=== branch_exec_unit ===
branch_exec_unit, routed metal, one colour a layer:
Drawn at 3 px/µm.
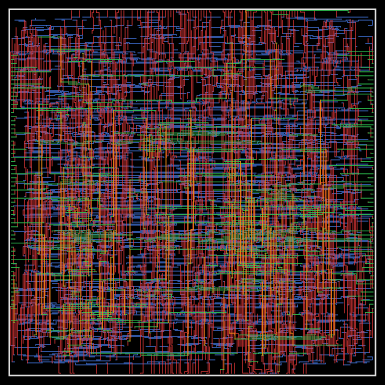

==> src/rtl/branch_pkg.sv <==
// ----------------------------------------------------------------------------
// branch_pkg
// Shared definitions for the branch execution stage.
//   - Bit positions of the branch control field (COND / JAL / JALR).
//   - funct3 encodings of the RISC-V conditional branches.
//   - Output buffer state type (EMPTY / FULL).
//   - Packed struct describing one buffered, resolved branch.
// The struct fields are sized by PKG_WIDTH / PKG_ROB. These are also the
// default values of the WIDTH / ROB parameters of branch_exec_unit, so the
// two must be changed together.
// ----------------------------------------------------------------------------
package branch_pkg;

    localparam int PKG_WIDTH   = 31;
    localparam int PKG_ROB     = 2;
    localparam int PKG_C_WIDTH = 7;

    // Positions of the control bits inside instrInfo; [2:0] carries funct3.
    localparam int COND_BIT = 3;
    localparam int JAL_BIT  = 4;
    localparam int JALR_BIT = 5;

    localparam logic [2:0] F3_BEQ  = 3'b000;
    localparam logic [2:0] F3_BNE  = 3'b001;
    localparam logic [2:0] F3_BLT  = 3'b100;
    localparam logic [2:0] F3_BGE  = 3'b101;
    localparam logic [2:0] F3_BLTU = 3'b110;
    localparam logic [2:0] F3_BGEU = 3'b111;

    typedef enum logic {
        EMPTY = 1'b0,
        FULL  = 1'b1
    } bufState_t;

    typedef struct packed {
        logic [PKG_WIDTH:0] result;
        logic [PKG_ROB:0]   rob;
        logic [PKG_WIDTH:0] correctPC;
        logic               taken;
        logic               mispredict;
    } branchEntry_t;

endpackage

==> src/rtl/branch_compare.sv <==
// ----------------------------------------------------------------------------
// branch_compare
// Purely combinational condition evaluator for conditional branches.
// Ports:
//   i_src1, i_src2 : signed operands (WIDTH+1 bits)
//   i_funct3       : branch funct3 selecting the comparison
//   o_cond         : 1 when the branch condition holds; the unused funct3
//                    codes 010/011 always give 0 (not taken)
// ----------------------------------------------------------------------------
module branch_compare
    import branch_pkg::*;
#(
    parameter int WIDTH = 31
) (
    input  logic signed [WIDTH:0] i_src1,
    input  logic signed [WIDTH:0] i_src2,
    input  logic        [2:0]     i_funct3,
    output logic                  o_cond
);

    logic w_eq;
    logic w_lt;
    logic w_ltu;

    // The three primitive relations every branch is built from; both operands
    // are declared signed, so w_lt is a two's-complement compare and w_ltu
    // reinterprets the same bits as unsigned.
    assign w_eq  = (i_src1 == i_src2);
    assign w_lt  = (i_src1 < i_src2);
    assign w_ltu = ($unsigned(i_src1) < $unsigned(i_src2));

    // The GE variants are simply the negation of the matching LT relation.
    always_comb begin
        o_cond = 1'b0;
        case (i_funct3)
            F3_BEQ:  o_cond = w_eq;
            F3_BNE:  o_cond = ~w_eq;
            F3_BLT:  o_cond = w_lt;
            F3_BGE:  o_cond = ~w_lt;
            F3_BLTU: o_cond = w_ltu;
            F3_BGEU: o_cond = ~w_ltu;
            default: o_cond = 1'b0;
        endcase
    end

endmodule

==> src/rtl/branch_exec_unit.sv <==
// ----------------------------------------------------------------------------
// branch_exec_unit
// Single-cycle branch execution stage with a one-deep result buffer that
// holds the resolved branch until the CDB arbiter grants the broadcast.
// Ports:
//   clk, globalReset      : clock, synchronous active-high reset
//   execute               : granted RS entry is issued this cycle
//   src1, src2            : signed operands
//   instrInfo             : [2:0] funct3, [3] COND, [4] JAL, [5] JALR
//   instrRob              : ROB tag of the issued instruction
//   predictedAddress      : next PC predicted at fetch
//   targetAddress         : branch/JAL target, or the JALR immediate
//   branchResult          : sequential PC (PC+4)
//   flush                 : ROB pipeline clear, drops buffer and any issue
//   cdbGrant              : arbiter grants the broadcast this cycle
//   exReady               : an issue can be accepted this cycle
//   cdbReq                : buffer holds a result awaiting broadcast
//   cdbResult, cdbRob     : writeback value (link PC or 0) and its tag
//   mispredict, correctPC : resolved next PC and its mismatch vs prediction
//   taken                 : resolved direction
// Optional build macro BRANCH_STATS_EN adds saturating 32-bit outputs
// branchCount / mispredictCount counting granted broadcasts; they are cleared
// by globalReset only.
// ----------------------------------------------------------------------------
module branch_exec_unit
    import branch_pkg::*;
#(
    parameter int WIDTH   = PKG_WIDTH,
    parameter int ROB     = PKG_ROB,
    parameter int C_WIDTH = PKG_C_WIDTH
) (
    input  logic                  clk,
    input  logic                  globalReset,
    input  logic                  execute,
    input  logic signed [WIDTH:0] src1,
    input  logic signed [WIDTH:0] src2,
    input  logic [C_WIDTH:0]      instrInfo,
    input  logic [ROB:0]          instrRob,
    input  logic [WIDTH:0]        predictedAddress,
    input  logic [WIDTH:0]        targetAddress,
    input  logic [WIDTH:0]        branchResult,
    input  logic                  flush,
    input  logic                  cdbGrant,
    output logic                  exReady,
    output logic                  cdbReq,
    output logic [WIDTH:0]        cdbResult,
    output logic [ROB:0]          cdbRob,
    output logic                  mispredict,
    output logic [WIDTH:0]        correctPC,
`ifdef BRANCH_STATS_EN
    output logic [31:0]           branchCount,
    output logic [31:0]           mispredictCount,
`endif
    output logic                  taken
);

    bufState_t    r_state;
    branchEntry_t r_entry;
    branchEntry_t w_next;
    logic         w_cond;
    logic [WIDTH:0] w_jalrSum;
    logic         w_unusedBits;

    // instrInfo bits above JALR are reserved and deliberately ignored.
    assign w_unusedBits = &{1'b0, instrInfo[C_WIDTH:JALR_BIT+1]};

    branch_compare #(
        .WIDTH (WIDTH)
    ) u_compare (
        .i_src1   (src1),
        .i_src2   (src2),
        .i_funct3 (instrInfo[2:0]),
        .o_cond   (w_cond)
    );

    // JALR target wraps naturally at the datapath width.
    assign w_jalrSum = $unsigned(src1) + targetAddress;

    // Resolve the issued branch into the form it will be buffered in. If more
    // than one control bit is set, JALR wins over JAL, which wins over COND;
    // with none set the op falls through sequentially as not taken.
    always_comb begin
        w_next     = '0;
        w_next.rob = instrRob;
        if (instrInfo[JALR_BIT]) begin
            w_next.taken     = 1'b1;
            w_next.correctPC = {w_jalrSum[WIDTH:1], 1'b0};
            w_next.result    = branchResult;
        end else if (instrInfo[JAL_BIT]) begin
            w_next.taken     = 1'b1;
            w_next.correctPC = targetAddress;
            w_next.result    = branchResult;
        end else if (instrInfo[COND_BIT]) begin
            w_next.taken     = w_cond;
            w_next.correctPC = w_cond ? targetAddress : branchResult;
        end else begin
            w_next.taken     = 1'b0;
            w_next.correctPC = branchResult;
        end
        w_next.mispredict = (w_next.correctPC != predictedAddress);
    end

    // A new op can be taken when the buffer is empty, or when the current
    // occupant leaves this very cycle, which gives one result per cycle.
    assign exReady = (r_state == EMPTY) || cdbGrant;

    // Buffer state machine. Reset/flush clears everything and overrides any
    // coinciding issue or grant. An issue while not ready is ignored, and a
    // grant while empty has nothing to act on. Draining zeroes the stored
    // fields so stale data never sits on the outputs.
    always_ff @(posedge clk) begin
        if (globalReset || flush) begin
            r_state <= EMPTY;
            r_entry <= '0;
        end else begin
            case (r_state)
                EMPTY: begin
                    if (execute) begin
                        r_state <= FULL;
                        r_entry <= w_next;
                    end
                end
                FULL: begin
                    if (cdbGrant) begin
                        if (execute) begin
                            r_entry <= w_next;
                        end else begin
                            r_state <= EMPTY;
                            r_entry <= '0;
                        end
                    end
                end
                default: begin
                    r_state <= EMPTY;
                    r_entry <= '0;
                end
            endcase
        end
    end

    assign cdbReq     = (r_state == FULL);
    assign cdbResult  = r_entry.result;
    assign cdbRob     = r_entry.rob;
    assign mispredict = r_entry.mispredict;
    assign correctPC  = r_entry.correctPC;
    assign taken      = r_entry.taken;

`ifdef BRANCH_STATS_EN
    logic [31:0] r_branchCount;
    logic [31:0] r_mispredictCount;

    // Statistics survive a flush so they reflect the whole run. A grant that
    // coincides with a flush is not counted because the flush discards the
    // buffered result before it is broadcast. Both counters saturate.
    always_ff @(posedge clk) begin
        if (globalReset) begin
            r_branchCount     <= '0;
            r_mispredictCount <= '0;
        end else if (!flush && (r_state == FULL) && cdbGrant) begin
            if (r_branchCount != '1) begin
                r_branchCount <= r_branchCount + 32'd1;
            end
            if (r_entry.mispredict && (r_mispredictCount != '1)) begin
                r_mispredictCount <= r_mispredictCount + 32'd1;
            end
        end
    end

    assign branchCount     = r_branchCount;
    assign mispredictCount = r_mispredictCount;
`endif

    // Upstream must never issue into an occupied buffer that is not draining.
    property pNoIssueWhenBusy;
        @(posedge clk) disable iff (globalReset || flush)
            execute |-> exReady;
    endproperty
    aNoIssueWhenBusy: assert property (pNoIssueWhenBusy);

endmodule

==> config.mk <==
export PLATFORM = sky130hd
export DESIGN_NAME = branch_exec_unit
export DESIGN_NICKNAME = d
export VERILOG_FILES = /design/src/rtl/branch_pkg.sv /design/src/rtl/branch_compare.sv /design/src/rtl/branch_exec_unit.sv
export SDC_FILE = /design/constraint.sdc
export NUM_CORES = 1
export LEC_CHECK = 0
export CAP_MARGIN = 20
export CORE_UTILIZATION = 47
export CTS_BUF_LIST = sky130_fd_sc_hd__clkbuf_4 sky130_fd_sc_hd__clkbuf_8
export CTS_CLUSTER_DIAMETER = 100
export DETAILED_ROUTE_END_ITERATION = 10
export PLACE_DENSITY_LB_ADDON = 0.15
export SETUP_SLACK_MARGIN = 0.15
export SLEW_MARGIN = 5
export SYNTH_ARGS = -nofsm -noshare
export SYNTH_HDL_FRONTEND = slang
export SYNTH_SLANG_ARGS = --single-unit
==> constraint.sdc <==
create_clock -name clk -period 4.45 [get_ports clk]
set_input_delay 0.89 -clock clk [delete_from_list [all_inputs] [get_ports clk]]
set_output_delay 0.89 -clock clk [all_outputs]
set_load 0.05 [all_outputs]
=== alu_cmp_pipe_flat ===
[config.mk]
export PLATFORM = sky130hd
export DESIGN_NAME = alu_cmp_pipe_flat
export DESIGN_NICKNAME = d
export VERILOG_FILES = /design/src/rtl/alu_cmp_pipe_if.sv /design/src/rtl/alu_cmp_pipe.sv /design/src/flat_wrapper.sv
export SDC_FILE = /design/constraint.sdc
export NUM_CORES = 1
export LEC_CHECK = 0
export ABC_CLOCK_PERIOD_IN_PS = 3670
export CAP_MARGIN = 20
export CORE_MARGIN = 5
export CORE_UTILIZATION = 50
export CTS_BUF_LIST = sky130_fd_sc_hd__clkbuf_4 sky130_fd_sc_hd__clkbuf_8
export CTS_CLUSTER_SIZE = 40
export DETAILED_ROUTE_END_ITERATION = 12
export HOLD_SLACK_MARGIN = 0.15
export PLACE_DENSITY = 0.82
export SYNTH_ARGS = -nofsm -noshare
export SYNTH_HDL_FRONTEND = slang
export SYNTH_SLANG_ARGS = --single-unit
[constraint.sdc]
create_clock -name clk -period 3.67 [get_ports clk]
set_clock_uncertainty 0.15 [all_clocks]
set_input_delay 0.9175 -clock clk [delete_from_list [all_inputs] [get_ports clk]]
set_output_delay 0.9175 -clock clk [all_outputs]
set_load 0.01 [all_outputs]
[src/rtl/alu_cmp_pipe_if.sv]
// Valid/ready request and result channels for alu_cmp_pipe.
// master: requester side; slave: the compare pipeline.
interface alu_cmp_pipe_if #(
  parameter int W  = 32,
  parameter int TW = 5
);
  logic          in_valid;
  logic          in_ready;
  logic [1:0]    in_op;
  logic [W-1:0]  in_a;
  logic [W-1:0]  in_b;
  logic [TW-1:0] in_tag;
  logic          out_valid;
  logic          out_ready;
  logic [W-1:0]  out_result;
  logic [TW-1:0] out_tag;

  modport master (
    output in_valid,
    output in_op,
    output in_a,
    output in_b,
    output in_tag,
    output out_ready,
    input  in_ready,
    input  out_valid,
    input  out_result,
    input  out_tag
  );

  modport slave (
    input  in_valid,
    input  in_op,
    input  in_a,
    input  in_b,
    input  in_tag,
    input  out_ready,
    output in_ready,
    output out_valid,
    output out_result,
    output out_tag
  );
endinterface

[src/rtl/alu_cmp_pipe.sv]
// Two-stage SLTU/SLT/EQ/NE compare pipe with valid/ready on both sides.
// Ports: clk, rst_n, flush, bus (slave), op_count (saturating results).
module alu_cmp_pipe #(
  parameter int W  = 32,
  parameter int TW = 5
) (
  input  logic         clk,
  input  logic         rst_n,
  input  logic         flush,
  alu_cmp_pipe_if.slave bus,
  output logic [15:0]  op_count
);

  typedef struct packed {
    logic [1:0]    op;
    logic [W-1:0]  a;
    logic [W-1:0]  b;
    logic [TW-1:0] tag;
  } s1_t;

  typedef struct packed {
    logic [W-1:0]  res;
    logic [TW-1:0] tag;
  } s2_t;

  localparam logic [1:0] OP_SLTU = 2'b00;
  localparam logic [1:0] OP_SLT  = 2'b01;
  localparam logic [1:0] OP_EQ   = 2'b10;
  localparam logic [1:0] OP_NE   = 2'b11;

  s1_t  s1_q;
  s2_t  s2_q;
  logic s1_v;
  logic s2_v;

  logic out_fire;
  logic s2_adv;
  logic s1_mv;
  logic s1_adv;
  logic in_fire;

  assign out_fire = s2_v & bus.out_ready;
  assign s2_adv   = ~s2_v | bus.out_ready;
  assign s1_mv    = s1_v & s2_adv;
  assign s1_adv   = ~s1_v | s2_adv;

  // Flush blocks acceptance, so it is folded into in_ready itself.
  assign bus.in_ready = s1_adv & ~flush;
  assign in_fire      = bus.in_valid & bus.in_ready;

  assign bus.out_valid  = s2_v;
  assign bus.out_result = s2_q.res;
  assign bus.out_tag    = s2_q.tag;

  // a - b as a + ~b + 1; carry-out set means a >= b unsigned.
  logic [W:0] diff;
  logic       ltu;
  logic       ovf;
  logic       lt;
  logic       eq;

  assign diff = {1'b0, s1_q.a}
              + {1'b0, ~s1_q.b}
              + {{W{1'b0}}, 1'b1};
  assign ltu  = ~diff[W];
  assign ovf  = (s1_q.a[W-1] ^ s1_q.b[W-1])
              & (diff[W-1] ^ s1_q.a[W-1]);
  assign lt   = diff[W-1] ^ ovf;
  assign eq   = (s1_q.a == s1_q.b);

  logic is_sltu;
  logic is_slt;
  logic is_eq;
  logic is_ne;

  assign is_sltu = (s1_q.op == OP_SLTU);
  assign is_slt  = (s1_q.op == OP_SLT);
  assign is_eq   = (s1_q.op == OP_EQ);
  assign is_ne   = (s1_q.op == OP_NE);

  logic flag;

  always_comb begin
    flag = 1'b0;
    unique case (1'b1)
      is_sltu: flag = ltu;
      is_slt:  flag = lt;
      is_eq:   flag = eq;
      is_ne:   flag = ~eq;
      default: flag = 1'b0;
    endcase
  end

  logic [W-1:0] res;

  assign res = {{(W-1){1'b0}}, flag};

  always_ff @(posedge clk or negedge rst_n) begin
    if (!rst_n) begin
      s1_v <= 1'b0;
      s1_q <= '0;
    end else if (flush) begin
      s1_v <= 1'b0;
    end else if (s1_adv) begin
      s1_v <= in_fire;
      if (in_fire) begin
        s1_q.op  <= bus.in_op;
        s1_q.a   <= bus.in_a;
        s1_q.b   <= bus.in_b;
        s1_q.tag <= bus.in_tag;
      end
    end
  end

  // S2 data only moves when S1 holds something, keeping
  // out_result/out_tag steady across idle and stalled cycles.
  always_ff @(posedge clk or negedge rst_n) begin
    if (!rst_n) begin
      s2_v <= 1'b0;
      s2_q <= '0;
    end else if (flush) begin
      s2_v <= 1'b0;
    end else if (s2_adv) begin
      s2_v <= s1_v;
      if (s1_mv) begin
        s2_q.res <= res;
        s2_q.tag <= s1_q.tag;
      end
    end
  end

  // A handshake completing under flush still counts.
  always_ff @(posedge clk or negedge rst_n) begin
    if (!rst_n) begin
      op_count <= '0;
    end else if (out_fire && (op_count != 16'hFFFF)) begin
      op_count <= op_count + 16'd1;
    end
  end

endmodule

[src/flat_wrapper.sv]
// flat-port wrapper written by rule: the top's interface ports become plain ports
module alu_cmp_pipe_flat 
#(
  parameter int W  = 32,
  parameter int TW = 5
)
  (clk, rst_n, flush, op_count, bus_in_valid, bus_in_op, bus_in_a, bus_in_b, bus_in_tag, bus_out_ready, bus_in_ready, bus_out_valid, bus_out_result, bus_out_tag);
  alu_cmp_pipe_if #(.W(W), .TW(TW)) bus_i ();
  input  logic clk;
  input  logic rst_n;
  input  logic flush;
  output logic [15:0] op_count;
  input wire logic [$bits(bus_i.in_valid)-1:0] bus_in_valid;
  input wire logic [$bits(bus_i.in_op)-1:0] bus_in_op;
  input wire logic [$bits(bus_i.in_a)-1:0] bus_in_a;
  input wire logic [$bits(bus_i.in_b)-1:0] bus_in_b;
  input wire logic [$bits(bus_i.in_tag)-1:0] bus_in_tag;
  input wire logic [$bits(bus_i.out_ready)-1:0] bus_out_ready;
  output wire logic [$bits(bus_i.in_ready)-1:0] bus_in_ready;
  output wire logic [$bits(bus_i.out_valid)-1:0] bus_out_valid;
  output wire logic [$bits(bus_i.out_result)-1:0] bus_out_result;
  output wire logic [$bits(bus_i.out_tag)-1:0] bus_out_tag;
  assign bus_i.in_valid = bus_in_valid;
  assign bus_i.in_op = bus_in_op;
  assign bus_i.in_a = bus_in_a;
  assign bus_i.in_b = bus_in_b;
  assign bus_i.in_tag = bus_in_tag;
  assign bus_i.out_ready = bus_out_ready;
  assign bus_in_ready = bus_i.in_ready;
  assign bus_out_valid = bus_i.out_valid;
  assign bus_out_result = bus_i.out_result;
  assign bus_out_tag = bus_i.out_tag;
  alu_cmp_pipe #(.W(W), .TW(TW)) u_core (.clk(clk), .rst_n(rst_n), .flush(flush), .bus(bus_i), .op_count(op_count));
endmodule
=== pe_ingress_buffer ===
$ cat config.mk
export PLATFORM = sky130hd
export DESIGN_NAME = pe_ingress_buffer
export DESIGN_NICKNAME = d
export VERILOG_FILES = /design/src/rtl/pe_types.sv /design/src/rtl/pe_ingress_buffer.sv
export SDC_FILE = /design/constraint.sdc
export NUM_CORES = 1
export LEC_CHECK = 0
export CAP_MARGIN = 20
export CELL_PAD_IN_SITES_DETAIL_PLACEMENT = 2
export CELL_PAD_IN_SITES_GLOBAL_PLACEMENT = 2
export CORE_MARGIN = 2
export CORE_UTILIZATION = 41
export DETAILED_ROUTE_END_ITERATION = 6
export PLACE_DENSITY_LB_ADDON = 0.08
export REMOVE_ABC_BUFFERS = 1
export SLEW_MARGIN = 30
export SYNTH_ARGS = -nofsm -noshare
export SYNTH_HDL_FRONTEND = slang
export SYNTH_SLANG_ARGS = --single-unit
export TNS_END_PERCENT = 5
$ cat constraint.sdc
create_clock -name clk -period 5.7 [get_ports clk]
set_input_delay 0.855 -clock clk [delete_from_list [all_inputs] [get_ports clk]]
set_output_delay 0.855 -clock clk [all_outputs]
set_load 0.01 [all_outputs]
$ cat src/rtl/pe_types.sv
// Types shared by the PE, its switchbox and FUs: the packet word and the
// port direction used at PE level to steer grants into per-port buffers.
package pe_types;

   localparam int PKT_W = 8;
   localparam int PORTS = 4;

   typedef logic [PKT_W-1:0] pkt_t;

   typedef enum logic [1:0] {
      PORT_N = 2'd0,
      PORT_E = 2'd1,
      PORT_S = 2'd2,
      PORT_W = 2'd3
   } port_dir_t;

endpackage

$ cat src/rtl/pe_ingress_buffer.sv
// Per-port circular ingress FIFO: head/empty go to the PE arbiter, each real
// dequeue returns one credit upstream, bad traffic sets sticky error flags.
module pe_ingress_buffer
   import pe_types::*;
#(
   parameter int DEPTH = 4,
   localparam int PW = (DEPTH > 1) ? $clog2(DEPTH) : 1,
   localparam int CW = $clog2(DEPTH + 1)
) (
   input  logic          clk,
   input  logic          rst,
   input  logic          in_valid,
   input  pkt_t          in_pkt,
   output logic          credit_ret,
   input  logic          deq,
   output logic          empty,
   output pkt_t          head_pkt,
   output logic [CW-1:0] occupancy,
   output logic          overflow_err,
   output logic          underflow_err
);

   localparam logic [CW-1:0] DEPTH_C = CW'(DEPTH);

   pkt_t          mem_q [DEPTH];
   logic [PW-1:0] wr_ptr_q, wr_ptr_d;
   logic [PW-1:0] rd_ptr_q, rd_ptr_d;
   logic [CW-1:0] count_q, count_d;
   logic          credit_ret_q, credit_ret_d;
   logic          overflow_err_q, overflow_err_d;
   logic          underflow_err_q, underflow_err_d;
   logic          deq_ok, enq_ok;

   always_comb begin
      deq_ok          = deq && (count_q != '0);
      // A full buffer still accepts when the head leaves in the same cycle.
      enq_ok          = in_valid && ((count_q != DEPTH_C) || deq_ok);
      wr_ptr_d        = enq_ok ? wr_ptr_q + 1'b1 : wr_ptr_q;
      rd_ptr_d        = deq_ok ? rd_ptr_q + 1'b1 : rd_ptr_q;
      count_d         = count_q;
      case ({enq_ok, deq_ok})
         2'b10:   count_d = count_q + 1'b1;
         2'b01:   count_d = count_q - 1'b1;
         default: count_d = count_q;
      endcase
      credit_ret_d    = deq_ok;
      overflow_err_d  = overflow_err_q | (in_valid && !enq_ok);
      underflow_err_d = underflow_err_q | (deq && (count_q == '0));
   end

   always_ff @(posedge clk) begin
      if (rst) begin
         wr_ptr_q        <= '0;
         rd_ptr_q        <= '0;
         count_q         <= '0;
         credit_ret_q    <= 1'b0;
         overflow_err_q  <= 1'b0;
         underflow_err_q <= 1'b0;
      end else begin
         wr_ptr_q        <= wr_ptr_d;
         rd_ptr_q        <= rd_ptr_d;
         count_q         <= count_d;
         credit_ret_q    <= credit_ret_d;
         overflow_err_q  <= overflow_err_d;
         underflow_err_q <= underflow_err_d;
      end
   end

   // Storage is deliberately left unreset; count gates everything read from it.
   always_ff @(posedge clk) begin
      if (!rst && enq_ok) mem_q[wr_ptr_q] <= in_pkt;
   end

   assign empty         = (count_q == '0);
   assign head_pkt      = empty ? '0 : mem_q[rd_ptr_q];
   assign occupancy     = count_q;
   assign credit_ret    = credit_ret_q;
   assign overflow_err  = overflow_err_q;
   assign underflow_err = underflow_err_q;

   a_count_bound : assert property (@(posedge clk) count_q <= DEPTH_C);
   a_no_credit_after_rst : assert property (@(posedge clk) $fell(rst) |-> !credit_ret_q);

endmodule

=== memory_arbiter ===
`config.mk`:
```
export PLATFORM = sky130hd
export DESIGN_NAME = memory_arbiter
export DESIGN_NICKNAME = d
export VERILOG_FILES = /design/src/rtl/memory_arbiter.sv
export SDC_FILE = /design/constraint.sdc
export NUM_CORES = 1
export LEC_CHECK = 0
export ABC_AREA = 1
export ABC_CLOCK_PERIOD_IN_PS = 1300
export CAP_MARGIN = 20
export CELL_PAD_IN_SITES_DETAIL_PLACEMENT = 1
export CELL_PAD_IN_SITES_GLOBAL_PLACEMENT = 2
export CORE_AREA = 3 3 147 220
export CTS_CLUSTER_SIZE = 30
export DETAILED_ROUTE_END_ITERATION = 8
export DIE_AREA = 0 0 150 223
export PLACE_DENSITY_LB_ADDON = 0.08
export SLEW_MARGIN = 20
export SYNTH_ARGS = -nofsm -noshare
export SYNTH_HDL_FRONTEND = slang
export SYNTH_SLANG_ARGS = --single-unit
```
`constraint.sdc`:
```
create_clock -name CLK -period 1.3 [get_ports CLK]
set_input_delay 0.26 -clock CLK [delete_from_list [all_inputs] [get_ports CLK]]
set_output_delay 0.26 -clock CLK [all_outputs]
set_load 0.05 [all_outputs]
```
`src/rtl/memory_arbiter.sv`:
```
// memory_arbiter: shares one single-port RAM between the instruction fetch
// and data memory requesters. One access is in flight at a time. The owner is
// answered with a one-cycle ihit/dhit pulse and a registered load word. A
// watchdog bounds the variable RAM latency and raises a sticky err flag.
module memory_arbiter #(
  parameter int          TIMEOUT_CYC = 64,
  parameter logic [31:0] ERR_WORD    = 32'hBAD1_BAD1
) (
  input  logic        CLK,
  input  logic        RST,
  input  logic        iREN,
  input  logic [31:0] iaddr,
  output logic [31:0] iload,
  output logic        ihit,
  input  logic        dREN,
  input  logic        dWEN,
  input  logic [31:0] daddr,
  input  logic [31:0] dstore,
  output logic [31:0] dload,
  output logic        dhit,
  output logic        ramREN,
  output logic        ramWEN,
  output logic [31:0] ramaddr,
  output logic [31:0] ramstore,
  input  logic [31:0] ramload,
  input  logic        ram_ready,
  output logic        err
);

  localparam int             CW       = $clog2(TIMEOUT_CYC);
  localparam logic [CW-1:0]  LAST_CNT = CW'(TIMEOUT_CYC - 1);

  typedef enum logic [1:0] {IDLE, BUSY, RESP} state_t;

  state_t        state;
  logic          grant_d;
  logic [CW-1:0] busy_cnt;
  logic          timed_out;
  logic [31:0]   resp_word;

  // Word handed back at the end of BUSY: RAM data for reads, zero for writes,
  // the error word when the watchdog gives up on the RAM.
  always_comb begin
    timed_out = 1'b0;
    resp_word = ERR_WORD;
    if (ram_ready) begin
      resp_word = ramWEN ? 32'h0 : ramload;
    end else if (busy_cnt == LAST_CNT) begin
      timed_out = 1'b1;
    end
  end

  // Arbitration FSM; every output is a register so nothing feeds through
  // combinationally from the request inputs to the hits or the RAM port.
  always_ff @(posedge CLK) begin
    if (RST) begin
      state    <= IDLE;
      grant_d  <= 1'b0;
      busy_cnt <= '0;
      ihit     <= 1'b0;
      dhit     <= 1'b0;
      iload    <= 32'h0;
      dload    <= 32'h0;
      ramREN   <= 1'b0;
      ramWEN   <= 1'b0;
      ramaddr  <= 32'h0;
      ramstore <= 32'h0;
      err      <= 1'b0;
    end else begin
      case (state)
        IDLE: begin
          ihit     <= 1'b0;
          dhit     <= 1'b0;
          busy_cnt <= '0;
          if (dREN || dWEN) begin
            grant_d  <= 1'b1;
            ramWEN   <= dWEN;
            ramREN   <= ~dWEN;
            ramaddr  <= daddr;
            ramstore <= dstore;
            state    <= BUSY;
          end else if (iREN) begin
            grant_d  <= 1'b0;
            ramWEN   <= 1'b0;
            ramREN   <= 1'b1;
            ramaddr  <= iaddr;
            ramstore <= 32'h0;
            state    <= BUSY;
          end
        end
        BUSY: begin
          busy_cnt <= busy_cnt + 1'b1;
          if (ram_ready || timed_out) begin
            ramREN <= 1'b0;
            ramWEN <= 1'b0;
            if (timed_out) begin
              err <= 1'b1;
            end
            if (grant_d) begin
              dhit  <= 1'b1;
              dload <= resp_word;
            end else begin
              ihit  <= 1'b1;
              iload <= resp_word;
            end
            state <= RESP;
          end
        end
        RESP: begin
          ihit     <= 1'b0;
          dhit     <= 1'b0;
          busy_cnt <= '0;
          state    <= IDLE;
        end
        default: begin
          state <= IDLE;
        end
      endcase
    end
  end

endmodule

```
=== lc3b_fetch_unit ===
===== config.mk =====
export PLATFORM = sky130hd
export DESIGN_NAME = lc3b_fetch_unit
export DESIGN_NICKNAME = d
export VERILOG_FILES = /design/src/rtl/lc3b_fetch_unit.sv
export SDC_FILE = /design/constraint.sdc
export NUM_CORES = 1
export LEC_CHECK = 0
export ABC_CLOCK_PERIOD_IN_PS = 4400
export CORE_ASPECT_RATIO = 0.5
export CORE_MARGIN = 2
export CORE_UTILIZATION = 44
export DETAILED_ROUTE_END_ITERATION = 12
export PLACE_DENSITY_LB_ADDON = 0.1
export SKIP_LAST_GASP = 1
export SLEW_MARGIN = 20
export SYNTH_ARGS = -nofsm -noshare
export SYNTH_HDL_FRONTEND = slang
export SYNTH_SLANG_ARGS = --single-unit

===== constraint.sdc =====
create_clock -name clk -period 4.4 [get_ports clk]
set_clock_uncertainty 0.2 [all_clocks]
set_input_delay 1.1 -clock clk [delete_from_list [all_inputs] [get_ports clk]]
set_output_delay 1.1 -clock clk [all_outputs]
set_load 0.01 [all_outputs]

===== src/rtl/lc3b_fetch_unit.sv =====
// lc3b_fetch_unit: LC-3b IF stage owning the PC, icache handshake and IF/ID register
module lc3b_fetch_unit #(
  parameter logic [15:0] RESET_PC = 16'h0000,
  parameter logic [15:0] BUBBLE   = 16'h0000
) (
  input  logic        clk,
  input  logic        reset_n,
  output logic        icache_read,
  output logic [15:0] icache_address,
  input  logic [15:0] icache_rdata,
  input  logic        icache_resp,
  output logic [15:0] if_inst,
  output logic        if_valid,
  input  logic [15:0] ctl_inst,
  input  logic        ctl_issue,
  input  logic        pc_run,
  input  logic [1:0]  pcmux_sel,
  input  logic [15:0] adder_target,
  input  logic [15:0] reg_target,
  input  logic [15:0] trap_vector,
  input  logic        pipe_stall,
  output logic [15:0] id_inst,
  output logic [15:0] id_pc,
  output logic        id_valid
);
  typedef enum logic {FETCH, HOLD} state_t;
  state_t      state;
  logic [15:0] pc, inst_reg, pc_inc, next_pc;
  logic        issued;
  assign pc_inc         = pc + 16'd2;
  assign icache_address = pc;
  assign if_inst        = inst_reg;
  assign if_valid       = state == HOLD;
  always_comb
    next_pc = (pcmux_sel == 2'b00 ? pc_inc :
               pcmux_sel == 2'b01 ? adder_target :
               pcmux_sel == 2'b10 ? reg_target : trap_vector) & 16'hFFFE;
  // icache_read is registered so it stays low through reset and rises on the first edge after
  always_ff @(posedge clk or negedge reset_n) begin
    if (!reset_n) begin
      state       <= FETCH;
      pc          <= RESET_PC;
      inst_reg    <= BUBBLE;
      issued      <= 1'b0;
      icache_read <= 1'b0;
      id_inst     <= BUBBLE;
      id_pc       <= 16'h0000;
      id_valid    <= 1'b0;
    end else if (state == FETCH) begin
      if (icache_read && icache_resp) begin
        inst_reg    <= icache_rdata;
        issued      <= 1'b0;
        state       <= HOLD;
        icache_read <= 1'b0;
      end else begin
        icache_read <= 1'b1;
      end
      if (!pipe_stall) begin
        id_inst  <= BUBBLE;
        id_valid <= 1'b0;
      end
    end else if (!pipe_stall) begin
      if (ctl_issue && !issued) begin
        id_inst  <= ctl_inst;
        id_pc    <= pc_inc;
        id_valid <= 1'b1;
        issued   <= 1'b1;
      end else begin
        id_inst  <= BUBBLE;
        id_valid <= 1'b0;
      end
      if (pc_run) begin
        pc          <= next_pc;
        state       <= FETCH;
        icache_read <= 1'b1;
      end
    end
  end
endmodule


==> layout pictures side by side <==
Routed metal, one colour a layer.
shot_01.png
Drawn at 4 px/µm.
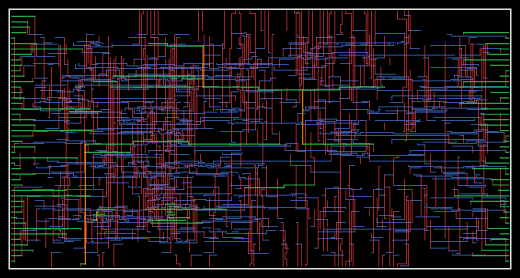
shot_02.png
Drawn at 3 px/µm.
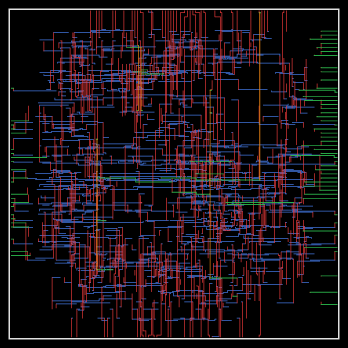
shot_03.png
Drawn at 4 px/µm.
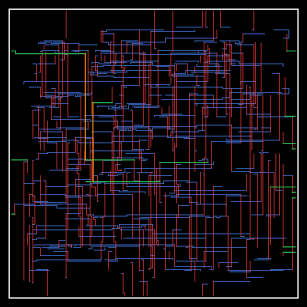
shot_04.png
Drawn at 1.5 px/µm.
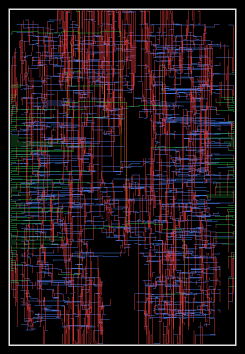
- shot_03.png = pe_ingress_buffer
- shot_02.png = alu_cmp_pipe_flat
- shot_01.png = lc3b_fetch_unit
- shot_04.png = memory_arbiter

pe_ingress_buffer, routing congestion map:
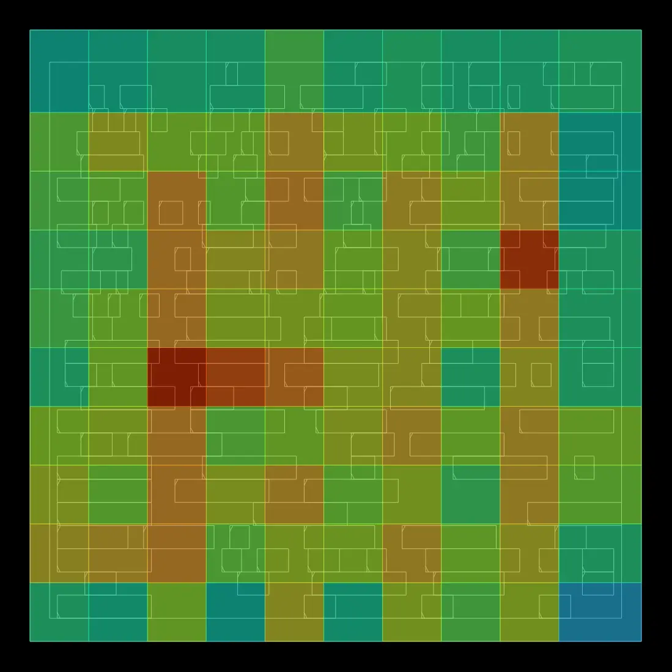
M2 GR Usage: 27.1%
GR peak layer: met2
WL/cell: 19.9 µm
GR Util All Layers: 17.1%
met3 GRT Util: 3.38%

==> reports/summary.txt, pe_ingress_buffer <==
Outcome = finished, final reports clean
Comb pwr share = 17.7%
Layout cells sized above 1 = 14.1%
RSZ-0062 raised after global routing = no
Power per cell area = 334 mW/mm²
Power, Total = 0.757 mW
1st-iter DRT viols = 34
CP Cell Sequence = mux4_2, nor2b_1, clkdlybuf4s50_1
Register share after synthesis = 63.7%
DIE WIDTH = 71.8 µm
Worst slew pin tran = 0.578 ns
CP endpoint kind = primary output
Number of cells in Yosys stat = 123
Inverters = 6
Wirelength, routed = 4010 µm
Met3 wire len = 92 µm
# diodes = 0
Reg area = 0.00120 mm²
Clock sink count = 44
Comb gate area = 606 µm²
Commonest cells in the netlist = edfxtp_1 (32), dfxtp_1 (12), nor2_1 (9)
Post-Layout Inst Area = 0.00227 mm²
Non-clock buffering overhead = 11.5%
Worst hold slack = 0.486 ns
Setup slack, reg-to-reg = 3.68 ns
FFs w/ async S/R, synth = 0%
EDFF count, synth = 32
Area Growth Syn to Fin = 20.5%
Post-synthesis xor/xnor area fraction = 1.86%
pe_ingress_buffer: power groups by stage:
| stage | clock (mW) | combinational, mW | sequential, mW |
|---|---|---|---|
| after floorplan | 0 | 0.0680 | 0.385 |
| after global placement | 0 | 0.130 | 0.388 |
| after detailed placement | 0 | 0.136 | 0.391 |
| after CTS | 0.247 | 0.138 | 0.383 |
| after global routing | 0.255 | 0.148 | 0.386 |
| final | 0.241 | 0.134 | 0.382 |
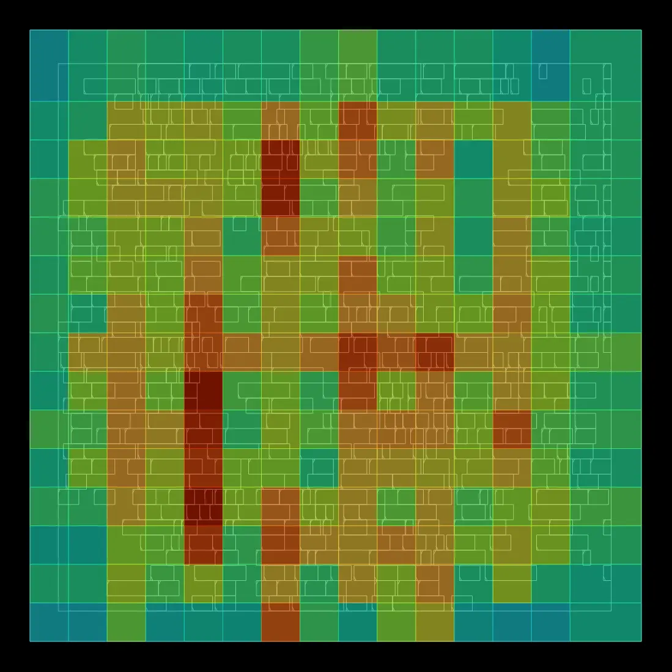
alu_cmp_pipe_flat: routing congestion map
M1 GR Usage: 22.2%
GR Util All Layers: 17.2%
GR peak layer: met2

alu_cmp_pipe_flat, metal 4:
Drawn at 3 px/µm.
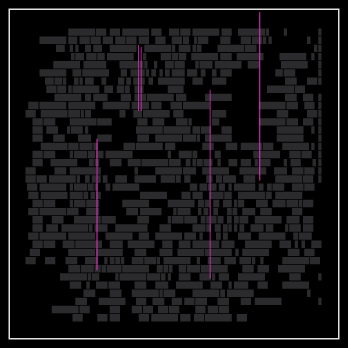
nets with wire on the layer: 4
share of all routed wire: 2.1%
longest straight run: 62.6 µm
wire length on this layer: 205 µm

==> reports/summary.txt, alu_cmp_pipe_flat <==
Yosys synthesis chip area = 0.00494 mm²
Area Growth Syn to Fin = 25.2%
Top Layout Cells = clkdlybuf4s50_1 (98), dfrtp_1 (95), mux2_2 (76)
RSZ-0062 raised after global routing = no
CTS tree = built
Leak = 2.84 nW
Post-Layout Inst Area = 0.00618 mm²
Via/cell ratio = 5.01
Cell Rows = 36
Critical path launch point = bus_out_ready
ANT nets after route = 0
Fmax = 294 MHz
DP Worst Slack = 0.277 ns
Pre-placement core utilization = 51.0%
Outcome = finished, final reports clean
WL/cell = 15.0 µm
Post-synthesis xor/xnor area fraction = 2.46%
First-pass GRT wire length = 16,100 µm
Inverters = 36
Repair and plain buffers = 103
VDD IR max = 0.225 mV
Top FF cell, synth = dfrtp_1
CP peak stage delay = 0.58 ns
Mux frac, synth = 17.6%
Slowest CP cell = clkdlybuf4s50_1
Worst path bufs/invs = 2
Clock buffer count = 12
Dominant class by area = registers
Hold endpoint = u_core.bus.out_tag[1]
alu_cmp_pipe_flat: per-layer routing:
metal	part of all wire (%)	track usage, %
met5	0	0
met2	50	29.3
met3	5.6	2.17
met4	2.1	7.39
met1	42	22.2
alu_cmp_pipe_flat: power by group:
group          internal [mW]  switching (mW)
clock network          0.346           0.351
logic                  0.425           0.333
registers               1.21           0.111
total                   1.98           0.795
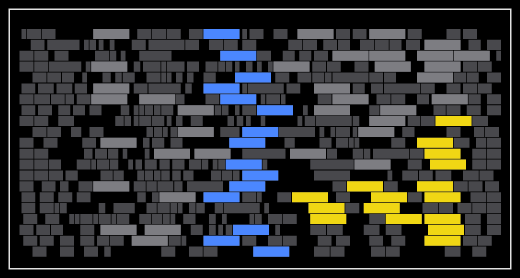
lc3b_fetch_unit: sequential cells grouped by signal name
Drawn at 4 px/µm. Other sequential cells in the stronger grey, the rest of the logic in the fainter grey.
| signal | colour | placed flops |
|---|---|---|
| if_inst | yellow | 16 |
| id_pc | blue | 15 |
not coloured: 35
Reg area: 0.00165 mm²
final core utilization: 74.1%
sequential group power: 1.09 mW
fraction of area in registers: 32.4%

==> reports/summary.txt, lc3b_fetch_unit <==
Die height = 64.5 µm
Vias = 2,831
ANT nets after route = 0
Outcome = finished, final reports clean
Power per cell area = 606 mW/mm²
Post-CTS sizing = 0
Commonest cells in the netlist = dfrtp_1 (66), nand2_1 (32), a22o_1 (17)
DP Worst Slack = 1.06 ns
Critical Path Source Type = input pin
Wirelength, routed = 8640 µm
Avg Inst Size Synth = 11.0 µm²
Clock power frac = 24.5%
Combinational share of cell area = 28.6%
Critical path launch point = pcmux_sel[1]
Tap cells = 92
Max Cap Viol = 0
Pre-placement core utilization = 46.8%
Comb gate area = 0.00146 mm²
Fin. Hold Viols = 0
Cell Type Count = 52
Inverters = 6
Worst Hold Class = reg -> reg
Area leader, netlist = dfrtp_1
EDFF count, synth = 0
Comb pwr share = 40.3%
Critical path depth = 5
Non-clock buffering overhead = 30.0%
CP endpoint kind = flop
==> lc3b_fetch_unit: registers in the layout, indices dropped and copies added, names as in the netlist <==
signal and cells:
issued 1, icache_address 15, icache_read 1, if_valid 1, id_valid 1, id_pc 15, if_inst 16, id_inst 16
==> lc3b_fetch_unit: metrics by stage <==
step	hold slack [ns]	cells
detailed placement	0.266	518
CTS	0.280	534
finish	0.274	534
global route	0.317	534
global placement	0.261	518
floorplan	0.260	293
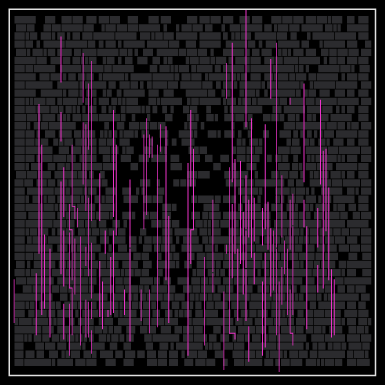
branch_exec_unit: metal 4
Drawn at 3 px/µm.
share of all routed wire: 7.7%
main direction: vertical
longest straight run: 68.0 µm
wire length on this layer: 2,540 µm
nets with wire on the layer: 102
wirelength, routed: 32,900 µm
vias: 9,361

Notes on 'routed metal, one colour a layer' of branch_exec_unit above:
| layer | colour | wire length |
|---|---|---|
| met4 | orange | 2,540 µm |
| met2 | red | 15,700 µm |
| met3 | green | 3,340 µm |
| met1 | blue | 11,400 µm |

==> reports/summary.txt, branch_exec_unit <==
Number of global-route vias before repair = 9,715
Outcome = finished with violations
CP endpoint kind = flop
Via/cell ratio = 6.29
VDD IR max = 0.227 mV
Setup-failing EPs final = 1
Met1 WL = 11,400 µm
Setup ws final = -0.0808 ns
Mux frac, synth = 2.12%
Clock sink count = 70
Net Sw Frac = 39.8%
1st-iter DRT viols = 818
Number of cells in Yosys stat = 894
Sequential share of power = 25.0%
Max transition margin = 48.4%
Power per cell area = 228 mW/mm²
Top Layout Cells = buf_4 (190), clkdlybuf4s50_1 (176), nor2_1 (88)
Die ar. = 0.0148 mm²
M2 GR Usage = 76.6%
Worst Hold Class = reg -> reg
Failing checks = negative setup slack
Post-CTS sizing = 217
Max Cap Viol = 0
-- branch_exec_unit: final cells by class --
class | instances | area, µm²
inverters | 76 | 285
multi-input cells | 705 | 5570
clock inverters | 7 | 81.3
repair buffers | 441 | 3890
clock buffers | 9 | 124
well taps | 180 | 225
flip-flops and latches | 70 | 1400
fillers | 824 | 2360
memory_arbiter, close-up of the layout:
Window x 102 to 122, y 46 to 66 µm. Cells in grey, sequential cells in the stronger grey; small squares are vias.
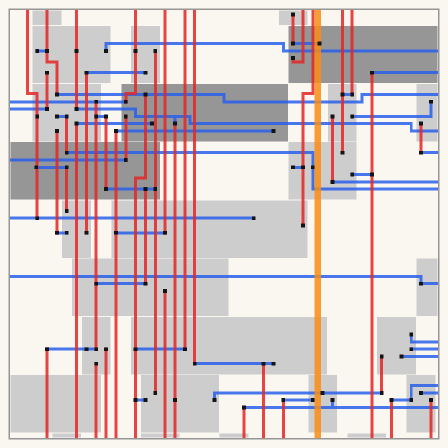
| layer | colour |
|---|---|
| met2 | red |
| met4 | orange |
| met1 | blue |
cells with their middle in the window: 18
sequential cells in the window: 3
most frequent: nand2_1 (5)
netlist names of flops here include: dload (3)

==> reports/summary.txt, memory_arbiter <==
Setup-failing EPs final = 90
Layout fillers = 3,431
CP endpoint kind = flop
GR Util All Layers = 15.6%
Die ar. = 0.0335 mm²
#MultiIn Comb = 604
Power per cell area = 1190 mW/mm²
EDFF count, synth = 0
Setup ws final = -0.0807 ns
Setup slack, reg-to-reg = -0.08 ns
Placed Area = 0.0108 mm²
Fraction of area in registers = 22.4%
M1 GR Usage = 16.9%
Failing checks = negative setup slack
Outcome = finished with violations
Top sig layer = met4
Worst Hold Class = in -> reg
RSZ-0062 raised after global routing = yes
[memory_arbiter: power by group through the flow]
stage          registers, mW  clock network [mW]  logic (mW)
6_report                5.04                5.09        5.12
5_1_grt                 5.08                5.46        5.43
2_1_floorplan           5.98                   0        1.07
4_1_cts                 5.02                5.28        4.49
3_3_place_gp            5.11                   0        4.27
3_5_place_dp            5.11                   0        4.28
[memory_arbiter: logic make-up after synthesis]
group	count (synthesis)	synth area share [%]
AND-OR/OR-AND	158	13.6
XOR/XNOR	1	0.144
adder cells (fa/ha/maj)	1	0.206
buffers and inverters	104	9.22
flip-flops	142	46.9
AND/OR/NAND/NOR	444	30.0

=== img_rsz_ctrl ===
img_rsz_ctrl, routed metal, one colour a layer:
Drawn at 4 px/µm.
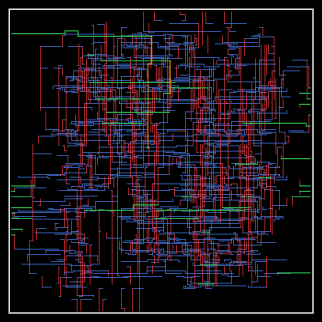

File: config.mk
export PLATFORM = sky130hd
export DESIGN_NAME = img_rsz_ctrl
export DESIGN_NICKNAME = d
export VERILOG_FILES = /design/src/rtl/img_rsz_ctrl.sv
export SDC_FILE = /design/constraint.sdc
export NUM_CORES = 1
export LEC_CHECK = 0
export CAP_MARGIN = 20
export CORE_MARGIN = 1.5
export CORE_UTILIZATION = 52
export DETAILED_ROUTE_END_ITERATION = 16
export PLACE_DENSITY = 0.75
export SYNTH_ARGS = -nofsm -noshare
export SYNTH_HDL_FRONTEND = slang
export SYNTH_SLANG_ARGS = --single-unit
File: constraint.sdc
create_clock -name clk -period 4.2 [get_ports clk]
set_input_delay 0.84 -clock clk [delete_from_list [all_inputs] [get_ports clk]]
set_output_delay 0.84 -clock clk [all_outputs]
set_load 0.05 [all_outputs]
File: src/rtl/img_rsz_ctrl.sv
// img_rsz_ctrl: frame sequencer for the image resizer; indexes block-sum accumulation
// during the pixel raster, then scans the resized buffer out with a valid/ready handshake.
module img_rsz_ctrl #(
   parameter int IMG_WIDTH_MAX_SIZE  = 1024,
   parameter int IMG_HEIGHT_MAX_SIZE = 1024,
   parameter int RSZ_IMG_WIDTH_SIZE  = 8,
   parameter int RSZ_IMG_HEIGHT_SIZE = 8,
   localparam int BWM = $clog2(IMG_WIDTH_MAX_SIZE) - $clog2(RSZ_IMG_WIDTH_SIZE),
   localparam int BHM = $clog2(IMG_HEIGHT_MAX_SIZE) - $clog2(RSZ_IMG_HEIGHT_SIZE),
   localparam int LW  = $clog2(((BWM > BHM) ? BWM : BHM) + 1),
   localparam int CW  = $clog2(RSZ_IMG_WIDTH_SIZE),
   localparam int RW  = $clog2(RSZ_IMG_HEIGHT_SIZE)
) (
   input  logic          clk,
   input  logic          rst_n,
   input  logic          start,
   input  logic [LW-1:0] cfg_blk_w_log2,
   input  logic [LW-1:0] cfg_blk_h_log2,
   output logic          busy,
   input  logic          pxl_vld,
   output logic          pxl_rdy,
   output logic          acc_en,
   output logic          acc_clr,
   output logic [RW-1:0] acc_row,
   output logic [CW-1:0] acc_col,
   output logic          fwd_vld,
   input  logic          fwd_rdy,
   output logic [RW-1:0] fwd_row,
   output logic [CW-1:0] fwd_col,
   output logic          fwd_last,
   output logic [LW:0]   fwd_shift,
   output logic          frame_done
);
   localparam int XW = $clog2(IMG_WIDTH_MAX_SIZE);
   localparam int YW = $clog2(IMG_HEIGHT_MAX_SIZE);

   typedef enum logic [1:0] {IDLE, ACC, FWD} stateT;

   stateT state, stateNext;
   logic [XW-1:0] x, wMask;
   logic [YW-1:0] y, hMask;
   logic [LW-1:0] bw, bh;
   logic [XW:0] wDim;
   logic [YW:0] hDim;
   logic xLast, yLast, colLast, rowLast, fwdHs;

   assign wDim = (XW+1)'(RSZ_IMG_WIDTH_SIZE) << bw;
   assign hDim = (YW+1)'(RSZ_IMG_HEIGHT_SIZE) << bh;
   assign xLast = x == XW'(wDim - 1'b1);
   assign yLast = y == YW'(hDim - 1'b1);
   assign wMask = ~({XW{1'b1}} << bw);
   assign hMask = ~({YW{1'b1}} << bh);

   assign busy = state != IDLE;
   assign pxl_rdy = state == ACC;
   assign acc_en = pxl_vld && pxl_rdy;
   assign acc_clr = acc_en && (x & wMask) == '0 && (y & hMask) == '0;
   assign acc_col = CW'(x >> bw);
   assign acc_row = RW'(y >> bh);
   assign fwd_vld = state == FWD;
   assign colLast = fwd_col == CW'(RSZ_IMG_WIDTH_SIZE - 1);
   assign rowLast = fwd_row == RW'(RSZ_IMG_HEIGHT_SIZE - 1);
   assign fwd_last = fwd_vld && colLast && rowLast;
   assign fwdHs = fwd_vld && fwd_rdy;
   assign fwd_shift = (LW+1)'(bw) + (LW+1)'(bh);

   always_comb begin
      stateNext = state;
      case (state)
         IDLE: if (start) stateNext = ACC;
         ACC: if (acc_en && xLast && yLast) stateNext = FWD;
         FWD: if (fwdHs && fwd_last) stateNext = IDLE;
         default: stateNext = IDLE;
      endcase
   end

   always_ff @(posedge clk or negedge rst_n) begin
      if (!rst_n) begin
         state <= IDLE;
         x <= '0;
         y <= '0;
         bw <= '0;
         bh <= '0;
         fwd_row <= '0;
         fwd_col <= '0;
         frame_done <= 1'b0;
      end else begin
         state <= stateNext;
         frame_done <= fwdHs && fwd_last;
         if (state == IDLE && start) begin
            // out-of-range block sizes saturate at the largest that fits the source
            bw <= (cfg_blk_w_log2 > LW'(BWM)) ? LW'(BWM) : cfg_blk_w_log2;
            bh <= (cfg_blk_h_log2 > LW'(BHM)) ? LW'(BHM) : cfg_blk_h_log2;
            x <= '0;
            y <= '0;
         end
         if (acc_en) begin
            x <= xLast ? '0 : x + 1'b1;
            if (xLast) y <= yLast ? '0 : y + 1'b1;
         end
         if (fwdHs) begin
            fwd_col <= colLast ? '0 : fwd_col + 1'b1;
            if (colLast) fwd_row <= rowLast ? '0 : fwd_row + 1'b1;
         end
      end
   end
endmodule

=== load_store_unit ===
--- config.mk ---
export PLATFORM = sky130hd
export DESIGN_NAME = load_store_unit
export DESIGN_NICKNAME = d
export VERILOG_FILES = /design/src/rtl/lsu_pkg.sv /design/src/rtl/load_align.sv /design/src/rtl/load_store_unit.sv
export SDC_FILE = /design/constraint.sdc
export NUM_CORES = 1
export LEC_CHECK = 0
export ABC_AREA = 1
export CAP_MARGIN = 20
export CORE_ASPECT_RATIO = 0.6
export CORE_MARGIN = 2
export CORE_UTILIZATION = 42
export CTS_BUF_LIST = sky130_fd_sc_hd__clkbuf_4 sky130_fd_sc_hd__clkbuf_8 sky130_fd_sc_hd__clkbuf_16
export CTS_CLUSTER_DIAMETER = 50
export DETAILED_ROUTE_END_ITERATION = 6
export GPL_TIMING_DRIVEN = 0
export HOLD_SLACK_MARGIN = 0.05
export PLACE_DENSITY = 0.83
export SLEW_MARGIN = 20
export SYNTH_ARGS = -nofsm -noshare
export SYNTH_HDL_FRONTEND = slang
export SYNTH_SLANG_ARGS = --single-unit
export TNS_END_PERCENT = 50
--- constraint.sdc ---
create_clock -name Clk_Core -period 1.85 [get_ports Clk_Core]
set_input_delay 0.37 -clock Clk_Core [delete_from_list [all_inputs] [get_ports Clk_Core]]
set_output_delay 0.37 -clock Clk_Core [all_outputs]
set_load 0.03 [all_outputs]
--- src/rtl/lsu_pkg.sv ---
`default_nettype none
// ============================================================================
// Module      : lsu_pkg
// Description : Shared encodings and lane helpers for the load/store unit.
// Revision    : 1.0 - initial release
// ============================================================================
package lsu_pkg;

    localparam logic [2:0] c_F3_B  = 3'b000;
    localparam logic [2:0] c_F3_H  = 3'b001;
    localparam logic [2:0] c_F3_W  = 3'b010;
    localparam logic [2:0] c_F3_BU = 3'b100;
    localparam logic [2:0] c_F3_HU = 3'b101;

    localparam logic [1:0] c_ERR_OK       = 2'b00;
    localparam logic [1:0] c_ERR_ILLEGAL  = 2'b01;
    localparam logic [1:0] c_ERR_MISALIGN = 2'b10;
    localparam logic [1:0] c_ERR_FAULT    = 2'b11;

    typedef enum logic [1:0] {
        ST_IDLE  = 2'd0,
        ST_ISSUE = 2'd1,
        ST_WAIT  = 2'd2,
        ST_RESP  = 2'd3
    } lsu_state_e;

    // size is funct3[1:0]: 00 byte, 01 half, 10 word
    function automatic logic [3:0] byte_enable(input logic [1:0] size, input logic [1:0] addr_lo);
        case (size)
            2'b00:   byte_enable = 4'b0001 << addr_lo;
            2'b01:   byte_enable = 4'b0011 << {addr_lo[1], 1'b0};
            default: byte_enable = 4'b1111;
        endcase
    endfunction

    function automatic logic [31:0] replicate(input logic [1:0] size, input logic [31:0] wdata);
        case (size)
            2'b00:   replicate = {4{wdata[7:0]}};
            2'b01:   replicate = {2{wdata[15:0]}};
            default: replicate = wdata;
        endcase
    endfunction

endpackage
`default_nettype wire

--- src/rtl/load_align.sv ---
`default_nettype none
// ============================================================================
// Module      : load_align
// Description : Extracts and sign/zero-extends a load field from a memory word.
// Revision    : 1.0 - initial release
// ============================================================================
module load_align
    import lsu_pkg::*;
(
    input  logic [31:0] word,
    input  logic [1:0]  addr_lo,
    input  logic [2:0]  funct3,
    output logic [31:0] result
);

    logic [31:0] w_field;

    assign w_field = word >> {addr_lo, 3'b000};

    always_comb begin
        result = '0;
        case (funct3)
            c_F3_B:  result = {{24{w_field[7]}}, w_field[7:0]};
            c_F3_H:  result = {{16{w_field[15]}}, w_field[15:0]};
            c_F3_W:  result = w_field;
            c_F3_BU: result = {24'd0, w_field[7:0]};
            c_F3_HU: result = {16'd0, w_field[15:0]};
            default: result = '0;
        endcase
    end

endmodule
`default_nettype wire

--- src/rtl/load_store_unit.sv ---
`default_nettype none
// ============================================================================
// Module      : load_store_unit
// Description : Byte/half/word load-store front end for a word-organised memory.
// Revision    : 1.0 - initial release
// ============================================================================
module load_store_unit
    import lsu_pkg::*;
#(
    parameter int MEM_SIZE = 256
) (
    input  logic        Clk_Core,
    input  logic        Rst_Core_N,
    input  logic        Req_Valid,
    output logic        Req_Ready,
    input  logic        Req_Write,
    input  logic [2:0]  Req_Funct3,
    input  logic [31:0] Req_Address,
    input  logic [31:0] Req_Wdata,
    output logic        Rsp_Valid,
    output logic [31:0] Rsp_Rdata,
    output logic [1:0]  Rsp_Error,
    output logic        Mem_Read_Ctrl,
    output logic [3:0]  Mem_Write_Ctrl,
    output logic [31:0] Mem_Data_Address,
    output logic [31:0] Mem_Data_Write,
    input  logic [31:0] Mem_Data_Read
);

    lsu_state_e  r_state, w_next_state;
    logic [31:0] r_addr, r_wdata, r_rsp_rdata, w_load_data;
    logic [2:0]  r_funct3;
    logic        r_write;
    logic [1:0]  r_rsp_error, w_req_err;
    logic        w_illegal, w_misalign, w_fault, w_accept, w_issue;

    assign w_accept = (r_state == ST_IDLE) && Req_Valid;
    assign w_issue  = (r_state == ST_ISSUE);

    always_comb begin
        w_illegal = Req_Write ? (Req_Funct3 >= 3'b011)
                              : ((Req_Funct3 == 3'b011) || (Req_Funct3[2:1] == 2'b11));
        case (Req_Funct3[1:0])
            2'b01:   w_misalign = Req_Address[0];
            2'b10:   w_misalign = (Req_Address[1:0] != 2'b00);
            default: w_misalign = 1'b0;
        endcase
        w_fault = ({2'b00, Req_Address[31:2]} >= 32'(MEM_SIZE));
        if (w_illegal)       w_req_err = c_ERR_ILLEGAL;
        else if (w_misalign) w_req_err = c_ERR_MISALIGN;
        else if (w_fault)    w_req_err = c_ERR_FAULT;
        else                 w_req_err = c_ERR_OK;
    end

    always_ff @(posedge Clk_Core or negedge Rst_Core_N) begin
        if (!Rst_Core_N) r_state <= ST_IDLE;
        else             r_state <= w_next_state;
    end

    always_comb begin
        w_next_state = r_state;
        case (r_state)
            ST_IDLE:  if (Req_Valid) w_next_state = (w_req_err != c_ERR_OK) ? ST_RESP : ST_ISSUE;
            ST_ISSUE: w_next_state = r_write ? ST_RESP : ST_WAIT;
            ST_WAIT:  w_next_state = ST_RESP;
            ST_RESP:  w_next_state = ST_IDLE;
            default:  w_next_state = ST_IDLE;
        endcase
    end

    load_align u_load_align (
        .word    (Mem_Data_Read),
        .addr_lo (r_addr[1:0]),
        .funct3  (r_funct3),
        .result  (w_load_data)
    );

    // Response registers only change on entry to RESP, so they hold between responses
    always_ff @(posedge Clk_Core or negedge Rst_Core_N) begin
        if (!Rst_Core_N) begin
            r_addr      <= '0;
            r_wdata     <= '0;
            r_funct3    <= '0;
            r_write     <= 1'b0;
            r_rsp_rdata <= '0;
            r_rsp_error <= c_ERR_OK;
        end else begin
            if (w_accept) begin
                r_addr   <= Req_Address;
                r_wdata  <= Req_Wdata;
                r_funct3 <= Req_Funct3;
                r_write  <= Req_Write;
            end
            if (w_next_state == ST_RESP) begin
                r_rsp_error <= (r_state == ST_IDLE) ? w_req_err : c_ERR_OK;
                r_rsp_rdata <= (r_state == ST_WAIT) ? w_load_data : '0;
            end
        end
    end

    assign Req_Ready        = (r_state == ST_IDLE);
    assign Rsp_Valid        = (r_state == ST_RESP);
    assign Rsp_Rdata        = r_rsp_rdata;
    assign Rsp_Error        = r_rsp_error;
    assign Mem_Read_Ctrl    = w_issue && !r_write;
    assign Mem_Write_Ctrl   = (w_issue && r_write) ? byte_enable(r_funct3[1:0], r_addr[1:0]) : 4'b0000;
    assign Mem_Data_Address = w_issue ? {r_addr[31:2], 2'b00} : '0;
    assign Mem_Data_Write   = (w_issue && r_write) ? replicate(r_funct3[1:0], r_wdata) : '0;

endmodule
`default_nettype wire

=== add_sub_nbit_chunked ===
===== config.mk =====
export PLATFORM = sky130hd
export DESIGN_NAME = add_sub_nbit_chunked
export DESIGN_NICKNAME = d
export VERILOG_FILES = /design/src/rtl/add_sub_nbit_chunked.sv
export SDC_FILE = /design/constraint.sdc
export NUM_CORES = 1
export LEC_CHECK = 0
export CAP_MARGIN = 20
export CORE_ASPECT_RATIO = 1.25
export CORE_MARGIN = 3
export CORE_UTILIZATION = 45
export CTS_CLUSTER_SIZE = 28
export DETAILED_ROUTE_END_ITERATION = 16
export GPL_TIMING_DRIVEN = 0
export PLACE_DENSITY = 0.71
export SYNTH_ARGS = -nofsm -noshare
export SYNTH_HDL_FRONTEND = slang
export SYNTH_SLANG_ARGS = --single-unit

===== constraint.sdc =====
create_clock -name clk -period 3.6 [get_ports clk]
set_clock_uncertainty 0.1 [all_clocks]
set_input_delay 0.54 -clock clk [delete_from_list [all_inputs] [get_ports clk]]
set_output_delay 0.54 -clock clk [all_outputs]
set_load 0.01 [all_outputs]

===== src/rtl/add_sub_nbit_chunked.sv =====
// ---------------------------------------------------------------------------
// add_sub_nbit_chunked
//   Multi-cycle adder/subtractor. The operation processes CHUNK bits per clock,
//   starting with the least significant chunk. The carry ripples through a
//   register between chunks, so the full-width result is exact. Subtraction
//   is done as A + ~B + ~Cin.
//
// Parameters
//   WIDTH  operand/result width (must be an integer multiple of CHUNK)
//   CHUNK  bits added per clock (>= 1)
//
// Ports
//   clk        clock, rising edge
//   rst        synchronous, active-high reset
//   start      request, sampled only in IDLE
//   mode       0 = add, 1 = subtract (sampled with start)
//   in1, in2   operands A and B (sampled with start)
//   Cin        carry-in / borrow-in (sampled with start)
//   busy       high in BUSY and DONE
//   done       one-cycle pulse, result valid
//   Sum        result, held from done until the next accepted start
//   Cout       carry out of MSB (subtract: 1 = no borrow)
//   Ovf        two's-complement signed overflow
//   dbg_state  current FSM state (0 IDLE, 1 BUSY, 2 DONE)
//
// Handshake: start is a request that is accepted only while busy is low, and
// it is ignored at all other times. The operands are captured on the accepting
// edge. done pulses exactly once per accepted operation. rst aborts an
// operation, and no done pulse follows.
// ---------------------------------------------------------------------------
module add_sub_nbit_chunked #(
  parameter int WIDTH = 16,
  parameter int CHUNK = 4
) (
  input  logic             clk,
  input  logic             rst,
  input  logic             start,
  input  logic             mode,
  input  logic [WIDTH-1:0] in1,
  input  logic [WIDTH-1:0] in2,
  input  logic             Cin,
  output logic             busy,
  output logic             done,
  output logic [WIDTH-1:0] Sum,
  output logic             Cout,
  output logic             Ovf,
  output logic [1:0]       dbg_state
);

  localparam int NCHUNK = WIDTH / CHUNK;
  localparam int CW     = (NCHUNK > 1) ? $clog2(NCHUNK) : 1;

  typedef enum logic [1:0] {
    IDLE = 2'd0,
    BUSY = 2'd1,
    DONE = 2'd2
  } state_t;

  state_t             state;
  logic [WIDTH-1:0]   a_q;
  logic [WIDTH-1:0]   b_q;      // already inverted for subtract
  logic               carry;
  logic [CW-1:0]      cnt;

  logic [31:0]        base;
  logic [WIDTH-1:0]   a_sh;
  logic [WIDTH-1:0]   b_sh;
  logic [CHUNK-1:0]   a_ch;
  logic [CHUNK-1:0]   b_ch;
  logic [CHUNK-1:0]   s_ch;
  logic               c_out_ch;
  logic               c_msb;
  logic               last;
  logic [WIDTH-1:0]   chunk_mask;
  logic [WIDTH-1:0]   sum_next;

  assign dbg_state = state;

  // The datapath for one chunk. The bit offset of the active chunk is cnt*CHUNK.
  always_comb begin
    base       = 32'(cnt) * 32'(CHUNK);
    a_sh       = a_q >> base;
    b_sh       = b_q >> base;
    a_ch       = a_sh[CHUNK-1:0];
    b_ch       = b_sh[CHUNK-1:0];
    {c_out_ch, s_ch} = {1'b0, a_ch} + {1'b0, b_ch} + {{CHUNK{1'b0}}, carry};
    // For the MSB, sum = a ^ b ^ carry_in. This recovers the carry into the MSB,
    // and the result holds for any CHUNK, including CHUNK == 1.
    c_msb      = a_ch[CHUNK-1] ^ b_ch[CHUNK-1] ^ s_ch[CHUNK-1];
    last       = (cnt == CW'(NCHUNK - 1));
    chunk_mask = WIDTH'({CHUNK{1'b1}}) << base;
    sum_next   = (Sum & ~chunk_mask) | ((WIDTH'(s_ch)) << base);
  end

  always_ff @(posedge clk) begin
    if (rst) begin
      state <= IDLE;
      cnt   <= '0;
      a_q   <= '0;
      b_q   <= '0;
      carry <= 1'b0;
      busy  <= 1'b0;
      done  <= 1'b0;
      Sum   <= '0;
      Cout  <= 1'b0;
      Ovf   <= 1'b0;
    end else begin
      case (state)
        IDLE: begin
          done <= 1'b0;
          if (start) begin
            a_q   <= in1;
            b_q   <= mode ? ~in2 : in2;
            carry <= Cin ^ mode;
            cnt   <= '0;
            busy  <= 1'b1;
            state <= BUSY;
          end
        end
        BUSY: begin
          Sum   <= sum_next;
          carry <= c_out_ch;
          if (last) begin
            Cout  <= c_out_ch;
            Ovf   <= c_msb ^ c_out_ch;
            done  <= 1'b1;
            cnt   <= '0;
            state <= DONE;
          end else begin
            cnt <= cnt + CW'(1);
          end
        end
        DONE: begin
          done  <= 1'b0;
          busy  <= 1'b0;
          state <= IDLE;
        end
        default: begin
          done  <= 1'b0;
          busy  <= 1'b0;
          state <= IDLE;
        end
      endcase
    end
  end

endmodule


img_rsz_ctrl, sequential cells grouped by signal name:
Drawn at 6 px/µm. Other sequential cells in the stronger grey, the rest of the logic in the fainter grey.
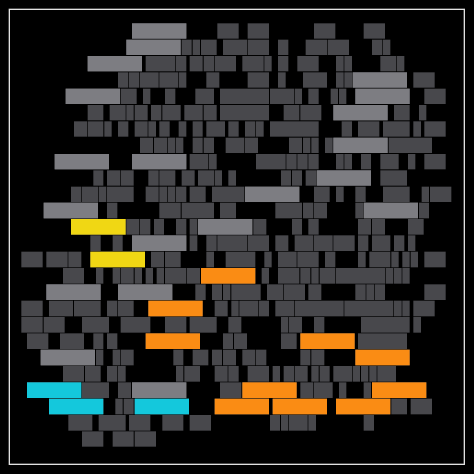
| signal | colour | placed flops |
|---|---|---|
| state | yellow | 2 |
| x | orange | 10 |
| fwd_col | cyan | 3 |
not coloured: 20

img_rsz_ctrl, routed clock nets over the placement:
Drawn at 4 px/µm.
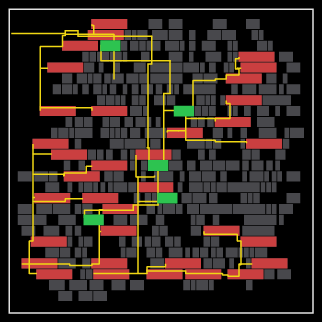
[clock wires] yellow | length: 516 µm
[cells driving clock nets] green | count: 5
[flip-flops] red | count: 35
routed clock nets: 6
Clock Skew: 0.0134 ns
clk pwr: 0.267 mW
Clock power frac: 18.1%
Clock Latency Late Sink: 0.30 ns

## Picture notes: 'routed metal, one colour a layer' of img_rsz_ctrl
| layer | colour | wire length |
|---|---|---|
| met4 | orange | 37.0 µm |
| met3 | green | 285 µm |
| met2 | red | 2,780 µm |
| met1 | blue | 2,950 µm |

==> reports/summary.txt, img_rsz_ctrl <==
Inverters = 13
Critical path depth = 4
Post-CTS sizing = 0
Simple-Gate Area Share = 23.9%
Die ar. = 0.00571 mm²
Comb gate area = 0.00169 mm²
Critical path launch point = bh[1]
Outcome = finished, final reports clean
Setup ws final = 0.608 ns
Synth warn = 0
DRC errors left = 0
Finished Layout Cells = 410
GR Util All Layers = 22.7%
Total Neg Setup Slack = 0 ns
Cell Rows = 26
First-pass GRT wire length = 9870 µm
img_rsz_ctrl: worst register-to-register path: cells and delay by family (launching register included):
| kind | cells | cell delay [ns] |
|---|---|---|
| mux | 2 | 0.65 |
| xor+xnor | 1 | 0.25 |
| compound gates | 2 | 0.20 |
| simple gates | 2 | 1.22 |
| flops | 1 | 0.61 |
| fa+ha+maj | 1 | 0.33 |
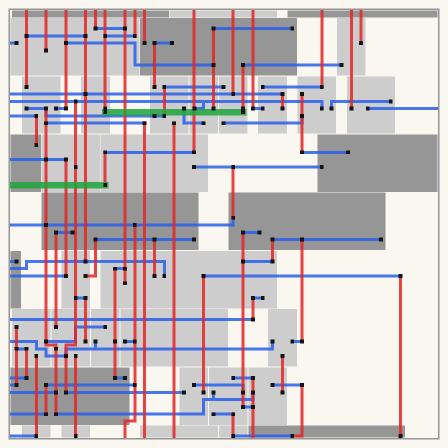
add_sub_nbit_chunked: close-up of the layout
Window x 45 to 65, y 13 to 33 µm. Cells in grey, sequential cells in the stronger grey; small squares are vias.
| layer | colour |
|---|---|
| met3 | green |
| met1 | blue |
| met2 | red |
cells with their middle in the window: 27
netlist names of flops here include: a_q (4), busy (1)
most frequent: a21oi_1 (7), nand2_1 (5), dfxtp_1 (5)
sequential cells in the window: 5

==> reports/summary.txt, add_sub_nbit_chunked <==
Outcome = finished, final reports clean
Reg area = 0.00114 mm²
Vias = 2,142
Met3 wire len = 295 µm
Setup-failing EPs final = 0
Setup slack, reg-to-reg = 0.38 ns
Critical path launch point = cnt[0]
Cell repeated most along the worst path = fa_1
Top Family by Delay on Critical Path = adder cells
Total Neg Setup Slack = 0 ns
Layout fillers = 511
ANT nets after route = 0
Placed insts = 390
Area leader, netlist = dfxtp_1
Cell Rows = 30
DP Worst Slack = 0.189 ns
Fmax = 310 MHz
CP Cell Sequence = buf_2, mux4_2, fa_1, fa_1, a21o_1, a21oi_1, xnor2_1, a211oi_2
Post-Synth Adder-Cell Area = 4.99%
Leak = 1.27 nW
Mux frac, synth = 7.44%
Tap cells = 64
Mapped Nets = 316
==> add_sub_nbit_chunked: power by group through the flow <==
stage | logic, mW | registers (mW) | clock network, mW
2_1_floorplan | 0.143 | 0.697 | 0
5_1_grt | 0.258 | 0.691 | 0.598
4_1_cts | 0.235 | 0.686 | 0.568
3_5_place_dp | 0.234 | 0.700 | 0
3_3_place_gp | 0.231 | 0.699 | 0
6_report | 0.234 | 0.686 | 0.566
==> add_sub_nbit_chunked: state kept, by name, indices dropped and copies added, names as in the netlist <==
signal,flops
b_q,16
cnt,2
Sum,16
busy,1
carry,1
a_q,16
Cout,1
dbg_state,2
Ovf,1
done,1
load_store_unit, routing congestion map:
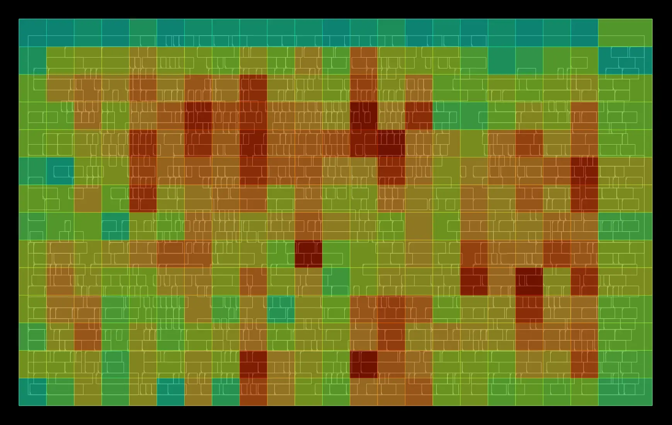
GR Util All Layers: 27.1%
M1 GR Usage: 40.0%
final core utilization: 69.1%
met3 GRT Util: 8.29%
M2 GR Usage: 39.2%

load_store_unit, routed metal, one colour a layer:
Drawn at 3 px/µm.
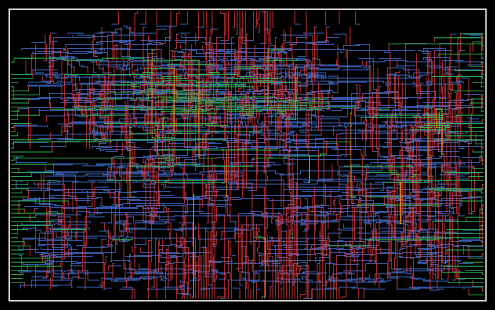
| layer | colour | wire length |
|---|---|---|
| met2 | red | 9,130 µm |
| met4 | orange | 326 µm |
| met3 | green | 2,350 µm |
| met1 | blue | 9,740 µm |
WL/cell: 18.0 µm
vias: 6,136
wirelength, routed: 21,500 µm

==> reports/summary.txt, load_store_unit <==
Setup ws final = -0.316 ns
Sequential share of power = 24.0%
Tap cells = 192
Failing checks = negative setup slack
Number of global-route vias before repair = 5,920
Clock Skew = 0.0125 ns
DP Worst Slack = -0.993 ns
Critical Path Source Type = flop
Layout fillers = 1,115
Combinational share of cell area = 33.5%
Synth warn = 0
Register share after synthesis = 43.3%
Setup-failing EPs final = 66
CTS tree = built
Cell count after synthesis = 750
Core area = 0.0138 mm²
Initial antenna violation count = 0
DRC errors left = 0
Clock Latency Late Sink = 0.35 ns
Psw = 7.68 mW
Outcome = finished with violations
Sequential group power = 3.95 mW
Top Family by Delay on Critical Path = buffers and inverters
Commonest cells in the netlist = nand2_1 (196), dfrtp_1 (104), inv_1 (74), nor2_1 (74), nand3_1 (66)
load_store_unit: per-stage QoR:
step                      instances  util [%]
final                          1198      69.1
after global placement         1148      60.6
after floorplan                 751         -
after detailed placement       1149      60.8
after global routing           1198      69.1
after CTS                      1180      66.1
load_store_unit: registers in the layout (all words and copies together) (netlist names):
name / flops
r_funct3: 3
r_write: 1
r_state: 2
r_addr: 32
r_wdata: 32
Rsp_Rdata: 32
Rsp_Error: 2

=== muxn_pipe ===
muxn_pipe, routed metal, one colour a layer:
Drawn at 3 px/µm.
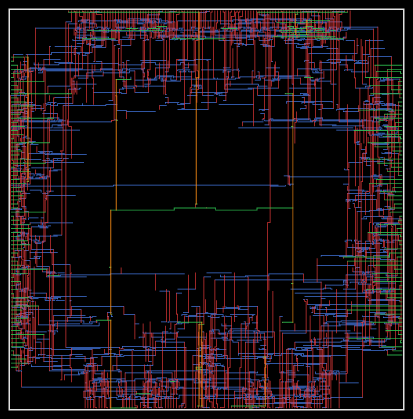

File: src/rtl/muxn_pipe_pkg.sv
// Shared types for the N-way registered select stage: arbitration mode and default word type.
package muxn_pipe_pkg;

  typedef enum logic {
    MUXN_MODE_SEL = 1'b0,
    MUXN_MODE_RR  = 1'b1
  } muxn_mode_e;

  localparam int unsigned MUXN_WORD_W = 64;

  typedef logic [MUXN_WORD_W-1:0] muxn_word_t;

endpackage

File: src/rtl/muxn_pipe_rr_pick.sv
// Rotate-priority picker: first requester at or after ptr, wrapping, via a doubled request vector.
module muxn_pipe_rr_pick #(
  parameter  int unsigned N    = 4,
  localparam int unsigned SELW = $clog2(N)
) (
  input  logic [N-1:0]    req,
  input  logic [SELW-1:0] ptr,
  output logic [N-1:0]    gnt,
  output logic [SELW-1:0] gnt_idx,
  output logic            any
);

  logic [2*N-1:0] dbl;

  // Masking the low copy below ptr lets the upper copy supply the wrap without a modulo.
  always_comb begin
    dbl     = {req, req};
    gnt_idx = '0;
    any     = 1'b0;
    for (int i = 0; i < int'(N); i++) begin
      if (i < int'(ptr)) dbl[i] = 1'b0;
    end
    for (int i = 2*int'(N) - 1; i >= 0; i--) begin
      if (dbl[i]) begin
        any     = 1'b1;
        gnt_idx = (i >= int'(N)) ? SELW'(i - int'(N)) : SELW'(i);
      end
    end
    gnt = any ? (N'(1) << gnt_idx) : '0;
  end

endmodule

File: src/rtl/muxn_pipe.sv
// N-way WIDTH-bit select stage with a one-entry registered output and valid/ready on every channel.
module muxn_pipe
  import muxn_pipe_pkg::*;
#(
  parameter  int unsigned N     = 4,
  parameter  int unsigned WIDTH = MUXN_WORD_W,
  parameter  muxn_mode_e  MODE  = MUXN_MODE_SEL,
  localparam int unsigned SELW  = $clog2(N)
) (
  input  logic               clk,
  input  logic               reset_n,
  input  logic [N-1:0]       in_valid,
  input  logic [N*WIDTH-1:0] in_data,
  output logic [N-1:0]       in_ready,
  input  logic [SELW-1:0]    sel,
  output logic               out_valid,
  output logic [WIDTH-1:0]   out_data,
  output logic [SELW-1:0]    out_src,
  input  logic               out_ready
);

  logic               out_valid_q, out_valid_d;
  logic [WIDTH-1:0]   out_data_q, out_data_d;
  logic [SELW-1:0]    out_src_q, out_src_d;
  logic [SELW-1:0]    ptr_q, ptr_d;

  logic               load_c;
  logic [N-1:0]       grant_c;
  logic [SELW-1:0]    gidx_c;
  logic               any_c;
  logic [WIDTH-1:0]   gdata_c;

  logic [N-1:0]       rr_gnt;
  logic [SELW-1:0]    rr_idx;
  logic               rr_any;

  generate
    if (MODE == MUXN_MODE_RR) begin : g_rr
      muxn_pipe_rr_pick #(.N(N)) u_rr_pick (
        .req     (in_valid),
        .ptr     (ptr_q),
        .gnt     (rr_gnt),
        .gnt_idx (rr_idx),
        .any     (rr_any)
      );
    end else begin : g_no_rr
      assign rr_gnt = '0;
      assign rr_idx = '0;
      assign rr_any = 1'b0;
    end
  endgenerate

  assign load_c = !out_valid_q || out_ready;

  // Grant selection; an out-of-range sel grants nothing.
  always_comb begin
    grant_c = '0;
    gidx_c  = '0;
    if (MODE == MUXN_MODE_RR) begin
      grant_c = rr_gnt;
      gidx_c  = rr_idx;
    end else if (int'(sel) < int'(N)) begin
      grant_c[sel] = in_valid[sel];
      gidx_c       = sel;
    end
    any_c = |grant_c;
  end

  always_comb begin
    gdata_c = '0;
    for (int i = 0; i < int'(N); i++) begin
      if (SELW'(i) == gidx_c) gdata_c = in_data[i*WIDTH +: WIDTH];
    end
  end

  assign in_ready = reset_n ? (load_c ? grant_c : '0) : '0;

  // Output register and RR pointer next state; everything holds under backpressure.
  always_comb begin
    out_valid_d = out_valid_q;
    out_data_d  = out_data_q;
    out_src_d   = out_src_q;
    ptr_d       = ptr_q;
    if (load_c) begin
      if (any_c) begin
        out_valid_d = 1'b1;
        out_data_d  = gdata_c;
        out_src_d   = gidx_c;
        ptr_d       = (gidx_c == SELW'(N - 1)) ? '0 : SELW'(gidx_c + SELW'(1));
      end else begin
        out_valid_d = 1'b0;
      end
    end
  end

  always_ff @(posedge clk or negedge reset_n) begin
    if (!reset_n) begin
      out_valid_q <= 1'b0;
      out_data_q  <= '0;
      out_src_q   <= '0;
      ptr_q       <= '0;
    end else begin
      out_valid_q <= out_valid_d;
      out_data_q  <= out_data_d;
      out_src_q   <= out_src_d;
      ptr_q       <= ptr_d;
    end
  end

  assign out_valid = out_valid_q;
  assign out_data  = out_data_q;
  assign out_src   = out_src_q;

endmodule

File: config.mk
export PLATFORM = sky130hd
export DESIGN_NAME = muxn_pipe
export DESIGN_NICKNAME = d
export VERILOG_FILES = /design/src/rtl/muxn_pipe_pkg.sv /design/src/rtl/muxn_pipe_rr_pick.sv /design/src/rtl/muxn_pipe.sv
export SDC_FILE = /design/constraint.sdc
export NUM_CORES = 1
export LEC_CHECK = 0
export ABC_AREA = 1
export CAP_MARGIN = 10
export CORE_AREA = 2 2 129 131
export CTS_BUF_LIST = sky130_fd_sc_hd__clkbuf_8
export CTS_CLUSTER_SIZE = 28
export DETAILED_ROUTE_END_ITERATION = 16
export DIE_AREA = 0 0 131 133
export DONT_BUFFER_PORTS = 1
export HOLD_SLACK_MARGIN = 0.06
export PLACE_DENSITY = 0.47
export SYNTH_ARGS = -nofsm -noshare
export SYNTH_HDL_FRONTEND = slang
export SYNTH_SLANG_ARGS = --single-unit
File: constraint.sdc
create_clock -name clk -period 2.1 [get_ports clk]
set_input_delay 0.42 -clock clk [delete_from_list [all_inputs] [get_ports clk]]
set_output_delay 0.42 -clock clk [all_outputs]
set_load 0.01 [all_outputs]
=== rice_partition_sequencer ===
### src/rtl/rice_partition_sequencer.sv
// rtl/rice_partition_sequencer.sv - walks a Rice-coded residual block partition by partition
// Issues one registered operand set per accepted residual to a 1-cycle demapper.
module rice_partition_sequencer (
  input  logic        iClk,
  input  logic        iRst,
  input  logic        iStart,
  input  logic [15:0] iBlockSize,
  input  logic [3:0]  iPartOrder,
  input  logic [5:0]  iPredOrder,
  input  logic        iParamValid,
  input  logic [3:0]  iRiceParam,
  output logic        oParamReady,
  input  logic        iResValid,
  input  logic [15:0] iMSB,
  input  logic [15:0] iLSB,
  output logic        oResReady,
  output logic        oOpValid,
  output logic [15:0] oMSB,
  output logic [15:0] oLSB,
  output logic [3:0]  oRiceParam,
  output logic        oSampleValid,
  output logic [14:0] oPartIdx,
  output logic        oBusy,
  output logic        oDone,
  output logic        oError
);

  typedef enum logic [1:0] {ST_IDLE, ST_PARAM, ST_RESID, ST_DONE} state_t;

  state_t      state_q, state_d;
  logic [3:0]  part_order_q, part_order_d;
  logic [5:0]  pred_order_q, pred_order_d;
  logic [15:0] part_len_q, part_len_d;
  logic [15:0] cnt_q, cnt_d;
  logic [14:0] part_idx_q, part_idx_d;
  logic [3:0]  rice_q, rice_d;
  logic        op_valid_q, op_valid_d;
  logic [15:0] msb_q, msb_d;
  logic [15:0] lsb_q, lsb_d;
  logic [3:0]  op_rice_q, op_rice_d;
  logic        sample_valid_q, sample_valid_d;
  logic        done_q, done_d;
  logic        error_q, error_d;

  logic [15:0] start_mask, start_len, part_mask, param_len;
  logic        cfg_err, last_part;

  // Config check happens before any subtraction, so param_len never wraps.
  always_comb begin
    start_mask = ~(16'hFFFF << iPartOrder);
    start_len  = iBlockSize >> iPartOrder;
    cfg_err    = ((iBlockSize & start_mask) != 16'd0) || (start_len < {10'd0, iPredOrder});
    part_mask  = ~(16'hFFFF << part_order_q);
    last_part  = ({1'b0, part_idx_q} == part_mask);
    param_len  = (part_idx_q == 15'd0) ? (part_len_q - {10'd0, pred_order_q}) : part_len_q;
  end

  always_comb begin
    state_d        = state_q;
    part_order_d   = part_order_q;
    pred_order_d   = pred_order_q;
    part_len_d     = part_len_q;
    cnt_d          = cnt_q;
    part_idx_d     = part_idx_q;
    rice_d         = rice_q;
    op_valid_d     = 1'b0;
    msb_d          = msb_q;
    lsb_d          = lsb_q;
    op_rice_d      = op_rice_q;
    sample_valid_d = op_valid_q;
    // Delayed a cycle so it lines up with the final demapped sample.
    done_d         = (state_q == ST_DONE);
    error_d        = error_q;
    unique case (state_q)
      ST_IDLE: begin
        if (iStart) begin
          part_order_d = iPartOrder;
          pred_order_d = iPredOrder;
          part_len_d   = start_len;
          part_idx_d   = 15'd0;
          error_d      = cfg_err;
          state_d      = cfg_err ? ST_DONE : ST_PARAM;
        end
      end
      ST_PARAM: begin
        if (iParamValid) begin
          if (iRiceParam == 4'hF) begin
            error_d = 1'b1;
            state_d = ST_DONE;
          end else begin
            rice_d = iRiceParam;
            cnt_d  = param_len;
            if (param_len != 16'd0) begin
              state_d = ST_RESID;
            end else if (last_part) begin
              state_d = ST_DONE;
            end else begin
              part_idx_d = part_idx_q + 15'd1;
            end
          end
        end
      end
      ST_RESID: begin
        if (iResValid) begin
          op_valid_d = 1'b1;
          msb_d      = iMSB;
          lsb_d      = iLSB;
          op_rice_d  = rice_q;
          cnt_d      = cnt_q - 16'd1;
          if (cnt_q == 16'd1) begin
            if (last_part) begin
              state_d = ST_DONE;
            end else begin
              part_idx_d = part_idx_q + 15'd1;
              state_d    = ST_PARAM;
            end
          end
        end
      end
      ST_DONE: state_d = ST_IDLE;
      default: state_d = ST_IDLE;
    endcase
  end

  always_ff @(posedge iClk) begin
    if (iRst) begin
      state_q        <= ST_IDLE;
      part_order_q   <= 4'd0;
      pred_order_q   <= 6'd0;
      part_len_q     <= 16'd0;
      cnt_q          <= 16'd0;
      part_idx_q     <= 15'd0;
      rice_q         <= 4'd0;
      op_valid_q     <= 1'b0;
      msb_q          <= 16'd0;
      lsb_q          <= 16'd0;
      op_rice_q      <= 4'd0;
      sample_valid_q <= 1'b0;
      done_q         <= 1'b0;
      error_q        <= 1'b0;
    end else begin
      state_q        <= state_d;
      part_order_q   <= part_order_d;
      pred_order_q   <= pred_order_d;
      part_len_q     <= part_len_d;
      cnt_q          <= cnt_d;
      part_idx_q     <= part_idx_d;
      rice_q         <= rice_d;
      op_valid_q     <= op_valid_d;
      msb_q          <= msb_d;
      lsb_q          <= lsb_d;
      op_rice_q      <= op_rice_d;
      sample_valid_q <= sample_valid_d;
      done_q         <= done_d;
      error_q        <= error_d;
    end
  end

  assign oParamReady  = (state_q == ST_PARAM);
  assign oResReady    = (state_q == ST_RESID);
  assign oBusy        = (state_q != ST_IDLE);
  assign oOpValid     = op_valid_q;
  assign oMSB         = msb_q;
  assign oLSB         = lsb_q;
  assign oRiceParam   = op_rice_q;
  assign oSampleValid = sample_valid_q;
  assign oPartIdx     = part_idx_q;
  assign oDone        = done_q;
  assign oError       = error_q;

endmodule
### config.mk
export PLATFORM = sky130hd
export DESIGN_NAME = rice_partition_sequencer
export DESIGN_NICKNAME = d
export VERILOG_FILES = /design/src/rtl/rice_partition_sequencer.sv
export SDC_FILE = /design/constraint.sdc
export NUM_CORES = 1
export LEC_CHECK = 0
export ABC_AREA = 1
export CAP_MARGIN = 20
export CORE_MARGIN = 4
export CORE_UTILIZATION = 60
export DETAILED_ROUTE_END_ITERATION = 7
export DONT_BUFFER_PORTS = 1
export GPL_ROUTABILITY_DRIVEN = 1
export PLACE_DENSITY = 0.77
export REMOVE_ABC_BUFFERS = 1
export SYNTH_ARGS = -nofsm -noshare
export SYNTH_HDL_FRONTEND = slang
export SYNTH_SLANG_ARGS = --single-unit
### constraint.sdc
create_clock -name iClk -period 2.6 [get_ports iClk]
set_input_delay 0.26 -clock iClk [delete_from_list [all_inputs] [get_ports iClk]]
set_output_delay 0.26 -clock iClk [all_outputs]
set_load 0.005 [all_outputs]
=== pipelined_rca_flat ===
[src/rtl/pipelined_rca_if.sv]
// pipelined_rca_if: operand/result bundle for pipelined_rca.
//   master (source): drives en, in_valid, A, B, cin; observes the results.
//   slave  (adder) : drives out_valid, S, cout, ovf, op_count.
interface pipelined_rca_if #(parameter int WIDTH = 8);
  logic             en;
  logic             in_valid;
  logic [WIDTH-1:0] A;
  logic [WIDTH-1:0] B;
  logic             cin;
  logic             out_valid;
  logic [WIDTH-1:0] S;
  logic             cout;
  logic             ovf;
  logic [15:0]      op_count;
  modport master (output en, in_valid, A, B, cin, input out_valid, S, cout, ovf, op_count);
  modport slave  (input en, in_valid, A, B, cin, output out_valid, S, cout, ovf, op_count);
endinterface

[src/rtl/pipelined_rca.sv]
// pipelined_rca: WIDTH-stage bit-serial pipelined ripple-carry adder.
//   clk, rst : rising-edge clock, async active-high reset
//   bus      : slave side of pipelined_rca_if (en, in_valid, A, B, cin in;
//              out_valid, S, cout, ovf, op_count out)
module pipelined_rca #(
  parameter int WIDTH = 8
) (
  input logic            clk,
  input logic            rst,
  pipelined_rca_if.slave bus
);
  typedef logic [WIDTH-1:0] word_t;
  logic [WIDTH-1:0]  val_q, val_d, cry_q, cry_d, cry_src;
  word_t [WIDTH-1:0] sum_q, sum_d, sum_src, a_src, b_src;
  word_t [WIDTH-2:0] a_q, a_d, b_q, b_d;
  logic              cmsb_q, cmsb_d;
  logic [15:0]       cnt_q, cnt_d;
  // Stage k reads stage k-1's registers; slot 0 of each source vector is the
  // port side (operands, cin, an empty deskew word).
  always_comb begin
    val_d   = {val_q[WIDTH-2:0], bus.in_valid};
    cry_src = {cry_q[WIDTH-2:0], bus.cin};
    sum_src = {sum_q[WIDTH-2:0], word_t'(0)};
    a_src   = {a_q, bus.A};
    b_src   = {b_q, bus.B};
    a_d     = a_src[WIDTH-2:0];
    b_d     = b_src[WIDTH-2:0];
    sum_d   = sum_src;
    cry_d   = '0;
    for (int k = 0; k < WIDTH; k++) begin
      sum_d[k][k] = a_src[k][k] ^ b_src[k][k] ^ cry_src[k];
      cry_d[k]    = (a_src[k][k] & b_src[k][k]) | (cry_src[k] & (a_src[k][k] ^ b_src[k][k]));
    end
    cmsb_d = cry_src[WIDTH-1];
    cnt_d  = cnt_q + 16'(val_d[WIDTH-1]);
  end
  always_ff @(posedge clk or posedge rst) begin
    if (rst) begin
      val_q  <= '0;
      cry_q  <= '0;
      sum_q  <= '0;
      a_q    <= '0;
      b_q    <= '0;
      cmsb_q <= 1'b0;
      cnt_q  <= '0;
    end else if (bus.en) begin
      val_q  <= val_d;
      cry_q  <= cry_d;
      sum_q  <= sum_d;
      a_q    <= a_d;
      b_q    <= b_d;
      cmsb_q <= cmsb_d;
      cnt_q  <= cnt_d;
    end
  end
  assign bus.out_valid = val_q[WIDTH-1];
  assign bus.S         = sum_q[WIDTH-1];
  assign bus.cout      = cry_q[WIDTH-1];
  assign bus.ovf       = cmsb_q ^ cry_q[WIDTH-1];
  assign bus.op_count  = cnt_q;
endmodule

[src/flat_wrapper.sv]
// flat-port wrapper written by rule: the top's interface ports become plain ports
module pipelined_rca_flat 
#(
  parameter int WIDTH = 8
)
  (clk, rst, bus_en, bus_in_valid, bus_A, bus_B, bus_cin, bus_out_valid, bus_S, bus_cout, bus_ovf, bus_op_count);
  pipelined_rca_if #(.WIDTH(WIDTH)) bus_i ();
  input logic clk;
  input logic rst;
  input wire logic [$bits(bus_i.en)-1:0] bus_en;
  input wire logic [$bits(bus_i.in_valid)-1:0] bus_in_valid;
  input wire logic [$bits(bus_i.A)-1:0] bus_A;
  input wire logic [$bits(bus_i.B)-1:0] bus_B;
  input wire logic [$bits(bus_i.cin)-1:0] bus_cin;
  output wire logic [$bits(bus_i.out_valid)-1:0] bus_out_valid;
  output wire logic [$bits(bus_i.S)-1:0] bus_S;
  output wire logic [$bits(bus_i.cout)-1:0] bus_cout;
  output wire logic [$bits(bus_i.ovf)-1:0] bus_ovf;
  output wire logic [$bits(bus_i.op_count)-1:0] bus_op_count;
  assign bus_i.en = bus_en;
  assign bus_i.in_valid = bus_in_valid;
  assign bus_i.A = bus_A;
  assign bus_i.B = bus_B;
  assign bus_i.cin = bus_cin;
  assign bus_out_valid = bus_i.out_valid;
  assign bus_S = bus_i.S;
  assign bus_cout = bus_i.cout;
  assign bus_ovf = bus_i.ovf;
  assign bus_op_count = bus_i.op_count;
  pipelined_rca #(.WIDTH(WIDTH)) u_core (.clk(clk), .rst(rst), .bus(bus_i));
endmodule
[config.mk]
export PLATFORM = sky130hd
export DESIGN_NAME = pipelined_rca_flat
export DESIGN_NICKNAME = d
export VERILOG_FILES = /design/src/rtl/pipelined_rca_if.sv /design/src/rtl/pipelined_rca.sv /design/src/flat_wrapper.sv
export SDC_FILE = /design/constraint.sdc
export NUM_CORES = 1
export LEC_CHECK = 0
export CORE_MARGIN = 3
export CORE_UTILIZATION = 55
export CTS_CLUSTER_DIAMETER = 30
export DETAILED_ROUTE_END_ITERATION = 10
export GPL_TIMING_DRIVEN = 0
export PLACE_DENSITY = 0.78
export RECOVER_POWER = 50
export SETUP_SLACK_MARGIN = 0.02
export SYNTH_ARGS = -nofsm -noshare
export SYNTH_HDL_FRONTEND = slang
export SYNTH_SLANG_ARGS = --single-unit
[constraint.sdc]
create_clock -name clk -period 4.6 [get_ports clk]
set_input_delay 0.92 -clock clk [delete_from_list [all_inputs] [get_ports clk]]
set_output_delay 0.92 -clock clk [all_outputs]
set_load 0.01 [all_outputs]
=== fetch_sequencer ===
`src/rtl/fetch_pkg.sv`:
```
// Shared types and default sizing for the instruction-fetch path.
package fetch_pkg;

    localparam int ADDR_W   = 16;
    localparam int DATA_W   = 16;
    localparam int PC_INC   = 1;
    localparam int RESET_IR = 0;

    typedef enum logic [1:0] {
        S_IDLE,
        S_REQ,
        S_WAIT,
        S_HOLD
    } fetch_state_t;

    typedef enum logic [1:0] {
        NPC_HOLD,
        NPC_INC,
        NPC_REDIRECT
    } npc_sel_t;

endpackage

```
`src/rtl/next_pc_mux.sv`:
```
// Selects the value program_counter loads next: hold, increment or branch target.
module next_pc_mux
    import fetch_pkg::*;
#(
    parameter int ADDR_W = fetch_pkg::ADDR_W,
    parameter int PC_INC = fetch_pkg::PC_INC
) (
    input  npc_sel_t          sel_i,
    input  logic [ADDR_W-1:0] pc_i,
    input  logic [ADDR_W-1:0] redirect_pc_i,
    output logic [ADDR_W-1:0] next_pc_o
);

    // The increment wraps modulo 2^ADDR_W with no carry out.
    always_comb begin
        case (sel_i)
            NPC_INC:      next_pc_o = pc_i + ADDR_W'(PC_INC);
            NPC_REDIRECT: next_pc_o = redirect_pc_i;
            default:      next_pc_o = pc_i;
        endcase
    end

endmodule

```
`src/rtl/fetch_sequencer.sv`:
```
// Instruction-fetch sequencer: reads memory at pc, holds the word in ir for the
// decoder, and steers program_counter through next_pc.
module fetch_sequencer
    import fetch_pkg::*;
#(
    parameter int ADDR_W = fetch_pkg::ADDR_W,
    parameter int DATA_W = fetch_pkg::DATA_W,
    parameter int PC_INC = fetch_pkg::PC_INC
) (
    input  logic              clk,
    input  logic              reset,
    input  logic [ADDR_W-1:0] pc,
    output logic [ADDR_W-1:0] next_pc,
    output logic              pc_write,
    output logic              mem_req,
    output logic [ADDR_W-1:0] mem_addr,
    input  logic              mem_ready,
    input  logic [DATA_W-1:0] mem_rdata,
    output logic [DATA_W-1:0] ir,
    output logic              ir_valid,
    input  logic              ir_ack,
    input  logic              redirect,
    input  logic [ADDR_W-1:0] redirect_pc
);

    // state  | meaning
    // S_IDLE | just out of reset, no request outstanding
    // S_REQ  | first request cycle at pc
    // S_WAIT | request held while memory stalls
    // S_HOLD | ir valid, waiting for the decoder to ack

    fetch_state_t      state_q;
    logic [DATA_W-1:0] ir_q;
    logic              ir_valid_q;
    logic              mem_req_q;
    npc_sel_t          npc_sel;

    always_ff @(posedge clk) begin
        if (reset) begin
            state_q    <= S_IDLE;
            ir_q       <= DATA_W'(RESET_IR);
            ir_valid_q <= 1'b0;
            mem_req_q  <= 1'b0;
        end else begin
            case (state_q)
                S_IDLE: begin
                    state_q   <= S_REQ;
                    mem_req_q <= 1'b1;
                end
                S_REQ, S_WAIT: begin
                    if (mem_ready) begin
                        state_q    <= S_HOLD;
                        ir_q       <= mem_rdata;
                        ir_valid_q <= 1'b1;
                        mem_req_q  <= 1'b0;
                    end else begin
                        state_q <= S_WAIT;
                    end
                end
                S_HOLD: begin
                    if (ir_ack) begin
                        state_q    <= S_REQ;
                        ir_valid_q <= 1'b0;
                        mem_req_q  <= 1'b1;
                    end
                end
                default: begin
                    state_q    <= S_IDLE;
                    ir_valid_q <= 1'b0;
                    mem_req_q  <= 1'b0;
                end
            endcase
        end
    end

    // The PC already points past ir once in S_HOLD, so a plain ack holds it.
    always_comb begin
        npc_sel = NPC_HOLD;
        if (!reset) begin
            case (state_q)
                S_REQ, S_WAIT: if (mem_ready)            npc_sel = NPC_INC;
                S_HOLD:        if (ir_ack && redirect)   npc_sel = NPC_REDIRECT;
                default:       npc_sel = NPC_HOLD;
            endcase
        end
    end

    next_pc_mux #(
        .ADDR_W (ADDR_W),
        .PC_INC (PC_INC)
    ) u_next_pc_mux (
        .sel_i         (npc_sel),
        .pc_i          (pc),
        .redirect_pc_i (redirect_pc),
        .next_pc_o     (next_pc)
    );

    assign pc_write = (npc_sel != NPC_HOLD);
    assign mem_req  = mem_req_q;
    assign mem_addr = pc;
    assign ir       = ir_q;
    assign ir_valid = ir_valid_q;

endmodule

```
`config.mk`:
```
export PLATFORM = sky130hd
export DESIGN_NAME = fetch_sequencer
export DESIGN_NICKNAME = d
export VERILOG_FILES = /design/src/rtl/fetch_pkg.sv /design/src/rtl/next_pc_mux.sv /design/src/rtl/fetch_sequencer.sv
export SDC_FILE = /design/constraint.sdc
export NUM_CORES = 1
export LEC_CHECK = 0
export CELL_PAD_IN_SITES_DETAIL_PLACEMENT = 0
export CELL_PAD_IN_SITES_GLOBAL_PLACEMENT = 2
export CORE_ASPECT_RATIO = 0.8
export CORE_MARGIN = 3
export CORE_UTILIZATION = 19
export CTS_CLUSTER_DIAMETER = 100
export DETAILED_ROUTE_END_ITERATION = 10
export GPL_TIMING_DRIVEN = 0
export HOLD_SLACK_MARGIN = 0.15
export PLACE_DENSITY_LB_ADDON = 0.12
export SYNTH_ARGS = -nofsm -noshare
export SYNTH_HDL_FRONTEND = slang
export SYNTH_HIERARCHICAL = 1
export SYNTH_SLANG_ARGS = --single-unit
```
`constraint.sdc`:
```
create_clock -name clk -period 3.1 [get_ports clk]
set_input_delay 0.465 -clock clk [delete_from_list [all_inputs] [get_ports clk]]
set_output_delay 0.465 -clock clk [all_outputs]
set_load 0.05 [all_outputs]
```
=== cordic_ctrl_flat ===
[config.mk]
export PLATFORM = sky130hd
export DESIGN_NAME = cordic_ctrl_flat
export DESIGN_NICKNAME = d
export VERILOG_FILES = /design/src/rtl/cordic_ctrl_if.sv /design/src/rtl/cordic_ctrl.sv /design/src/flat_wrapper.sv
export SDC_FILE = /design/constraint.sdc
export NUM_CORES = 1
export LEC_CHECK = 0
export ABC_CLOCK_PERIOD_IN_PS = 2800
export CORE_AREA = 10 10 47 49
export CTS_BUF_LIST = sky130_fd_sc_hd__clkbuf_2 sky130_fd_sc_hd__clkbuf_4 sky130_fd_sc_hd__clkbuf_8
export CTS_CLUSTER_DIAMETER = 40
export CTS_CLUSTER_SIZE = 30
export DETAILED_ROUTE_END_ITERATION = 8
export DIE_AREA = 0 0 57 59
export GPL_ROUTABILITY_DRIVEN = 0
export HOLD_SLACK_MARGIN = 0.02
export PLACE_DENSITY = 0.7
export SKIP_LAST_GASP = 1
export SYNTH_ARGS = -nofsm -noshare
export SYNTH_HDL_FRONTEND = slang
export SYNTH_SLANG_ARGS = --single-unit
export TNS_END_PERCENT = 30
[constraint.sdc]
create_clock -name clk -period 2.8 [get_ports clk]
set_input_delay 0.42 -clock clk [delete_from_list [all_inputs] [get_ports clk]]
set_output_delay 0.42 -clock clk [all_outputs]
set_load 0.01 [all_outputs]
[src/rtl/cordic_ctrl_if.sv]
// ---------------------------------------------------------------------------
// cordic_ctrl_if
//   Operand/result handshake bundle for the CORDIC controller.
//   in_valid  : producer -> controller, operand on the shared bus is valid
//   in_ready  : controller -> producer, operand accepted this cycle
//   out_valid : controller -> consumer, result registers hold a result
//   out_ready : consumer -> controller, result taken this cycle
//   Modports: master = producer/consumer side, slave = controller side.
// ---------------------------------------------------------------------------
interface cordic_ctrl_if;
    logic in_valid;
    logic in_ready;
    logic out_valid;
    logic out_ready;

    modport master (
        output in_valid,
        output out_ready,
        input  in_ready,
        input  out_valid
    );

    modport slave (
        input  in_valid,
        input  out_ready,
        output in_ready,
        output out_valid
    );
endinterface

[src/rtl/cordic_ctrl.sv]
// ---------------------------------------------------------------------------
// cordic_ctrl
//   Sequencing controller for an iterative CORDIC datapath. One operation is
//   in flight at a time: load operand, N-1 micro-rotations, X result write,
//   Y result write, then hold the result until the consumer takes it.
//
//   Parameters:
//     N      number of micro-rotations per operation (N >= 2)
//   Ports:
//     clk    rising-edge clock
//     rst    synchronous, active-low reset
//     bus    handshake bundle (cordic_ctrl_if.slave)
//     busy   operation in flight (state other than IDLE)
//     c      datapath control word, bits 8:1
//              [1] operand-load select   [2] rotation-register enable
//              [5] result mux (0=X,1=Y)  [6] X result enable
//              [7] Y result enable       [8] angle-register enable
//              [3],[4] reserved, always 0
//     cnt    micro-rotation index (shift amount / angle-bit select)
//     abort  (only with CORDIC_CTRL_ABORT_EN defined) active-high abort
//
//   Optional feature macro: CORDIC_CTRL_ABORT_EN
// ---------------------------------------------------------------------------
module cordic_ctrl #(
    parameter int N = 7
) (
    input  logic                 clk,
    input  logic                 rst,
    cordic_ctrl_if.slave         bus,
    output logic                 busy,
    output logic [8:1]           c,
    output logic [$clog2(N)-1:0] cnt
`ifdef CORDIC_CTRL_ABORT_EN
    ,
    input  logic                 abort
`endif
);
    localparam int CW = $clog2(N);
    localparam logic [CW-1:0] LAST_ITER = CW'(N - 2);

    typedef enum logic [2:0] {
        S_IDLE,
        S_ITER,
        S_OUT_X,
        S_OUT_Y,
        S_DONE
    } state_t;

    state_t        state_q, state_d;
    logic [CW-1:0] cnt_q, cnt_d;

    logic [8:1] c_raw;
    logic       in_ready_raw;
    logic       out_valid_raw;
    logic       live;

    // Outputs are suppressed whenever the controller is being forced back
    // to IDLE, so nothing downstream sees a stale strobe during that cycle.
`ifdef CORDIC_CTRL_ABORT_EN
    assign live = rst & ~abort;
`else
    assign live = rst;
`endif

    always_ff @(posedge clk) begin
        if (!rst) begin
            state_q <= S_IDLE;
            cnt_q   <= '0;
        end
`ifdef CORDIC_CTRL_ABORT_EN
        else if (abort) begin
            state_q <= S_IDLE;
            cnt_q   <= '0;
        end
`endif
        else begin
            state_q <= state_d;
            cnt_q   <= cnt_d;
        end
    end

    always_comb begin
        state_d       = state_q;
        cnt_d         = cnt_q;
        c_raw         = '0;
        in_ready_raw  = 1'b0;
        out_valid_raw = 1'b0;

        case (state_q)
            S_IDLE: begin
                in_ready_raw = 1'b1;
                cnt_d        = '0;
                // Accept term: the only output that depends on an input.
                if (bus.in_valid) begin
                    c_raw[1] = 1'b1;
                    c_raw[2] = 1'b1;
                    c_raw[8] = 1'b1;
                    state_d  = S_ITER;
                end
            end
            S_ITER: begin
                c_raw[2] = 1'b1;
                // Incrementing out of the last rotation lands exactly on
                // N-1, which is the value OUT_X/OUT_Y must present.
                cnt_d    = cnt_q + 1'b1;
                if (cnt_q == LAST_ITER) begin
                    state_d = S_OUT_X;
                end
            end
            S_OUT_X: begin
                c_raw[6] = 1'b1;
                state_d  = S_OUT_Y;
            end
            S_OUT_Y: begin
                c_raw[5] = 1'b1;
                c_raw[7] = 1'b1;
                state_d  = S_DONE;
            end
            S_DONE: begin
                out_valid_raw = 1'b1;
                if (bus.out_ready) begin
                    state_d = S_IDLE;
                    cnt_d   = '0;
                end
            end
            default: begin
                state_d = S_IDLE;
                cnt_d   = '0;
            end
        endcase
    end

    assign c             = live ? c_raw : '0;
    assign bus.in_ready  = in_ready_raw & live;
    assign bus.out_valid = out_valid_raw & live;
    assign busy          = rst & (state_q != S_IDLE);
    assign cnt           = rst ? cnt_q : '0;

endmodule
[src/flat_wrapper.sv]
// flat-port wrapper written by rule: the top's interface ports become plain ports
module cordic_ctrl_flat 
#(
    parameter int N = 7
)
  (clk, rst, busy, c, cnt, bus_in_valid, bus_out_ready, bus_in_ready, bus_out_valid);
  cordic_ctrl_if bus_i ();
  input  logic clk;
  input  logic rst;
  output logic busy;
  output logic [8:1] c;
  output logic [$clog2(N)-1:0] cnt;
  input wire logic [$bits(bus_i.in_valid)-1:0] bus_in_valid;
  input wire logic [$bits(bus_i.out_ready)-1:0] bus_out_ready;
  output wire logic [$bits(bus_i.in_ready)-1:0] bus_in_ready;
  output wire logic [$bits(bus_i.out_valid)-1:0] bus_out_valid;
  assign bus_i.in_valid = bus_in_valid;
  assign bus_i.out_ready = bus_out_ready;
  assign bus_in_ready = bus_i.in_ready;
  assign bus_out_valid = bus_i.out_valid;
  cordic_ctrl #(.N(N)) u_core (.clk(clk), .rst(rst), .bus(bus_i), .busy(busy), .c(c), .cnt(cnt));
endmodule
muxn_pipe, routing congestion map:
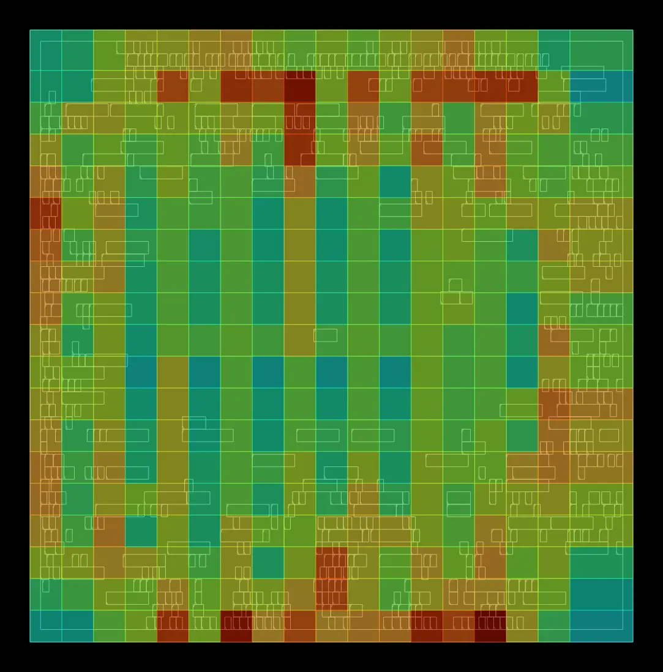
M1 GR Usage: 17.1%
met3 GRT Util: 2.95%
GR peak layer: met2
GR Util All Layers: 15.6%

## Picture notes: 'routed metal, one colour a layer' of muxn_pipe
| layer | colour | wire length |
|---|---|---|
| met3 | green | 1,170 µm |
| met1 | blue | 5,510 µm |
| met4 | orange | 373 µm |
| met2 | red | 7,370 µm |

==> reports/summary.txt, muxn_pipe <==
Outcome = finished, final reports clean
1st-iter DRT viols = 283
Area Growth Syn to Fin = 8.58%
Post-DP HPWL = 10,000 µm
Repair and plain buffers = 9
DP Worst Slack = 0.381 ns
Critical path launch point = out_valid
Area leader share = 39.1%
Worst path required time = 1.68 ns
CTS Buf Count = 9
Top FF cell, synth = dfrtp_1
Top sig layer = met4
Simple-Gate Area Share = 54.3%
Mapped Area = 0.00429 mm²
Post-CTS sizing = 0
Reg2Reg Depth = 5
Tap cells = 220
RSZ-0062 raised after global routing = no
Fmax = 526 MHz
Total Neg Setup Slack = 0 ns
[muxn_pipe: metrics by stage]
step / utilization [%] / power [mW] / cell area (µm²)
finish: 28.8 / 3.93 / 4660
global route: 28.8 / 4.19 / 4660
CTS: 28.8 / 4.02 / 4650
detailed placement: 27.1 / 2.71 / 4390
global placement: 27.1 / 2.69 / 4390
floorplan: - / 2.51 / 4290
[muxn_pipe: where the power goes]
part / switching [mW] / total (mW) / internal (mW)
clock: 0.499 / 1.23 / 0.727
sequential: 0.400 / 1.99 / 1.59
combinational: 0.454 / 0.714 / 0.260
total: 1.35 / 3.93 / 2.58
rice_partition_sequencer, routing congestion map:
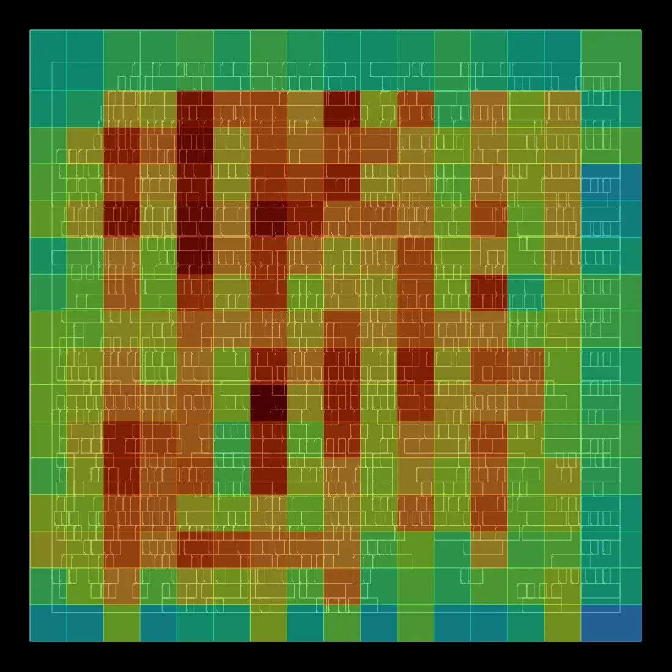
M1 GR Usage: 34.2%
GR Util All Layers: 26.8%
GR peak layer: met2
final core utilization: 67.7%

rice_partition_sequencer, close-up of the layout:
Window x 76 to 96, y 19 to 39 µm. Cells in grey, sequential cells in the stronger grey; small squares are vias.
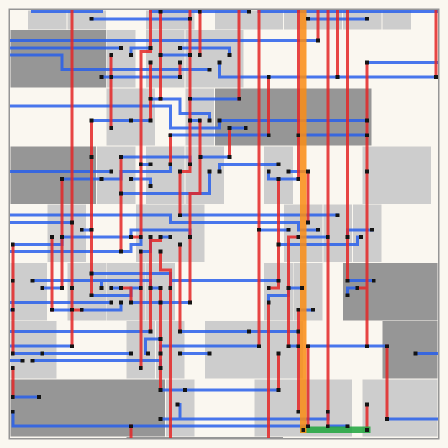
| layer | colour |
|---|---|
| met1 | blue |
| met3 | green |
| met2 | red |
| met4 | orange |
cells with their middle in the window: 32
netlist names of flops here include: cnt_q (5)
most frequent: dfxtp_1 (5)
sequential cells in the window: 5

==> reports/summary.txt, rice_partition_sequencer <==
IO Pins = 125
Met1 WL = 7760 µm
Psw = 4.18 mW
Top Family by Delay on Critical Path = simple AND/OR/NAND/NOR gates
Fin. Hold Viols = 0
Crit Path Class = reg -> reg
Cts hold-fix bufs = 1
Fin crit share = 95.6%
CTS Buf Count = 9
Period minus WS final = 2.49 ns
Number of cells in Yosys stat = 1,084
Outcome = finished, final reports clean
Max Cap Viol = 0
Finished Layout Cells = 1,223
# diodes = 0
Post-DP HPWL = 13,300 µm
Register share after synthesis = 30.1%
WHS Path Cells = 3
Log Warnings = 30
CP peak stage delay = 0.38 ns
Synth warn = 0
Leak = 3.26 nW
## rice_partition_sequencer: layout make-up
class	instances	area [µm²]
multi-input cells	821	4220
fillers	1026	3570
well taps	140	175
clock inverters	7	76.3
repair buffers	31	258
flip-flops and latches	103	2060
repair inverters	1	8.76
clock buffers	9	225
inverters	111	434
## rice_partition_sequencer: power groups by stage
stage	combinational [mW]	sequential, mW	clock [mW]
after floorplan	3.37	2.23	0
after global placement	4.28	2.28	0
after detailed placement	4.31	2.29	0
after CTS	4.42	2.26	1.40
after global routing	5.47	2.32	1.46
final	4.86	2.26	1.38
pipelined_rca_flat, sequential cells grouped by signal name:
Drawn at 4 px/µm. Other sequential cells in the stronger grey, the rest of the logic in the fainter grey.
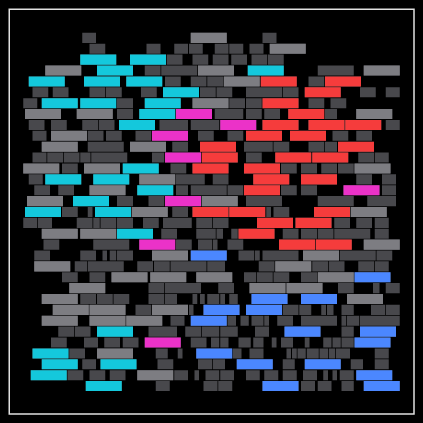
| signal | colour | placed flops |
|---|---|---|
| u_core.a_d | cyan | 27 |
| u_core.bus.op_count | blue | 16 |
| u_core.cry_q | magenta | 8 |
| u_core.sum_d | red | 28 |

==> reports/summary.txt, pipelined_rca_flat <==
Failing checks = max-capacitance violations, max-slew violations
Met1 WL = 3460 µm
Grt ovf = 0
Outcome = finished with violations
CP endpoint kind = primary output
Max Cap Viol = 1
Top Layout Cells = dfrtp_1 (125), mux2_2 (111), clkdlybuf4s50_1 (45)
Worst hold slack = 0.479 ns
Cell count after synthesis = 302
Top FF cell, synth = dfrtp_1
Max-slew violation count = 33
Initial DRT Pass Iterations = 4
Cell Type Count = 19
Dominant combinational family = multiplexers
Net Sw Frac = 27.4%
DRC errors left = 0
Top sig layer = met4
Yosys synthesis chip area = 0.00494 mm²
Yosys top cell by instances = dfrtp_1
==> pipelined_rca_flat: final cells by class <==
class | count | share of cell area (%)
Timing Repair Buffer | 47 | 8.01
Tap cell | 105 | 2.16
Multi-Input combinational cell | 162 | 28.3
Inverter | 2 | 0.144
Buffer | 13 | 0.863
Clock inverter | 15 | 2.32
Sequential cell | 125 | 51.4
Clock buffer | 17 | 6.80
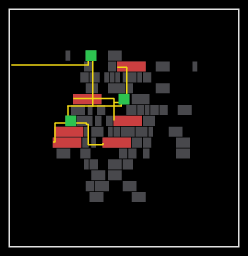
cordic_ctrl_flat: routed clock nets over the placement
Drawn at 4 px/µm.
[cells driving clock nets] green | count: 3
[clock wires] yellow | length: 105 µm
[flip-flops] red | count: 6
flops lie: centre

==> reports/summary.txt, cordic_ctrl_flat <==
Met2 WL = 504 µm
Setup Fix Bufs, Post-CTS = 0
Initial antenna violation count = 0
IO Pins = 18
Core area = 0.00140 mm²
Avg Inst Size Synth = 7.88 µm²
Cts hold-fix bufs = 0
DP Worst Slack = 0.322 ns
Leak = 0.234 nW
Max transition margin = 64.7%
Max-slew violation count = 0
Fin crit share = 87.2%
Largest net degree at the start of global routing = 19
1st-iter DRT viols = 7
First-pass GRT wire length = 1970 µm
Clock Latency Late Sink = 0.25 ns
Log Warnings = 27
Met3 wire len = 93 µm
RSZ-0062 raised after global routing = no
Top Family by Delay on Critical Path = buffers and inverters
Fraction of area in registers = 19.7%
Repair and plain buffers = 15
RR Endpoint = u_core.cnt_q[1]
Outcome = finished, final reports clean
[cordic_ctrl_flat: how the worst max path moves through the flow]
stage	startpoint	to	slack [ns]	cells after the start
detailed placement	rst	c[2]	0.32	4
global placement	rst	c[2]	0.32	4
finish	rst	c[2]	0.36	4
CTS	rst	c[2]	0.31	4
global route	rst	c[2]	0.20	4
floorplan	u_core.state_q[0]	c[8]	1.19	5
[cordic_ctrl_flat: registers in the layout, indices dropped and copies added, names as in the netlist]
name / count
u_core.cnt_q: 3
u_core.state_q: 3
fetch_sequencer, routed metal, one colour a layer:
Drawn at 3 px/µm.
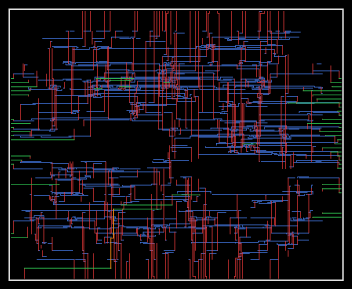
| layer | colour | wire length |
|---|---|---|
| met3 | green | 330 µm |
| met1 | blue | 3,290 µm |
| met4 | orange | 20.6 µm |
| met2 | red | 2,690 µm |
WL/cell: 14.4 µm
wirelength, routed: 6320 µm
GR Util All Layers: 12.5%

==> reports/summary.txt, fetch_sequencer <==
Outcome = finished, final reports clean
AND-OR/OR-AND Cells, Area Fraction = 21.6%
Root Driver = clkbuf_8
Crit path DAT = 2.51 ns
FF+latch count = 20
Simple-Gate Area Share = 28.2%
Fmax = 336 MHz
CTS Buf Count = 3
Grt ovf = 0
Sequential group power = 0.316 mW
Setup-failing EPs final = 0
Post-DP HPWL = 4880 µm
Area leader, netlist = dfxtp_1
Fraction of area in registers = 13.3%
Fin nets = 389
Non-clock buffering overhead = 41.8%
fetch_sequencer: path summary, 6_finish.rpt:
kind	startpoint	slack (ns)	end	depth (start not counted)
worst max-delay path	ir_ack	0.12	next_pc[2]	8
worst min-delay path	ir[13]	0.46	ir[13]	2
worst max register to register	state_q[0]	1.76	ir[6]	7
worst min register to register	ir[13]	0.46	ir[13]	2
fetch_sequencer: worst max-delay path, stage by stage:
cell             delay [ns]
clkdlybuf4s50_1        0.49
nand2_2                0.09
nor4b_4                0.32
ha_4                   0.28
clkbuf_4               0.21
a222oi_1               0.39
inv_1                  0.10
buf_6                  0.16

=== seg7_scan_display_flat ===
seg7_scan_display_flat, metal 4:
Drawn at 4 px/µm.
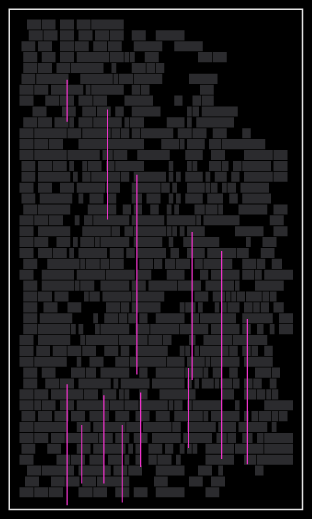

**config.mk**
```make
export PLATFORM = sky130hd
export DESIGN_NAME = seg7_scan_display_flat
export DESIGN_NICKNAME = d
export VERILOG_FILES = /design/src/rtl/seg7_scan_display_pkg.sv /design/src/rtl/seg7_scan_display_if.sv /design/src/rtl/seg7_scan_display_hex_to_seg7.sv /design/src/rtl/seg7_scan_display.sv /design/src/flat_wrapper.sv
export SDC_FILE = /design/constraint.sdc
export NUM_CORES = 1
export LEC_CHECK = 0
export CAP_MARGIN = 15
export CORE_ASPECT_RATIO = 1.75
export CORE_MARGIN = 2
export CORE_UTILIZATION = 49
export CTS_BUF_LIST = sky130_fd_sc_hd__clkbuf_16
export DETAILED_ROUTE_END_ITERATION = 8
export PLACE_DENSITY = 0.87
export SLEW_MARGIN = 20
export SYNTH_ARGS = -nofsm -noshare
export SYNTH_HDL_FRONTEND = slang
export SYNTH_HIERARCHICAL = 1
export SYNTH_SLANG_ARGS = --single-unit
```
**constraint.sdc**
```tcl
create_clock -name clk -period 4.2 [get_ports clk]
set_clock_uncertainty 0.1 [all_clocks]
set_input_delay 1.26 -clock clk [delete_from_list [all_inputs] [get_ports clk]]
set_output_delay 1.26 -clock clk [all_outputs]
set_load 0.05 [all_outputs]
```
**src/rtl/seg7_scan_display_pkg.sv**
```systemverilog
// Shared definitions for the seven-segment scan display: source selector codes,
// the blank pattern and the hex digit to active-low segment table.
package seg7_pkg;

    typedef enum logic [2:0] {
        SHOW_LED    = 3'd0,
        SHOW_ALL    = 3'd1,
        SHOW_BRANCH = 3'd2,
        SHOW_JMP    = 3'd3
    } show_sel_e;

    localparam logic [6:0] SEG_BLANK = 7'h7F;

    // Entry n is the {g,f,e,d,c,b,a} pattern for hex digit n; a segment lights when its bit is 0.
    localparam logic [15:0][6:0] HEX_SEG_TABLE = {
        7'h0E, 7'h06, 7'h21, 7'h46, 7'h03, 7'h08, 7'h10, 7'h00,
        7'h78, 7'h02, 7'h12, 7'h19, 7'h30, 7'h24, 7'h79, 7'h40
    };

    function automatic logic [6:0] nibble_to_seg(input logic [3:0] nibble);
        return HEX_SEG_TABLE[nibble];
    endfunction

endpackage

```
**src/rtl/seg7_scan_display_if.sv**
```systemverilog
// Bundle between the CPU statistics sources and the scan display: the selector,
// the four candidate words and the SEG/AN pins driven back out to the board.
interface seg7_scan_display_if;

    logic [2:0]  Show;
    logic [31:0] Leddata;
    logic [31:0] countAll;
    logic [31:0] Count_branch;
    logic [31:0] countJmp;
    logic [7:0]  SEG;
    logic [7:0]  AN;

    modport master (
        output Show, Leddata, countAll, Count_branch, countJmp,
        input  SEG, AN
    );

    modport slave (
        input  Show, Leddata, countAll, Count_branch, countJmp,
        output SEG, AN
    );

endinterface

```
**src/rtl/seg7_scan_display_hex_to_seg7.sv**
```systemverilog
// Combinational hex nibble to active-low seven-segment pattern ({g,f,e,d,c,b,a}).
module hex_to_seg7
    import seg7_pkg::*;
(
    input  logic [3:0] nibble,
    output logic [6:0] seg
);

    assign seg = nibble_to_seg(nibble);

endmodule

```
**src/rtl/seg7_scan_display.sv**
```systemverilog
// Time-multiplexes one of four 32-bit words as 8 hex digits on an active-low display,
// latching the word once per full scan so digits never mix two counter values.
module seg7_scan_display
    import seg7_pkg::*;
#(
    parameter int SCAN_DIV = 100000,
    parameter bit LZ_BLANK = 1'b0
) (
    input  logic                clk,
    input  logic                clr,
    seg7_scan_display_if.slave  bus
);

    localparam int PW = (SCAN_DIV > 2) ? $clog2(SCAN_DIV) : 1;
    localparam logic [PW-1:0] PRESCALE_LAST = PW'(SCAN_DIV - 1);

    logic [PW-1:0] prescaler;
    logic [2:0]    idx;
    logic [31:0]   snapshot;
    logic          snap_invalid;
    logic          load_pending;
    logic          tick;
    logic          do_load;
    logic [31:0]   selected_word;
    logic [4:0]    digit_lsb;
    logic [3:0]    nibble;
    logic [6:0]    hex_pattern;
    logic [6:0]    seg_pattern;
    logic          leading_zero;

    assign tick      = (prescaler == PRESCALE_LAST);
    assign do_load   = load_pending | (tick & (idx == 3'd7));
    assign digit_lsb = {idx, 2'b00};

    always_comb begin
        selected_word = 32'h0;
        case (bus.Show)
            SHOW_LED:    selected_word = bus.Leddata;
            SHOW_ALL:    selected_word = bus.countAll;
            SHOW_BRANCH: selected_word = bus.Count_branch;
            SHOW_JMP:    selected_word = bus.countJmp;
            default:     selected_word = 32'h0;
        endcase
    end

    assign nibble       = snapshot[digit_lsb +: 4];
    assign leading_zero = (idx != 3'd0) && ((snapshot >> digit_lsb) == 32'h0);

    hex_to_seg7 u_hex_to_seg7 (
        .nibble (nibble),
        .seg    (hex_pattern)
    );

    assign seg_pattern = (LZ_BLANK && leading_zero) ? SEG_BLANK : hex_pattern;

    // Slot timing and the once-per-scan snapshot; the load on the idx 7 tick lands
    // exactly as digit 0 comes back round, so a scan never straddles two words.
    always_ff @(posedge clk) begin
        if (clr) begin
            prescaler    <= '0;
            idx          <= 3'd0;
            snapshot     <= 32'h0;
            snap_invalid <= 1'b0;
            load_pending <= 1'b1;
        end else begin
            prescaler <= tick ? '0 : prescaler + PW'(1);
            if (tick) begin
                idx <= (idx == 3'd7) ? 3'd0 : idx + 3'd1;
            end
            if (do_load) begin
                snapshot     <= selected_word;
                snap_invalid <= (bus.Show > 3'd3);
                load_pending <= 1'b0;
            end
        end
    end

    always_ff @(posedge clk) begin
        if (clr) begin
            bus.AN  <= 8'hFF;
            bus.SEG <= 8'hFF;
        end else begin
            bus.AN  <= ~(8'b1 << idx);
            bus.SEG <= {~snap_invalid, seg_pattern};
        end
    end

endmodule

```
**src/flat_wrapper.sv**
```systemverilog
// flat-port wrapper written by rule: the top's interface ports become plain ports
module seg7_scan_display_flat import seg7_pkg::*;
#(
    parameter int SCAN_DIV = 100000,
    parameter bit LZ_BLANK = 1'b0
)
  (clk, clr, bus_Show, bus_Leddata, bus_countAll, bus_Count_branch, bus_countJmp, bus_SEG, bus_AN);
  seg7_scan_display_if bus_i ();
  input  logic clk;
  input  logic clr;
  input wire logic [$bits(bus_i.Show)-1:0] bus_Show;
  input wire logic [$bits(bus_i.Leddata)-1:0] bus_Leddata;
  input wire logic [$bits(bus_i.countAll)-1:0] bus_countAll;
  input wire logic [$bits(bus_i.Count_branch)-1:0] bus_Count_branch;
  input wire logic [$bits(bus_i.countJmp)-1:0] bus_countJmp;
  output wire logic [$bits(bus_i.SEG)-1:0] bus_SEG;
  output wire logic [$bits(bus_i.AN)-1:0] bus_AN;
  assign bus_i.Show = bus_Show;
  assign bus_i.Leddata = bus_Leddata;
  assign bus_i.countAll = bus_countAll;
  assign bus_i.Count_branch = bus_Count_branch;
  assign bus_i.countJmp = bus_countJmp;
  assign bus_SEG = bus_i.SEG;
  assign bus_AN = bus_i.AN;
  seg7_scan_display #(.SCAN_DIV(SCAN_DIV), .LZ_BLANK(LZ_BLANK)) u_core (.clk(clk), .clr(clr), .bus(bus_i));
endmodule
```
=== fetch_seq_ctrl ===
File: config.mk
export PLATFORM = sky130hd
export DESIGN_NAME = fetch_seq_ctrl
export DESIGN_NICKNAME = d
export VERILOG_FILES = /design/src/rtl/fetch_pkg.sv /design/src/rtl/fetch_seq_ctrl.sv
export SDC_FILE = /design/constraint.sdc
export NUM_CORES = 1
export LEC_CHECK = 0
export CAP_MARGIN = 10
export CELL_PAD_IN_SITES_DETAIL_PLACEMENT = 1
export CELL_PAD_IN_SITES_GLOBAL_PLACEMENT = 1
export CORE_MARGIN = 4
export CORE_UTILIZATION = 38
export CTS_BUF_LIST = sky130_fd_sc_hd__clkbuf_4 sky130_fd_sc_hd__clkbuf_8
export DETAILED_ROUTE_END_ITERATION = 10
export GPL_TIMING_DRIVEN = 0
export MAX_ROUTING_LAYER = met4
export PLACE_DENSITY_LB_ADDON = 0.1
export SETUP_SLACK_MARGIN = 0.02
export SLEW_MARGIN = 5
export SYNTH_ARGS = -nofsm -noshare
export SYNTH_HDL_FRONTEND = slang
export SYNTH_SLANG_ARGS = --single-unit
File: constraint.sdc
create_clock -name clk_i -period 4.25 [get_ports clk_i]
set_clock_uncertainty 0.2 [all_clocks]
set_input_delay 0.85 -clock clk_i [delete_from_list [all_inputs] [get_ports clk_i]]
set_output_delay 0.85 -clock clk_i [all_outputs]
set_load 0.02 [all_outputs]
File: src/rtl/fetch_pkg.sv
// Shared definitions for the instruction-fetch sequencer.
// Holds the FSM state encoding, default reset/exception addresses,
// the instruction size and a small next-sequential-PC helper.
package fetch_pkg;

  typedef logic [1:0] state_t;

  localparam state_t ST_IDLE  = 2'd0;
  localparam state_t ST_FETCH = 2'd1;
  localparam state_t ST_FULL  = 2'd2;
  localparam state_t ST_DRAIN = 2'd3;

  localparam logic [31:0] DEF_RESET_PC = 32'h0000_3000;
  localparam logic [31:0] DEF_EXC_VEC  = 32'h0000_4180;
  localparam logic [31:0] INSTR_BYTES  = 32'd4;

  // Sequential successor of a fetch address; wraps naturally at 2^32.
  function automatic logic [31:0] nextSeqPc(input logic [31:0] addr);
    return addr + INSTR_BYTES;
  endfunction

endpackage

File: src/rtl/fetch_seq_ctrl.sv
// Instruction-fetch sequencer: owns the PC, drives the instruction-memory
// request handshake and buffers one fetched instruction for decode.
// Next-PC priority: exception vector > redirect target > PC+4.
// Optional feature macro PC_ALIGN_CHK_EN: when defined, a misaligned redirect
// target is replaced by the exception vector and adel_o pulses for one cycle;
// when undefined, the low two bits of the redirect target are cleared and
// adel_o stays low.
module fetch_seq_ctrl
  import fetch_pkg::*;
#(
  parameter logic [31:0] RESET_PC = DEF_RESET_PC,
  parameter logic [31:0] EXC_VEC  = DEF_EXC_VEC
) (
  input  logic        clk_i,
  input  logic        rst_ni,
  input  logic        redirect_valid_i,
  input  logic [31:0] redirect_pc_i,
  input  logic        exc_req_i,
  output logic        imem_req_o,
  output logic [31:0] imem_addr_o,
  input  logic        imem_ack_i,
  input  logic [31:0] imem_rdata_i,
  output logic        if_valid_o,
  output logic [31:0] if_instr_o,
  output logic [31:0] if_pc_o,
  input  logic        if_ready_i,
  output logic [31:0] pc_o,
  output logic        adel_o
);

  state_t      state_q, state_d;
  logic [31:0] pc_q, pc_d;
  logic [31:0] req_addr_q, req_addr_d;
  logic        if_valid_q, if_valid_d;
  logic [31:0] if_instr_q, if_instr_d;
  logic [31:0] if_pc_q, if_pc_d;
  logic        adel_q, adel_d;

  logic        takeRedir;
  logic [31:0] target;

  // Resolve which control-flow change (if any) is taken and where it goes.
  always_comb begin
    takeRedir = redirect_valid_i | exc_req_i;
`ifdef PC_ALIGN_CHK_EN
    if (exc_req_i || (redirect_pc_i[1:0] != 2'b00)) begin
      target = EXC_VEC;
    end else begin
      target = redirect_pc_i;
    end
    adel_d = redirect_valid_i & ~exc_req_i & (redirect_pc_i[1:0] != 2'b00);
`else
    if (exc_req_i) begin
      target = EXC_VEC;
    end else begin
      target = redirect_pc_i & ~32'h0000_0003;
    end
    adel_d = 1'b0;
`endif
  end

  // Next-state logic for the fetch FSM, PC, request address and buffer.
  always_comb begin
    state_d    = state_q;
    pc_d       = pc_q;
    req_addr_d = req_addr_q;
    if_valid_d = if_valid_q;
    if_instr_d = if_instr_q;
    if_pc_d    = if_pc_q;

    if (takeRedir) begin
      pc_d       = target;
      if_valid_d = 1'b0;
    end

    case (state_q)
      ST_IDLE: begin
        state_d    = ST_FETCH;
        req_addr_d = pc_d;
      end
      ST_FETCH: begin
        if (imem_ack_i) begin
          if (takeRedir) begin
            req_addr_d = target;
          end else begin
            if_instr_d = imem_rdata_i;
            if_pc_d    = req_addr_q;
            if_valid_d = 1'b1;
            pc_d       = nextSeqPc(req_addr_q);
            state_d    = ST_FULL;
          end
        end else if (takeRedir) begin
          state_d = ST_DRAIN;
        end
      end
      ST_FULL: begin
        if (takeRedir) begin
          req_addr_d = target;
          state_d    = ST_FETCH;
        end else if (if_ready_i) begin
          if_valid_d = 1'b0;
          req_addr_d = pc_q;
          state_d    = ST_FETCH;
        end
      end
      ST_DRAIN: begin
        if (imem_ack_i) begin
          req_addr_d = pc_d;
          state_d    = ST_FETCH;
        end
      end
      default: begin
        state_d = ST_IDLE;
      end
    endcase
  end

  // State registers with asynchronous active-low reset.
  always_ff @(posedge clk_i or negedge rst_ni) begin
    if (!rst_ni) begin
      state_q    <= ST_IDLE;
      pc_q       <= RESET_PC;
      req_addr_q <= RESET_PC;
      if_valid_q <= 1'b0;
      if_instr_q <= 32'h0;
      if_pc_q    <= 32'h0;
      adel_q     <= 1'b0;
    end else begin
      state_q    <= state_d;
      pc_q       <= pc_d;
      req_addr_q <= req_addr_d;
      if_valid_q <= if_valid_d;
      if_instr_q <= if_instr_d;
      if_pc_q    <= if_pc_d;
      adel_q     <= adel_d;
    end
  end

  assign imem_req_o  = (state_q == ST_FETCH) || (state_q == ST_DRAIN);
  assign imem_addr_o = req_addr_q;
  assign if_valid_o  = if_valid_q;
  assign if_instr_o  = if_instr_q;
  assign if_pc_o     = if_pc_q;
  assign pc_o        = pc_q;
  assign adel_o      = adel_q;

endmodule

fetch_seq_ctrl, close-up of the layout:
Window x 93 to 113, y 24 to 44 µm. Cells in grey, sequential cells in the stronger grey; small squares are vias.
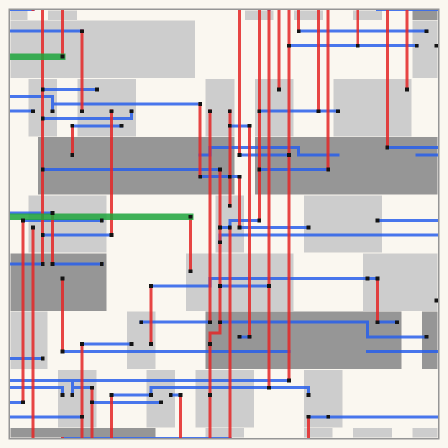
| layer | colour |
|---|---|
| met1 | blue |
| met2 | red |
| met3 | green |
netlist names of flops here include: if_pc_o (2), imem_addr_o (1)
cells with their middle in the window: 20
sequential cells in the window: 3
most frequent: nand2_1 (6), dfrtp_1 (3), clkdlybuf4s50_1 (3)

==> reports/summary.txt, fetch_seq_ctrl <==
Outcome = finished, final reports clean
Number of global-route vias before repair = 6,539
Post-Synth Adder-Cell Area = 0.781%
Synth warn = 0
Commonest cells in the netlist = nand2_1 (256), dfrtp_1 (127), nor2_1 (41)
Area leader share = 49.6%
Setup slack, reg-to-reg = 1.27 ns
Log Warnings = 30
Critical Path Source Type = flop
Die ar. = 0.0190 mm²
Clock Latency Late Sink = 0.45 ns
Worst path required time = 3.20 ns
Reg area = 0.00328 mm²
Clock sink count = 131
Setup-failing EPs final = 0
Psw = 2.45 mW
Period minus WS final = 3.20 ns
Comb gate area = 0.00285 mm²
## fetch_seq_ctrl: critical path, stage by stage (launching register included)
cell	delay, ns
dfrtp_1	0.42
inv_1	0.06
ha_1	0.18
buf_2	0.19
or2_2	0.31
clkdlybuf4s50_1	0.54
## fetch_seq_ctrl: layer usage
metal  part of all wire (%)  track usage, %
met1                     43            31.8
met2                     49            41.8
met3                    5.9            4.67
met4                    1.8            7.46
met5                      0               -
seg7_scan_display_flat, routing congestion map:
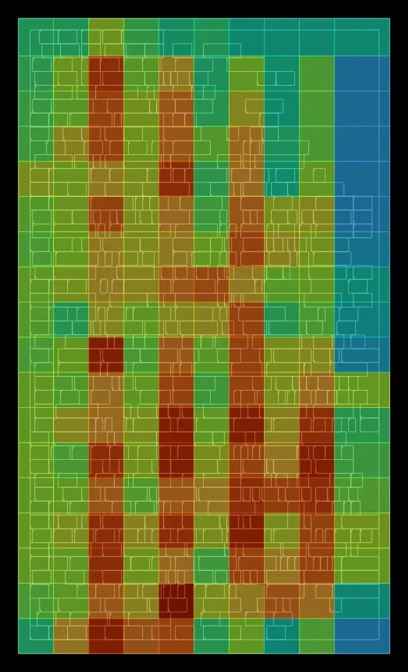
M2 GR Usage: 41.2%
final core utilization: 71.3%
M1 GR Usage: 22.8%
GR Util All Layers: 22.6%
WL/cell: 15.7 µm

## Picture notes: 'metal 4' of seg7_scan_display_flat
longest straight run: 51.7 µm
main direction: vertical

==> reports/summary.txt, seg7_scan_display_flat <==
Met2 WL = 5460 µm
Combinational power = 0.326 mW
Sequential share of power = 40.5%
Worst slew pin tran = 0.721 ns
Crit Path Class = reg -> reg
Max Cap Viol = 0
Clock Latency Late Sink = 0.33 ns
Dominant class by area = logic gates
Fin nets = 663
First-pass GRT wire length = 15,900 µm
Clock buffer count = 9
Cts hold-fix bufs = 0
AND-OR/OR-AND Cells, Area Fraction = 2.85%
Outcome = finished, final reports clean
Dominant combinational family = multiplexers
[seg7_scan_display_flat: final timing paths]
check                                          from                end  slack, ns  depth (start not counted)
worst min register to register  u_core/snap_invalid  u_core/bus.SEG[7]       0.33                          1
worst max register to register        u_core/idx[0]  u_core/bus.SEG[3]       1.26                          8
worst min-delay path            u_core/snap_invalid  u_core/bus.SEG[7]       0.33                          1
worst max-delay path                  u_core/idx[0]  u_core/bus.SEG[3]       1.26                          8


==> notes/layouts.md <==
Pictures saved along the way, in no particular order.

Routed clock nets over the placement.
panel A
Drawn at 3 px/µm.
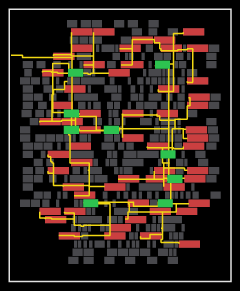
panel B
Drawn at 2 px/µm.
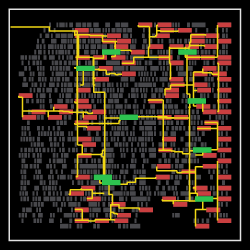
panel C
Drawn at 2 px/µm.
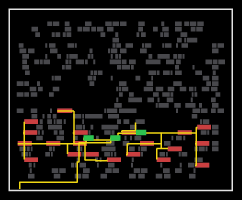
panel D
Drawn at 2 px/µm.
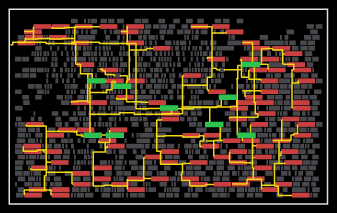
panel E
Drawn at 3 px/µm.
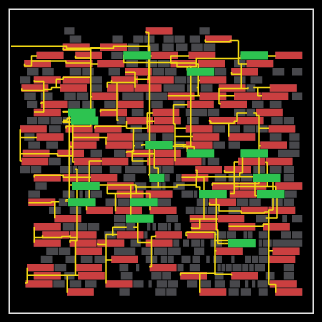
panel F
Drawn at 2 px/µm.
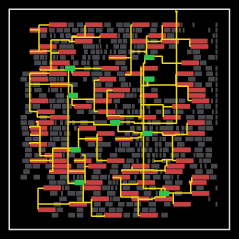
- panel A = add_sub_nbit_chunked
- panel F = alu_cmp_pipe_flat
- panel C = fetch_sequencer
- panel E = pipelined_rca_flat
- panel D = load_store_unit
- panel B = rice_partition_sequencer
Of these, largest die: panel D
Of these, smallest die: panel A

Key to panel F:
[cells driving clock nets] green | count: 9
[clock wires] yellow | length: 1,170 µm
[flip-flops] red | count: 95
routed clock nets: 10
flops lie: all over the die


## Gallery

Metal 4.
image #1
Drawn at 1.5 px/µm.
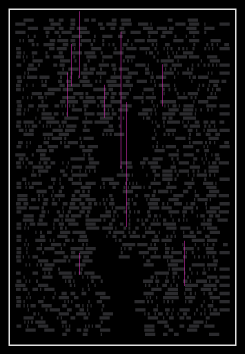
image #2
Drawn at 3 px/µm.
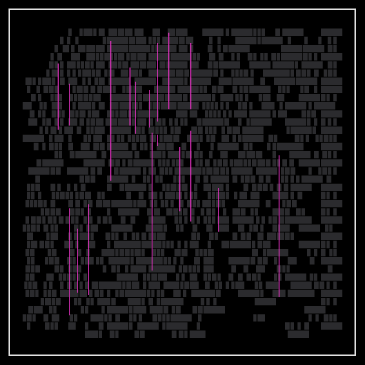
image #3
Drawn at 3 px/µm.
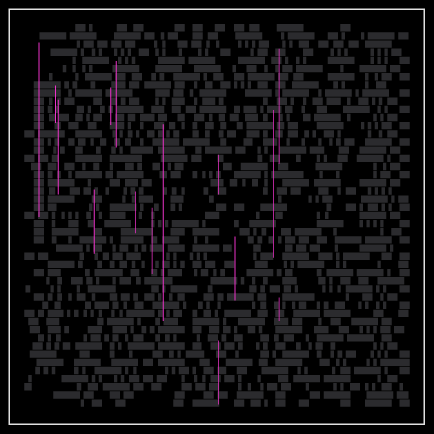
image #4
Drawn at 3 px/µm.
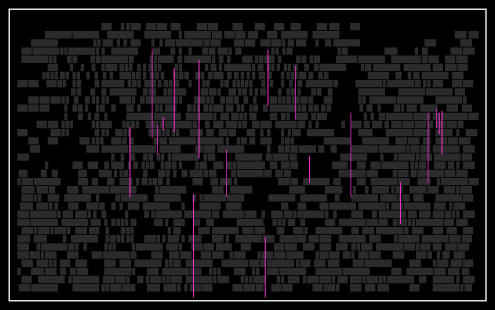
image #5
Drawn at 3 px/µm.
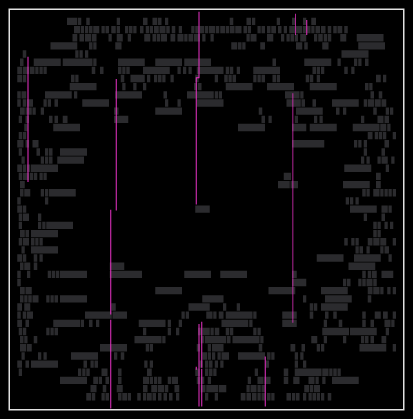
- muxn_pipe = image #5
- load_store_unit = image #4
- memory_arbiter = image #1
- rice_partition_sequencer = image #2
- fetch_seq_ctrl = image #3
- largest die: image #1
- smallest die: image #2

Key to image #3:
share of all routed wire: 1.8%
nets with wire on the layer: 12
longest straight run: 65.3 µm
main direction: vertical

Power is estimated from default activity; no workload was simulated.
